=== fb_ram_arbiter ===
fb_ram_arbiter, drive-strength map:
Drawn at 4 px/µm.
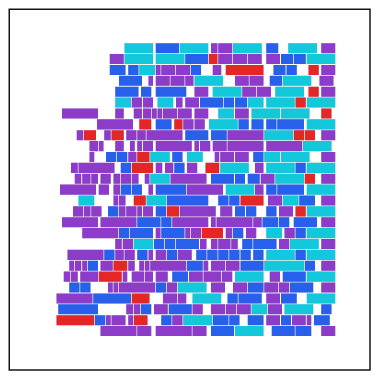

[src/rtl/fb_ram_arbiter.sv]
// Framebuffer RAM arbiter: shares one single-port RAM between the display
// read stream, the waterfall pixel writer and a full-frame clear engine.
// Reads win by default; a starvation counter hands the background requester
// one cycle after MAX_WAIT consecutive blocked cycles.
module fb_ram_arbiter #(
    parameter int ADDR_W      = 17,
    parameter int DATA_W      = 8,
    parameter int DEPTH       = 76800,
    parameter int MAX_WAIT    = 8,
    parameter int CLEAR_VALUE = 0
) (
    input  logic              clk,
    input  logic              reset,
    input  logic              rd_req,
    input  logic [ADDR_W-1:0] rd_addr,
    output logic              rd_ready,
    output logic              rd_data_valid,
    output logic [DATA_W-1:0] rd_data,
    input  logic              wr_valid,
    input  logic [ADDR_W-1:0] wr_addr,
    input  logic [DATA_W-1:0] wr_data,
    output logic              wr_ready,
    input  logic              clear_start,
    output logic              clear_busy,
    output logic              clear_done,
    output logic              oob_err,
    output logic [ADDR_W-1:0] ram_addr,
    output logic [DATA_W-1:0] ram_wdata,
    output logic              ram_we,
    input  logic [DATA_W-1:0] ram_rdata
);

    localparam int                WAIT_W     = $clog2(MAX_WAIT + 1);
    localparam logic [WAIT_W-1:0] WAIT_MAX   = WAIT_W'(MAX_WAIT);
    localparam logic [ADDR_W:0]   DEPTH_X    = (ADDR_W + 1)'(DEPTH);
    localparam logic [ADDR_W-1:0] LAST_ADDR  = ADDR_W'(DEPTH - 1);
    localparam logic [DATA_W-1:0] CLEAR_BYTE = DATA_W'(CLEAR_VALUE);

    typedef enum logic {
        IDLE,
        CLEAR
    } state_t;

    state_t            state;
    state_t            state_nxt;
    logic [WAIT_W-1:0] wait_cnt;
    logic [ADDR_W-1:0] clear_cnt;
    logic              rd_oob_q;

    logic bg_req;
    logic starve;
    logic bg_grant;
    logic wr_grant;
    logic clr_grant;
    logic clr_last;
    logic rd_oob;
    logic wr_oob;

    assign rd_oob = ({1'b0, rd_addr} >= DEPTH_X);
    assign wr_oob = ({1'b0, wr_addr} >= DEPTH_X);

    // Grant decision: read unless the background requester has starved.
    always_comb begin
        bg_req    = (state == CLEAR) ? 1'b1 : wr_valid;
        starve    = bg_req && (wait_cnt == WAIT_MAX);
        rd_ready  = rd_req && !starve;
        bg_grant  = bg_req && (!rd_req || starve);
        wr_grant  = bg_grant && (state == IDLE);
        clr_grant = bg_grant && (state == CLEAR);
        clr_last  = clr_grant && (clear_cnt == LAST_ADDR);
        wr_ready  = wr_grant;
    end

    // RAM port mux driven straight from the grant; zeros when idle.
    always_comb begin
        ram_addr  = '0;
        ram_wdata = '0;
        ram_we    = 1'b0;
        if (rd_ready) begin
            ram_addr = rd_addr;
        end else if (wr_grant) begin
            ram_addr  = wr_addr;
            ram_wdata = wr_data;
            ram_we    = !wr_oob;
        end else if (clr_grant) begin
            ram_addr  = clear_cnt;
            ram_wdata = CLEAR_BYTE;
            ram_we    = 1'b1;
        end
    end

    // Next-state logic: clear_start is only honoured in IDLE.
    always_comb begin
        state_nxt = state;
        case (state)
            IDLE:    if (clear_start) state_nxt = CLEAR;
            CLEAR:   if (clr_last)    state_nxt = IDLE;
            default: state_nxt = IDLE;
        endcase
    end

    // State, starvation counter, clear address and status flags.
    always_ff @(posedge clk or posedge reset) begin
        if (reset) begin
            state      <= IDLE;
            wait_cnt   <= '0;
            clear_cnt  <= '0;
            clear_done <= 1'b0;
            oob_err    <= 1'b0;
        end else begin
            state      <= state_nxt;
            clear_done <= clr_last;
            if (!bg_req || bg_grant) begin
                wait_cnt <= '0;
            end else if (wait_cnt != WAIT_MAX) begin
                wait_cnt <= wait_cnt + 1'b1;
            end
            if (state == IDLE && clear_start) begin
                clear_cnt <= '0;
            end else if (clr_grant) begin
                clear_cnt <= clear_cnt + 1'b1;
            end
            if (wr_grant && wr_oob) begin
                oob_err <= 1'b1;
            end
        end
    end

    // Read return pipeline: valid and the out-of-range mask travel together.
    always_ff @(posedge clk or posedge reset) begin
        if (reset) begin
            rd_data_valid <= 1'b0;
            rd_oob_q      <= 1'b0;
        end else begin
            rd_data_valid <= rd_ready;
            rd_oob_q      <= rd_ready && rd_oob;
        end
    end

    assign clear_busy = (state == CLEAR);
    assign rd_data    = (rd_data_valid && !rd_oob_q) ? ram_rdata : '0;

endmodule

[config.mk]
export PLATFORM = sky130hd
export DESIGN_NAME = fb_ram_arbiter
export DESIGN_NICKNAME = d
export VERILOG_FILES = /design/src/rtl/fb_ram_arbiter.sv
export SDC_FILE = /design/constraint.sdc
export NUM_CORES = 1
export LEC_CHECK = 0
export CAP_MARGIN = 20
export CORE_MARGIN = 8
export CORE_UTILIZATION = 33
export CTS_CLUSTER_SIZE = 14
export DETAILED_ROUTE_END_ITERATION = 16
export PLACE_DENSITY_LB_ADDON = 0.3
export SLEW_MARGIN = 5
export SYNTH_ARGS = -nofsm -noshare
export SYNTH_HDL_FRONTEND = slang
export SYNTH_SLANG_ARGS = --single-unit
[constraint.sdc]
create_clock -name clk -period 1.8 [get_ports clk]
set_clock_uncertainty 0.05 [all_clocks]
set_input_delay 0.18 -clock clk [delete_from_list [all_inputs] [get_ports clk]]
set_output_delay 0.18 -clock clk [all_outputs]
set_load 0.1 [all_outputs]
=== microroc_readout ===
### src/rtl/daq_readout_pkg.sv
// Shared types and constants for the Microroc readout path.
package daq_readout_pkg;

   typedef enum logic [2:0] {
      IDLE,
      START,
      READ,
      FLUSH,
      DONE
   } state_e;

   localparam int WORD_W        = 16;
   localparam int TIMEOUT_SHIFT = 8;
   localparam int TIMER_W       = WORD_W + TIMEOUT_SHIFT;
   localparam int BITCNT_W      = $clog2(WORD_W) + 1;

   // Moves the n most recent bits to the top of the word, zero-filling below.
   function automatic logic [WORD_W-1:0] leftAlign(input logic [WORD_W-1:0] bits,
                                                   input logic [BITCNT_W-1:0] n);
      logic [BITCNT_W-1:0] sh;
      sh = BITCNT_W'(WORD_W) - n;
      return bits << sh;
   endfunction

endpackage

### src/rtl/readout_clk_gen.sv
// Enable-gated divider producing READ_CLK (high first) and a strobe for the
// cycle in which READ_CLK is about to fall.
module readout_clk_gen #(
   parameter int CLK_DIV = 4
) (
   input  logic clk_i,
   input  logic reset_i,
   input  logic enable_i,
   output logic readClk_o,
   output logic fall_o
);

   localparam logic [7:0] DIV_LAST = 8'(CLK_DIV - 1);

   logic [7:0] divCnt_q, divCnt_d;
   logic       readClk_q, readClk_d;

   // Parking the counter at its terminal value makes the first enabled edge raise the clock.
   always_comb begin
      divCnt_d  = divCnt_q;
      readClk_d = readClk_q;
      if (!enable_i) begin
         divCnt_d  = DIV_LAST;
         readClk_d = 1'b0;
      end else if (divCnt_q == DIV_LAST) begin
         divCnt_d  = '0;
         readClk_d = ~readClk_q;
      end else begin
         divCnt_d = divCnt_q + 8'd1;
      end
   end

   always_ff @(posedge clk_i) begin
      if (reset_i) begin
         divCnt_q  <= DIV_LAST;
         readClk_q <= 1'b0;
      end else begin
         divCnt_q  <= divCnt_d;
         readClk_q <= readClk_d;
      end
   end

   assign readClk_o = readClk_q;
   assign fall_o    = readClk_q && (divCnt_q == DIV_LAST);

endmodule

### src/rtl/sync_2ff.sv
// Two-flop synchroniser cell for asynchronous single-bit inputs.
module sync_2ff #(
   parameter logic RESET_VAL = 1'b0
) (
   input  logic clk_i,
   input  logic reset_i,
   input  logic d_i,
   output logic q_o
);

   logic meta_q;
   logic sync_q;

   always_ff @(posedge clk_i) begin
      if (reset_i) begin
         meta_q <= RESET_VAL;
         sync_q <= RESET_VAL;
      end else begin
         meta_q <= d_i;
         sync_q <= meta_q;
      end
   end

   assign q_o = sync_q;

endmodule

### src/rtl/microroc_readout.sv
// Microroc digital RAM readout: drives the chip readout pins, deserialises DOUT
// into 16-bit words for the USB FIFO and reports completion to the DAQ controller.
module microroc_readout
   import daq_readout_pkg::*;
#(
   parameter int CLK_DIV     = 4,
   parameter int START_PULSE = 4
) (
   input  logic              Clk_i,
   input  logic              reset_i,
   input  logic              StartReadout_i,
   output logic              EndReadout_o,
   output logic              Busy_o,
   output logic              START_READOUT_o,
   output logic              READ_CLK_o,
   input  logic              TRANSMITON_i,
   input  logic              DOUT_i,
   input  logic              END_READOUT_i,
   input  logic [WORD_W-1:0] ReadoutTimeout_i,
   output logic [WORD_W-1:0] DataOut_o,
   output logic              DataValid_o,
   input  logic              FifoFull_i,
   output logic [WORD_W-1:0] WordCount_o,
   output logic              Overflow_o,
   output logic              TimeoutFlag_o
);

   localparam logic [7:0]          PULSE_LAST = 8'(START_PULSE - 1);
   localparam logic [BITCNT_W-1:0] LAST_BIT   = BITCNT_W'(WORD_W - 1);

   state_e               state_q, state_d;
   logic [7:0]           pulseCnt_q, pulseCnt_d;
   logic [WORD_W-1:0]    shift_q, shift_d;
   logic [BITCNT_W-1:0]  bitCnt_q, bitCnt_d;
   logic [TIMER_W-1:0]   timeCnt_q, timeCnt_d;
   logic [WORD_W-1:0]    dataOut_q, dataOut_d;
   logic                 dataValid_q, dataValid_d;
   logic [WORD_W-1:0]    wordCount_q, wordCount_d;
   logic                 overflow_q, overflow_d;
   logic                 timeoutFlag_q, timeoutFlag_d;
   logic                 endPrev_q;
   logic                 endEdge_q, endEdge_d;

   logic                 txSync, doutSync, endSync;
   logic                 readFall;
   logic                 timeoutHit;
   logic                 writeReq;
   logic [WORD_W-1:0]    writeWord;

   sync_2ff #(.RESET_VAL(1'b1)) uTxSync (
      .clk_i(Clk_i), .reset_i(reset_i), .d_i(TRANSMITON_i), .q_o(txSync)
   );

   sync_2ff #(.RESET_VAL(1'b0)) uDoutSync (
      .clk_i(Clk_i), .reset_i(reset_i), .d_i(DOUT_i), .q_o(doutSync)
   );

   sync_2ff #(.RESET_VAL(1'b0)) uEndSync (
      .clk_i(Clk_i), .reset_i(reset_i), .d_i(END_READOUT_i), .q_o(endSync)
   );

   // Enabled from the next-state so READ_CLK is already high in the first READ cycle.
   readout_clk_gen #(.CLK_DIV(CLK_DIV)) uClkGen (
      .clk_i    (Clk_i),
      .reset_i  (reset_i),
      .enable_i (state_d == READ),
      .readClk_o(READ_CLK_o),
      .fall_o   (readFall)
   );

   assign endEdge_d  = endSync & ~endPrev_q;
   assign timeoutHit = (ReadoutTimeout_i != '0) &&
                       (timeCnt_q[TIMEOUT_SHIFT +: WORD_W] == ReadoutTimeout_i);

   always_comb begin
      state_d       = state_q;
      pulseCnt_d    = pulseCnt_q;
      shift_d       = shift_q;
      bitCnt_d      = bitCnt_q;
      timeCnt_d     = timeCnt_q;
      dataOut_d     = dataOut_q;
      dataValid_d   = 1'b0;
      wordCount_d   = wordCount_q;
      overflow_d    = overflow_q;
      timeoutFlag_d = timeoutFlag_q;
      writeReq      = 1'b0;
      writeWord     = '0;

      case (state_q)
         IDLE: begin
            if (StartReadout_i) begin
               state_d       = START;
               pulseCnt_d    = '0;
               shift_d       = '0;
               bitCnt_d      = '0;
               wordCount_d   = '0;
               overflow_d    = 1'b0;
               timeoutFlag_d = 1'b0;
            end
         end
         START: begin
            if (pulseCnt_q == PULSE_LAST) begin
               state_d   = READ;
               timeCnt_d = '0;
            end else begin
               pulseCnt_d = pulseCnt_q + 8'd1;
            end
         end
         READ: begin
            timeCnt_d = timeCnt_q + 1'b1;
            // A bit landing together with the end edge is still taken before flushing.
            if (readFall && !txSync) begin
               shift_d = {shift_q[WORD_W-2:0], doutSync};
               if (bitCnt_q == LAST_BIT) begin
                  writeReq  = 1'b1;
                  writeWord = shift_d;
                  bitCnt_d  = '0;
               end else begin
                  bitCnt_d = bitCnt_q + 1'b1;
               end
            end
            if (endEdge_q) begin
               state_d = FLUSH;
            end else if (timeoutHit) begin
               state_d       = FLUSH;
               timeoutFlag_d = 1'b1;
            end
         end
         FLUSH: begin
            if (bitCnt_q != '0) begin
               writeReq  = 1'b1;
               writeWord = leftAlign(shift_q, bitCnt_q);
            end
            bitCnt_d = '0;
            state_d  = DONE;
         end
         DONE: begin
            state_d = IDLE;
         end
         default: begin
            state_d = IDLE;
         end
      endcase

      if (writeReq) begin
         if (FifoFull_i) begin
            overflow_d = 1'b1;
         end else begin
            dataOut_d   = writeWord;
            dataValid_d = 1'b1;
            if (wordCount_q != '1) begin
               wordCount_d = wordCount_q + 1'b1;
            end
         end
      end
   end

   always_ff @(posedge Clk_i) begin
      if (reset_i) begin
         state_q       <= IDLE;
         pulseCnt_q    <= '0;
         shift_q       <= '0;
         bitCnt_q      <= '0;
         timeCnt_q     <= '0;
         dataOut_q     <= '0;
         dataValid_q   <= 1'b0;
         wordCount_q   <= '0;
         overflow_q    <= 1'b0;
         timeoutFlag_q <= 1'b0;
         endPrev_q     <= 1'b0;
         endEdge_q     <= 1'b0;
      end else begin
         state_q       <= state_d;
         pulseCnt_q    <= pulseCnt_d;
         shift_q       <= shift_d;
         bitCnt_q      <= bitCnt_d;
         timeCnt_q     <= timeCnt_d;
         dataOut_q     <= dataOut_d;
         dataValid_q   <= dataValid_d;
         wordCount_q   <= wordCount_d;
         overflow_q    <= overflow_d;
         timeoutFlag_q <= timeoutFlag_d;
         endPrev_q     <= endSync;
         endEdge_q     <= endEdge_d;
      end
   end

   assign START_READOUT_o = (state_q == START);
   assign EndReadout_o    = (state_q == DONE);
   assign Busy_o          = (state_q != IDLE);
   assign DataOut_o       = dataOut_q;
   assign DataValid_o     = dataValid_q;
   assign WordCount_o     = wordCount_q;
   assign Overflow_o      = overflow_q;
   assign TimeoutFlag_o   = timeoutFlag_q;

endmodule

### config.mk
export PLATFORM = sky130hd
export DESIGN_NAME = microroc_readout
export DESIGN_NICKNAME = d
export VERILOG_FILES = /design/src/rtl/daq_readout_pkg.sv /design/src/rtl/readout_clk_gen.sv /design/src/rtl/sync_2ff.sv /design/src/rtl/microroc_readout.sv
export SDC_FILE = /design/constraint.sdc
export NUM_CORES = 1
export LEC_CHECK = 0
export CAP_MARGIN = 40
export CORE_MARGIN = 2
export CORE_UTILIZATION = 45
export DETAILED_ROUTE_END_ITERATION = 12
export PLACE_DENSITY = 0.66
export SLEW_MARGIN = 20
export SYNTH_ARGS = -nofsm -noshare
export SYNTH_HDL_FRONTEND = slang
export SYNTH_SLANG_ARGS = --single-unit
### constraint.sdc
create_clock -name Clk_i -period 4.1 [get_ports Clk_i]
set_input_delay 0.82 -clock Clk_i [delete_from_list [all_inputs] [get_ports Clk_i]]
set_output_delay 0.82 -clock Clk_i [all_outputs]
set_load 0.01 [all_outputs]
=== fetch_arbiter_flat ===
--- src/rtl/fetch_arbiter_if.sv ---
// Memory port, decode handshake and CPU data port of the fetch arbiter.
// master = arbiter side, slave = memory/CPU side.
interface fetch_arbiter_if;
   logic        mem_read;
   logic        mem_write;
   logic [15:0] mem_addr;
   logic [15:0] mem_wdata;
   logic [15:0] mem_rdata;
   logic        instr_valid;
   logic        instr_ready;
   logic [15:0] instr;
   logic [15:0] instr_pc;
   logic        redirect;
   logic [15:0] redirect_pc;
   logic        d_req;
   logic        d_we;
   logic [15:0] d_addr;
   logic [15:0] d_wdata;
   logic        d_gnt;
   logic        d_rvalid;
   logic [15:0] d_rdata;

   modport master (
      output mem_read, mem_write, mem_addr, mem_wdata,
      input  mem_rdata,
      output instr_valid, instr, instr_pc,
      input  instr_ready, redirect, redirect_pc,
      input  d_req, d_we, d_addr, d_wdata,
      output d_gnt, d_rvalid, d_rdata
   );

   modport slave (
      input  mem_read, mem_write, mem_addr, mem_wdata,
      output mem_rdata,
      input  instr_valid, instr, instr_pc,
      output instr_ready, redirect, redirect_pc,
      output d_req, d_we, d_addr, d_wdata,
      input  d_gnt, d_rvalid, d_rdata
   );
endinterface

--- src/rtl/fetch_arbiter.sv ---
// Owns the single memory port: sequential instruction prefetch into a small FIFO,
// with CPU data loads/stores taking priority and PC redirect flushing stale fetches.
module fetch_arbiter #(
   parameter logic [15:0] RESET_PC = 16'd0,
   parameter int          DEPTH    = 2
) (
   input logic             CLK,
   input logic             reset,
   fetch_arbiter_if.master bus
);
   localparam int AW = $clog2(DEPTH);

   typedef enum logic [1:0] {IF_NONE, IF_DATA, IF_FETCH} inflight_t;

   inflight_t   r_inflight, w_next_inflight;
   logic [15:0] r_pc;
   logic        r_epoch;
   logic        r_tag_epoch;
   logic [15:0] r_tag_pc;
   logic [AW-1:0] r_rd_ptr, r_wr_ptr;
   logic [AW:0]   r_count;
   logic [15:0] r_q_instr [DEPTH];
   logic [15:0] r_q_pc    [DEPTH];
   logic [15:0] r_d_rdata;

   logic        w_pop, w_push, w_room, w_issue;
   logic        w_mem_read, w_mem_write, w_gnt;
   logic [15:0] w_mem_addr, w_mem_wdata;

   // A redirect flush wins over a same-cycle pop.
   assign w_pop  = (r_count != '0) && bus.instr_ready && !bus.redirect;
   assign w_push = (r_inflight == IF_FETCH) && (r_tag_epoch == r_epoch) && !bus.redirect;
   // Reserve a slot for every outstanding fetch; a departing head frees its slot this
   // cycle, which keeps streaming at one word per cycle without ever overfilling.
   assign w_room = (int'(r_count) - int'(w_pop) + int'(r_inflight == IF_FETCH)) < DEPTH;

   always_comb begin
      w_mem_read      = 1'b0;
      w_mem_write     = 1'b0;
      w_mem_addr      = r_pc;
      w_mem_wdata     = 16'h0000;
      w_gnt           = 1'b0;
      w_issue         = 1'b0;
      w_next_inflight = IF_NONE;
      if (bus.d_req) begin
         w_gnt      = 1'b1;
         w_mem_addr = bus.d_addr;
         if (bus.d_we) begin
            w_mem_write = 1'b1;
            w_mem_wdata = bus.d_wdata;
         end else begin
            w_mem_read      = 1'b1;
            w_next_inflight = IF_DATA;
         end
      end else if (!bus.redirect && w_room) begin
         w_mem_read      = 1'b1;
         w_issue         = 1'b1;
         w_next_inflight = IF_FETCH;
      end
   end

   always_ff @(posedge CLK or negedge reset) begin
      if (!reset) begin
         r_inflight  <= IF_NONE;
         r_pc        <= RESET_PC;
         r_epoch     <= 1'b0;
         r_tag_epoch <= 1'b0;
         r_tag_pc    <= 16'h0000;
         r_rd_ptr    <= '0;
         r_wr_ptr    <= '0;
         r_count     <= '0;
         r_d_rdata   <= 16'h0000;
         for (int i = 0; i < DEPTH; i++) begin
            r_q_instr[i] <= 16'h0000;
            r_q_pc[i]    <= 16'h0000;
         end
      end else begin
         r_inflight <= w_next_inflight;
         if (r_inflight == IF_DATA) r_d_rdata <= bus.mem_rdata;
         if (w_issue) begin
            r_tag_pc    <= r_pc;
            r_tag_epoch <= r_epoch;
            r_pc        <= r_pc + 16'd1;
         end
         if (bus.redirect) begin
            r_pc     <= bus.redirect_pc;
            r_epoch  <= ~r_epoch;
            r_rd_ptr <= '0;
            r_wr_ptr <= '0;
            r_count  <= '0;
         end else begin
            if (w_push) begin
               r_q_instr[r_wr_ptr] <= bus.mem_rdata;
               r_q_pc[r_wr_ptr]    <= r_tag_pc;
               r_wr_ptr            <= r_wr_ptr + 1'b1;
            end
            if (w_pop) r_rd_ptr <= r_rd_ptr + 1'b1;
            if (w_push && !w_pop)      r_count <= r_count + 1'b1;
            else if (!w_push && w_pop) r_count <= r_count - 1'b1;
         end
      end
   end

   assign bus.mem_read    = reset & w_mem_read;
   assign bus.mem_write   = reset & w_mem_write;
   assign bus.mem_addr    = w_mem_addr;
   assign bus.mem_wdata   = w_mem_wdata;
   assign bus.d_gnt       = reset & w_gnt;
   assign bus.instr_valid = (r_count != '0);
   assign bus.instr       = r_q_instr[r_rd_ptr];
   assign bus.instr_pc    = r_q_pc[r_rd_ptr];
   assign bus.d_rvalid    = (r_inflight == IF_DATA);
   assign bus.d_rdata     = (r_inflight == IF_DATA) ? bus.mem_rdata : r_d_rdata;
endmodule

--- src/flat_wrapper.sv ---
// flat-port wrapper written by rule: the top's interface ports become plain ports
module fetch_arbiter_flat 
#(
   parameter logic [15:0] RESET_PC = 16'd0,
   parameter int          DEPTH    = 2
)
  (CLK, reset, bus_mem_read, bus_mem_write, bus_mem_addr, bus_mem_wdata, bus_mem_rdata, bus_instr_valid, bus_instr, bus_instr_pc, bus_instr_ready, bus_redirect, bus_redirect_pc, bus_d_req, bus_d_we, bus_d_addr, bus_d_wdata, bus_d_gnt, bus_d_rvalid, bus_d_rdata);
  fetch_arbiter_if bus_i ();
  input logic CLK;
  input logic reset;
  output wire logic [$bits(bus_i.mem_read)-1:0] bus_mem_read;
  output wire logic [$bits(bus_i.mem_write)-1:0] bus_mem_write;
  output wire logic [$bits(bus_i.mem_addr)-1:0] bus_mem_addr;
  output wire logic [$bits(bus_i.mem_wdata)-1:0] bus_mem_wdata;
  input wire logic [$bits(bus_i.mem_rdata)-1:0] bus_mem_rdata;
  output wire logic [$bits(bus_i.instr_valid)-1:0] bus_instr_valid;
  output wire logic [$bits(bus_i.instr)-1:0] bus_instr;
  output wire logic [$bits(bus_i.instr_pc)-1:0] bus_instr_pc;
  input wire logic [$bits(bus_i.instr_ready)-1:0] bus_instr_ready;
  input wire logic [$bits(bus_i.redirect)-1:0] bus_redirect;
  input wire logic [$bits(bus_i.redirect_pc)-1:0] bus_redirect_pc;
  input wire logic [$bits(bus_i.d_req)-1:0] bus_d_req;
  input wire logic [$bits(bus_i.d_we)-1:0] bus_d_we;
  input wire logic [$bits(bus_i.d_addr)-1:0] bus_d_addr;
  input wire logic [$bits(bus_i.d_wdata)-1:0] bus_d_wdata;
  output wire logic [$bits(bus_i.d_gnt)-1:0] bus_d_gnt;
  output wire logic [$bits(bus_i.d_rvalid)-1:0] bus_d_rvalid;
  output wire logic [$bits(bus_i.d_rdata)-1:0] bus_d_rdata;
  assign bus_mem_read = bus_i.mem_read;
  assign bus_mem_write = bus_i.mem_write;
  assign bus_mem_addr = bus_i.mem_addr;
  assign bus_mem_wdata = bus_i.mem_wdata;
  assign bus_i.mem_rdata = bus_mem_rdata;
  assign bus_instr_valid = bus_i.instr_valid;
  assign bus_instr = bus_i.instr;
  assign bus_instr_pc = bus_i.instr_pc;
  assign bus_i.instr_ready = bus_instr_ready;
  assign bus_i.redirect = bus_redirect;
  assign bus_i.redirect_pc = bus_redirect_pc;
  assign bus_i.d_req = bus_d_req;
  assign bus_i.d_we = bus_d_we;
  assign bus_i.d_addr = bus_d_addr;
  assign bus_i.d_wdata = bus_d_wdata;
  assign bus_d_gnt = bus_i.d_gnt;
  assign bus_d_rvalid = bus_i.d_rvalid;
  assign bus_d_rdata = bus_i.d_rdata;
  fetch_arbiter #(.RESET_PC(RESET_PC), .DEPTH(DEPTH)) u_core (.CLK(CLK), .reset(reset), .bus(bus_i));
endmodule
--- config.mk ---
export PLATFORM = sky130hd
export DESIGN_NAME = fetch_arbiter_flat
export DESIGN_NICKNAME = d
export VERILOG_FILES = /design/src/rtl/fetch_arbiter_if.sv /design/src/rtl/fetch_arbiter.sv /design/src/flat_wrapper.sv
export SDC_FILE = /design/constraint.sdc
export NUM_CORES = 1
export LEC_CHECK = 0
export CAP_MARGIN = 20
export CORE_ASPECT_RATIO = 1.1
export CORE_MARGIN = 3
export CORE_UTILIZATION = 30
export CTS_BUF_LIST = sky130_fd_sc_hd__clkbuf_4 sky130_fd_sc_hd__clkbuf_8
export CTS_CLUSTER_DIAMETER = 80
export DETAILED_ROUTE_END_ITERATION = 10
export PLACE_DENSITY = 0.61
export SYNTH_ARGS = -nofsm -noshare
export SYNTH_HDL_FRONTEND = slang
export SYNTH_SLANG_ARGS = --single-unit
--- constraint.sdc ---
create_clock -name CLK -period 8.6 [get_ports CLK]
set_input_delay 2.58 -clock CLK [delete_from_list [all_inputs] [get_ports CLK]]
set_output_delay 2.58 -clock CLK [all_outputs]
set_load 0.05 [all_outputs]
=== demux_stream ===
`src/rtl/demux_stream_pkg.sv`:
```
// -----------------------------------------------------------------------------
// demux_stream_pkg
// Shared constants for the 1-to-2 stream demultiplexer:
//   DEFAULT_WIDTH  - default data width of the input and both output ports
//   DEFAULT_CNT_W  - default width of each per-port transfer counter
//   SEL_A / SEL_B  - in_sel encodings that route a word to port A or port B
// -----------------------------------------------------------------------------
package demux_stream_pkg;

   localparam int   DEFAULT_WIDTH = 2;
   localparam int   DEFAULT_CNT_W = 8;

   localparam logic SEL_A = 1'b0;
   localparam logic SEL_B = 1'b1;

endpackage : demux_stream_pkg

```
`src/rtl/demux_slot.sv`:
```
// -----------------------------------------------------------------------------
// demux_slot
// One output holding register: a single data word plus a full flag.
//   clk        - clock, rising edge
//   rst        - synchronous active-high reset; empties the slot, clears data
//   load       - write load_data this cycle (caller guarantees room)
//   load_data  - word to store
//   out_ready  - downstream consumer accepts the held word
//   full       - slot holds a word (drives the port valid)
//   data       - held word; keeps its last value after draining
// -----------------------------------------------------------------------------
module demux_slot
   import demux_stream_pkg::*;
#(
   parameter int WIDTH = DEFAULT_WIDTH
) (
   input  logic             clk,
   input  logic             rst,
   input  logic             load,
   input  logic [WIDTH-1:0] load_data,
   input  logic             out_ready,
   output logic             full,
   output logic [WIDTH-1:0] data
);

   logic             full_r;
   logic [WIDTH-1:0] data_r;
   logic             drain_s;

   // Drain happens only when a word is actually present and taken.
   always_comb begin
      drain_s = 1'b0;
      if (full_r) begin
         drain_s = out_ready;
      end else begin
         drain_s = 1'b0;
      end
   end

   // Holding register: a load wins over a drain so a simultaneous
   // drain+load leaves the slot full with the new word.
   always_ff @(posedge clk) begin
      if (rst) begin
         full_r <= 1'b0;
         data_r <= {WIDTH{1'b0}};
      end else if (load) begin
         full_r <= 1'b1;
         data_r <= load_data;
      end else if (drain_s) begin
         full_r <= 1'b0;
         data_r <= data_r;
      end else begin
         full_r <= full_r;
         data_r <= data_r;
      end
   end

   assign full = full_r;
   assign data = data_r;

endmodule : demux_slot

```
`src/rtl/demux_stream.sv`:
```
// -----------------------------------------------------------------------------
// demux_stream
// Routes a valid/ready input stream to one of two output streams (A or B)
// chosen per word by in_sel, with one holding register per output and a
// per-port count of accepted words.
//   clk, rst            - clock and synchronous active-high reset
//   in_valid/in_ready   - input handshake
//   in_data, in_sel     - input word and its destination (SEL_A / SEL_B)
//   a_valid/a_ready     - port A handshake, a_data port A word
//   b_valid/b_ready     - port B handshake, b_data port B word
//   a_count, b_count    - words accepted into A / B since reset (wrapping)
// -----------------------------------------------------------------------------
module demux_stream
   import demux_stream_pkg::*;
#(
   parameter int WIDTH = DEFAULT_WIDTH,
   parameter int CNT_W = DEFAULT_CNT_W
) (
   input  logic             clk,
   input  logic             rst,
   input  logic             in_valid,
   output logic             in_ready,
   input  logic [WIDTH-1:0] in_data,
   input  logic             in_sel,
   output logic             a_valid,
   input  logic             a_ready,
   output logic [WIDTH-1:0] a_data,
   output logic             b_valid,
   input  logic             b_ready,
   output logic [WIDTH-1:0] b_data,
   output logic [CNT_W-1:0] a_count,
   output logic [CNT_W-1:0] b_count
);

   logic             in_ready_s;
   logic             a_load_s;
   logic             b_load_s;
   logic             a_full_s;
   logic             b_full_s;
   logic [WIDTH-1:0] a_data_s;
   logic [WIDTH-1:0] b_data_s;
   logic [CNT_W-1:0] a_count_r;
   logic [CNT_W-1:0] b_count_r;

   // Accept when the selected slot is empty or being drained this cycle;
   // in_valid only qualifies the load, never the ready.
   always_comb begin
      in_ready_s = 1'b0;
      a_load_s   = 1'b0;
      b_load_s   = 1'b0;
      if (rst) begin
         in_ready_s = 1'b0;
      end else if (in_sel == SEL_B) begin
         in_ready_s = (!b_full_s) || b_ready;
      end else begin
         in_ready_s = (!a_full_s) || a_ready;
      end
      a_load_s = in_valid && in_ready_s && (in_sel == SEL_A);
      b_load_s = in_valid && in_ready_s && (in_sel == SEL_B);
   end

   demux_slot #(
      .WIDTH (WIDTH)
   ) u_slot_a (
      .clk       (clk),
      .rst       (rst),
      .load      (a_load_s),
      .load_data (in_data),
      .out_ready (a_ready),
      .full      (a_full_s),
      .data      (a_data_s)
   );

   demux_slot #(
      .WIDTH (WIDTH)
   ) u_slot_b (
      .clk       (clk),
      .rst       (rst),
      .load      (b_load_s),
      .load_data (in_data),
      .out_ready (b_ready),
      .full      (b_full_s),
      .data      (b_data_s)
   );

   // Per-port accepted-word counters; natural binary wrap at 2^CNT_W.
   always_ff @(posedge clk) begin
      if (rst) begin
         a_count_r <= {CNT_W{1'b0}};
         b_count_r <= {CNT_W{1'b0}};
      end else begin
         if (a_load_s) begin
            a_count_r <= a_count_r + {{(CNT_W-1){1'b0}}, 1'b1};
         end else begin
            a_count_r <= a_count_r;
         end
         if (b_load_s) begin
            b_count_r <= b_count_r + {{(CNT_W-1){1'b0}}, 1'b1};
         end else begin
            b_count_r <= b_count_r;
         end
      end
   end

   assign in_ready = in_ready_s;
   assign a_valid  = a_full_s;
   assign a_data   = a_data_s;
   assign b_valid  = b_full_s;
   assign b_data   = b_data_s;
   assign a_count  = a_count_r;
   assign b_count  = b_count_r;

endmodule : demux_stream

```
`config.mk`:
```
export PLATFORM = sky130hd
export DESIGN_NAME = demux_stream
export DESIGN_NICKNAME = d
export VERILOG_FILES = /design/src/rtl/demux_stream_pkg.sv /design/src/rtl/demux_slot.sv /design/src/rtl/demux_stream.sv
export SDC_FILE = /design/constraint.sdc
export NUM_CORES = 1
export LEC_CHECK = 0
export ABC_CLOCK_PERIOD_IN_PS = 2000
export CAP_MARGIN = 40
export CELL_PAD_IN_SITES_DETAIL_PLACEMENT = 0
export CELL_PAD_IN_SITES_GLOBAL_PLACEMENT = 1
export CORE_UTILIZATION = 40
export CTS_CLUSTER_DIAMETER = 100
export DETAILED_ROUTE_END_ITERATION = 12
export DONT_BUFFER_PORTS = 1
export PLACE_DENSITY_LB_ADDON = 0.25
export SETUP_SLACK_MARGIN = 0.5
export SLEW_MARGIN = 0
export SYNTH_ARGS = -nofsm -noshare
export SYNTH_HDL_FRONTEND = slang
export SYNTH_HIERARCHICAL = 1
export SYNTH_SLANG_ARGS = --single-unit
```
`constraint.sdc`:
```
create_clock -name clk -period 2 [get_ports clk]
set_input_delay 0.5 -clock clk [delete_from_list [all_inputs] [get_ports clk]]
set_output_delay 0.5 -clock clk [all_outputs]
set_load 0.02 [all_outputs]
```
microroc_readout, drive-strength map:
Drawn at 3 px/µm.
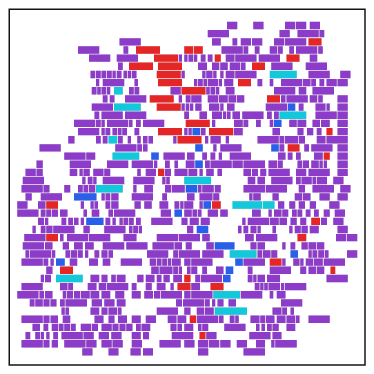
x3 and x4: marked blue, cells 19. x2: marked red, cells 38. x6 and larger: marked cyan, cells 14. x1 and smaller: marked purple, cells 647.
Repair and plain buffers: 74
final standard cell area without fillers: 0.00690 mm²
minimum setup slack in the final design: 1.09 ns
Syn-to-layout area delta: 17.9%

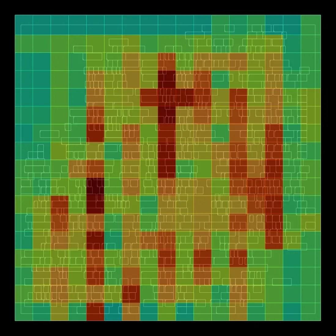
microroc_readout: routing congestion map
Global Route met1 Usage: 29.0%
met3 Resource Use GR: 4.99%
routed length per instance: 16.5 µm
met2 routing resource usage after global routing: 33.9%
Core Util, Final: 54.5%

==> flow_results.xml, microroc_readout <==
<?xml version="1.0" encoding="UTF-8"?>
<metrics>
  <group name="status">
    <metric name="outcome" unit="">complete, no violations</metric>
  </group>
  <group name="clocking">
    <metric name="worstSkewPairLatency" unit="ns">0.35</metric>
    <metric name="cts-root-buf" unit="">sky130_fd_sc_hd__clkbuf_16</metric>
  </group>
  <group name="power_and_ir_drop">
    <metric name="pwr-share-seq" unit="%">51.8</metric>
    <metric name="powerClk" unit="µW">882</metric>
    <metric name="p_int" unit="µW">1580</metric>
    <metric name="combinational_power" unit="µW">102</metric>
  </group>
  <group name="logic_synthesis">
    <metric name="netlist.top_cell.by_area" unit="">sky130_fd_sc_hd__dfxtp_1</metric>
    <metric name="synth_net_count" unit="">700</metric>
    <metric name="post-synth-top-count-cell" unit="">sky130_fd_sc_hd__dfxtp_1</metric>
    <metric name="synth_top_area_share" unit="%">36.9</metric>
  </group>
  <group name="hold_path">
    <metric name="min_path_type" unit="">flop to flop</metric>
  </group>
  <group name="setup_path">
    <metric name="setup.worst_path.start" unit="">uClkGen.divCnt_q[0]$_SDFF_PP1_</metric>
    <metric name="crit_required" unit="ns">4.34</metric>
  </group>
  <group name="routing">
    <metric name="first_pass_iters" unit="">5</metric>
  </group>
  <group name="cells_and_area">
    <metric name="diodes" unit="">0</metric>
    <metric name="inverters_excl_clock" unit="">14</metric>
  </group>
  <group name="sta">
    <metric name="fin_setup_tns" unit="ns">0</metric>
    <metric name="finalHoldWorstSlack" unit="ns">0.419</metric>
  </group>
  <group name="grt">
    <metric name="grt_antenna_before_repair" unit="">0</metric>
    <metric name="grt_first_pass_wirelength" unit="µm">25000</metric>
  </group>
  <group name="floorplanning">
    <metric name="die_width" unit="µm">118</metric>
  </group>
</metrics>
-- microroc_readout: registers in the layout (all words and copies together) (netlist names), 3 cells and up --
signal            count
DataOut_o            16
WordCount_o          16
bitCnt_q              5
pulseCnt_q            8
shift_q              16
state_q               3
timeCnt_q            24
uClkGen.divCnt_q      8
-- microroc_readout: metal layers --
layer  vias to the layer above  routed length, µm  global-route usage [%]
met1                      2615               6730                    29.0
met5                         -                  0                       0
met2                       184               6860                    33.9
met4                         0                262                    7.15
li1                       2611                  -                       -
met3                        28                864                    4.99
-- microroc_readout: worst paths after layout --
path	to	cells past startpoint	slack, ns
worst max-delay path	WordCount_o[13]$_SDFF_PP0_	7	1.09
worst min-delay path	endEdge_q$_SDFF_PP0_	1	0.42
worst max register to register	WordCount_o[13]$_SDFF_PP0_	7	1.09
worst min register to register	endEdge_q$_SDFF_PP0_	1	0.42
-- microroc_readout: metrics by stage --
stage	total power [µW]	worst slack (ns)	area, µm²
final	2040	1.09	6900
after floorplan	1140	1.19	5850
after global routing	2120	0.845	6900
after global placement	1180	1.22	6560
after CTS	2060	1.12	6870
after detailed placement	1180	1.16	6570
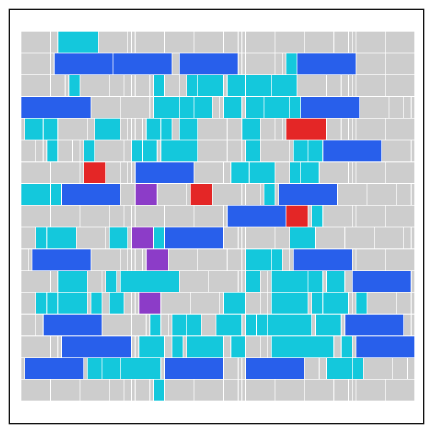
demux_stream: placed cells, one color a class
Drawn at 8 px/µm. Fill, decap, tap and diode cells in gray.
registers: marked blue, cells 22, share of their area 42%. clock drivers and dummy loads: marked red, cells 4, share of their area 3.4%. remaining logic cells: marked cyan, cells 83, share of their area 52%. remaining buffers and delay cells: marked purple, cells 4, share of their area 2.8%.
final standard cell area without fillers: 0.00111 mm²
placeable core region: 0.00228 mm²

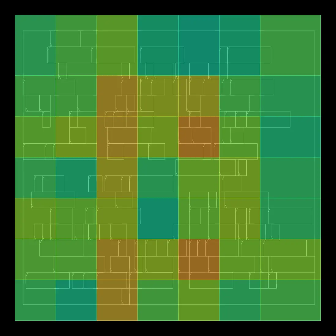
demux_stream: routing congestion map
met3 Resource Use GR: 8.19%
routed length per instance: 12.6 µm
Most Used Layer, Global Route: met2

==> flow_results.xml, demux_stream <==
<?xml version="1.0" encoding="UTF-8"?>
<metrics>
  <group name="status">
    <metric name="outcome" unit="">complete, no violations</metric>
  </group>
  <group name="placed_design">
    <metric name="detailed_place_hpwl" unit="µm">1250</metric>
  </group>
  <group name="floorplanning">
    <metric name="die_width" unit="µm">51.6</metric>
  </group>
  <group name="logic_synthesis">
    <metric name="syn-cell-area" unit="µm²">985</metric>
    <metric name="post-synth-top-count-cell" unit="">sky130_fd_sc_hd__dfxtp_1</metric>
    <metric name="synthArstFlopShare" unit="%">0</metric>
  </group>
  <group name="clocking">
    <metric name="clock_tree_from_tritoncts" unit="">yes</metric>
    <metric name="cts.sinks" unit="">22</metric>
  </group>
  <group name="cells_and_area">
    <metric name="post_layout_nets" unit="">124</metric>
  </group>
  <group name="routing">
    <metric name="route.detailed.drc" unit="">0</metric>
    <metric name="first_pass_iters" unit="">4</metric>
    <metric name="route.final.wire_length" unit="µm">1780</metric>
  </group>
  <group name="setup_path">
    <metric name="critical_path_arrival" unit="ns">1.16</metric>
  </group>
  <group name="sta">
    <metric name="slew_viol_final" unit="">0</metric>
    <metric name="fin_setup_tns" unit="ns">0</metric>
  </group>
  <group name="power_and_ir_drop">
    <metric name="leakagePower" unit="µW">0.000376</metric>
  </group>
</metrics>
## demux_stream: power by group through the flow
stage	Clock [µW]	Combinational, µW	Sequential [µW]
floorplan	0	39.6	477
finish	244	42.2	468
global placement	0	39.0	479
CTS	255	41.7	468
global route	276	47.5	470
detailed placement	0	39.7	479
## demux_stream: area by class of cell
type,instances,area [µm²]
multi-input combinational,81,551
sequential,22,448
inverter,2,7.51
tap,28,35.0
clock buffer,4,36.3
fill,229,1170
timing repair buffer,4,30.0
## demux_stream: metrics by stage
stage | instances | utilization [%]
2_1_floorplan | 110 | -
3_3_place_gp | 136 | 45.4
3_5_place_dp | 136 | 45.4
4_1_cts | 141 | 48.3
5_1_grt | 141 | 48.7
6_report | 141 | 48.7
## demux_stream: worst paths after layout
kind	startpoint	endpoint	slack [ns]	cells after the start
hold / removal	rst	u_slot_a/full$_SDFFE_PP0P_	0.23	1
setup reg to reg	b_count[0]$_SDFFE_PP0P_	b_count[4]$_SDFFE_PP0P_	0.57	5
hold reg to reg	u_slot_b/full$_SDFFE_PP0P_	u_slot_b/full$_SDFFE_PP0P_	0.54	2
setup / recovery	u_slot_b/full$_SDFFE_PP0P_	in_ready	0.34	2
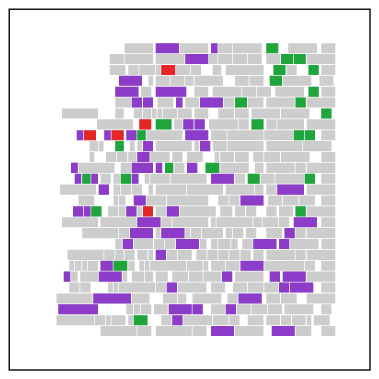
fb_ram_arbiter: gate-type map
Drawn at 4 px/µm.
and/or cells: marked green, cells 26. non-inverting ao/oa cells: marked red, cells 5. aoi and oai cells: marked purple, cells 64.
post-route non-filler standard cell count: 443
logic share of the area: 36.1%

## Picture notes: 'drive-strength map' of fb_ram_arbiter
x6 and larger: marked cyan, cells 55. x1 and smaller: marked purple, cells 187. x3 and x4: marked blue, cells 103. x2: marked red, cells 26.
Syn-to-layout area delta: 137%
final standard cell area without fillers: 0.00425 mm²

==> flow_results.xml, fb_ram_arbiter <==
<?xml version="1.0" encoding="UTF-8"?>
<metrics>
  <group name="status">
    <metric name="violations" unit="">negative setup slack</metric>
    <metric name="outcome" unit="">finished, violations left</metric>
  </group>
  <group name="sta">
    <metric name="worst_slack" unit="ns">-0.371</metric>
    <metric name="fin_crit_sh" unit="%">121</metric>
    <metric name="final_period_minus_worst_setup_slack" unit="ns">2.17</metric>
    <metric name="report.final.setup_viol" unit="">36</metric>
    <metric name="slew_viol_final" unit="">0</metric>
  </group>
  <group name="power_and_ir_drop">
    <metric name="p_int" unit="µW">1530</metric>
    <metric name="vdd_drop_max" unit="µV">565</metric>
    <metric name="power.switching_fraction" unit="%">43.7</metric>
    <metric name="p_switching" unit="µW">1180</metric>
  </group>
  <group name="grt">
    <metric name="overflow" unit="">0</metric>
  </group>
  <group name="logic_synthesis">
    <metric name="number_of_enable_type_register_cells_in_the_synthesized_netlist" unit="">0</metric>
    <metric name="post-synth-top-count-cell" unit="">sky130_fd_sc_hd__a21oi_1</metric>
    <metric name="yosys-top-cells-count" unit="">sky130_fd_sc_hd__a21oi_1, sky130_fd_sc_hd__dfrtp_1, sky130_fd_sc_hd__nor2_1</metric>
    <metric name="postSynthSeqShare" unit="%">36.2</metric>
  </group>
  <group name="setup_path">
    <metric name="timing.critical_path.depth" unit="">9</metric>
    <metric name="r2r.worst_path.cells" unit="">7</metric>
  </group>
  <group name="placed_design">
    <metric name="placedInstanceArea" unit="mm²">0.00382</metric>
  </group>
  <group name="floorplanning">
    <metric name="num_rows" unit="">27</metric>
  </group>
</metrics>
[fb_ram_arbiter: sequential cells by signal, indices dropped and copies added, names as in the netlist]
| signal | count |
|---|---|
| clear_busy | 1 |
| clear_cnt | 17 |
| clear_done | 1 |
| oob_err | 1 |
| rd_data_valid | 1 |
| rd_oob_q | 1 |
| wait_cnt | 4 |
[fb_ram_arbiter: what timing repair did]
| action | in CTS | in global routing |
|---|---|---|
| pin swaps | 12 | 7 |
| endpoints found under the setup margin | 42 | 45 |
| gates resized | 42 | 24 |
| gates cloned | 1 | 0 |
| hold buffers | 0 | 0 |
| buffers inserted | 10 | 5 |
[fb_ram_arbiter: metal layers]
layer / routed length (µm) / part of all wire (%)
met2: 4770 / 54
met4: 160 / 1.8
met3: 601 / 6.8
met5: 0 / 0
met1: 3320 / 38
[fb_ram_arbiter: area by class of cell]
| type | count | area [µm²] | area share (%) |
|---|---|---|---|
| Inverter | 9 | 37.5 | 0.883 |
| Clock buffer | 4 | 55.1 | 1.30 |
| Sequential cell | 26 | 657 | 15.5 |
| Timing Repair Buffer | 159 | 1880 | 44.2 |
| Tap cell | 72 | 90.1 | 2.12 |
| Multi-Input combinational cell | 173 | 1530 | 36.1 |
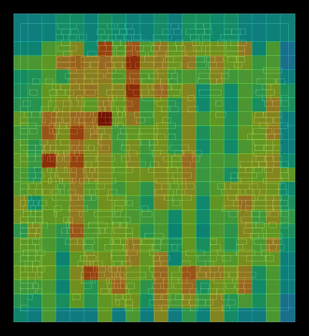
fetch_arbiter_flat: routing congestion map
gr usage total: 14.1%
Core Util, Final: 42.6%
met2 routing resource usage after global routing: 24.4%
Most Used Layer, Global Route: met2

==> flow_results.xml, fetch_arbiter_flat <==
<?xml version="1.0" encoding="UTF-8"?>
<metrics>
  <group name="status">
    <metric name="outcome" unit="">complete, no violations</metric>
  </group>
  <group name="logic_synthesis">
    <metric name="synthAoiAreaFrac" unit="%">4.30</metric>
    <metric name="syn-cell-area" unit="mm²">0.00578</metric>
    <metric name="yosysUniqueCellTypes" unit="">49</metric>
  </group>
  <group name="cells_and_area">
    <metric name="area.growth.synth_to_final" unit="%">37.6</metric>
    <metric name="fillCellCount" unit="">1710</metric>
    <metric name="diodes" unit="">0</metric>
  </group>
  <group name="power_and_ir_drop">
    <metric name="power.switching_fraction" unit="%">40.2</metric>
    <metric name="powerClk" unit="µW">478</metric>
  </group>
  <group name="sta">
    <metric name="slew_headroom" unit="%">30.4</metric>
  </group>
  <group name="clocking">
    <metric name="cts-root-buf" unit="">sky130_fd_sc_hd__clkbuf_8</metric>
    <metric name="clock_tree_from_tritoncts" unit="">yes</metric>
  </group>
  <group name="grt">
    <metric name="grt_first_pass_wirelength" unit="µm">23300</metric>
    <metric name="grt_antenna_before_repair" unit="">0</metric>
  </group>
  <group name="routing">
    <metric name="post_drt_via_cell_ratio" unit="">4.84</metric>
    <metric name="vias" unit="">4130</metric>
    <metric name="drtIter0Drc" unit="">140</metric>
  </group>
  <group name="flow_run">
    <metric name="maxCapViolCount" unit="">0</metric>
  </group>
</metrics>
[fetch_arbiter_flat: kinds of logic (layout without fill, tap and decap cells)]
group                      after synthesis  in the layout
xor gates and xnor gates                 5              5
AOI/OAI and AO/OA                       35             35
adders and majority gates               10             10
buffers and inverters                   34            202
DFF                                    120            120
and+or+nand+nor                         94             94
muxes                                  145            145
[fetch_arbiter_flat: per-stage QoR]
step,instances,hold slack [ns],worst slack [ns],cell area [µm²]
after global routing,854,0.501,0.791,7960
after detailed placement,821,0.473,0.933,7550
final,854,0.487,0.951,7960
after CTS,853,0.491,0.932,7930
after global placement,821,0.465,0.980,7550
after floorplan,443,0.454,0.626,5780
[fetch_arbiter_flat: per-layer routing]
metal  share of wire (%)  track usage [%]
met1                  42             16.5
met2                  50             24.4
met3                 6.2             4.65
met4                 1.5             4.69
met5                   0                0
[fetch_arbiter_flat: cell type report]
type                    count  area [µm²]  area share, %
flip-flops and latches    120        3000           37.8
multi-input cells         289        2630           33.0
repair buffers            162        1620           20.3
well taps                 243         304           3.82
clock buffers              17         234           2.94
clock inverters            15         141           1.78
inverters                   8        30.0          0.377

==> gallery <==
M3 wires.
Plate I
Drawn at 3 px/µm.
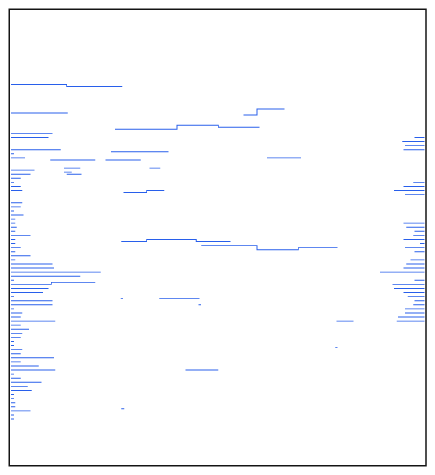
Plate II
Drawn at 6 px/µm.
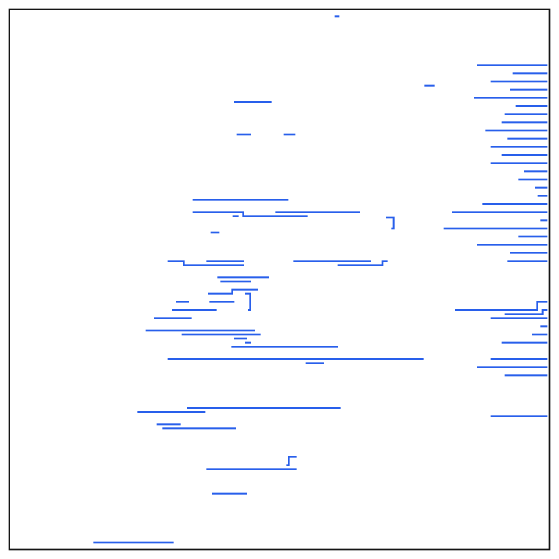
Plate III
Drawn at 4 px/µm.
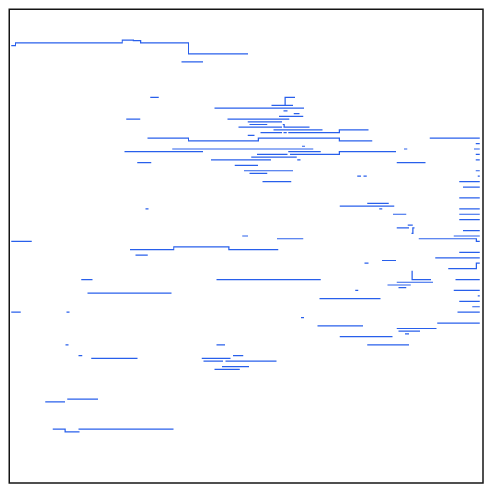
Plate IV
Drawn at 10 px/µm.
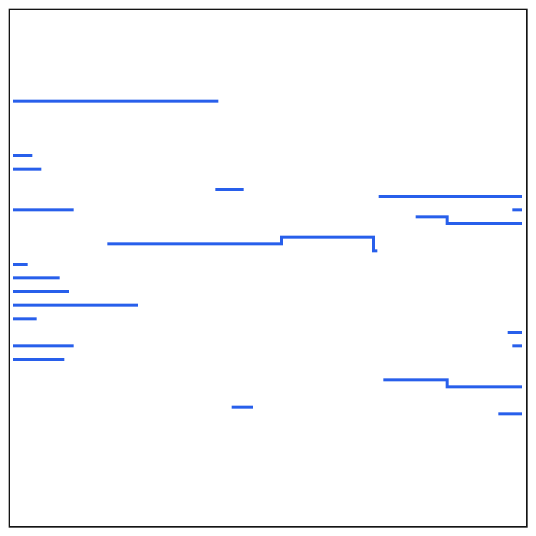
For demux_stream, see Plate IV.
For fetch_arbiter_flat, see Plate I.
For fb_ram_arbiter, see Plate II.
For microroc_readout, see Plate III.

Key to Plate IV:
The wires run mostly horizontal. The layer holds 8.0% of the routed length. The longest straight run is 20.2 µm. The layer carries 143 µm of wire.


=== game_scheduler ===
### src/rtl/game_pkg.sv
// game_pkg
// Shared constants and types for the playfield controller family.
//   UNDEFINED_POSITION : value driven on object_position when no spawn occurs
//   DH_TIME            : visible horizontal pixels
//   OBJECT_WIDTH       : enemy sprite width in pixels
//   SPAWN_LIMIT        : exclusive upper bound of legal enemy x positions
//   MOVE_*             : encodings of the renderer move command
//   game_state_t       : IDLE / PLAY / OVER
//   fold_position()    : maps an LFSR value onto a legal enemy x position
package game_pkg;

    localparam int UNDEFINED_POSITION = 1000;
    localparam int DH_TIME            = 640;
    localparam int OBJECT_WIDTH       = 50;
    localparam int SPAWN_LIMIT        = DH_TIME - OBJECT_WIDTH;

    localparam logic [1:0] MOVE_RIGHT = 2'd0;
    localparam logic [1:0] MOVE_LEFT  = 2'd1;
    localparam logic [1:0] MOVE_HOLD  = 2'd2;

    typedef enum logic [1:0] {
        IDLE = 2'd0,
        PLAY = 2'd1,
        OVER = 2'd2
    } game_state_t;

    // Low 10 LFSR bits span 0..1023; a single conditional subtract folds the
    // top part back so the sprite always fits fully on screen.
    function automatic logic [10:0] fold_position(input logic [15:0] lfsr);
        logic [10:0] p;
        p = {1'b0, lfsr[9:0]};
        if (p >= 11'(SPAWN_LIMIT))
            p = p - 11'(SPAWN_LIMIT);
        return p;
    endfunction

endpackage

### src/rtl/game_lfsr.sv
// game_lfsr
// Free-running 16-bit Fibonacci LFSR, polynomial x^16+x^14+x^13+x^11+1.
// Advances on every clock; intended as a shared pseudo-random source.
// Ports:
//   clk   in  1  : clock
//   reset in  1  : asynchronous active-low reset (loads SEED)
//   value out 16 : current LFSR state
// Parameters:
//   SEED : reset value, must be nonzero
module game_lfsr #(
    parameter logic [15:0] SEED = 16'hACE1
) (
    input  logic        clk,
    input  logic        reset,
    output logic [15:0] value
);

    logic [15:0] lfsr_reg;
    logic        feedback;

    // Taps 16,14,13,11 map to bits 15,13,12,10.
    assign feedback = lfsr_reg[15] ^ lfsr_reg[13] ^ lfsr_reg[12] ^ lfsr_reg[10];

    always_ff @(posedge clk or negedge reset) begin
        if (!reset)
            lfsr_reg <= SEED;
        else
            lfsr_reg <= {lfsr_reg[14:0], feedback};
    end

    assign value = lfsr_reg;

endmodule

### src/rtl/game_scheduler.sv
// game_scheduler
// Frame-synchronous controller: turns player buttons and the collision flag
// into one-cycle move/bullet/object_position commands, runs the IDLE/PLAY/OVER
// state machine and spawns enemies at pseudo-random x positions.
// Ports:
//   clk             in  1  : clock
//   reset           in  1  : asynchronous active-low reset
//   frame_start     in  1  : one-cycle pulse per frame
//   btn_left/right/fire/start in 1 : debounced button levels
//   hit             in  1  : collision level
//   move            out 2  : 0 right, 1 left, 2 hold
//   bullet          out 1  : one-cycle fire pulse
//   object_position out 11 : enemy x for one cycle, else 1000
//   score           out 16 : enemies spawned in the current game (saturating)
//   state           out 2  : 0 IDLE, 1 PLAY, 2 OVER
// Build option:
//   GAME_SCHED_AUTOFIRE_EN : when defined, holding fire re-fires every
//   FIRE_COOLDOWN frames; otherwise one bullet per press.
module game_scheduler
    import game_pkg::*;
#(
    parameter int          SPAWN_PERIOD  = 60,
    parameter int          FIRE_COOLDOWN = 20,
    parameter int          OVER_FRAMES   = 180,
    parameter logic [15:0] LFSR_SEED     = 16'hACE1
) (
    input  logic        clk,
    input  logic        reset,
    input  logic        frame_start,
    input  logic        btn_left,
    input  logic        btn_right,
    input  logic        btn_fire,
    input  logic        btn_start,
    input  logic        hit,
    output logic [1:0]  move,
    output logic        bullet,
    output logic [10:0] object_position,
    output logic [15:0] score,
    output logic [1:0]  state
);

    logic [15:0] lfsr_value;

    game_lfsr #(.SEED(LFSR_SEED)) u_lfsr (
        .clk   (clk),
        .reset (reset),
        .value (lfsr_value)
    );

    game_state_t state_reg;
    logic [1:0]  move_reg;
    logic        bullet_reg;
    logic [10:0] pos_reg;
    logic [15:0] score_reg;
    logic [15:0] spawn_cnt_reg;
    logic [7:0]  cooldown_reg;
    logic [7:0]  over_cnt_reg;
    logic        fire_latch_reg;
    logic        start_prev_reg;

    logic        start_rise;
    logic        fire_pending;
    logic [7:0]  cooldown_eff;
    logic        fire_now;
    logic        spawn_now;
    logic        over_done;

    assign start_rise = btn_start & ~start_prev_reg;

`ifdef GAME_SCHED_AUTOFIRE_EN
    assign fire_pending = fire_latch_reg;
`else
    logic fire_prev_reg;
    logic fire_rise;
    assign fire_rise    = btn_fire & ~fire_prev_reg;
    // Include a same-cycle press so a press on the frame_start cycle is not lost.
    assign fire_pending = fire_latch_reg | fire_rise;
`endif

    // The decrement for this frame is applied before the zero test, so bullets
    // are spaced exactly FIRE_COOLDOWN frames apart.
    assign cooldown_eff = (cooldown_reg == 8'd0) ? 8'd0 : cooldown_reg - 8'd1;
    assign fire_now     = fire_pending && (cooldown_eff == 8'd0);
    assign spawn_now    = (spawn_cnt_reg == 16'(SPAWN_PERIOD - 1));
    assign over_done    = (over_cnt_reg == 8'(OVER_FRAMES - 1));

    always_ff @(posedge clk or negedge reset) begin
        if (!reset) begin
            state_reg      <= IDLE;
            move_reg       <= MOVE_HOLD;
            bullet_reg     <= 1'b0;
            pos_reg        <= 11'(UNDEFINED_POSITION);
            score_reg      <= 16'd0;
            spawn_cnt_reg  <= 16'd0;
            cooldown_reg   <= 8'd0;
            over_cnt_reg   <= 8'd0;
            fire_latch_reg <= 1'b0;
            start_prev_reg <= 1'b0;
`ifndef GAME_SCHED_AUTOFIRE_EN
            fire_prev_reg  <= 1'b0;
`endif
        end else begin
            start_prev_reg <= btn_start;
`ifndef GAME_SCHED_AUTOFIRE_EN
            fire_prev_reg  <= btn_fire;
`endif
            // Commands are single-cycle: default back to idle values.
            move_reg   <= MOVE_HOLD;
            bullet_reg <= 1'b0;
            pos_reg    <= 11'(UNDEFINED_POSITION);

            case (state_reg)
                IDLE: begin
                    fire_latch_reg <= 1'b0;
                    cooldown_reg   <= 8'd0;
                    if (start_rise) begin
                        state_reg     <= PLAY;
                        score_reg     <= 16'd0;
                        spawn_cnt_reg <= 16'd0;
                    end
                end

                PLAY: begin
`ifdef GAME_SCHED_AUTOFIRE_EN
                    fire_latch_reg <= btn_fire;
`else
                    if (fire_rise)
                        fire_latch_reg <= 1'b1;
`endif
                    if (frame_start) begin
                        if (hit) begin
                            // Collision pre-empts every command this frame.
                            state_reg      <= OVER;
                            over_cnt_reg   <= 8'd0;
                            fire_latch_reg <= 1'b0;
                            cooldown_reg   <= 8'd0;
                        end else begin
                            if (btn_left && !btn_right)
                                move_reg <= MOVE_LEFT;
                            else if (btn_right && !btn_left)
                                move_reg <= MOVE_RIGHT;

                            if (fire_now) begin
                                bullet_reg   <= 1'b1;
                                cooldown_reg <= 8'(FIRE_COOLDOWN);
`ifndef GAME_SCHED_AUTOFIRE_EN
                                fire_latch_reg <= 1'b0;
`endif
                            end else begin
                                cooldown_reg <= cooldown_eff;
                            end

                            if (spawn_now) begin
                                spawn_cnt_reg <= 16'd0;
                                pos_reg       <= fold_position(lfsr_value);
                                if (score_reg != 16'hFFFF)
                                    score_reg <= score_reg + 16'd1;
                            end else begin
                                spawn_cnt_reg <= spawn_cnt_reg + 16'd1;
                            end
                        end
                    end
                end

                OVER: begin
                    fire_latch_reg <= 1'b0;
                    cooldown_reg   <= 8'd0;
                    if (start_rise) begin
                        state_reg <= IDLE;
                    end else if (frame_start) begin
                        if (over_done)
                            state_reg <= IDLE;
                        else
                            over_cnt_reg <= over_cnt_reg + 8'd1;
                    end
                end

                default: state_reg <= IDLE;
            endcase
        end
    end

    assign move            = move_reg;
    assign bullet          = bullet_reg;
    assign object_position = pos_reg;
    assign score           = score_reg;
    assign state           = state_reg;

endmodule

### config.mk
export PLATFORM = sky130hd
export DESIGN_NAME = game_scheduler
export DESIGN_NICKNAME = d
export VERILOG_FILES = /design/src/rtl/game_pkg.sv /design/src/rtl/game_lfsr.sv /design/src/rtl/game_scheduler.sv
export SDC_FILE = /design/constraint.sdc
export NUM_CORES = 1
export LEC_CHECK = 0
export CORE_ASPECT_RATIO = 0.7
export CORE_UTILIZATION = 25
export CTS_BUF_LIST = sky130_fd_sc_hd__clkbuf_4
export CTS_CLUSTER_DIAMETER = 200
export CTS_CLUSTER_SIZE = 8
export DETAILED_ROUTE_END_ITERATION = 10
export GPL_ROUTABILITY_DRIVEN = 0
export GPL_TIMING_DRIVEN = 1
export SLEW_MARGIN = 20
export SYNTH_ARGS = -nofsm -noshare
export SYNTH_HDL_FRONTEND = slang
export SYNTH_SLANG_ARGS = --single-unit
### constraint.sdc
create_clock -name clk -period 2 [get_ports clk]
set_input_delay 0.4 -clock clk [delete_from_list [all_inputs] [get_ports clk]]
set_output_delay 0.4 -clock clk [all_outputs]
set_load 0.01 [all_outputs]
=== riscv_timer_intr_ctrl ===
$ cat src/rtl/riscv_timer_intr_ctrl.sv
// Memory-mapped 64-bit mtime/mtimecmp timer and latched external interrupt feeding the core.
// Define TIMER_PRESCALE_EN to add the PRESCALE register and tick divider.
module riscv_timer_intr_ctrl #(
    parameter int DW          = 32,
    parameter int ADDRW       = 12,
    parameter int SYNC_STAGES = 2
) (
    input  logic             clk_i,
    input  logic             rst_ni,
    input  logic             sel_i,
    input  logic             we_i,
    input  logic [ADDRW-1:0] addr_i,
    input  logic [DW-1:0]    wdata_i,
    output logic [DW-1:0]    rdata_o,
    output logic             rvalid_o,
    input  logic             ext_irq_i,
    output logic             t_intr_o,
    output logic             e_intr_o
);

    typedef enum logic [2:0] {
        R_MTIME_LO    = 3'd0,
        R_MTIME_HI    = 3'd1,
        R_MTIMECMP_LO = 3'd2,
        R_MTIMECMP_HI = 3'd3,
        R_CTRL        = 3'd4,
        R_EXT_PEND    = 3'd5,
        R_PRESCALE    = 3'd6,
        R_RESERVED    = 3'd7
    } reg_e;

    reg_e                   w_idx;
    logic                   w_rd;
    logic                   w_wr;
    logic                   w_tick;
    logic                   w_ext_rise;
    logic [DW-1:0]          w_rdata;
    logic [DW-1:0]          w_prescale_rd;
    logic                   w_unused;

    logic [63:0]            r_mtime;
    logic [63:0]            r_mtimecmp;
    logic [2:0]             r_ctrl;
    logic [31:0]            r_shadow_hi;
    logic [SYNC_STAGES-1:0] r_sync;
    logic                   r_sync_d;
    logic                   r_pend;
    logic [DW-1:0]          r_rdata;
    logic                   r_rvalid;
    logic                   r_t_intr;
    logic                   r_e_intr;

    assign w_idx    = reg_e'(addr_i[4:2]);
    assign w_rd     = sel_i & ~we_i;
    assign w_wr     = sel_i & we_i;
    assign w_unused = ^{addr_i[ADDRW-1:5], addr_i[1:0]};

`ifdef TIMER_PRESCALE_EN
    logic [15:0] r_prescale;
    logic [15:0] r_pcnt;

    // Down-counter ticks when it reaches zero, then reloads: one tick per PRESCALE+1 cycles.
    always_ff @(posedge clk_i or negedge rst_ni) begin
        if (!rst_ni) begin
            r_prescale <= '0;
            r_pcnt     <= '0;
        end else if (w_wr && w_idx == R_PRESCALE) begin
            r_prescale <= wdata_i[15:0];
            r_pcnt     <= wdata_i[15:0];
        end else if (r_pcnt == '0) begin
            r_pcnt <= r_prescale;
        end else begin
            r_pcnt <= r_pcnt - 16'd1;
        end
    end

    assign w_tick        = (r_pcnt == '0);
    assign w_prescale_rd = {{(DW-16){1'b0}}, r_prescale};
`else
    assign w_tick        = 1'b1;
    assign w_prescale_rd = '0;
`endif

    // Software writes to either mtime half take priority over the tick increment.
    always_ff @(posedge clk_i or negedge rst_ni) begin
        if (!rst_ni) begin
            r_mtime     <= '0;
            r_mtimecmp  <= '1;
            r_ctrl      <= '0;
            r_shadow_hi <= '0;
        end else begin
            if (w_wr && w_idx == R_MTIME_LO) begin
                r_mtime[31:0] <= wdata_i;
            end else if (w_wr && w_idx == R_MTIME_HI) begin
                r_mtime[63:32] <= wdata_i;
            end else if (r_ctrl[2] && w_tick) begin
                r_mtime <= r_mtime + 64'd1;
            end
            if (w_wr && w_idx == R_MTIMECMP_LO) r_mtimecmp[31:0]  <= wdata_i;
            if (w_wr && w_idx == R_MTIMECMP_HI) r_mtimecmp[63:32] <= wdata_i;
            if (w_wr && w_idx == R_CTRL)        r_ctrl            <= wdata_i[2:0];
            if (w_rd && w_idx == R_MTIME_LO)    r_shadow_hi       <= r_mtime[63:32];
        end
    end

    always_comb begin
        w_rdata = '0;
        case (w_idx)
            R_MTIME_LO:    w_rdata = r_mtime[31:0];
            R_MTIME_HI:    w_rdata = r_shadow_hi;
            R_MTIMECMP_LO: w_rdata = r_mtimecmp[31:0];
            R_MTIMECMP_HI: w_rdata = r_mtimecmp[63:32];
            R_CTRL:        w_rdata = {{(DW-3){1'b0}}, r_ctrl};
            R_EXT_PEND:    w_rdata = {{(DW-1){1'b0}}, r_pend};
            R_PRESCALE:    w_rdata = w_prescale_rd;
            R_RESERVED:    w_rdata = '0;
            default:       w_rdata = '0;
        endcase
    end

    always_ff @(posedge clk_i or negedge rst_ni) begin
        if (!rst_ni) begin
            r_rdata  <= '0;
            r_rvalid <= 1'b0;
        end else begin
            r_rvalid <= w_rd;
            if (w_rd) r_rdata <= w_rdata;
        end
    end

    assign w_ext_rise = r_sync[SYNC_STAGES-1] & ~r_sync_d;

    // A detected edge beats a same-cycle software clear so no request is lost.
    always_ff @(posedge clk_i or negedge rst_ni) begin
        if (!rst_ni) begin
            r_sync   <= '0;
            r_sync_d <= 1'b0;
            r_pend   <= 1'b0;
            r_t_intr <= 1'b0;
            r_e_intr <= 1'b0;
        end else begin
            r_sync   <= {r_sync[SYNC_STAGES-2:0], ext_irq_i};
            r_sync_d <= r_sync[SYNC_STAGES-1];
            if (w_ext_rise) begin
                r_pend <= 1'b1;
            end else if (w_wr && w_idx == R_EXT_PEND && wdata_i[0]) begin
                r_pend <= 1'b0;
            end
            r_t_intr <= r_ctrl[0] & (r_mtime >= r_mtimecmp);
            r_e_intr <= r_ctrl[1] & r_pend;
        end
    end

    assign rdata_o  = r_rdata;
    assign rvalid_o = r_rvalid;
    assign t_intr_o = r_t_intr;
    assign e_intr_o = r_e_intr;

endmodule

$ cat config.mk
export PLATFORM = sky130hd
export DESIGN_NAME = riscv_timer_intr_ctrl
export DESIGN_NICKNAME = d
export VERILOG_FILES = /design/src/rtl/riscv_timer_intr_ctrl.sv
export SDC_FILE = /design/constraint.sdc
export NUM_CORES = 1
export LEC_CHECK = 0
export CORE_MARGIN = 1
export CORE_UTILIZATION = 54
export DETAILED_ROUTE_END_ITERATION = 10
export PLACE_DENSITY = 0.77
export SLEW_MARGIN = 20
export SYNTH_ARGS = -nofsm -noshare
export SYNTH_HDL_FRONTEND = slang
export SYNTH_SLANG_ARGS = --single-unit
$ cat constraint.sdc
create_clock -name clk_i -period 2.35 [get_ports clk_i]
set_input_delay 0.235 -clock clk_i [delete_from_list [all_inputs] [get_ports clk_i]]
set_output_delay 0.235 -clock clk_i [all_outputs]
set_load 0.02 [all_outputs]
=== fetch ===
===== config.mk =====
export PLATFORM = sky130hd
export DESIGN_NAME = fetch
export DESIGN_NICKNAME = d
export VERILOG_FILES = /design/src/rtl/fetch.sv
export SDC_FILE = /design/constraint.sdc
export NUM_CORES = 1
export LEC_CHECK = 0
export CAP_MARGIN = 30
export CORE_MARGIN = 2
export CORE_UTILIZATION = 58
export CTS_CLUSTER_SIZE = 40
export DETAILED_ROUTE_END_ITERATION = 12
export GPL_ROUTABILITY_DRIVEN = 0
export GPL_TIMING_DRIVEN = 0
export PLACE_DENSITY = 0.85
export SYNTH_ARGS = -nofsm -noshare
export SYNTH_HDL_FRONTEND = slang
export SYNTH_SLANG_ARGS = --single-unit

===== constraint.sdc =====
create_clock -name i_clk -period 3.8 [get_ports i_clk]
set_input_delay 0.76 -clock i_clk [delete_from_list [all_inputs] [get_ports i_clk]]
set_output_delay 0.76 -clock i_clk [all_outputs]
set_load 0.01 [all_outputs]

===== src/rtl/fetch.sv =====
// fetch: instruction fetch stage, single-outstanding word reads, small
// instruction FIFO, static JMP/JAL taken prediction, execute redirect.
//
// Ports:
//   i_clk, i_rst_n      clock, async active-low reset
//   o_mem_req/addr      word read request, held until i_mem_ack
//   i_mem_ack/data      read completion and instruction word
//   o_instr_l, o_imm_pass, o_jmp_pred_pass, o_submit -> decode
//   i_next_ready        decode can accept
//   i_pc_ovr/_val       execute redirect and its target
module fetch #(
  parameter logic [15:0] RESET_PC   = 16'h0000,
  parameter int          FIFO_DEPTH = 2,
  parameter int          I_SIZE     = 32
) (
  input  logic              i_clk,
  input  logic              i_rst_n,
  output logic              o_mem_req,
  output logic [15:0]       o_mem_addr,
  input  logic              i_mem_ack,
  input  logic [I_SIZE-1:0] i_mem_data,
  output logic [15:0]       o_instr_l,
  output logic [I_SIZE-17:0] o_imm_pass,
  output logic              o_jmp_pred_pass,
  output logic              o_submit,
  input  logic              i_next_ready,
  input  logic              i_pc_ovr,
  input  logic [15:0]       i_pc_ovr_val
);

  localparam int AW = $clog2(FIFO_DEPTH);
  localparam int CW = AW + 1;
  localparam int EW = I_SIZE + 1;
  localparam logic [CW-1:0] DEPTH = CW'(FIFO_DEPTH);

  // S_DROP: a request is in flight whose data belongs to a
  // flushed path and must be thrown away when it returns.
  typedef enum logic [1:0] {
    S_IDLE,
    S_BUSY,
    S_DROP
  } state_t;

  state_t        state_q, state_d;
  logic [15:0]   pc_q, pc_d;
  logic [15:0]   addr_q, addr_d;
  logic [AW-1:0] rd_q, rd_d;
  logic [AW-1:0] wr_q, wr_d;
  logic [CW-1:0] cnt_q, cnt_d;
  logic [CW-1:0] cnt_pp;
  logic [EW-1:0] mem_q [FIFO_DEPTH];
  logic [EW-1:0] head;

  logic          ack;
  logic          pred;
  logic          push;
  logic          pop;
  logic [15:0]   imm16;
  logic [15:0]   seq_pc;

  assign o_mem_req  = (state_q != S_IDLE);
  assign o_mem_addr = addr_q;

  assign ack   = o_mem_req && i_mem_ack;
  assign imm16 = i_mem_data[16 +: 16];

  // JMP with cond 0 and JAL are always taken.
  assign pred =
    ((i_mem_data[6:0] == 7'h0E) &&
     (i_mem_data[10:7] == 4'h0)) ||
    (i_mem_data[6:0] == 7'h0F);

  assign seq_pc = pred ? imm16 : pc_q + 16'd1;

  assign push = ack && (state_q == S_BUSY) && !i_pc_ovr;
  assign pop  = !i_pc_ovr && i_next_ready &&
                (cnt_q != '0);
  assign head = mem_q[rd_q];

  always_comb begin
    state_d = state_q;
    pc_d    = pc_q;
    addr_d  = addr_q;
    rd_d    = rd_q;
    wr_d    = wr_q;
    cnt_d   = cnt_q;
    cnt_pp  = cnt_q + CW'(push) - CW'(pop);
    if (push) wr_d = wr_q + 1'b1;
    if (pop)  rd_d = rd_q + 1'b1;
    if (i_pc_ovr) begin
      pc_d  = i_pc_ovr_val;
      rd_d  = '0;
      wr_d  = '0;
      cnt_d = '0;
      // An unacked request cannot be withdrawn; wait it out.
      if (o_mem_req && !i_mem_ack) begin
        state_d = S_DROP;
      end else begin
        state_d = S_BUSY;
        addr_d  = i_pc_ovr_val;
      end
    end else begin
      cnt_d = cnt_pp;
      unique case (state_q)
        S_IDLE: begin
          if (cnt_q < DEPTH) begin
            state_d = S_BUSY;
            addr_d  = pc_q;
          end
        end
        S_DROP: begin
          if (i_mem_ack) begin
            state_d = S_BUSY;
            addr_d  = pc_q;
          end
        end
        S_BUSY: begin
          if (i_mem_ack) begin
            pc_d    = seq_pc;
            addr_d  = seq_pc;
            state_d = (cnt_pp < DEPTH) ?
                      S_BUSY : S_IDLE;
          end
        end
        default: state_d = S_IDLE;
      endcase
    end
  end

  always_ff @(posedge i_clk or negedge i_rst_n) begin
    if (!i_rst_n) begin
      state_q         <= S_IDLE;
      pc_q            <= RESET_PC;
      addr_q          <= '0;
      rd_q            <= '0;
      wr_q            <= '0;
      cnt_q           <= '0;
      o_submit        <= 1'b0;
      o_instr_l       <= '0;
      o_imm_pass      <= '0;
      o_jmp_pred_pass <= 1'b0;
      for (int i = 0; i < FIFO_DEPTH; i++)
        mem_q[i] <= '0;
    end else begin
      state_q  <= state_d;
      pc_q     <= pc_d;
      addr_q   <= addr_d;
      rd_q     <= rd_d;
      wr_q     <= wr_d;
      cnt_q    <= cnt_d;
      o_submit <= pop;
      if (push)
        mem_q[wr_q] <= {pred, i_mem_data};
      if (pop) begin
        o_jmp_pred_pass <= head[EW-1];
        o_imm_pass      <= head[I_SIZE-1:16];
        o_instr_l       <= head[15:0];
      end
    end
  end

endmodule


=== conv_bias_streamer ===
### config.mk
export PLATFORM = sky130hd
export DESIGN_NAME = conv_bias_streamer
export DESIGN_NICKNAME = d
export VERILOG_FILES = /design/src/rtl/conv_bias_streamer.sv
export SDC_FILE = /design/constraint.sdc
export NUM_CORES = 1
export LEC_CHECK = 0
export ABC_AREA = 1
export CORE_MARGIN = 3
export CORE_UTILIZATION = 40
export CTS_BUF_LIST = sky130_fd_sc_hd__clkbuf_4 sky130_fd_sc_hd__clkbuf_8
export DETAILED_ROUTE_END_ITERATION = 10
export PLACE_DENSITY = 0.67
export SKIP_LAST_GASP = 1
export SYNTH_ARGS = -nofsm -noshare
export SYNTH_HDL_FRONTEND = slang
export SYNTH_SLANG_ARGS = --single-unit
### constraint.sdc
create_clock -name clk -period 1.7 [get_ports clk]
set_input_delay 0.255 -clock clk [delete_from_list [all_inputs] [get_ports clk]]
set_output_delay 0.255 -clock clk [all_outputs]
set_load 0.02 [all_outputs]
### src/rtl/conv_bias_streamer.sv
// conv_bias_streamer: reads NUM_WORDS bias words from a synchronous-read
// parameter memory and streams them in address order over a valid/ready
// link to the bias buffer, then raises a sticky completion flag.
// Reads are throttled so that buffered + in-flight words never exceed the
// 2-entry output FIFO, which lets the stream run at one word per cycle
// without bubbles and without overflow under backpressure.
module conv_bias_streamer #(
  parameter int unsigned DATA_W    = 16,
  parameter int unsigned NUM_WORDS = 32,
  parameter int unsigned ADDR_W    = 5,
  parameter int unsigned BASE_ADDR = 0
) (
  input  logic              clk,
  input  logic              rst_n,          // asynchronous, active-high despite the name
  input  logic              start,
  output logic              mem_rd_en,
  output logic [ADDR_W-1:0] mem_addr,
  input  logic [DATA_W-1:0] mem_rd_data,
  output logic [DATA_W-1:0] tx_data,
  output logic              tx_valid,
  input  logic              tx_ready,
  output logic              tx_last,
  output logic              busy,
  output logic              done_conv_bias_tx
);

  localparam int unsigned CNT_W = $clog2(NUM_WORDS + 1);

  typedef enum logic [1:0] {
    S_IDLE = 2'd0,
    S_RUN  = 2'd1,
    S_DONE = 2'd2
  } state_t;

  state_t              r_state;
  state_t              w_state_nxt;
  logic [CNT_W-1:0]    r_rd_idx;
  logic [CNT_W-1:0]    r_tx_idx;
  logic                r_inflight;
  logic [DATA_W-1:0]   r_fifo [2];
  logic                r_wr_ptr;
  logic                r_rd_ptr;
  logic [1:0]          r_count;
  logic                r_busy;
  logic                r_done;

  logic                w_load;
  logic                w_issue;
  logic                w_push;
  logic                w_xfer;
  logic                w_last;
  logic [1:0]          w_occ;

  // Stream-side handshake decode
  assign tx_valid = (r_count != 2'd0);
  assign tx_data  = r_fifo[r_rd_ptr];
  assign w_last   = tx_valid && (r_tx_idx == CNT_W'(NUM_WORDS - 1));
  assign tx_last  = w_last;
  assign w_xfer   = tx_valid && tx_ready;

  // Read data returns one cycle after the strobe
  assign w_push   = r_inflight;
  assign w_occ    = r_count + 2'(r_inflight);

  assign mem_rd_en         = w_issue;
  assign mem_addr          = ADDR_W'(BASE_ADDR) + ADDR_W'(r_rd_idx);
  assign busy              = r_busy;
  assign done_conv_bias_tx = r_done;

  // Next-state and read-issue decision
  always_comb begin
    w_state_nxt = r_state;
    w_load      = 1'b0;
    w_issue     = 1'b0;
    case (r_state)
      S_IDLE: begin
        if (start) begin
          w_state_nxt = S_RUN;
          w_load      = 1'b1;
        end
      end
      S_RUN: begin
        // a slot is free now, or one frees up through this cycle's transfer
        if ((r_rd_idx < CNT_W'(NUM_WORDS)) &&
            ((w_occ < 2'd2) || ((w_occ == 2'd2) && w_xfer))) begin
          w_issue = 1'b1;
        end
        if (w_xfer && w_last) begin
          w_state_nxt = S_DONE;
        end
      end
      S_DONE: begin
        if (start) begin
          w_state_nxt = S_RUN;
          w_load      = 1'b1;
        end
      end
      default: begin
        w_state_nxt = S_IDLE;
      end
    endcase
  end

  // State register
  always_ff @(posedge clk or posedge rst_n) begin
    if (rst_n) begin
      r_state <= S_IDLE;
    end else begin
      r_state <= w_state_nxt;
    end
  end

  // Read and send counters plus in-flight tracking
  always_ff @(posedge clk or posedge rst_n) begin
    if (rst_n) begin
      r_rd_idx   <= '0;
      r_tx_idx   <= '0;
      r_inflight <= 1'b0;
    end else if (w_load) begin
      r_rd_idx   <= '0;
      r_tx_idx   <= '0;
      r_inflight <= 1'b0;
    end else begin
      r_inflight <= w_issue;
      if (w_issue) begin
        r_rd_idx <= r_rd_idx + CNT_W'(1);
      end
      if (w_xfer) begin
        r_tx_idx <= r_tx_idx + CNT_W'(1);
      end
    end
  end

  // Two-entry output FIFO
  always_ff @(posedge clk or posedge rst_n) begin
    if (rst_n) begin
      r_fifo[0] <= '0;
      r_fifo[1] <= '0;
      r_wr_ptr  <= 1'b0;
      r_rd_ptr  <= 1'b0;
      r_count   <= 2'd0;
    end else if (w_load) begin
      r_wr_ptr  <= 1'b0;
      r_rd_ptr  <= 1'b0;
      r_count   <= 2'd0;
    end else begin
      if (w_push) begin
        r_fifo[r_wr_ptr] <= mem_rd_data;
        r_wr_ptr         <= ~r_wr_ptr;
      end
      if (w_xfer) begin
        r_rd_ptr <= ~r_rd_ptr;
      end
      case ({w_push, w_xfer})
        2'b10:   r_count <= r_count + 2'd1;
        2'b01:   r_count <= r_count - 2'd1;
        default: r_count <= r_count;
      endcase
    end
  end

  // Busy and sticky completion flags
  always_ff @(posedge clk or posedge rst_n) begin
    if (rst_n) begin
      r_busy <= 1'b0;
      r_done <= 1'b0;
    end else if (w_load) begin
      r_busy <= 1'b1;
      r_done <= 1'b0;
    end else if ((r_state == S_RUN) && w_xfer && w_last) begin
      r_busy <= 1'b0;
      r_done <= 1'b1;
    end
  end

endmodule
game_scheduler, placed cells, one color a class:
Drawn at 2 px/µm. Fill, decap, tap and diode cells in gray.
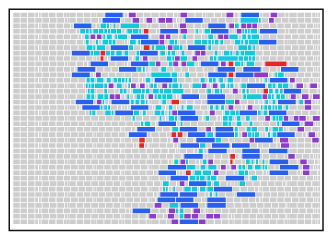
clock drivers and dummy loads: marked red, cells 16, share of their area 2.8%. registers: marked blue, cells 83, share of their area 41%. remaining buffers and delay cells: marked purple, cells 96, share of their area 16%. remaining logic cells: marked cyan, cells 305, share of their area 40%.
Core Util, Final: 33.1%
flop share of the area: 38.9%
number of rows in the core area: 39

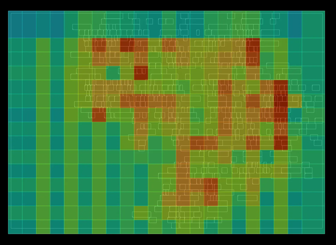
game_scheduler: routing congestion map
met2 routing resource usage after global routing: 16.5%
gr usage total: 11.8%
routed length per instance: 13.3 µm
met3 Resource Use GR: 2.36%
Global Route met1 Usage: 17.3%

==> flow_results.xml, game_scheduler <==
<?xml version="1.0" encoding="UTF-8"?>
<metrics>
  <group name="sta">
    <metric name="report.final.setup_viol" unit="">1</metric>
    <metric name="fin_crit_sh" unit="%">101</metric>
    <metric name="final.setup_skew" unit="ns">0.0175</metric>
    <metric name="worst_slack" unit="ns">-0.0213</metric>
  </group>
  <group name="status">
    <metric name="outcome" unit="">finished, violations left</metric>
    <metric name="violations" unit="">negative setup slack</metric>
  </group>
  <group name="routing">
    <metric name="route.detailed.drc" unit="">0</metric>
    <metric name="post_drt_via_cell_ratio" unit="">4.77</metric>
    <metric name="routed-wl-met2" unit="µm">4110</metric>
  </group>
  <group name="grt">
    <metric name="grt_max_degree" unit="">58</metric>
    <metric name="overflow" unit="">0</metric>
  </group>
  <group name="logic_synthesis">
    <metric name="synth.yosys.num_cells" unit="">403</metric>
    <metric name="syn_inst" unit="">403</metric>
    <metric name="mean_area_per_synthesized_cell" unit="µm²">10.3</metric>
    <metric name="netlist_top_cells_area" unit="">sky130_fd_sc_hd__dfrtp_1, sky130_fd_sc_hd__dfstp_2, sky130_fd_sc_hd__nand2_1</metric>
    <metric name="synth_top_flop_cell" unit="">sky130_fd_sc_hd__dfrtp_1</metric>
  </group>
  <group name="floorplanning">
    <metric name="die.size.y" unit="µm">110</metric>
  </group>
  <group name="cells_and_area">
    <metric name="register_area" unit="mm²">0.00210</metric>
    <metric name="n_multi_input_combinational_cell" unit="">294</metric>
    <metric name="comb-cell-share" unit="%">37.0</metric>
  </group>
  <group name="placed_design">
    <metric name="placedInstanceArea" unit="mm²">0.00518</metric>
    <metric name="port-buffer-count" unit="">39</metric>
  </group>
  <group name="clocking">
    <metric name="cts_max_level" unit="">3</metric>
    <metric name="cts_made_buffers" unit="">9</metric>
  </group>
  <group name="power_and_ir_drop">
    <metric name="leakagePower" unit="µW">0.00234</metric>
  </group>
</metrics>
==> game_scheduler: worst max-delay path, stage by stage (launching register included) <==
cell	delay [ns]
sky130_fd_sc_hd__dfrtp_1	0.44
sky130_fd_sc_hd__or4_4	0.57
sky130_fd_sc_hd__or2_0	0.25
sky130_fd_sc_hd__o2111ai_2	0.29
sky130_fd_sc_hd__nor3_2	0.10
sky130_fd_sc_hd__a211o_1	0.27
==> game_scheduler: power by group <==
part	internal, µW	switching [µW]
logic	792	977
registers	1800	142
clock network	392	635
==> game_scheduler: timing repair <==
item	CTS	global route
hold buffers	1	0
endpoints found under the hold margin	26	0
pin swaps	2	5
gates resized	3	16
setup buffers	1	0
endpoints found under the setup margin	4	16
==> game_scheduler: logic make-up (layout without fill, tap and decap cells) <==
group	Yosys count	in the layout	share of synthesized area [%]
flip-flops	83	83	50.4
AND-OR/OR-AND	107	107	18.6
other	0	1	0
AND/OR/NAND/NOR	155	155	20.8
adder cells (fa/ha/maj)	7	7	2.11
multiplexers	1	1	0.241
buffers and inverters	26	123	2.77
XOR/XNOR	24	24	5.05
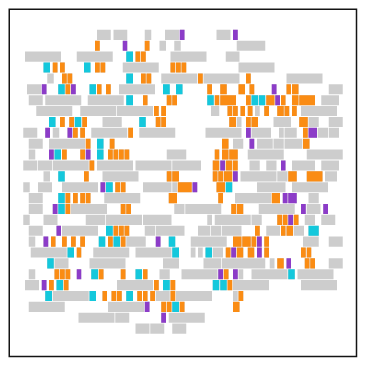
conv_bias_streamer: gate-type map
Drawn at 4 px/µm.
nand cells: marked orange, cells 153. aoi and oai cells: marked cyan, cells 43. inv cells: marked purple, cells 38.
top logic cell by instance count in the layout: sky130_fd_sc_hd__nand2_1
post-route non-filler standard cell count: 456
logic share of the area: 31.1%

==> flow_results.xml, conv_bias_streamer <==
<?xml version="1.0" encoding="UTF-8"?>
<metrics>
  <group name="status">
    <metric name="outcome" unit="">complete, no violations</metric>
  </group>
  <group name="routing">
    <metric name="vias" unit="">2174</metric>
    <metric name="met1_routed_length" unit="µm">2510</metric>
  </group>
  <group name="flow_run">
    <metric name="maxCapViolCount" unit="">0</metric>
  </group>
  <group name="cells_and_area">
    <metric name="layout.area.comb" unit="mm²">0.00104</metric>
    <metric name="layout-drive-gt1-share" unit="%">16.3</metric>
  </group>
  <group name="logic_synthesis">
    <metric name="syn-cell-area" unit="mm²">0.00259</metric>
    <metric name="synth.yosys.num_cells" unit="">324</metric>
  </group>
  <group name="sta">
    <metric name="final-hold-violation-count" unit="">0</metric>
    <metric name="slew_headroom" unit="%">80.4</metric>
    <metric name="fin_setup_tns" unit="ns">0</metric>
  </group>
  <group name="floorplanning">
    <metric name="num_rows" unit="">28</metric>
    <metric name="die_width" unit="µm">86.5</metric>
  </group>
  <group name="grt">
    <metric name="grt.total_usage" unit="%">16.0</metric>
  </group>
  <group name="setup_path">
    <metric name="slowest_stage" unit="">sky130_fd_sc_hd__dfrtp_1</metric>
  </group>
</metrics>
## conv_bias_streamer: layer usage
layer,global-route usage (%),up-vias
met5,0,-
met4,2.83,0
met3,4.56,2
met2,26.1,49
met1,21.5,1011
li1,-,1112
## conv_bias_streamer: sequential cells by signal, indices dropped and copies added, names as in the netlist
| name | cells |
|---|---|
| r_tx_idx | 6 |
| r_state | 2 |
| busy | 1 |
| r_inflight | 1 |
| r_count | 2 |
| r_fifo | 32 |
| r_wr_ptr | 1 |
| r_rd_ptr | 1 |
| r_rd_idx | 6 |
| done_conv_bias_tx | 1 |
## conv_bias_streamer: tightest hold or removal path: stages
cell and delay [ns]:
sky130_fd_sc_hd__clkdlybuf4s50_1 0.41, sky130_fd_sc_hd__inv_2 0.07, sky130_fd_sc_hd__buf_12 0.26
## conv_bias_streamer: where the power goes
group	internal, µW	leakage [µW]	switching [µW]
Sequential	1840	0.000655	382
Combinational	1530	0.00106	2130
Clock	479	0.0000574	419
Total	3850	0.00177	2930
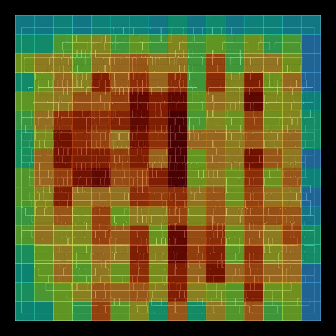
fetch: routing congestion map
Global Route met1 Usage: 39.1%
routed length per instance: 21.1 µm
gr usage total: 30.3%
met3 Resource Use GR: 7.63%
Most Used Layer, Global Route: met2

==> flow_results.xml, fetch <==
<?xml version="1.0" encoding="UTF-8"?>
<metrics>
  <group name="status">
    <metric name="outcome" unit="">complete, no violations</metric>
  </group>
  <group name="placed_design">
    <metric name="dp.cells" unit="">832</metric>
    <metric name="detailedPlace.worstSlack" unit="ns">-0.359</metric>
  </group>
  <group name="cells_and_area">
    <metric name="comb-cell-share" unit="%">34.5</metric>
    <metric name="n_multi_input_combinational_cell" unit="">404</metric>
    <metric name="register_area" unit="mm²">0.00345</metric>
    <metric name="diodes" unit="">0</metric>
    <metric name="inverters_excl_clock" unit="">8</metric>
  </group>
  <group name="logic_synthesis">
    <metric name="synth.yosys.warnings" unit="">0</metric>
  </group>
  <group name="grt">
    <metric name="grt_antenna_before_repair" unit="">0</metric>
    <metric name="grt_first_pass_wirelength" unit="µm">29300</metric>
  </group>
  <group name="floorplanning">
    <metric name="dieArea" unit="mm²">0.0122</metric>
    <metric name="pin_count" unit="">104</metric>
    <metric name="die.size.y" unit="µm">110</metric>
  </group>
  <group name="power_and_ir_drop">
    <metric name="power_sequential" unit="µW">2440</metric>
    <metric name="leakagePower" unit="µW">0.00354</metric>
    <metric name="totalPowerFinal" unit="µW">6180</metric>
    <metric name="power.share.combinational" unit="%">31.3</metric>
  </group>
  <group name="setup_path">
    <metric name="setup.worst_path.start_class" unit="">primary input</metric>
    <metric name="r2r_setup_slack" unit="ns">0.63</metric>
    <metric name="critical_path_arrival" unit="ns">3.86</metric>
    <metric name="timing.critical_path.depth" unit="">12</metric>
  </group>
  <group name="sta">
    <metric name="slew_viol_final" unit="">0</metric>
    <metric name="slew_headroom" unit="%">43.5</metric>
    <metric name="report.final.setup_viol" unit="">0</metric>
  </group>
  <group name="clocking">
    <metric name="clk_transition_reported_paths" unit="ns">0.06</metric>
  </group>
</metrics>
[fetch: per-layer routing]
layer / wire length [µm] / part of all wire [%]
met4: 577 / 3.2
met5: 0 / 0
met3: 1670 / 9.1
met1: 7140 / 39
met2: 8870 / 49
[fetch: cell families (layout without fill, tap and decap cells)]
logic type,after synthesis,after routing,synth area share (%)
multiplexers,108,108,17.8
AND-OR/OR-AND,130,130,12.6
XOR/XNOR,15,15,2.00
flip-flops,138,138,52.6
AND/OR/NAND/NOR,148,148,11.3
buffers and inverters,47,182,3.16
adder cells (fa/ha/maj),3,3,0.571
[fetch: cell usage after synthesis (all sizes together), types with 3 or more instances]
cell,count
buf,22
and3,5
dfrtp,138
ha,3
o22ai,8
mux2i,38
a21o,4
nand3,11
o21a,4
nand2b,5
nor3,10
o21ai,14
nor2b,4
or3,4
a21oi,61
xor2,7
a31oi,4
nand4,7
a211oi,7
inv,8
nor2,70
nor4,4
clkbuf,17
xnor2,8
a221o,5
mux2,70
nand2,22
o211ai,4
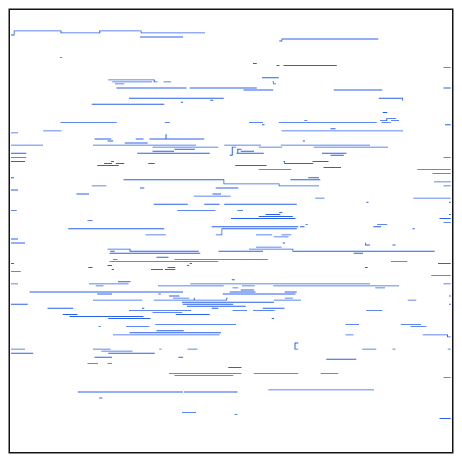
riscv_timer_intr_ctrl: M3 wires
Drawn at 3 px/µm.
The layer carries 2270 µm of wire. The wires run mostly horizontal. The layer holds 7.2% of the routed length. 163 nets have wire on it. The longest straight run is 59.6 µm.
vias after detailed routing: 9946
final wirelength: 31500 µm
met3 Resource Use GR: 5.71%

==> flow_results.xml, riscv_timer_intr_ctrl <==
<?xml version="1.0" encoding="UTF-8"?>
<metrics>
  <group name="placed_design">
    <metric name="globalplace.congestion" unit="">0.904</metric>
    <metric name="detailedPlace.worstSlack" unit="ns">-0.0331</metric>
  </group>
  <group name="cells_and_area">
    <metric name="diodes" unit="">0</metric>
    <metric name="final_core_utilization" unit="%">67.9</metric>
  </group>
  <group name="grt">
    <metric name="overflow" unit="">0</metric>
  </group>
  <group name="floorplanning">
    <metric name="initCoreUtil" unit="%">55.7</metric>
    <metric name="die.size.y" unit="µm">147</metric>
    <metric name="num_tap_cells" unit="">270</metric>
  </group>
  <group name="power_and_ir_drop">
    <metric name="power_sequential" unit="µW">5180</metric>
    <metric name="power_density" unit="mW/mm²">891</metric>
  </group>
  <group name="status">
    <metric name="outcome" unit="">complete, no violations</metric>
  </group>
  <group name="logic_synthesis">
    <metric name="ys_ff" unit="">202</metric>
    <metric name="synthArstFlopShare" unit="%">100</metric>
    <metric name="yosys-top-cells-count" unit="">sky130_fd_sc_hd__nand2_1, sky130_fd_sc_hd__o21ai_0, sky130_fd_sc_hd__dfrtp_1</metric>
  </group>
  <group name="setup_path">
    <metric name="setup.worst_path.start" unit="">r_mtime[25]$_DFFE_PN0P_</metric>
  </group>
  <group name="hold_path">
    <metric name="worstHoldPathCells" unit="">1</metric>
  </group>
</metrics>
## riscv_timer_intr_ctrl: final timing paths
check                           slack (ns)                    endpoint
worst max-delay path                  0.07     r_mtime[47]$_DFFE_PN0P_
worst min-delay path                  0.17         r_sync[0]$_DFF_PN0_
worst max register to register        0.07     r_mtime[47]$_DFFE_PN0P_
worst min register to register        0.34         r_sync[1]$_DFF_PN0_
max in group asynchronous             1.30  r_mtimecmp[56]$_DFFE_PN1P_
min in group asynchronous             0.32     rdata_o[16]$_DFFE_PN0P_
## riscv_timer_intr_ctrl: metal layers
metal	vias to the layer above	share of wire, %	GRT usage (%)
li1	4663	-	-
met1	4810	42	38.1
met2	388	48	48.1
met3	85	7.2	5.71
met4	0	3.5	12.2
met5	-	0	0
## riscv_timer_intr_ctrl: registers in the layout (all words and copies together) (netlist names), 2 cells and up
| register | count |
|---|---|
| rdata_o | 32 |
| r_sync | 2 |
| r_ctrl | 3 |
| r_mtime | 64 |
| r_mtimecmp | 64 |
| r_shadow_hi | 32 |

=== btn_conditioner_flat ===
btn_conditioner_flat, M3 wires:
Drawn at 3 px/µm.
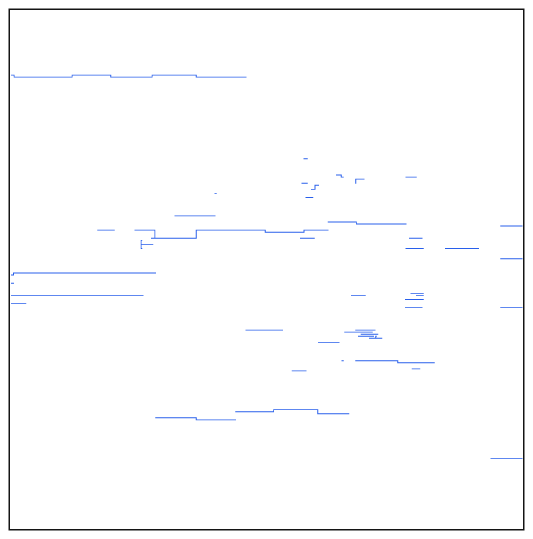

--- src/rtl/btn_conditioner_pkg.sv ---
// Shared types for the pushbutton conditioner: direction codes,
// FSM states and the single-direction priority select.
package btn_conditioner_pkg;

   typedef enum logic [1:0] {
      IDLE   = 2'd0,
      HOLD   = 2'd1,
      REPEAT = 2'd2
   } state_e;

   localparam logic [3:0] DIR_U    = 4'd8;
   localparam logic [3:0] DIR_D    = 4'd4;
   localparam logic [3:0] DIR_R    = 4'd2;
   localparam logic [3:0] DIR_L    = 4'd1;
   localparam logic [3:0] DIR_NONE = 4'd0;

   // Bit order is [3]=U [2]=D [1]=R [0]=L; U has highest priority.
   function automatic logic [3:0] dir_sel(input logic [3:0] lvl);
      logic [3:0] s;
      s = DIR_NONE;
      priority case (1'b1)
         lvl[3]:  s = DIR_U;
         lvl[2]:  s = DIR_D;
         lvl[1]:  s = DIR_R;
         lvl[0]:  s = DIR_L;
         default: s = DIR_NONE;
      endcase
      return s;
   endfunction

endpackage

--- src/rtl/btn_conditioner_if.sv ---
// Button-side bundle: raw inputs in, command word and levels out.
interface btn_conditioner_if;

   logic [3:0] btn_raw;
   logic [3:0] btns;
   logic [3:0] btn_level;
   logic       btn_active;

   modport master (
      output btn_raw,
      input  btns,
      input  btn_level,
      input  btn_active
   );

   modport slave (
      input  btn_raw,
      output btns,
      output btn_level,
      output btn_active
   );

endinterface

--- src/rtl/btn_debounce.sv ---
// One button: 2-FF synchroniser followed by a consecutive-cycle
// debounce counter that only moves the level after a stable run.
module btn_debounce #(
   parameter int DEBOUNCE_CYCLES = 1000000,
   parameter int CNT_W           = 26
) (
   input  logic btnClk,
   input  logic rst,
   input  logic raw,
   output logic level
);

   logic             s1_q, s2_q;
   logic             level_d, level_q;
   logic [CNT_W-1:0] cnt_d, cnt_q;

   always_comb begin
      level_d = level_q;
      cnt_d   = cnt_q;
      if (s2_q == level_q) begin
         cnt_d = '0;
      end else if (cnt_q == CNT_W'(DEBOUNCE_CYCLES - 1)) begin
         level_d = s2_q;
         cnt_d   = '0;
      end else begin
         cnt_d = cnt_q + CNT_W'(1);
      end
   end

   always_ff @(posedge btnClk or negedge rst) begin
      if (!rst) begin
         s1_q    <= 1'b0;
         s2_q    <= 1'b0;
         level_q <= 1'b0;
         cnt_q   <= '0;
      end else begin
         s1_q    <= raw;
         s2_q    <= s1_q;
         level_q <= level_d;
         cnt_q   <= cnt_d;
      end
   end

   assign level = level_q;

endmodule

--- src/rtl/btn_conditioner.sv ---
// Four debounced buttons -> one-hot single-cycle movement commands
// with a press pulse and typematic auto-repeat while held.
module btn_conditioner
   import btn_conditioner_pkg::*;
#(
   parameter int DEBOUNCE_CYCLES = 1000000,
   parameter int HOLD_CYCLES     = 25000000,
   parameter int REPEAT_CYCLES   = 5000000,
   parameter int CNT_W           = 26
) (
   input  logic               btnClk,
   input  logic               rst,
   btn_conditioner_if.slave   io
);

   logic [3:0]       lvl;
   logic [3:0]       sel;
   logic [CNT_W-1:0] limit;

   state_e           state_d, state_q;
   logic [3:0]       held_d, held_q;
   logic [3:0]       btns_d, btns_q;
   logic [CNT_W-1:0] timer_d, timer_q;

   for (genvar i = 0; i < 4; i++) begin : g_db
      btn_debounce #(
         .DEBOUNCE_CYCLES(DEBOUNCE_CYCLES),
         .CNT_W          (CNT_W)
      ) u_db (
         .btnClk(btnClk),
         .rst   (rst),
         .raw   (io.btn_raw[i]),
         .level (lvl[i])
      );
   end

   assign sel   = dir_sel(lvl);
   assign limit = (state_q == HOLD) ? CNT_W'(HOLD_CYCLES - 1)
                                    : CNT_W'(REPEAT_CYCLES - 1);

   always_comb begin
      state_d = state_q;
      held_d  = held_q;
      timer_d = timer_q;
      btns_d  = DIR_NONE;
      unique case (state_q)
         IDLE: begin
            if (sel != DIR_NONE) begin
               btns_d  = sel;
               held_d  = sel;
               timer_d = '0;
               state_d = HOLD;
            end
         end
         HOLD, REPEAT: begin
            if (sel == DIR_NONE) begin
               state_d = IDLE;
            end else if (sel != held_q) begin
               // New direction wins immediately and restarts the hold.
               btns_d  = sel;
               held_d  = sel;
               timer_d = '0;
               state_d = HOLD;
            end else if (timer_q == limit) begin
               btns_d  = held_q;
               timer_d = '0;
               state_d = REPEAT;
            end else begin
               timer_d = timer_q + CNT_W'(1);
            end
         end
         default: state_d = IDLE;
      endcase
   end

   always_ff @(posedge btnClk or negedge rst) begin
      if (!rst) begin
         state_q <= IDLE;
         held_q  <= DIR_NONE;
         btns_q  <= DIR_NONE;
         timer_q <= '0;
      end else begin
         state_q <= state_d;
         held_q  <= held_d;
         btns_q  <= btns_d;
         timer_q <= timer_d;
      end
   end

   assign io.btns       = btns_q;
   assign io.btn_level  = lvl;
   assign io.btn_active = (state_q != IDLE);

endmodule
--- src/flat_wrapper.sv ---
// flat-port wrapper written by rule: the top's interface ports become plain ports
module btn_conditioner_flat import btn_conditioner_pkg::*;
#(
   parameter int DEBOUNCE_CYCLES = 1000000,
   parameter int HOLD_CYCLES     = 25000000,
   parameter int REPEAT_CYCLES   = 5000000,
   parameter int CNT_W           = 26
)
  (btnClk, rst, io_btn_raw, io_btns, io_btn_level, io_btn_active);
  btn_conditioner_if io_i ();
  input  logic btnClk;
  input  logic rst;
  input wire logic [$bits(io_i.btn_raw)-1:0] io_btn_raw;
  output wire logic [$bits(io_i.btns)-1:0] io_btns;
  output wire logic [$bits(io_i.btn_level)-1:0] io_btn_level;
  output wire logic [$bits(io_i.btn_active)-1:0] io_btn_active;
  assign io_i.btn_raw = io_btn_raw;
  assign io_btns = io_i.btns;
  assign io_btn_level = io_i.btn_level;
  assign io_btn_active = io_i.btn_active;
  btn_conditioner #(.DEBOUNCE_CYCLES(DEBOUNCE_CYCLES), .HOLD_CYCLES(HOLD_CYCLES), .REPEAT_CYCLES(REPEAT_CYCLES), .CNT_W(CNT_W)) u_core (.btnClk(btnClk), .rst(rst), .io(io_i));
endmodule
--- config.mk ---
export PLATFORM = sky130hd
export DESIGN_NAME = btn_conditioner_flat
export DESIGN_NICKNAME = d
export VERILOG_FILES = /design/src/rtl/btn_conditioner_pkg.sv /design/src/rtl/btn_conditioner_if.sv /design/src/rtl/btn_debounce.sv /design/src/rtl/btn_conditioner.sv /design/src/flat_wrapper.sv
export SDC_FILE = /design/constraint.sdc
export NUM_CORES = 1
export LEC_CHECK = 0
export CAP_MARGIN = 20
export CORE_AREA = 5 5 166 168
export CTS_CLUSTER_DIAMETER = 200
export DETAILED_ROUTE_END_ITERATION = 7
export DIE_AREA = 0 0 171 173
export GPL_ROUTABILITY_DRIVEN = 0
export SYNTH_ARGS = -nofsm -noshare
export SYNTH_HDL_FRONTEND = slang
export SYNTH_SLANG_ARGS = --single-unit
--- constraint.sdc ---
create_clock -name btnClk -period 5.6 [get_ports btnClk]
set_clock_uncertainty 0.2 [all_clocks]
set_input_delay 1.12 -clock btnClk [delete_from_list [all_inputs] [get_ports btnClk]]
set_output_delay 1.12 -clock btnClk [all_outputs]
set_load 0.01 [all_outputs]
=== cipher_sched ===
===== src/rtl/cipher_sched_pkg.sv =====
// Shared state encodings, datapath control codes and defaults for cipher_sched.
package cipher_sched_pkg;

   localparam int STATE_W   = 3;
   localparam int LEN_W_DEF = 4;

   typedef enum logic [STATE_W-1:0] {
      ST_IDLE      = 3'b000,
      ST_KEY_GEN_1 = 3'b001,
      ST_KEY_GEN_2 = 3'b010,
      ST_RUN       = 3'b011,
      ST_DONE      = 3'b100
   } state_t;

   // Control codes are packed as {key_gen, outcode}
   typedef logic [1:0] ctrl_t;
   localparam ctrl_t CTRL_IDLE   = 2'b00;
   localparam ctrl_t CTRL_KEYGEN = 2'b10;
   localparam ctrl_t CTRL_ENC    = 2'b01;
   localparam ctrl_t CTRL_DEC    = 2'b11;

   function automatic ctrl_t ctrl_for(input state_t s, input logic enc);
      ctrl_t c;
      c = CTRL_IDLE;
      case (s)
         ST_KEY_GEN_1, ST_KEY_GEN_2: c = CTRL_KEYGEN;
         ST_RUN:                     c = enc ? CTRL_ENC : CTRL_DEC;
         default:                    c = CTRL_IDLE;
      endcase
      return c;
   endfunction

endpackage


===== src/rtl/cipher_sched_rr_arb2.sv =====
// Two-request round-robin arbiter; the requester the pointer names loses a tie.
module rr_arb2 (
   input  logic [1:0] req,
   input  logic       ptr,
   output logic [1:0] win,
   output logic       id
);

   always_comb begin
      win = 2'b00;
      id  = 1'b0;
      if (req == 2'b11) begin
         id  = ~ptr;
         win = {~ptr, ptr};
      end else if (req != 2'b00) begin
         id  = req[1];
         win = req;
      end
   end

endmodule


===== src/rtl/cipher_sched.sv =====
// Shares one cipher datapath between two requesters: arbitrate, key-gen twice, stream words.
// Optional stall timeout is built when CIPHER_SCHED_TIMEOUT_EN is defined.
module cipher_sched
   import cipher_sched_pkg::*;
#(
   parameter int LEN_W   = LEN_W_DEF,
   parameter int TMO_CYC = 16
) (
   input  logic               clka,
   input  logic               restart,
   input  logic [1:0]         req,
   input  logic [1:0]         mode,
   input  logic [2*LEN_W-1:0] len,
   input  logic               dp_ready,
   output logic [1:0]         gnt,
   output logic               key_gen,
   output logic               outcode,
   output logic               word_vld,
   output logic [1:0]         done,
   output logic               busy,
   output logic [2:0]         state,
   output logic               err
);

   state_t             cur_state;
   state_t             nxt_state;
   logic               owner_id;
   logic               owner_mode;
   logic [LEN_W-1:0]   word_cnt;
   logic               rr_ptr;
   logic [1:0]         arb_win;
   logic               arb_id;
   logic               take_grant;
   logic               abort;
   logic               timeout;
   logic               sel_id;
   logic               sel_mode;
   logic               owns_dp;

   rr_arb2 u_arb (
      .req (req),
      .ptr (rr_ptr),
      .win (arb_win),
      .id  (arb_id)
   );

`ifdef CIPHER_SCHED_TIMEOUT_EN
   localparam int STALL_W = $clog2(TMO_CYC + 1);
   logic [STALL_W-1:0] stall_cnt;
`endif

   assign owns_dp = (cur_state == ST_KEY_GEN_1) || (cur_state == ST_KEY_GEN_2) ||
                    (cur_state == ST_RUN);

   always_comb begin
      nxt_state  = cur_state;
      take_grant = 1'b0;
      abort      = 1'b0;
      timeout    = 1'b0;
      case (cur_state)
         ST_IDLE: begin
            if (arb_win != 2'b00) begin
               take_grant = 1'b1;
               nxt_state  = ST_KEY_GEN_1;
            end
         end
         ST_KEY_GEN_1: nxt_state = ST_KEY_GEN_2;
         ST_KEY_GEN_2: nxt_state = ST_RUN;
         ST_RUN: begin
            if (dp_ready && (word_cnt == '0)) nxt_state = ST_DONE;
         end
         ST_DONE: nxt_state = ST_IDLE;
         default: nxt_state = ST_IDLE;
      endcase
`ifdef CIPHER_SCHED_TIMEOUT_EN
      if ((cur_state == ST_RUN) && !dp_ready && (stall_cnt == STALL_W'(TMO_CYC - 1))) begin
         timeout   = 1'b1;
         nxt_state = ST_IDLE;
      end
`endif
      // Losing the owner's request overrides everything, including the last word
      if (owns_dp && !req[owner_id]) begin
         abort     = 1'b1;
         timeout   = 1'b0;
         nxt_state = ST_IDLE;
      end
   end

   assign sel_id   = take_grant ? arb_id : owner_id;
   assign sel_mode = take_grant ? mode[arb_id] : owner_mode;
   assign word_vld = (cur_state == ST_RUN) && dp_ready;
   assign state    = cur_state;

   // Outputs are registered from the next state so they line up with the state they describe
   always_ff @(posedge clka) begin
      if (restart) begin
         cur_state  <= ST_IDLE;
         owner_id   <= 1'b0;
         owner_mode <= 1'b0;
         word_cnt   <= '0;
         rr_ptr     <= 1'b0;
         gnt        <= 2'b00;
         key_gen    <= 1'b0;
         outcode    <= 1'b0;
         done       <= 2'b00;
         busy       <= 1'b0;
         err        <= 1'b0;
      end else begin
         cur_state <= nxt_state;
         if (take_grant) begin
            owner_id   <= arb_id;
            owner_mode <= mode[arb_id];
            word_cnt   <= arb_id ? len[2*LEN_W-1:LEN_W] : len[LEN_W-1:0];
         end else if ((cur_state == ST_RUN) && dp_ready && (word_cnt != '0)) begin
            word_cnt <= word_cnt - 1'b1;
         end
         if ((cur_state == ST_DONE) || abort || timeout) rr_ptr <= owner_id;
         if ((nxt_state == ST_KEY_GEN_1) || (nxt_state == ST_KEY_GEN_2) || (nxt_state == ST_RUN))
            gnt <= {sel_id, ~sel_id};
         else
            gnt <= 2'b00;
         {key_gen, outcode} <= ctrl_for(nxt_state, sel_mode);
         done <= (nxt_state == ST_DONE) ? {owner_id, ~owner_id} : 2'b00;
         busy <= (nxt_state != ST_IDLE);
         err  <= timeout;
      end
   end

`ifdef CIPHER_SCHED_TIMEOUT_EN
   // Consecutive stalled RUN cycles; any accepted word or leaving RUN clears it
   always_ff @(posedge clka) begin
      if (restart)
         stall_cnt <= '0;
      else if ((cur_state == ST_RUN) && !dp_ready && (nxt_state == ST_RUN))
         stall_cnt <= stall_cnt + 1'b1;
      else
         stall_cnt <= '0;
   end
`endif

endmodule

===== config.mk =====
export PLATFORM = sky130hd
export DESIGN_NAME = cipher_sched
export DESIGN_NICKNAME = d
export VERILOG_FILES = /design/src/rtl/cipher_sched_pkg.sv /design/src/rtl/cipher_sched_rr_arb2.sv /design/src/rtl/cipher_sched.sv
export SDC_FILE = /design/constraint.sdc
export NUM_CORES = 1
export LEC_CHECK = 0
export CORE_MARGIN = 10
export CORE_UTILIZATION = 38
export DETAILED_ROUTE_END_ITERATION = 12
export PLACE_DENSITY = 0.71
export RECOVER_POWER = 50
export SLEW_MARGIN = 5
export SYNTH_ARGS = -nofsm -noshare
export SYNTH_HDL_FRONTEND = slang
export SYNTH_SLANG_ARGS = --single-unit

===== constraint.sdc =====
create_clock -name clka -period 2.25 [get_ports clka]
set_input_delay 0.675 -clock clka [delete_from_list [all_inputs] [get_ports clka]]
set_output_delay 0.675 -clock clka [all_outputs]
set_load 0.1 [all_outputs]

=== instruction_loader_flat ===
[src/rtl/instruction_loader_pkg.sv]
// instruction_loader_pkg: shared types and constants for the instruction loader.
// Contents: state enumeration (LOAD/RUN), memory depth, byte-count width, NOP encoding.
package loader_pkg;
  typedef enum logic {LOAD, RUN} state_t;
  localparam int MEM_DEPTH = 256;
  localparam int COUNT_W = 9;
  localparam logic [7:0] NOP_INSTR = 8'h00;
endpackage

[src/rtl/instruction_loader_if.sv]
// instruction_loader_if: switch/button inputs and processor-side outputs of the loader.
// master: drives ReadAddress, DataSwitch, LoadButton, RunButton; observes the rest.
// slave:  the loader itself; drives Instruction, CPUReset, LoadCount, Full, Running, Checksum.
interface instruction_loader_if;
  import loader_pkg::*;
  logic [7:0] ReadAddress;
  logic [7:0] DataSwitch;
  logic LoadButton;
  logic RunButton;
  logic [7:0] Instruction;
  logic CPUReset;
  logic [COUNT_W-1:0] LoadCount;
  logic Full;
  logic Running;
  logic [7:0] Checksum;
  modport master (
    output ReadAddress, DataSwitch, LoadButton, RunButton,
    input Instruction, CPUReset, LoadCount, Full, Running, Checksum
  );
  modport slave (
    input ReadAddress, DataSwitch, LoadButton, RunButton,
    output Instruction, CPUReset, LoadCount, Full, Running, Checksum
  );
endinterface

[src/rtl/instruction_loader_button_edge.sv]
// button_edge: 2-flop synchronizer plus rising-edge detector, one pulse per press.
// Ports: clk, rst (async active-high), btn (raw button), pulse (one-cycle strobe).
module button_edge (
  input  logic clk,
  input  logic rst,
  input  logic btn,
  output logic pulse
);
  logic s1, s2, prev;
  logic [2:0] vld;
  always_ff @(posedge clk or posedge rst)
    if (rst) begin
      s1 <= 1'b0;
      s2 <= 1'b0;
      prev <= 1'b0;
      vld <= '0;
    end else begin
      s1 <= btn;
      s2 <= s1;
      prev <= s2;
      vld <= {vld[1:0], 1'b1};
    end
  // Edges are suppressed until prev holds a real synchronized sample, so a
  // button held through reset release does not read as a fresh press.
  assign pulse = vld[2] & s2 & ~prev;
endmodule

[src/rtl/instruction_loader.sv]
// instruction_loader: byte-at-a-time program loader feeding a processor fetch port.
// Ports: CLK, Reset (async active-high), bus (instruction_loader_if.slave).
// Optional LOADER_CHECKSUM_EN adds a modulo-256 checksum of accepted bytes.
module instruction_loader
  import loader_pkg::*;
(
  input logic CLK,
  input logic Reset,
  instruction_loader_if.slave bus
);
  logic load_p, run_p, full, we;
  state_t state, state_n;
  logic [COUNT_W-1:0] count, count_n;
  logic [7:0] mem [MEM_DEPTH];
  button_edge u_load (.clk(CLK), .rst(Reset), .btn(bus.LoadButton), .pulse(load_p));
  button_edge u_run (.clk(CLK), .rst(Reset), .btn(bus.RunButton), .pulse(run_p));
  assign full = count == COUNT_W'(MEM_DEPTH);
  // A run press wins over a simultaneous load press; the byte is dropped.
  always_comb begin
    state_n = state;
    count_n = count;
    we = 1'b0;
    if (state == RUN) begin
      if (run_p) begin
        state_n = LOAD;
        count_n = '0;
      end
    end else if (run_p) begin
      if (count != '0) state_n = RUN;
    end else if (load_p && !full) begin
      we = 1'b1;
      count_n = count + COUNT_W'(1);
    end
  end
  always_ff @(posedge CLK or posedge Reset)
    if (Reset) begin
      state <= LOAD;
      count <= '0;
    end else begin
      state <= state_n;
      count <= count_n;
    end
  always_ff @(posedge CLK)
    if (we) mem[count[7:0]] <= bus.DataSwitch;
`ifdef LOADER_CHECKSUM_EN
  logic [7:0] csum;
  always_ff @(posedge CLK or posedge Reset)
    if (Reset) csum <= '0;
    else if (state == RUN && run_p) csum <= '0;
    else if (we) csum <= csum + bus.DataSwitch;
  assign bus.Checksum = csum;
`else
  assign bus.Checksum = NOP_INSTR;
`endif
  assign bus.Instruction = (state == RUN && {1'b0, bus.ReadAddress} < count) ? mem[bus.ReadAddress] : NOP_INSTR;
  assign bus.CPUReset = state == LOAD;
  assign bus.Running = state == RUN;
  assign bus.Full = full;
  assign bus.LoadCount = count;
endmodule

[src/flat_wrapper.sv]
// flat-port wrapper written by rule: the top's interface ports become plain ports
module instruction_loader_flat import loader_pkg::*;
  (CLK, Reset, bus_ReadAddress, bus_DataSwitch, bus_LoadButton, bus_RunButton, bus_Instruction, bus_CPUReset, bus_LoadCount, bus_Full, bus_Running, bus_Checksum);
  instruction_loader_if bus_i ();
  input logic CLK;
  input logic Reset;
  input wire logic [$bits(bus_i.ReadAddress)-1:0] bus_ReadAddress;
  input wire logic [$bits(bus_i.DataSwitch)-1:0] bus_DataSwitch;
  input wire logic [$bits(bus_i.LoadButton)-1:0] bus_LoadButton;
  input wire logic [$bits(bus_i.RunButton)-1:0] bus_RunButton;
  output wire logic [$bits(bus_i.Instruction)-1:0] bus_Instruction;
  output wire logic [$bits(bus_i.CPUReset)-1:0] bus_CPUReset;
  output wire logic [$bits(bus_i.LoadCount)-1:0] bus_LoadCount;
  output wire logic [$bits(bus_i.Full)-1:0] bus_Full;
  output wire logic [$bits(bus_i.Running)-1:0] bus_Running;
  output wire logic [$bits(bus_i.Checksum)-1:0] bus_Checksum;
  assign bus_i.ReadAddress = bus_ReadAddress;
  assign bus_i.DataSwitch = bus_DataSwitch;
  assign bus_i.LoadButton = bus_LoadButton;
  assign bus_i.RunButton = bus_RunButton;
  assign bus_Instruction = bus_i.Instruction;
  assign bus_CPUReset = bus_i.CPUReset;
  assign bus_LoadCount = bus_i.LoadCount;
  assign bus_Full = bus_i.Full;
  assign bus_Running = bus_i.Running;
  assign bus_Checksum = bus_i.Checksum;
  instruction_loader u_core (.CLK(CLK), .Reset(Reset), .bus(bus_i));
endmodule
[config.mk]
export PLATFORM = sky130hd
export DESIGN_NAME = instruction_loader_flat
export DESIGN_NICKNAME = d
export VERILOG_FILES = /design/src/rtl/instruction_loader_pkg.sv /design/src/rtl/instruction_loader_if.sv /design/src/rtl/instruction_loader_button_edge.sv /design/src/rtl/instruction_loader.sv /design/src/flat_wrapper.sv
export SDC_FILE = /design/constraint.sdc
export NUM_CORES = 2
export LEC_CHECK = 0
export CORE_ASPECT_RATIO = 0.7
export CORE_UTILIZATION = 25
export CTS_CLUSTER_DIAMETER = 150
export DETAILED_ROUTE_END_ITERATION = 12
export PLACE_DENSITY_LB_ADDON = 0.25
export SYNTH_ARGS = -nofsm -noshare
export SYNTH_HDL_FRONTEND = slang
export SYNTH_SLANG_ARGS = --single-unit
[constraint.sdc]
create_clock -name CLK -period 3 [get_ports CLK]
set_input_delay 0.45 -clock CLK [delete_from_list [all_inputs] [get_ports CLK]]
set_output_delay 0.45 -clock CLK [all_outputs]
set_load 0.01 [all_outputs]
=== muldiv_ctrl ===
`src/rtl/muldiv_ctrl_pkg.sv`:
```
// Shared op codes, FSM states and the restoring-divide step for the mul/div controller.
package muldiv_ctrl_pkg;

    typedef enum logic [3:0] {
        MD_MULT  = 4'd0,
        MD_MULTU = 4'd1,
        MD_DIV   = 4'd2,
        MD_DIVU  = 4'd3,
        MD_MUL   = 4'd4,
        MD_MADD  = 4'd5,
        MD_MADDU = 4'd6,
        MD_MSUB  = 4'd7,
        MD_MSUBU = 4'd8
    } md_op_e;

    typedef enum logic [2:0] {
        MDS_IDLE,
        MDS_MUL_BUSY,
        MDS_DIV_BUSY,
        MDS_DIV_FIX,
        MDS_DONE
    } md_state_e;

    typedef struct packed {
        logic [31:0] rem;
        logic [31:0] quo;
    } div_pair_t;

    function automatic logic md_known(input logic [3:0] op);
        return op <= MD_MSUBU;
    endfunction

    function automatic logic md_is_div(input logic [3:0] op);
        return (op == MD_DIV) || (op == MD_DIVU);
    endfunction

    function automatic logic md_is_signed(input logic [3:0] op);
        return (op == MD_MULT) || (op == MD_DIV) || (op == MD_MUL) ||
               (op == MD_MADD) || (op == MD_MSUB);
    endfunction

    // One restoring step: shift {rem,quo} left, keep the trial difference when it does not borrow.
    function automatic div_pair_t div_step(input div_pair_t p, input logic [31:0] dvs);
        div_pair_t   r;
        logic [32:0] sh;
        logic [32:0] diff;
        sh    = {p.rem, p.quo[31]};
        diff  = sh - {1'b0, dvs};
        r.quo = {p.quo[30:0], ~diff[32]};
        r.rem = diff[32] ? sh[31:0] : diff[31:0];
        return r;
    endfunction

endpackage

```
`src/rtl/muldiv_ctrl_div_radix2.sv`:
```
// Iterative radix-2 restoring divider on magnitudes; the first step happens on load.
module div_radix2
    import muldiv_ctrl_pkg::*;
#(
    parameter int DIV_ITER = 32
) (
    input  logic        clk,
    input  logic        rst,
    input  logic        load_i,
    input  logic        abort_i,
    input  logic [31:0] dividend_i,
    input  logic [31:0] divisor_i,
    output logic [31:0] rem_o,
    output logic [31:0] quo_o,
    output logic        done_o
);
    localparam int CW = $clog2(DIV_ITER + 1);

    div_pair_t   pair_q, pair_d, pair_init;
    logic [31:0] dvs_q, dvs_d;
    logic [CW-1:0] cnt_q, cnt_d;
    logic        busy_q, busy_d;

    always_comb begin
        pair_init.rem = '0;
        pair_init.quo = dividend_i;
        pair_d = pair_q;
        dvs_d  = dvs_q;
        cnt_d  = cnt_q;
        busy_d = busy_q;
        if (abort_i) begin
            busy_d = 1'b0;
            cnt_d  = '0;
        end else if (load_i) begin
            pair_d = div_step(pair_init, divisor_i);
            dvs_d  = divisor_i;
            cnt_d  = CW'(DIV_ITER - 1);
            busy_d = (DIV_ITER > 1);
        end else if (busy_q) begin
            pair_d = div_step(pair_q, dvs_q);
            cnt_d  = cnt_q - 1'b1;
            if (cnt_q == CW'(1)) busy_d = 1'b0;
        end
    end

    always_ff @(posedge clk) begin
        if (rst) begin
            pair_q <= '0;
            dvs_q  <= '0;
            cnt_q  <= '0;
            busy_q <= 1'b0;
        end else begin
            pair_q <= pair_d;
            dvs_q  <= dvs_d;
            cnt_q  <= cnt_d;
            busy_q <= busy_d;
        end
    end

    // High in the cycle that performs the final step.
    assign done_o = busy_q && (cnt_q == CW'(1));
    assign rem_o  = pair_q.rem;
    assign quo_o  = pair_q.quo;

endmodule

```
`src/rtl/muldiv_ctrl.sv`:
```
// EX-stage multiply/divide sequencer: stalls EX, produces HI/LO or the MUL GPR result.
module muldiv_ctrl
    import muldiv_ctrl_pkg::*;
#(
    parameter int MUL_LAT  = 2,
    parameter int DIV_ITER = 32
) (
    input  logic        clk,
    input  logic        rst,
    input  logic        start,
    input  logic [3:0]  op,
    input  logic [31:0] src_a,
    input  logic [31:0] src_b,
    input  logic [63:0] hilo_in,
    input  logic        flush,
    input  logic        stall_mem,
    output logic        stall_ex,
    output logic [63:0] hilo_out,
    output logic        hilo_wen,
    output logic [31:0] mul_out,
    output logic        mul_valid
);
    localparam int MCW = $clog2(MUL_LAT + 1);

    md_state_e   state_q, state_d;
    logic [3:0]  op_q;
    logic [31:0] a_q, b_q;
    logic [63:0] h_q;
    logic        sa_q, sb_q;
    logic [MCW-1:0] cnt_q, cnt_d;
    logic [63:0] hilo_q, hilo_d;
    logic [31:0] mulo_q, mulo_d;
    logic        cap_en, div_load, div_abort, div_done, accept;
    logic        sa_in, sb_in;
    logic [31:0] div_rem, div_quo, quo_fix, rem_fix;

    // Multiplier reads the live inputs in IDLE so a single-stage pipe can finish on the accept edge.
    logic [3:0]  m_op;
    logic [31:0] ma, mb;
    logic [63:0] mh, ea, eb, prod, acc;

    always_comb begin
        m_op = (state_q == MDS_IDLE) ? op      : op_q;
        ma   = (state_q == MDS_IDLE) ? src_a   : a_q;
        mb   = (state_q == MDS_IDLE) ? src_b   : b_q;
        mh   = (state_q == MDS_IDLE) ? hilo_in : h_q;
        ea   = md_is_signed(m_op) ? {{32{ma[31]}}, ma} : {32'b0, ma};
        eb   = md_is_signed(m_op) ? {{32{mb[31]}}, mb} : {32'b0, mb};
        prod = ea * eb;
        if (m_op == MD_MADD || m_op == MD_MADDU)      acc = mh + prod;
        else if (m_op == MD_MSUB || m_op == MD_MSUBU) acc = mh - prod;
        else                                          acc = prod;
    end

    assign accept  = start && !flush && md_known(op);
    assign sa_in   = md_is_signed(op) && src_a[31];
    assign sb_in   = md_is_signed(op) && src_b[31];
    assign quo_fix = (sa_q ^ sb_q) ? -div_quo : div_quo;
    assign rem_fix = sa_q ? -div_rem : div_rem;

    always_comb begin
        state_d   = state_q;
        cnt_d     = cnt_q;
        hilo_d    = hilo_q;
        mulo_d    = mulo_q;
        cap_en    = 1'b0;
        div_load  = 1'b0;
        div_abort = 1'b0;
        hilo_wen  = 1'b0;
        mul_valid = 1'b0;
        case (state_q)
            MDS_IDLE: begin
                if (accept) begin
                    cap_en = 1'b1;
                    if (md_is_div(op)) begin
                        div_load = 1'b1;
                        state_d  = (DIV_ITER == 1) ? MDS_DIV_FIX : MDS_DIV_BUSY;
                    end else if (MUL_LAT == 1) begin
                        state_d = MDS_DONE;
                        if (m_op == MD_MUL) mulo_d = prod[31:0];
                        else                hilo_d = acc;
                    end else begin
                        state_d = MDS_MUL_BUSY;
                        cnt_d   = MCW'(MUL_LAT - 1);
                    end
                end
            end
            MDS_MUL_BUSY: begin
                cnt_d = cnt_q - 1'b1;
                if (cnt_q == MCW'(1)) begin
                    state_d = MDS_DONE;
                    if (m_op == MD_MUL) mulo_d = prod[31:0];
                    else                hilo_d = acc;
                end
            end
            MDS_DIV_BUSY: begin
                if (div_done) state_d = MDS_DIV_FIX;
            end
            MDS_DIV_FIX: begin
                hilo_d  = {rem_fix, quo_fix};
                state_d = MDS_DONE;
            end
            MDS_DONE: begin
                if (!stall_mem) begin
                    hilo_wen  = (op_q != MD_MUL);
                    mul_valid = (op_q == MD_MUL);
                    state_d   = MDS_IDLE;
                end
            end
            default: state_d = MDS_IDLE;
        endcase
        // Flush kills the op outright: no strobe, no result update.
        if (flush && state_q != MDS_IDLE) begin
            state_d   = MDS_IDLE;
            cnt_d     = '0;
            hilo_d    = hilo_q;
            mulo_d    = mulo_q;
            div_abort = 1'b1;
            hilo_wen  = 1'b0;
            mul_valid = 1'b0;
        end
    end

    always_ff @(posedge clk) begin
        if (rst) begin
            state_q <= MDS_IDLE;
            op_q    <= '0;
            a_q     <= '0;
            b_q     <= '0;
            h_q     <= '0;
            sa_q    <= 1'b0;
            sb_q    <= 1'b0;
            cnt_q   <= '0;
            hilo_q  <= '0;
            mulo_q  <= '0;
        end else begin
            state_q <= state_d;
            cnt_q   <= cnt_d;
            hilo_q  <= hilo_d;
            mulo_q  <= mulo_d;
            if (cap_en) begin
                op_q <= op;
                a_q  <= src_a;
                b_q  <= src_b;
                h_q  <= hilo_in;
                sa_q <= sa_in;
                sb_q <= sb_in;
            end
        end
    end

    div_radix2 #(.DIV_ITER(DIV_ITER)) u_div (
        .clk        (clk),
        .rst        (rst),
        .load_i     (div_load),
        .abort_i    (div_abort),
        .dividend_i (sa_in ? -src_a : src_a),
        .divisor_i  (sb_in ? -src_b : src_b),
        .rem_o      (div_rem),
        .quo_o      (div_quo),
        .done_o     (div_done)
    );

    assign stall_ex = (state_q != MDS_DONE) && (state_q != MDS_IDLE || accept);
    assign hilo_out = hilo_q;
    assign mul_out  = mulo_q;

endmodule

```
`config.mk`:
```
export PLATFORM = sky130hd
export DESIGN_NAME = muldiv_ctrl
export DESIGN_NICKNAME = d
export VERILOG_FILES = /design/src/rtl/muldiv_ctrl_pkg.sv /design/src/rtl/muldiv_ctrl_div_radix2.sv /design/src/rtl/muldiv_ctrl.sv
export SDC_FILE = /design/constraint.sdc
export NUM_CORES = 2
export LEC_CHECK = 0
export ABC_CLOCK_PERIOD_IN_PS = 13250
export CORE_MARGIN = 8
export CORE_UTILIZATION = 25
export DETAILED_ROUTE_END_ITERATION = 10
export HOLD_SLACK_MARGIN = 0.15
export PLACE_DENSITY = 0.38
export SETUP_SLACK_MARGIN = 0.1
export SLEW_MARGIN = 15
export SYNTH_ARGS = -nofsm -noshare
export SYNTH_HDL_FRONTEND = slang
export SYNTH_SLANG_ARGS = --single-unit
```
`constraint.sdc`:
```
create_clock -name clk -period 13.25 [get_ports clk]
set_clock_uncertainty 0.1 [all_clocks]
set_input_delay 2.65 -clock clk [delete_from_list [all_inputs] [get_ports clk]]
set_output_delay 2.65 -clock clk [all_outputs]
set_load 0.02 [all_outputs]
```

==> screenshots <==
Routing congestion map.
shot_01.png
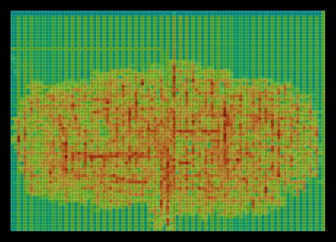
shot_02.png
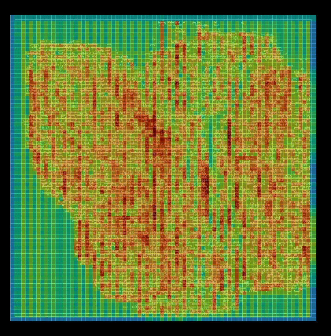
shot_03.png
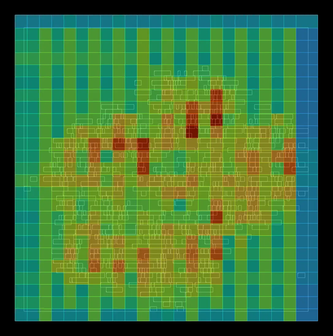
shot_04.png
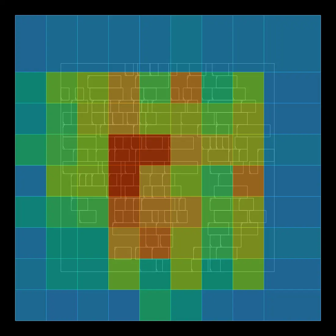
Of these, highest utilization: shot_04.png
Of these, highest track usage: shot_02.png
shot_04.png -> cipher_sched
shot_01.png -> instruction_loader_flat
shot_03.png -> btn_conditioner_flat
shot_02.png -> muldiv_ctrl

instruction_loader_flat, placed cells, one color a class:
Drawn at 1 px/µm. Fill, decap, tap and diode cells in gray.
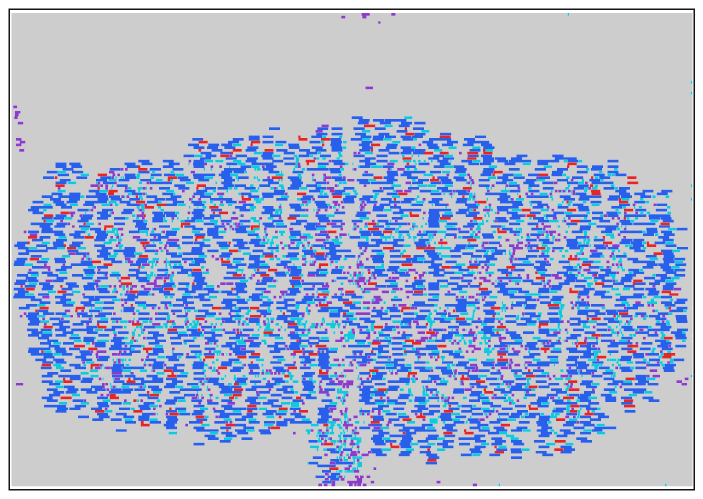
registers: marked blue, cells 2067, share of their area 65%. clock drivers and dummy loads: marked red, cells 362, share of their area 6.6%. remaining logic cells: marked cyan, cells 1760, share of their area 19%. remaining buffers and delay cells: marked purple, cells 1038, share of their area 9.8%.
final standard cell area without fillers: 0.101 mm²
number of rows in the core area: 174
Core Util, Final: 31.4%
placeable core region: 0.322 mm²

==> flow_results.xml, instruction_loader_flat <==
<?xml version="1.0" encoding="UTF-8"?>
<metrics>
  <group name="status">
    <metric name="outcome" unit="">finished, violations left</metric>
    <metric name="violations" unit="">negative setup slack</metric>
  </group>
  <group name="grt">
    <metric name="globalRouteMet1Util" unit="%">24.7</metric>
    <metric name="grt_first_pass_wirelength" unit="µm">371000</metric>
  </group>
  <group name="clocking">
    <metric name="cts_made_buffers" unit="">202</metric>
    <metric name="clock_tree_from_tritoncts" unit="">yes</metric>
    <metric name="cts-root-to-sink-buffers" unit="">4</metric>
    <metric name="holdBufCountCts" unit="">6</metric>
  </group>
  <group name="hold_path">
    <metric name="min_path_type" unit="">primary input to flop</metric>
  </group>
  <group name="setup_path">
    <metric name="critical-path-top-cell-by-count" unit="">sky130_fd_sc_hd__buf_4</metric>
    <metric name="setup.worst_path.start" unit="">bus_ReadAddress[0]</metric>
    <metric name="crit_fanout" unit="">7</metric>
    <metric name="critical_path.endpoint" unit="">bus_Instruction[7]</metric>
    <metric name="crit_required" unit="ns">2.55</metric>
  </group>
  <group name="routing">
    <metric name="drtIter0Drc" unit="">5575</metric>
  </group>
  <group name="logic_synthesis">
    <metric name="yosysUniqueCellTypes" unit="">66</metric>
    <metric name="yosys-top-cells-count" unit="">sky130_fd_sc_hd__edfxtp_1, sky130_fd_sc_hd__mux4_2, sky130_fd_sc_hd__nor2_1</metric>
    <metric name="synth.yosys.warnings" unit="">0</metric>
  </group>
  <group name="sta">
    <metric name="report.final.setup_viol" unit="">8</metric>
    <metric name="worst_slack" unit="ns">-1.11</metric>
  </group>
</metrics>
instruction_loader_flat: area by class of cell:
type | instances | area [µm²]
Clock buffer | 255 | 5370
Timing Repair Buffer | 1038 | 9340
Inverter | 18 | 72.6
Fill cell | 31300 | 221000
Multi-Input combinational cell | 1742 | 18000
Antenna cell | 6 | 15.0
Clock inverter | 107 | 997
Sequential cell | 2067 | 62000
Tap cell | 4312 | 5400
instruction_loader_flat: sequential cells by signal, summed over array words and instances (netlist names):
name and flops:
u_core.u_load.vld 3, u_core.u_run.s1 1, u_core.bus.Running 1, u_core.u_load.s2 1, u_core.u_load.prev 1, u_core.u_run.s2 1
u_core.u_run.prev 1, u_core.mem 2048, u_core.u_load.s1 1, u_core.bus.LoadCount 9
instruction_loader_flat: metrics by stage:
step	worst slack, ns	hold slack (ns)	utilization (%)
floorplan	-0.00155	0.331	-
global placement	-2.06	0.333	29.2
detailed placement	-2.02	0.335	29.2
CTS	-1.13	0.00662	31.4
global route	-1.12	0.0547	31.4
finish	-1.11	0.0576	31.4
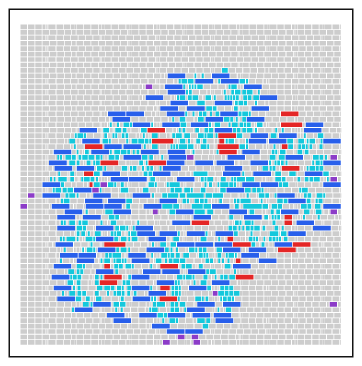
btn_conditioner_flat: placed cells, one color a class
Drawn at 2 px/µm. Fill, decap, tap and diode cells in gray.
remaining buffers and delay cells: marked purple, cells 16, share of their area 1.9%. remaining logic cells: marked cyan, cells 592, share of their area 45%. clock drivers and dummy loads: marked red, cells 31, share of their area 7.7%. registers: marked blue, cells 152, share of their area 46%.
placeable core region: 0.0258 mm²
final standard cell area without fillers: 0.00871 mm²
flop share of the area: 43.6%

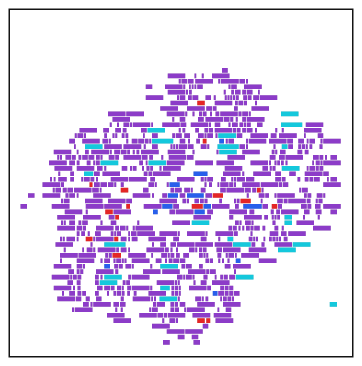
btn_conditioner_flat: drive-strength map
Drawn at 2 px/µm.
x6 and larger: marked cyan, cells 28. x2: marked red, cells 17. x1 and smaller: marked purple, cells 733. x3 and x4: marked blue, cells 13.
Repair and plain buffers: 16
minimum setup slack in the final design: 2.49 ns

About 'M3 wires' of btn_conditioner_flat:
32 nets have wire on it. The longest straight run is 47.4 µm. The layer holds 3.8% of the routed length.
vias after detailed routing: 5461
met3 Resource Use GR: 3.36%

==> flow_results.xml, btn_conditioner_flat <==
<?xml version="1.0" encoding="UTF-8"?>
<metrics>
  <group name="status">
    <metric name="outcome" unit="">complete, no violations</metric>
  </group>
  <group name="setup_path">
    <metric name="slowest_stage" unit="">sky130_fd_sc_hd__clkdlybuf4s50_1</metric>
    <metric name="setup.worst_path.start_class" unit="">flop</metric>
  </group>
  <group name="cells_and_area">
    <metric name="inverters_excl_clock" unit="">25</metric>
    <metric name="comb-cell-share" unit="%">41.3</metric>
    <metric name="diodes" unit="">0</metric>
    <metric name="layout-drive-gt1-share" unit="%">7.33</metric>
    <metric name="area_share_nonclk_buffers" unit="%">1.79</metric>
    <metric name="final-clk-cell-share" unit="%">7.37</metric>
  </group>
  <group name="grt">
    <metric name="grt_antenna_before_repair" unit="">0</metric>
    <metric name="grt_first_pass_wirelength" unit="µm">25400</metric>
    <metric name="overflow" unit="">0</metric>
  </group>
  <group name="clocking">
    <metric name="cts_made_buffers" unit="">17</metric>
    <metric name="cts-root-to-sink-buffers" unit="">2</metric>
  </group>
  <group name="routing">
    <metric name="route.met3.wl" unit="µm">556</metric>
    <metric name="final_antenna_net_count" unit="">0</metric>
  </group>
  <group name="logic_synthesis">
    <metric name="synthAdderAreaFrac" unit="%">1.31</metric>
    <metric name="netlist_top_cells_area" unit="">sky130_fd_sc_hd__dfrtp_1, sky130_fd_sc_hd__xnor2_1, sky130_fd_sc_hd__nor2_1</metric>
    <metric name="netlist.top_cell.by_area" unit="">sky130_fd_sc_hd__dfrtp_1</metric>
  </group>
  <group name="hold_path">
    <metric name="end_point_of_the_worst_hold_path" unit="">u_core.g_db[0].u_db.s2_q$_DFF_PN0_</metric>
  </group>
</metrics>
-- btn_conditioner_flat: sequential cells by signal, summed over array words and instances (netlist names) --
name,count
u_core.g_db.u_db.cnt_q,104
u_core.g_db.u_db.level,4
u_core.g_db.u_db.s1_q,4
u_core.g_db.u_db.s2_q,4
u_core.held_q,4
u_core.io.btns,4
u_core.state_q,2
u_core.timer_q,26
-- btn_conditioner_flat: worst max-delay path: cells and delay by family, from the launching register on --
family,cells,cell delay (ns)
buffers and inverters,3,0.76
DFF,1,0.37
adders and majority gates,1,0.24
-- btn_conditioner_flat: per-stage QoR --
stage | setup slack [ns] | util (%) | cell area (µm²)
after floorplan | 3.30 | - | 7640
after global placement | 2.78 | 31.3 | 8070
after detailed placement | 2.76 | 31.3 | 8070
after CTS | 2.47 | 33.8 | 8710
after global routing | 2.38 | 33.8 | 8710
final | 2.49 | 33.8 | 8710
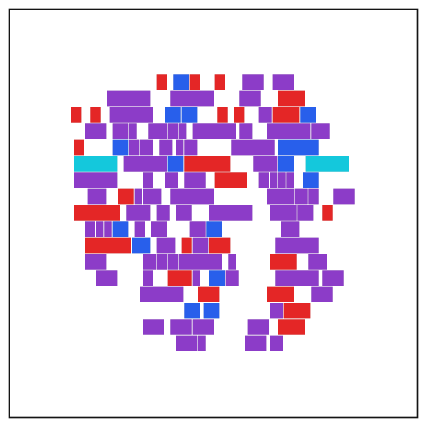
cipher_sched: drive-strength map
Drawn at 6 px/µm.
x3 and x4: marked blue, cells 15. x1 and smaller: marked purple, cells 81. x2: marked red, cells 24. x6 and larger: marked cyan, cells 2.
Repair and plain buffers: 34
final standard cell area without fillers: 0.00121 mm²
minimum setup slack in the final design: 0.115 ns

==> flow_results.xml, cipher_sched <==
<?xml version="1.0" encoding="UTF-8"?>
<metrics>
  <group name="status">
    <metric name="outcome" unit="">complete, no violations</metric>
  </group>
  <group name="sta">
    <metric name="final.setup_skew" unit="ns">0.00440</metric>
    <metric name="transition_time_of_the_tightest_slew_check_pin" unit="ns">0.551</metric>
    <metric name="fin_crit_sh" unit="%">94.9</metric>
  </group>
  <group name="cells_and_area">
    <metric name="fillCellCount" unit="">206</metric>
    <metric name="diodes" unit="">0</metric>
    <metric name="inverters_excl_clock" unit="">5</metric>
  </group>
  <group name="setup_path">
    <metric name="setup.worst_path.start_class" unit="">primary input</metric>
    <metric name="cpPeakStageDelay" unit="ns">0.59</metric>
  </group>
  <group name="grt">
    <metric name="grt_busiest_layer" unit="">met2</metric>
    <metric name="groute.layer.met2.usage" unit="%">17.6</metric>
  </group>
  <group name="floorplanning">
    <metric name="core_area" unit="mm²">0.00219</metric>
  </group>
  <group name="routing">
    <metric name="drtIter0Drc" unit="">17</metric>
    <metric name="vias" unit="">775</metric>
    <metric name="maxUsedRoutingLayer" unit="">met4</metric>
  </group>
  <group name="logic_synthesis">
    <metric name="syn_inst" unit="">87</metric>
    <metric name="mean_area_per_synthesized_cell" unit="µm²">9.98</metric>
  </group>
  <group name="placed_design">
    <metric name="detailed_place_hpwl" unit="µm">1750</metric>
    <metric name="port-buffer-count" unit="">25</metric>
  </group>
  <group name="clocking">
    <metric name="holdBufCountCts" unit="">0</metric>
  </group>
</metrics>
## cipher_sched: synthesized netlist by cell type, drive strengths merged
master	instances	area, µm²
dfxtp	17	340
a211oi	9	97.6
nor2	7	26.3
inv	5	18.8
nor3	4	25.0
a21oi	3	15.0
mux2i	3	30.0
nor2b	3	18.8
nor3b	3	33.8
or3	3	18.8
xnor2	3	26.3
and2	2	12.5
and3	2	13.8
buf	2	18.8
ha	2	25.0
nand2b	2	12.5
nand3	2	10.0
o21ai	2	10.0
a2111o	1	11.3
a2111oi	1	8.76
a21boi	1	11.3
a221oi	1	15.0
a31oi	1	6.26
clkbuf	1	3.75
conb	1	3.75
mux2	1	11.3
nand4b	1	8.76
o21bai	1	7.51
o31a	1	10.0
or2	1	8.76
or3b	1	8.76
## cipher_sched: path summary, 6_finish.rpt
check	from	end	slack [ns]	cells after the start
worst min register to register	rr_ptr$_SDFFE_PP0P_	rr_ptr$_SDFFE_PP0P_	0.50	2
worst max-delay path	req[0]	key_gen$_SDFF_PP0_	0.11	5
worst max register to register	state[2]$_SDFF_PP0_	word_cnt[1]$_SDFFE_PP0P_	0.40	6
worst min-delay path	rr_ptr$_SDFFE_PP0P_	rr_ptr$_SDFFE_PP0P_	0.50	2
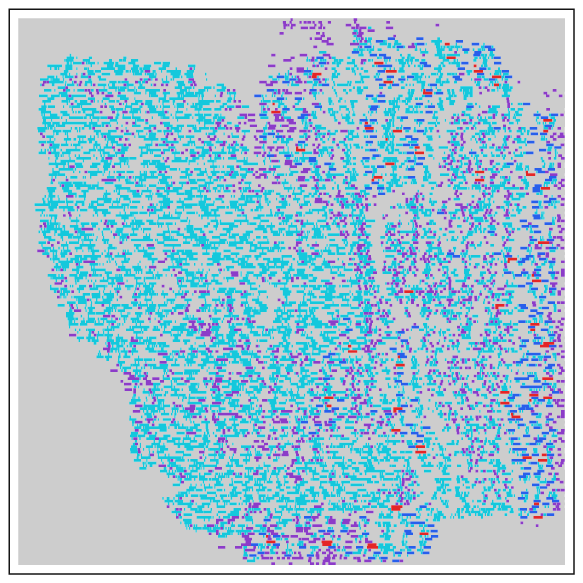
muldiv_ctrl: placed cells, one color a class
Drawn at 1 px/µm. Fill, decap, tap and diode cells in gray.
remaining buffers and delay cells: marked purple, cells 2098, share of their area 20%. registers: marked blue, cells 338, share of their area 6.9%. clock drivers and dummy loads: marked red, cells 79, share of their area 1.6%. remaining logic cells: marked cyan, cells 8495, share of their area 72%.
final standard cell area without fillers: 0.103 mm²
Core Util, Final: 34.5%
placeable core region: 0.299 mm²
flop share of the area: 6.57%
number of rows in the core area: 201

==> flow_results.xml, muldiv_ctrl <==
<?xml version="1.0" encoding="UTF-8"?>
<metrics>
  <group name="routing">
    <metric name="route.detailed.drc" unit="">0</metric>
    <metric name="post_drt_via_cell_ratio" unit="">4.72</metric>
    <metric name="vias" unit="">70600</metric>
  </group>
  <group name="floorplanning">
    <metric name="die_width" unit="µm">563</metric>
    <metric name="pin_count" unit="">236</metric>
  </group>
  <group name="cells_and_area">
    <metric name="final_cell_mix" unit="">sky130_fd_sc_hd__inv_1, sky130_fd_sc_hd__buf_4, sky130_fd_sc_hd__nand2_1, sky130_fd_sc_hd__fa_1, sky130_fd_sc_hd__nor2_1</metric>
    <metric name="diodes" unit="">4</metric>
    <metric name="layout_top_cell_excl_fill_tap" unit="">sky130_fd_sc_hd__inv_1</metric>
  </group>
  <group name="status">
    <metric name="outcome" unit="">complete, no violations</metric>
  </group>
  <group name="grt">
    <metric name="grt_max_degree" unit="">136</metric>
  </group>
  <group name="placed_design">
    <metric name="port-buffer-count" unit="">235</metric>
  </group>
  <group name="setup_path">
    <metric name="slowest_stage" unit="">sky130_fd_sc_hd__fa_2</metric>
    <metric name="crit_fanout" unit="">5</metric>
  </group>
  <group name="sta">
    <metric name="max_clock_freq" unit="MHz">75.5</metric>
  </group>
</metrics>
## muldiv_ctrl: what timing repair did
action	in CTS	in global routing
setup endpoints to repair	37	34
setup buffers	152	86
gates resized	725	490
cloned	12	1
pin swaps	247	308
endpoints found under the hold margin	0	0
## muldiv_ctrl: worst register-to-register path, delay by kind of cell (launching register included)
kind / cells / cell delay [ns]
AND/OR/NAND/NOR: 10 / 2.17
flip-flops: 1 / 0.40
multiplexers: 1 / 0.37
AND-OR/OR-AND: 8 / 1.28
adder cells (fa/ha/maj): 12 / 5.40
XOR/XNOR: 1 / 0.26
buffers and inverters: 19 / 2.40
## muldiv_ctrl: layer usage
layer  up-vias  track usage (%)  part of all wire (%)
met2      1875             38.5                    47
met4         0             6.06                   3.2
met1     36000             31.6                    46
met3       354             1.80                   4.3
li1      32400                -                     -
met5         -                0                     0
## muldiv_ctrl: metrics by stage
stage                     util (%)  std cells
after detailed placement      31.6      14600
after floorplan                  -       9327
after CTS                     33.6      14900
final                         34.5      15000
after global routing          34.5      15000
after global placement        31.6      14600


==> layout pictures side by side <==
Gate-type map.
panel A
Drawn at 6 px/µm.
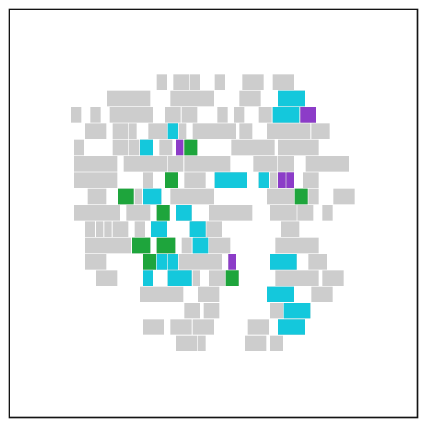
panel B
Drawn at 2 px/µm.
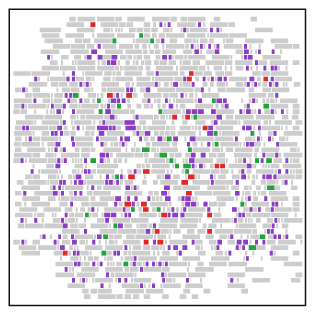
panel C
Drawn at 2 px/µm.
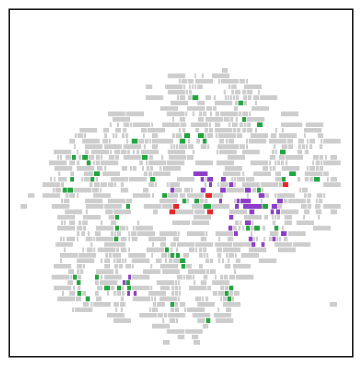
panel D
Drawn at 3 px/µm.
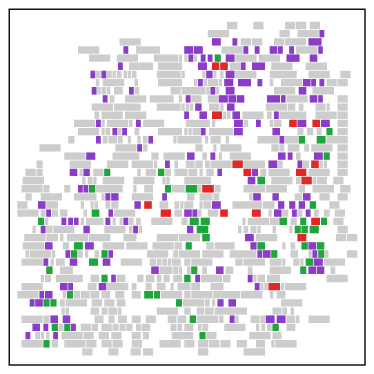
panel E
Drawn at 2 px/µm.
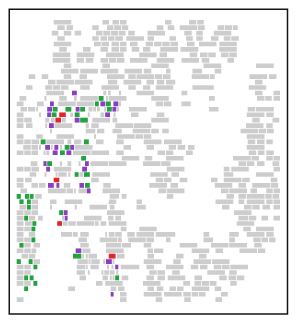
panel F
Drawn at 2 px/µm.
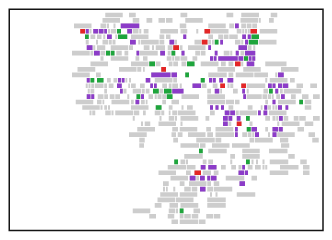
Panel A comes from cipher_sched.
Panel E comes from fetch_arbiter_flat.
Panel D comes from microroc_readout.
Panel B comes from riscv_timer_intr_ctrl.
Panel F comes from game_scheduler.
Panel C comes from btn_conditioner_flat.
- most cells: panel B
- smallest die: panel A

Key to panel B:
aoi and oai cells: marked purple, cells 313, where all over the die. non-inverting ao/oa cells: marked red, cells 26. and/or cells: marked green, cells 37.


==> layout pictures side by side <==
Placed cells, one color a class.
image #1
Drawn at 2 px/µm. Fill, decap, tap and diode cells in gray.
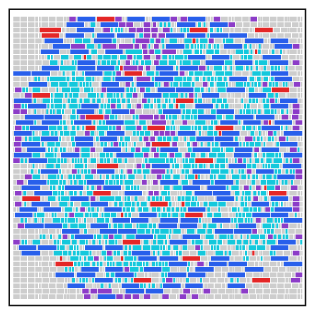
image #2
Drawn at 6 px/µm. Fill, decap, tap and diode cells in gray.
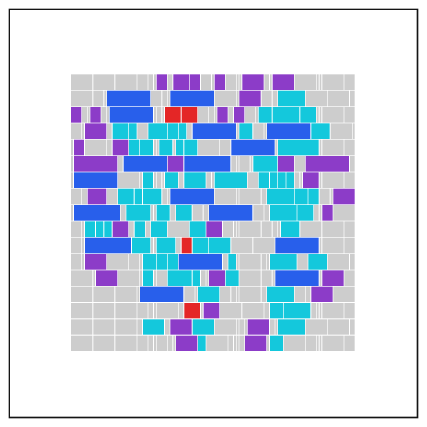
image #3
Drawn at 2 px/µm. Fill, decap, tap and diode cells in gray.
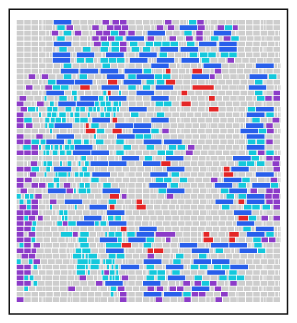
image #4
Drawn at 3 px/µm. Fill, decap, tap and diode cells in gray.
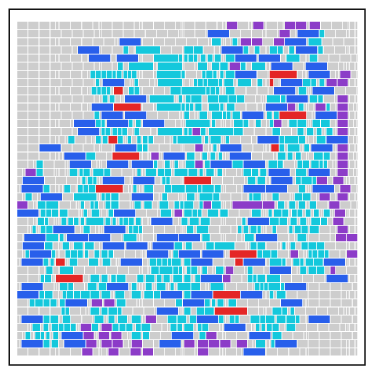
image #5
Drawn at 4 px/µm. Fill, decap, tap and diode cells in gray.
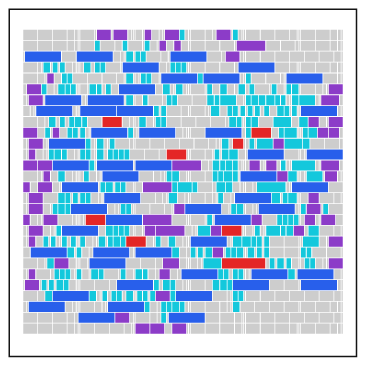
image #6
Drawn at 4 px/µm. Fill, decap, tap and diode cells in gray.
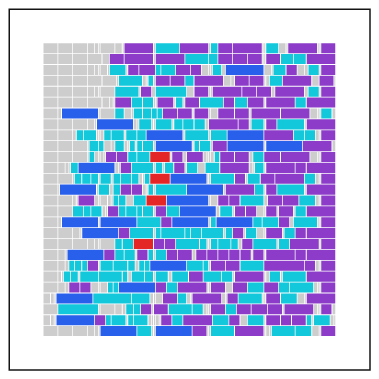
- most cells: image #1
- highest utilization: image #6
fetch_arbiter_flat is image #3.
riscv_timer_intr_ctrl is image #1.
cipher_sched is image #2.
conv_bias_streamer is image #5.
fb_ram_arbiter is image #6.
microroc_readout is image #4.

Key to image #6:
remaining buffers and delay cells: marked purple, cells 159, share of their area 45%. registers: marked blue, cells 26, share of their area 16%. clock drivers and dummy loads: marked red, cells 4, share of their area 1.3%. remaining logic cells: marked cyan, cells 182, share of their area 38%.

Power figures rest on the tool's default switching activity, not on a simulated workload.
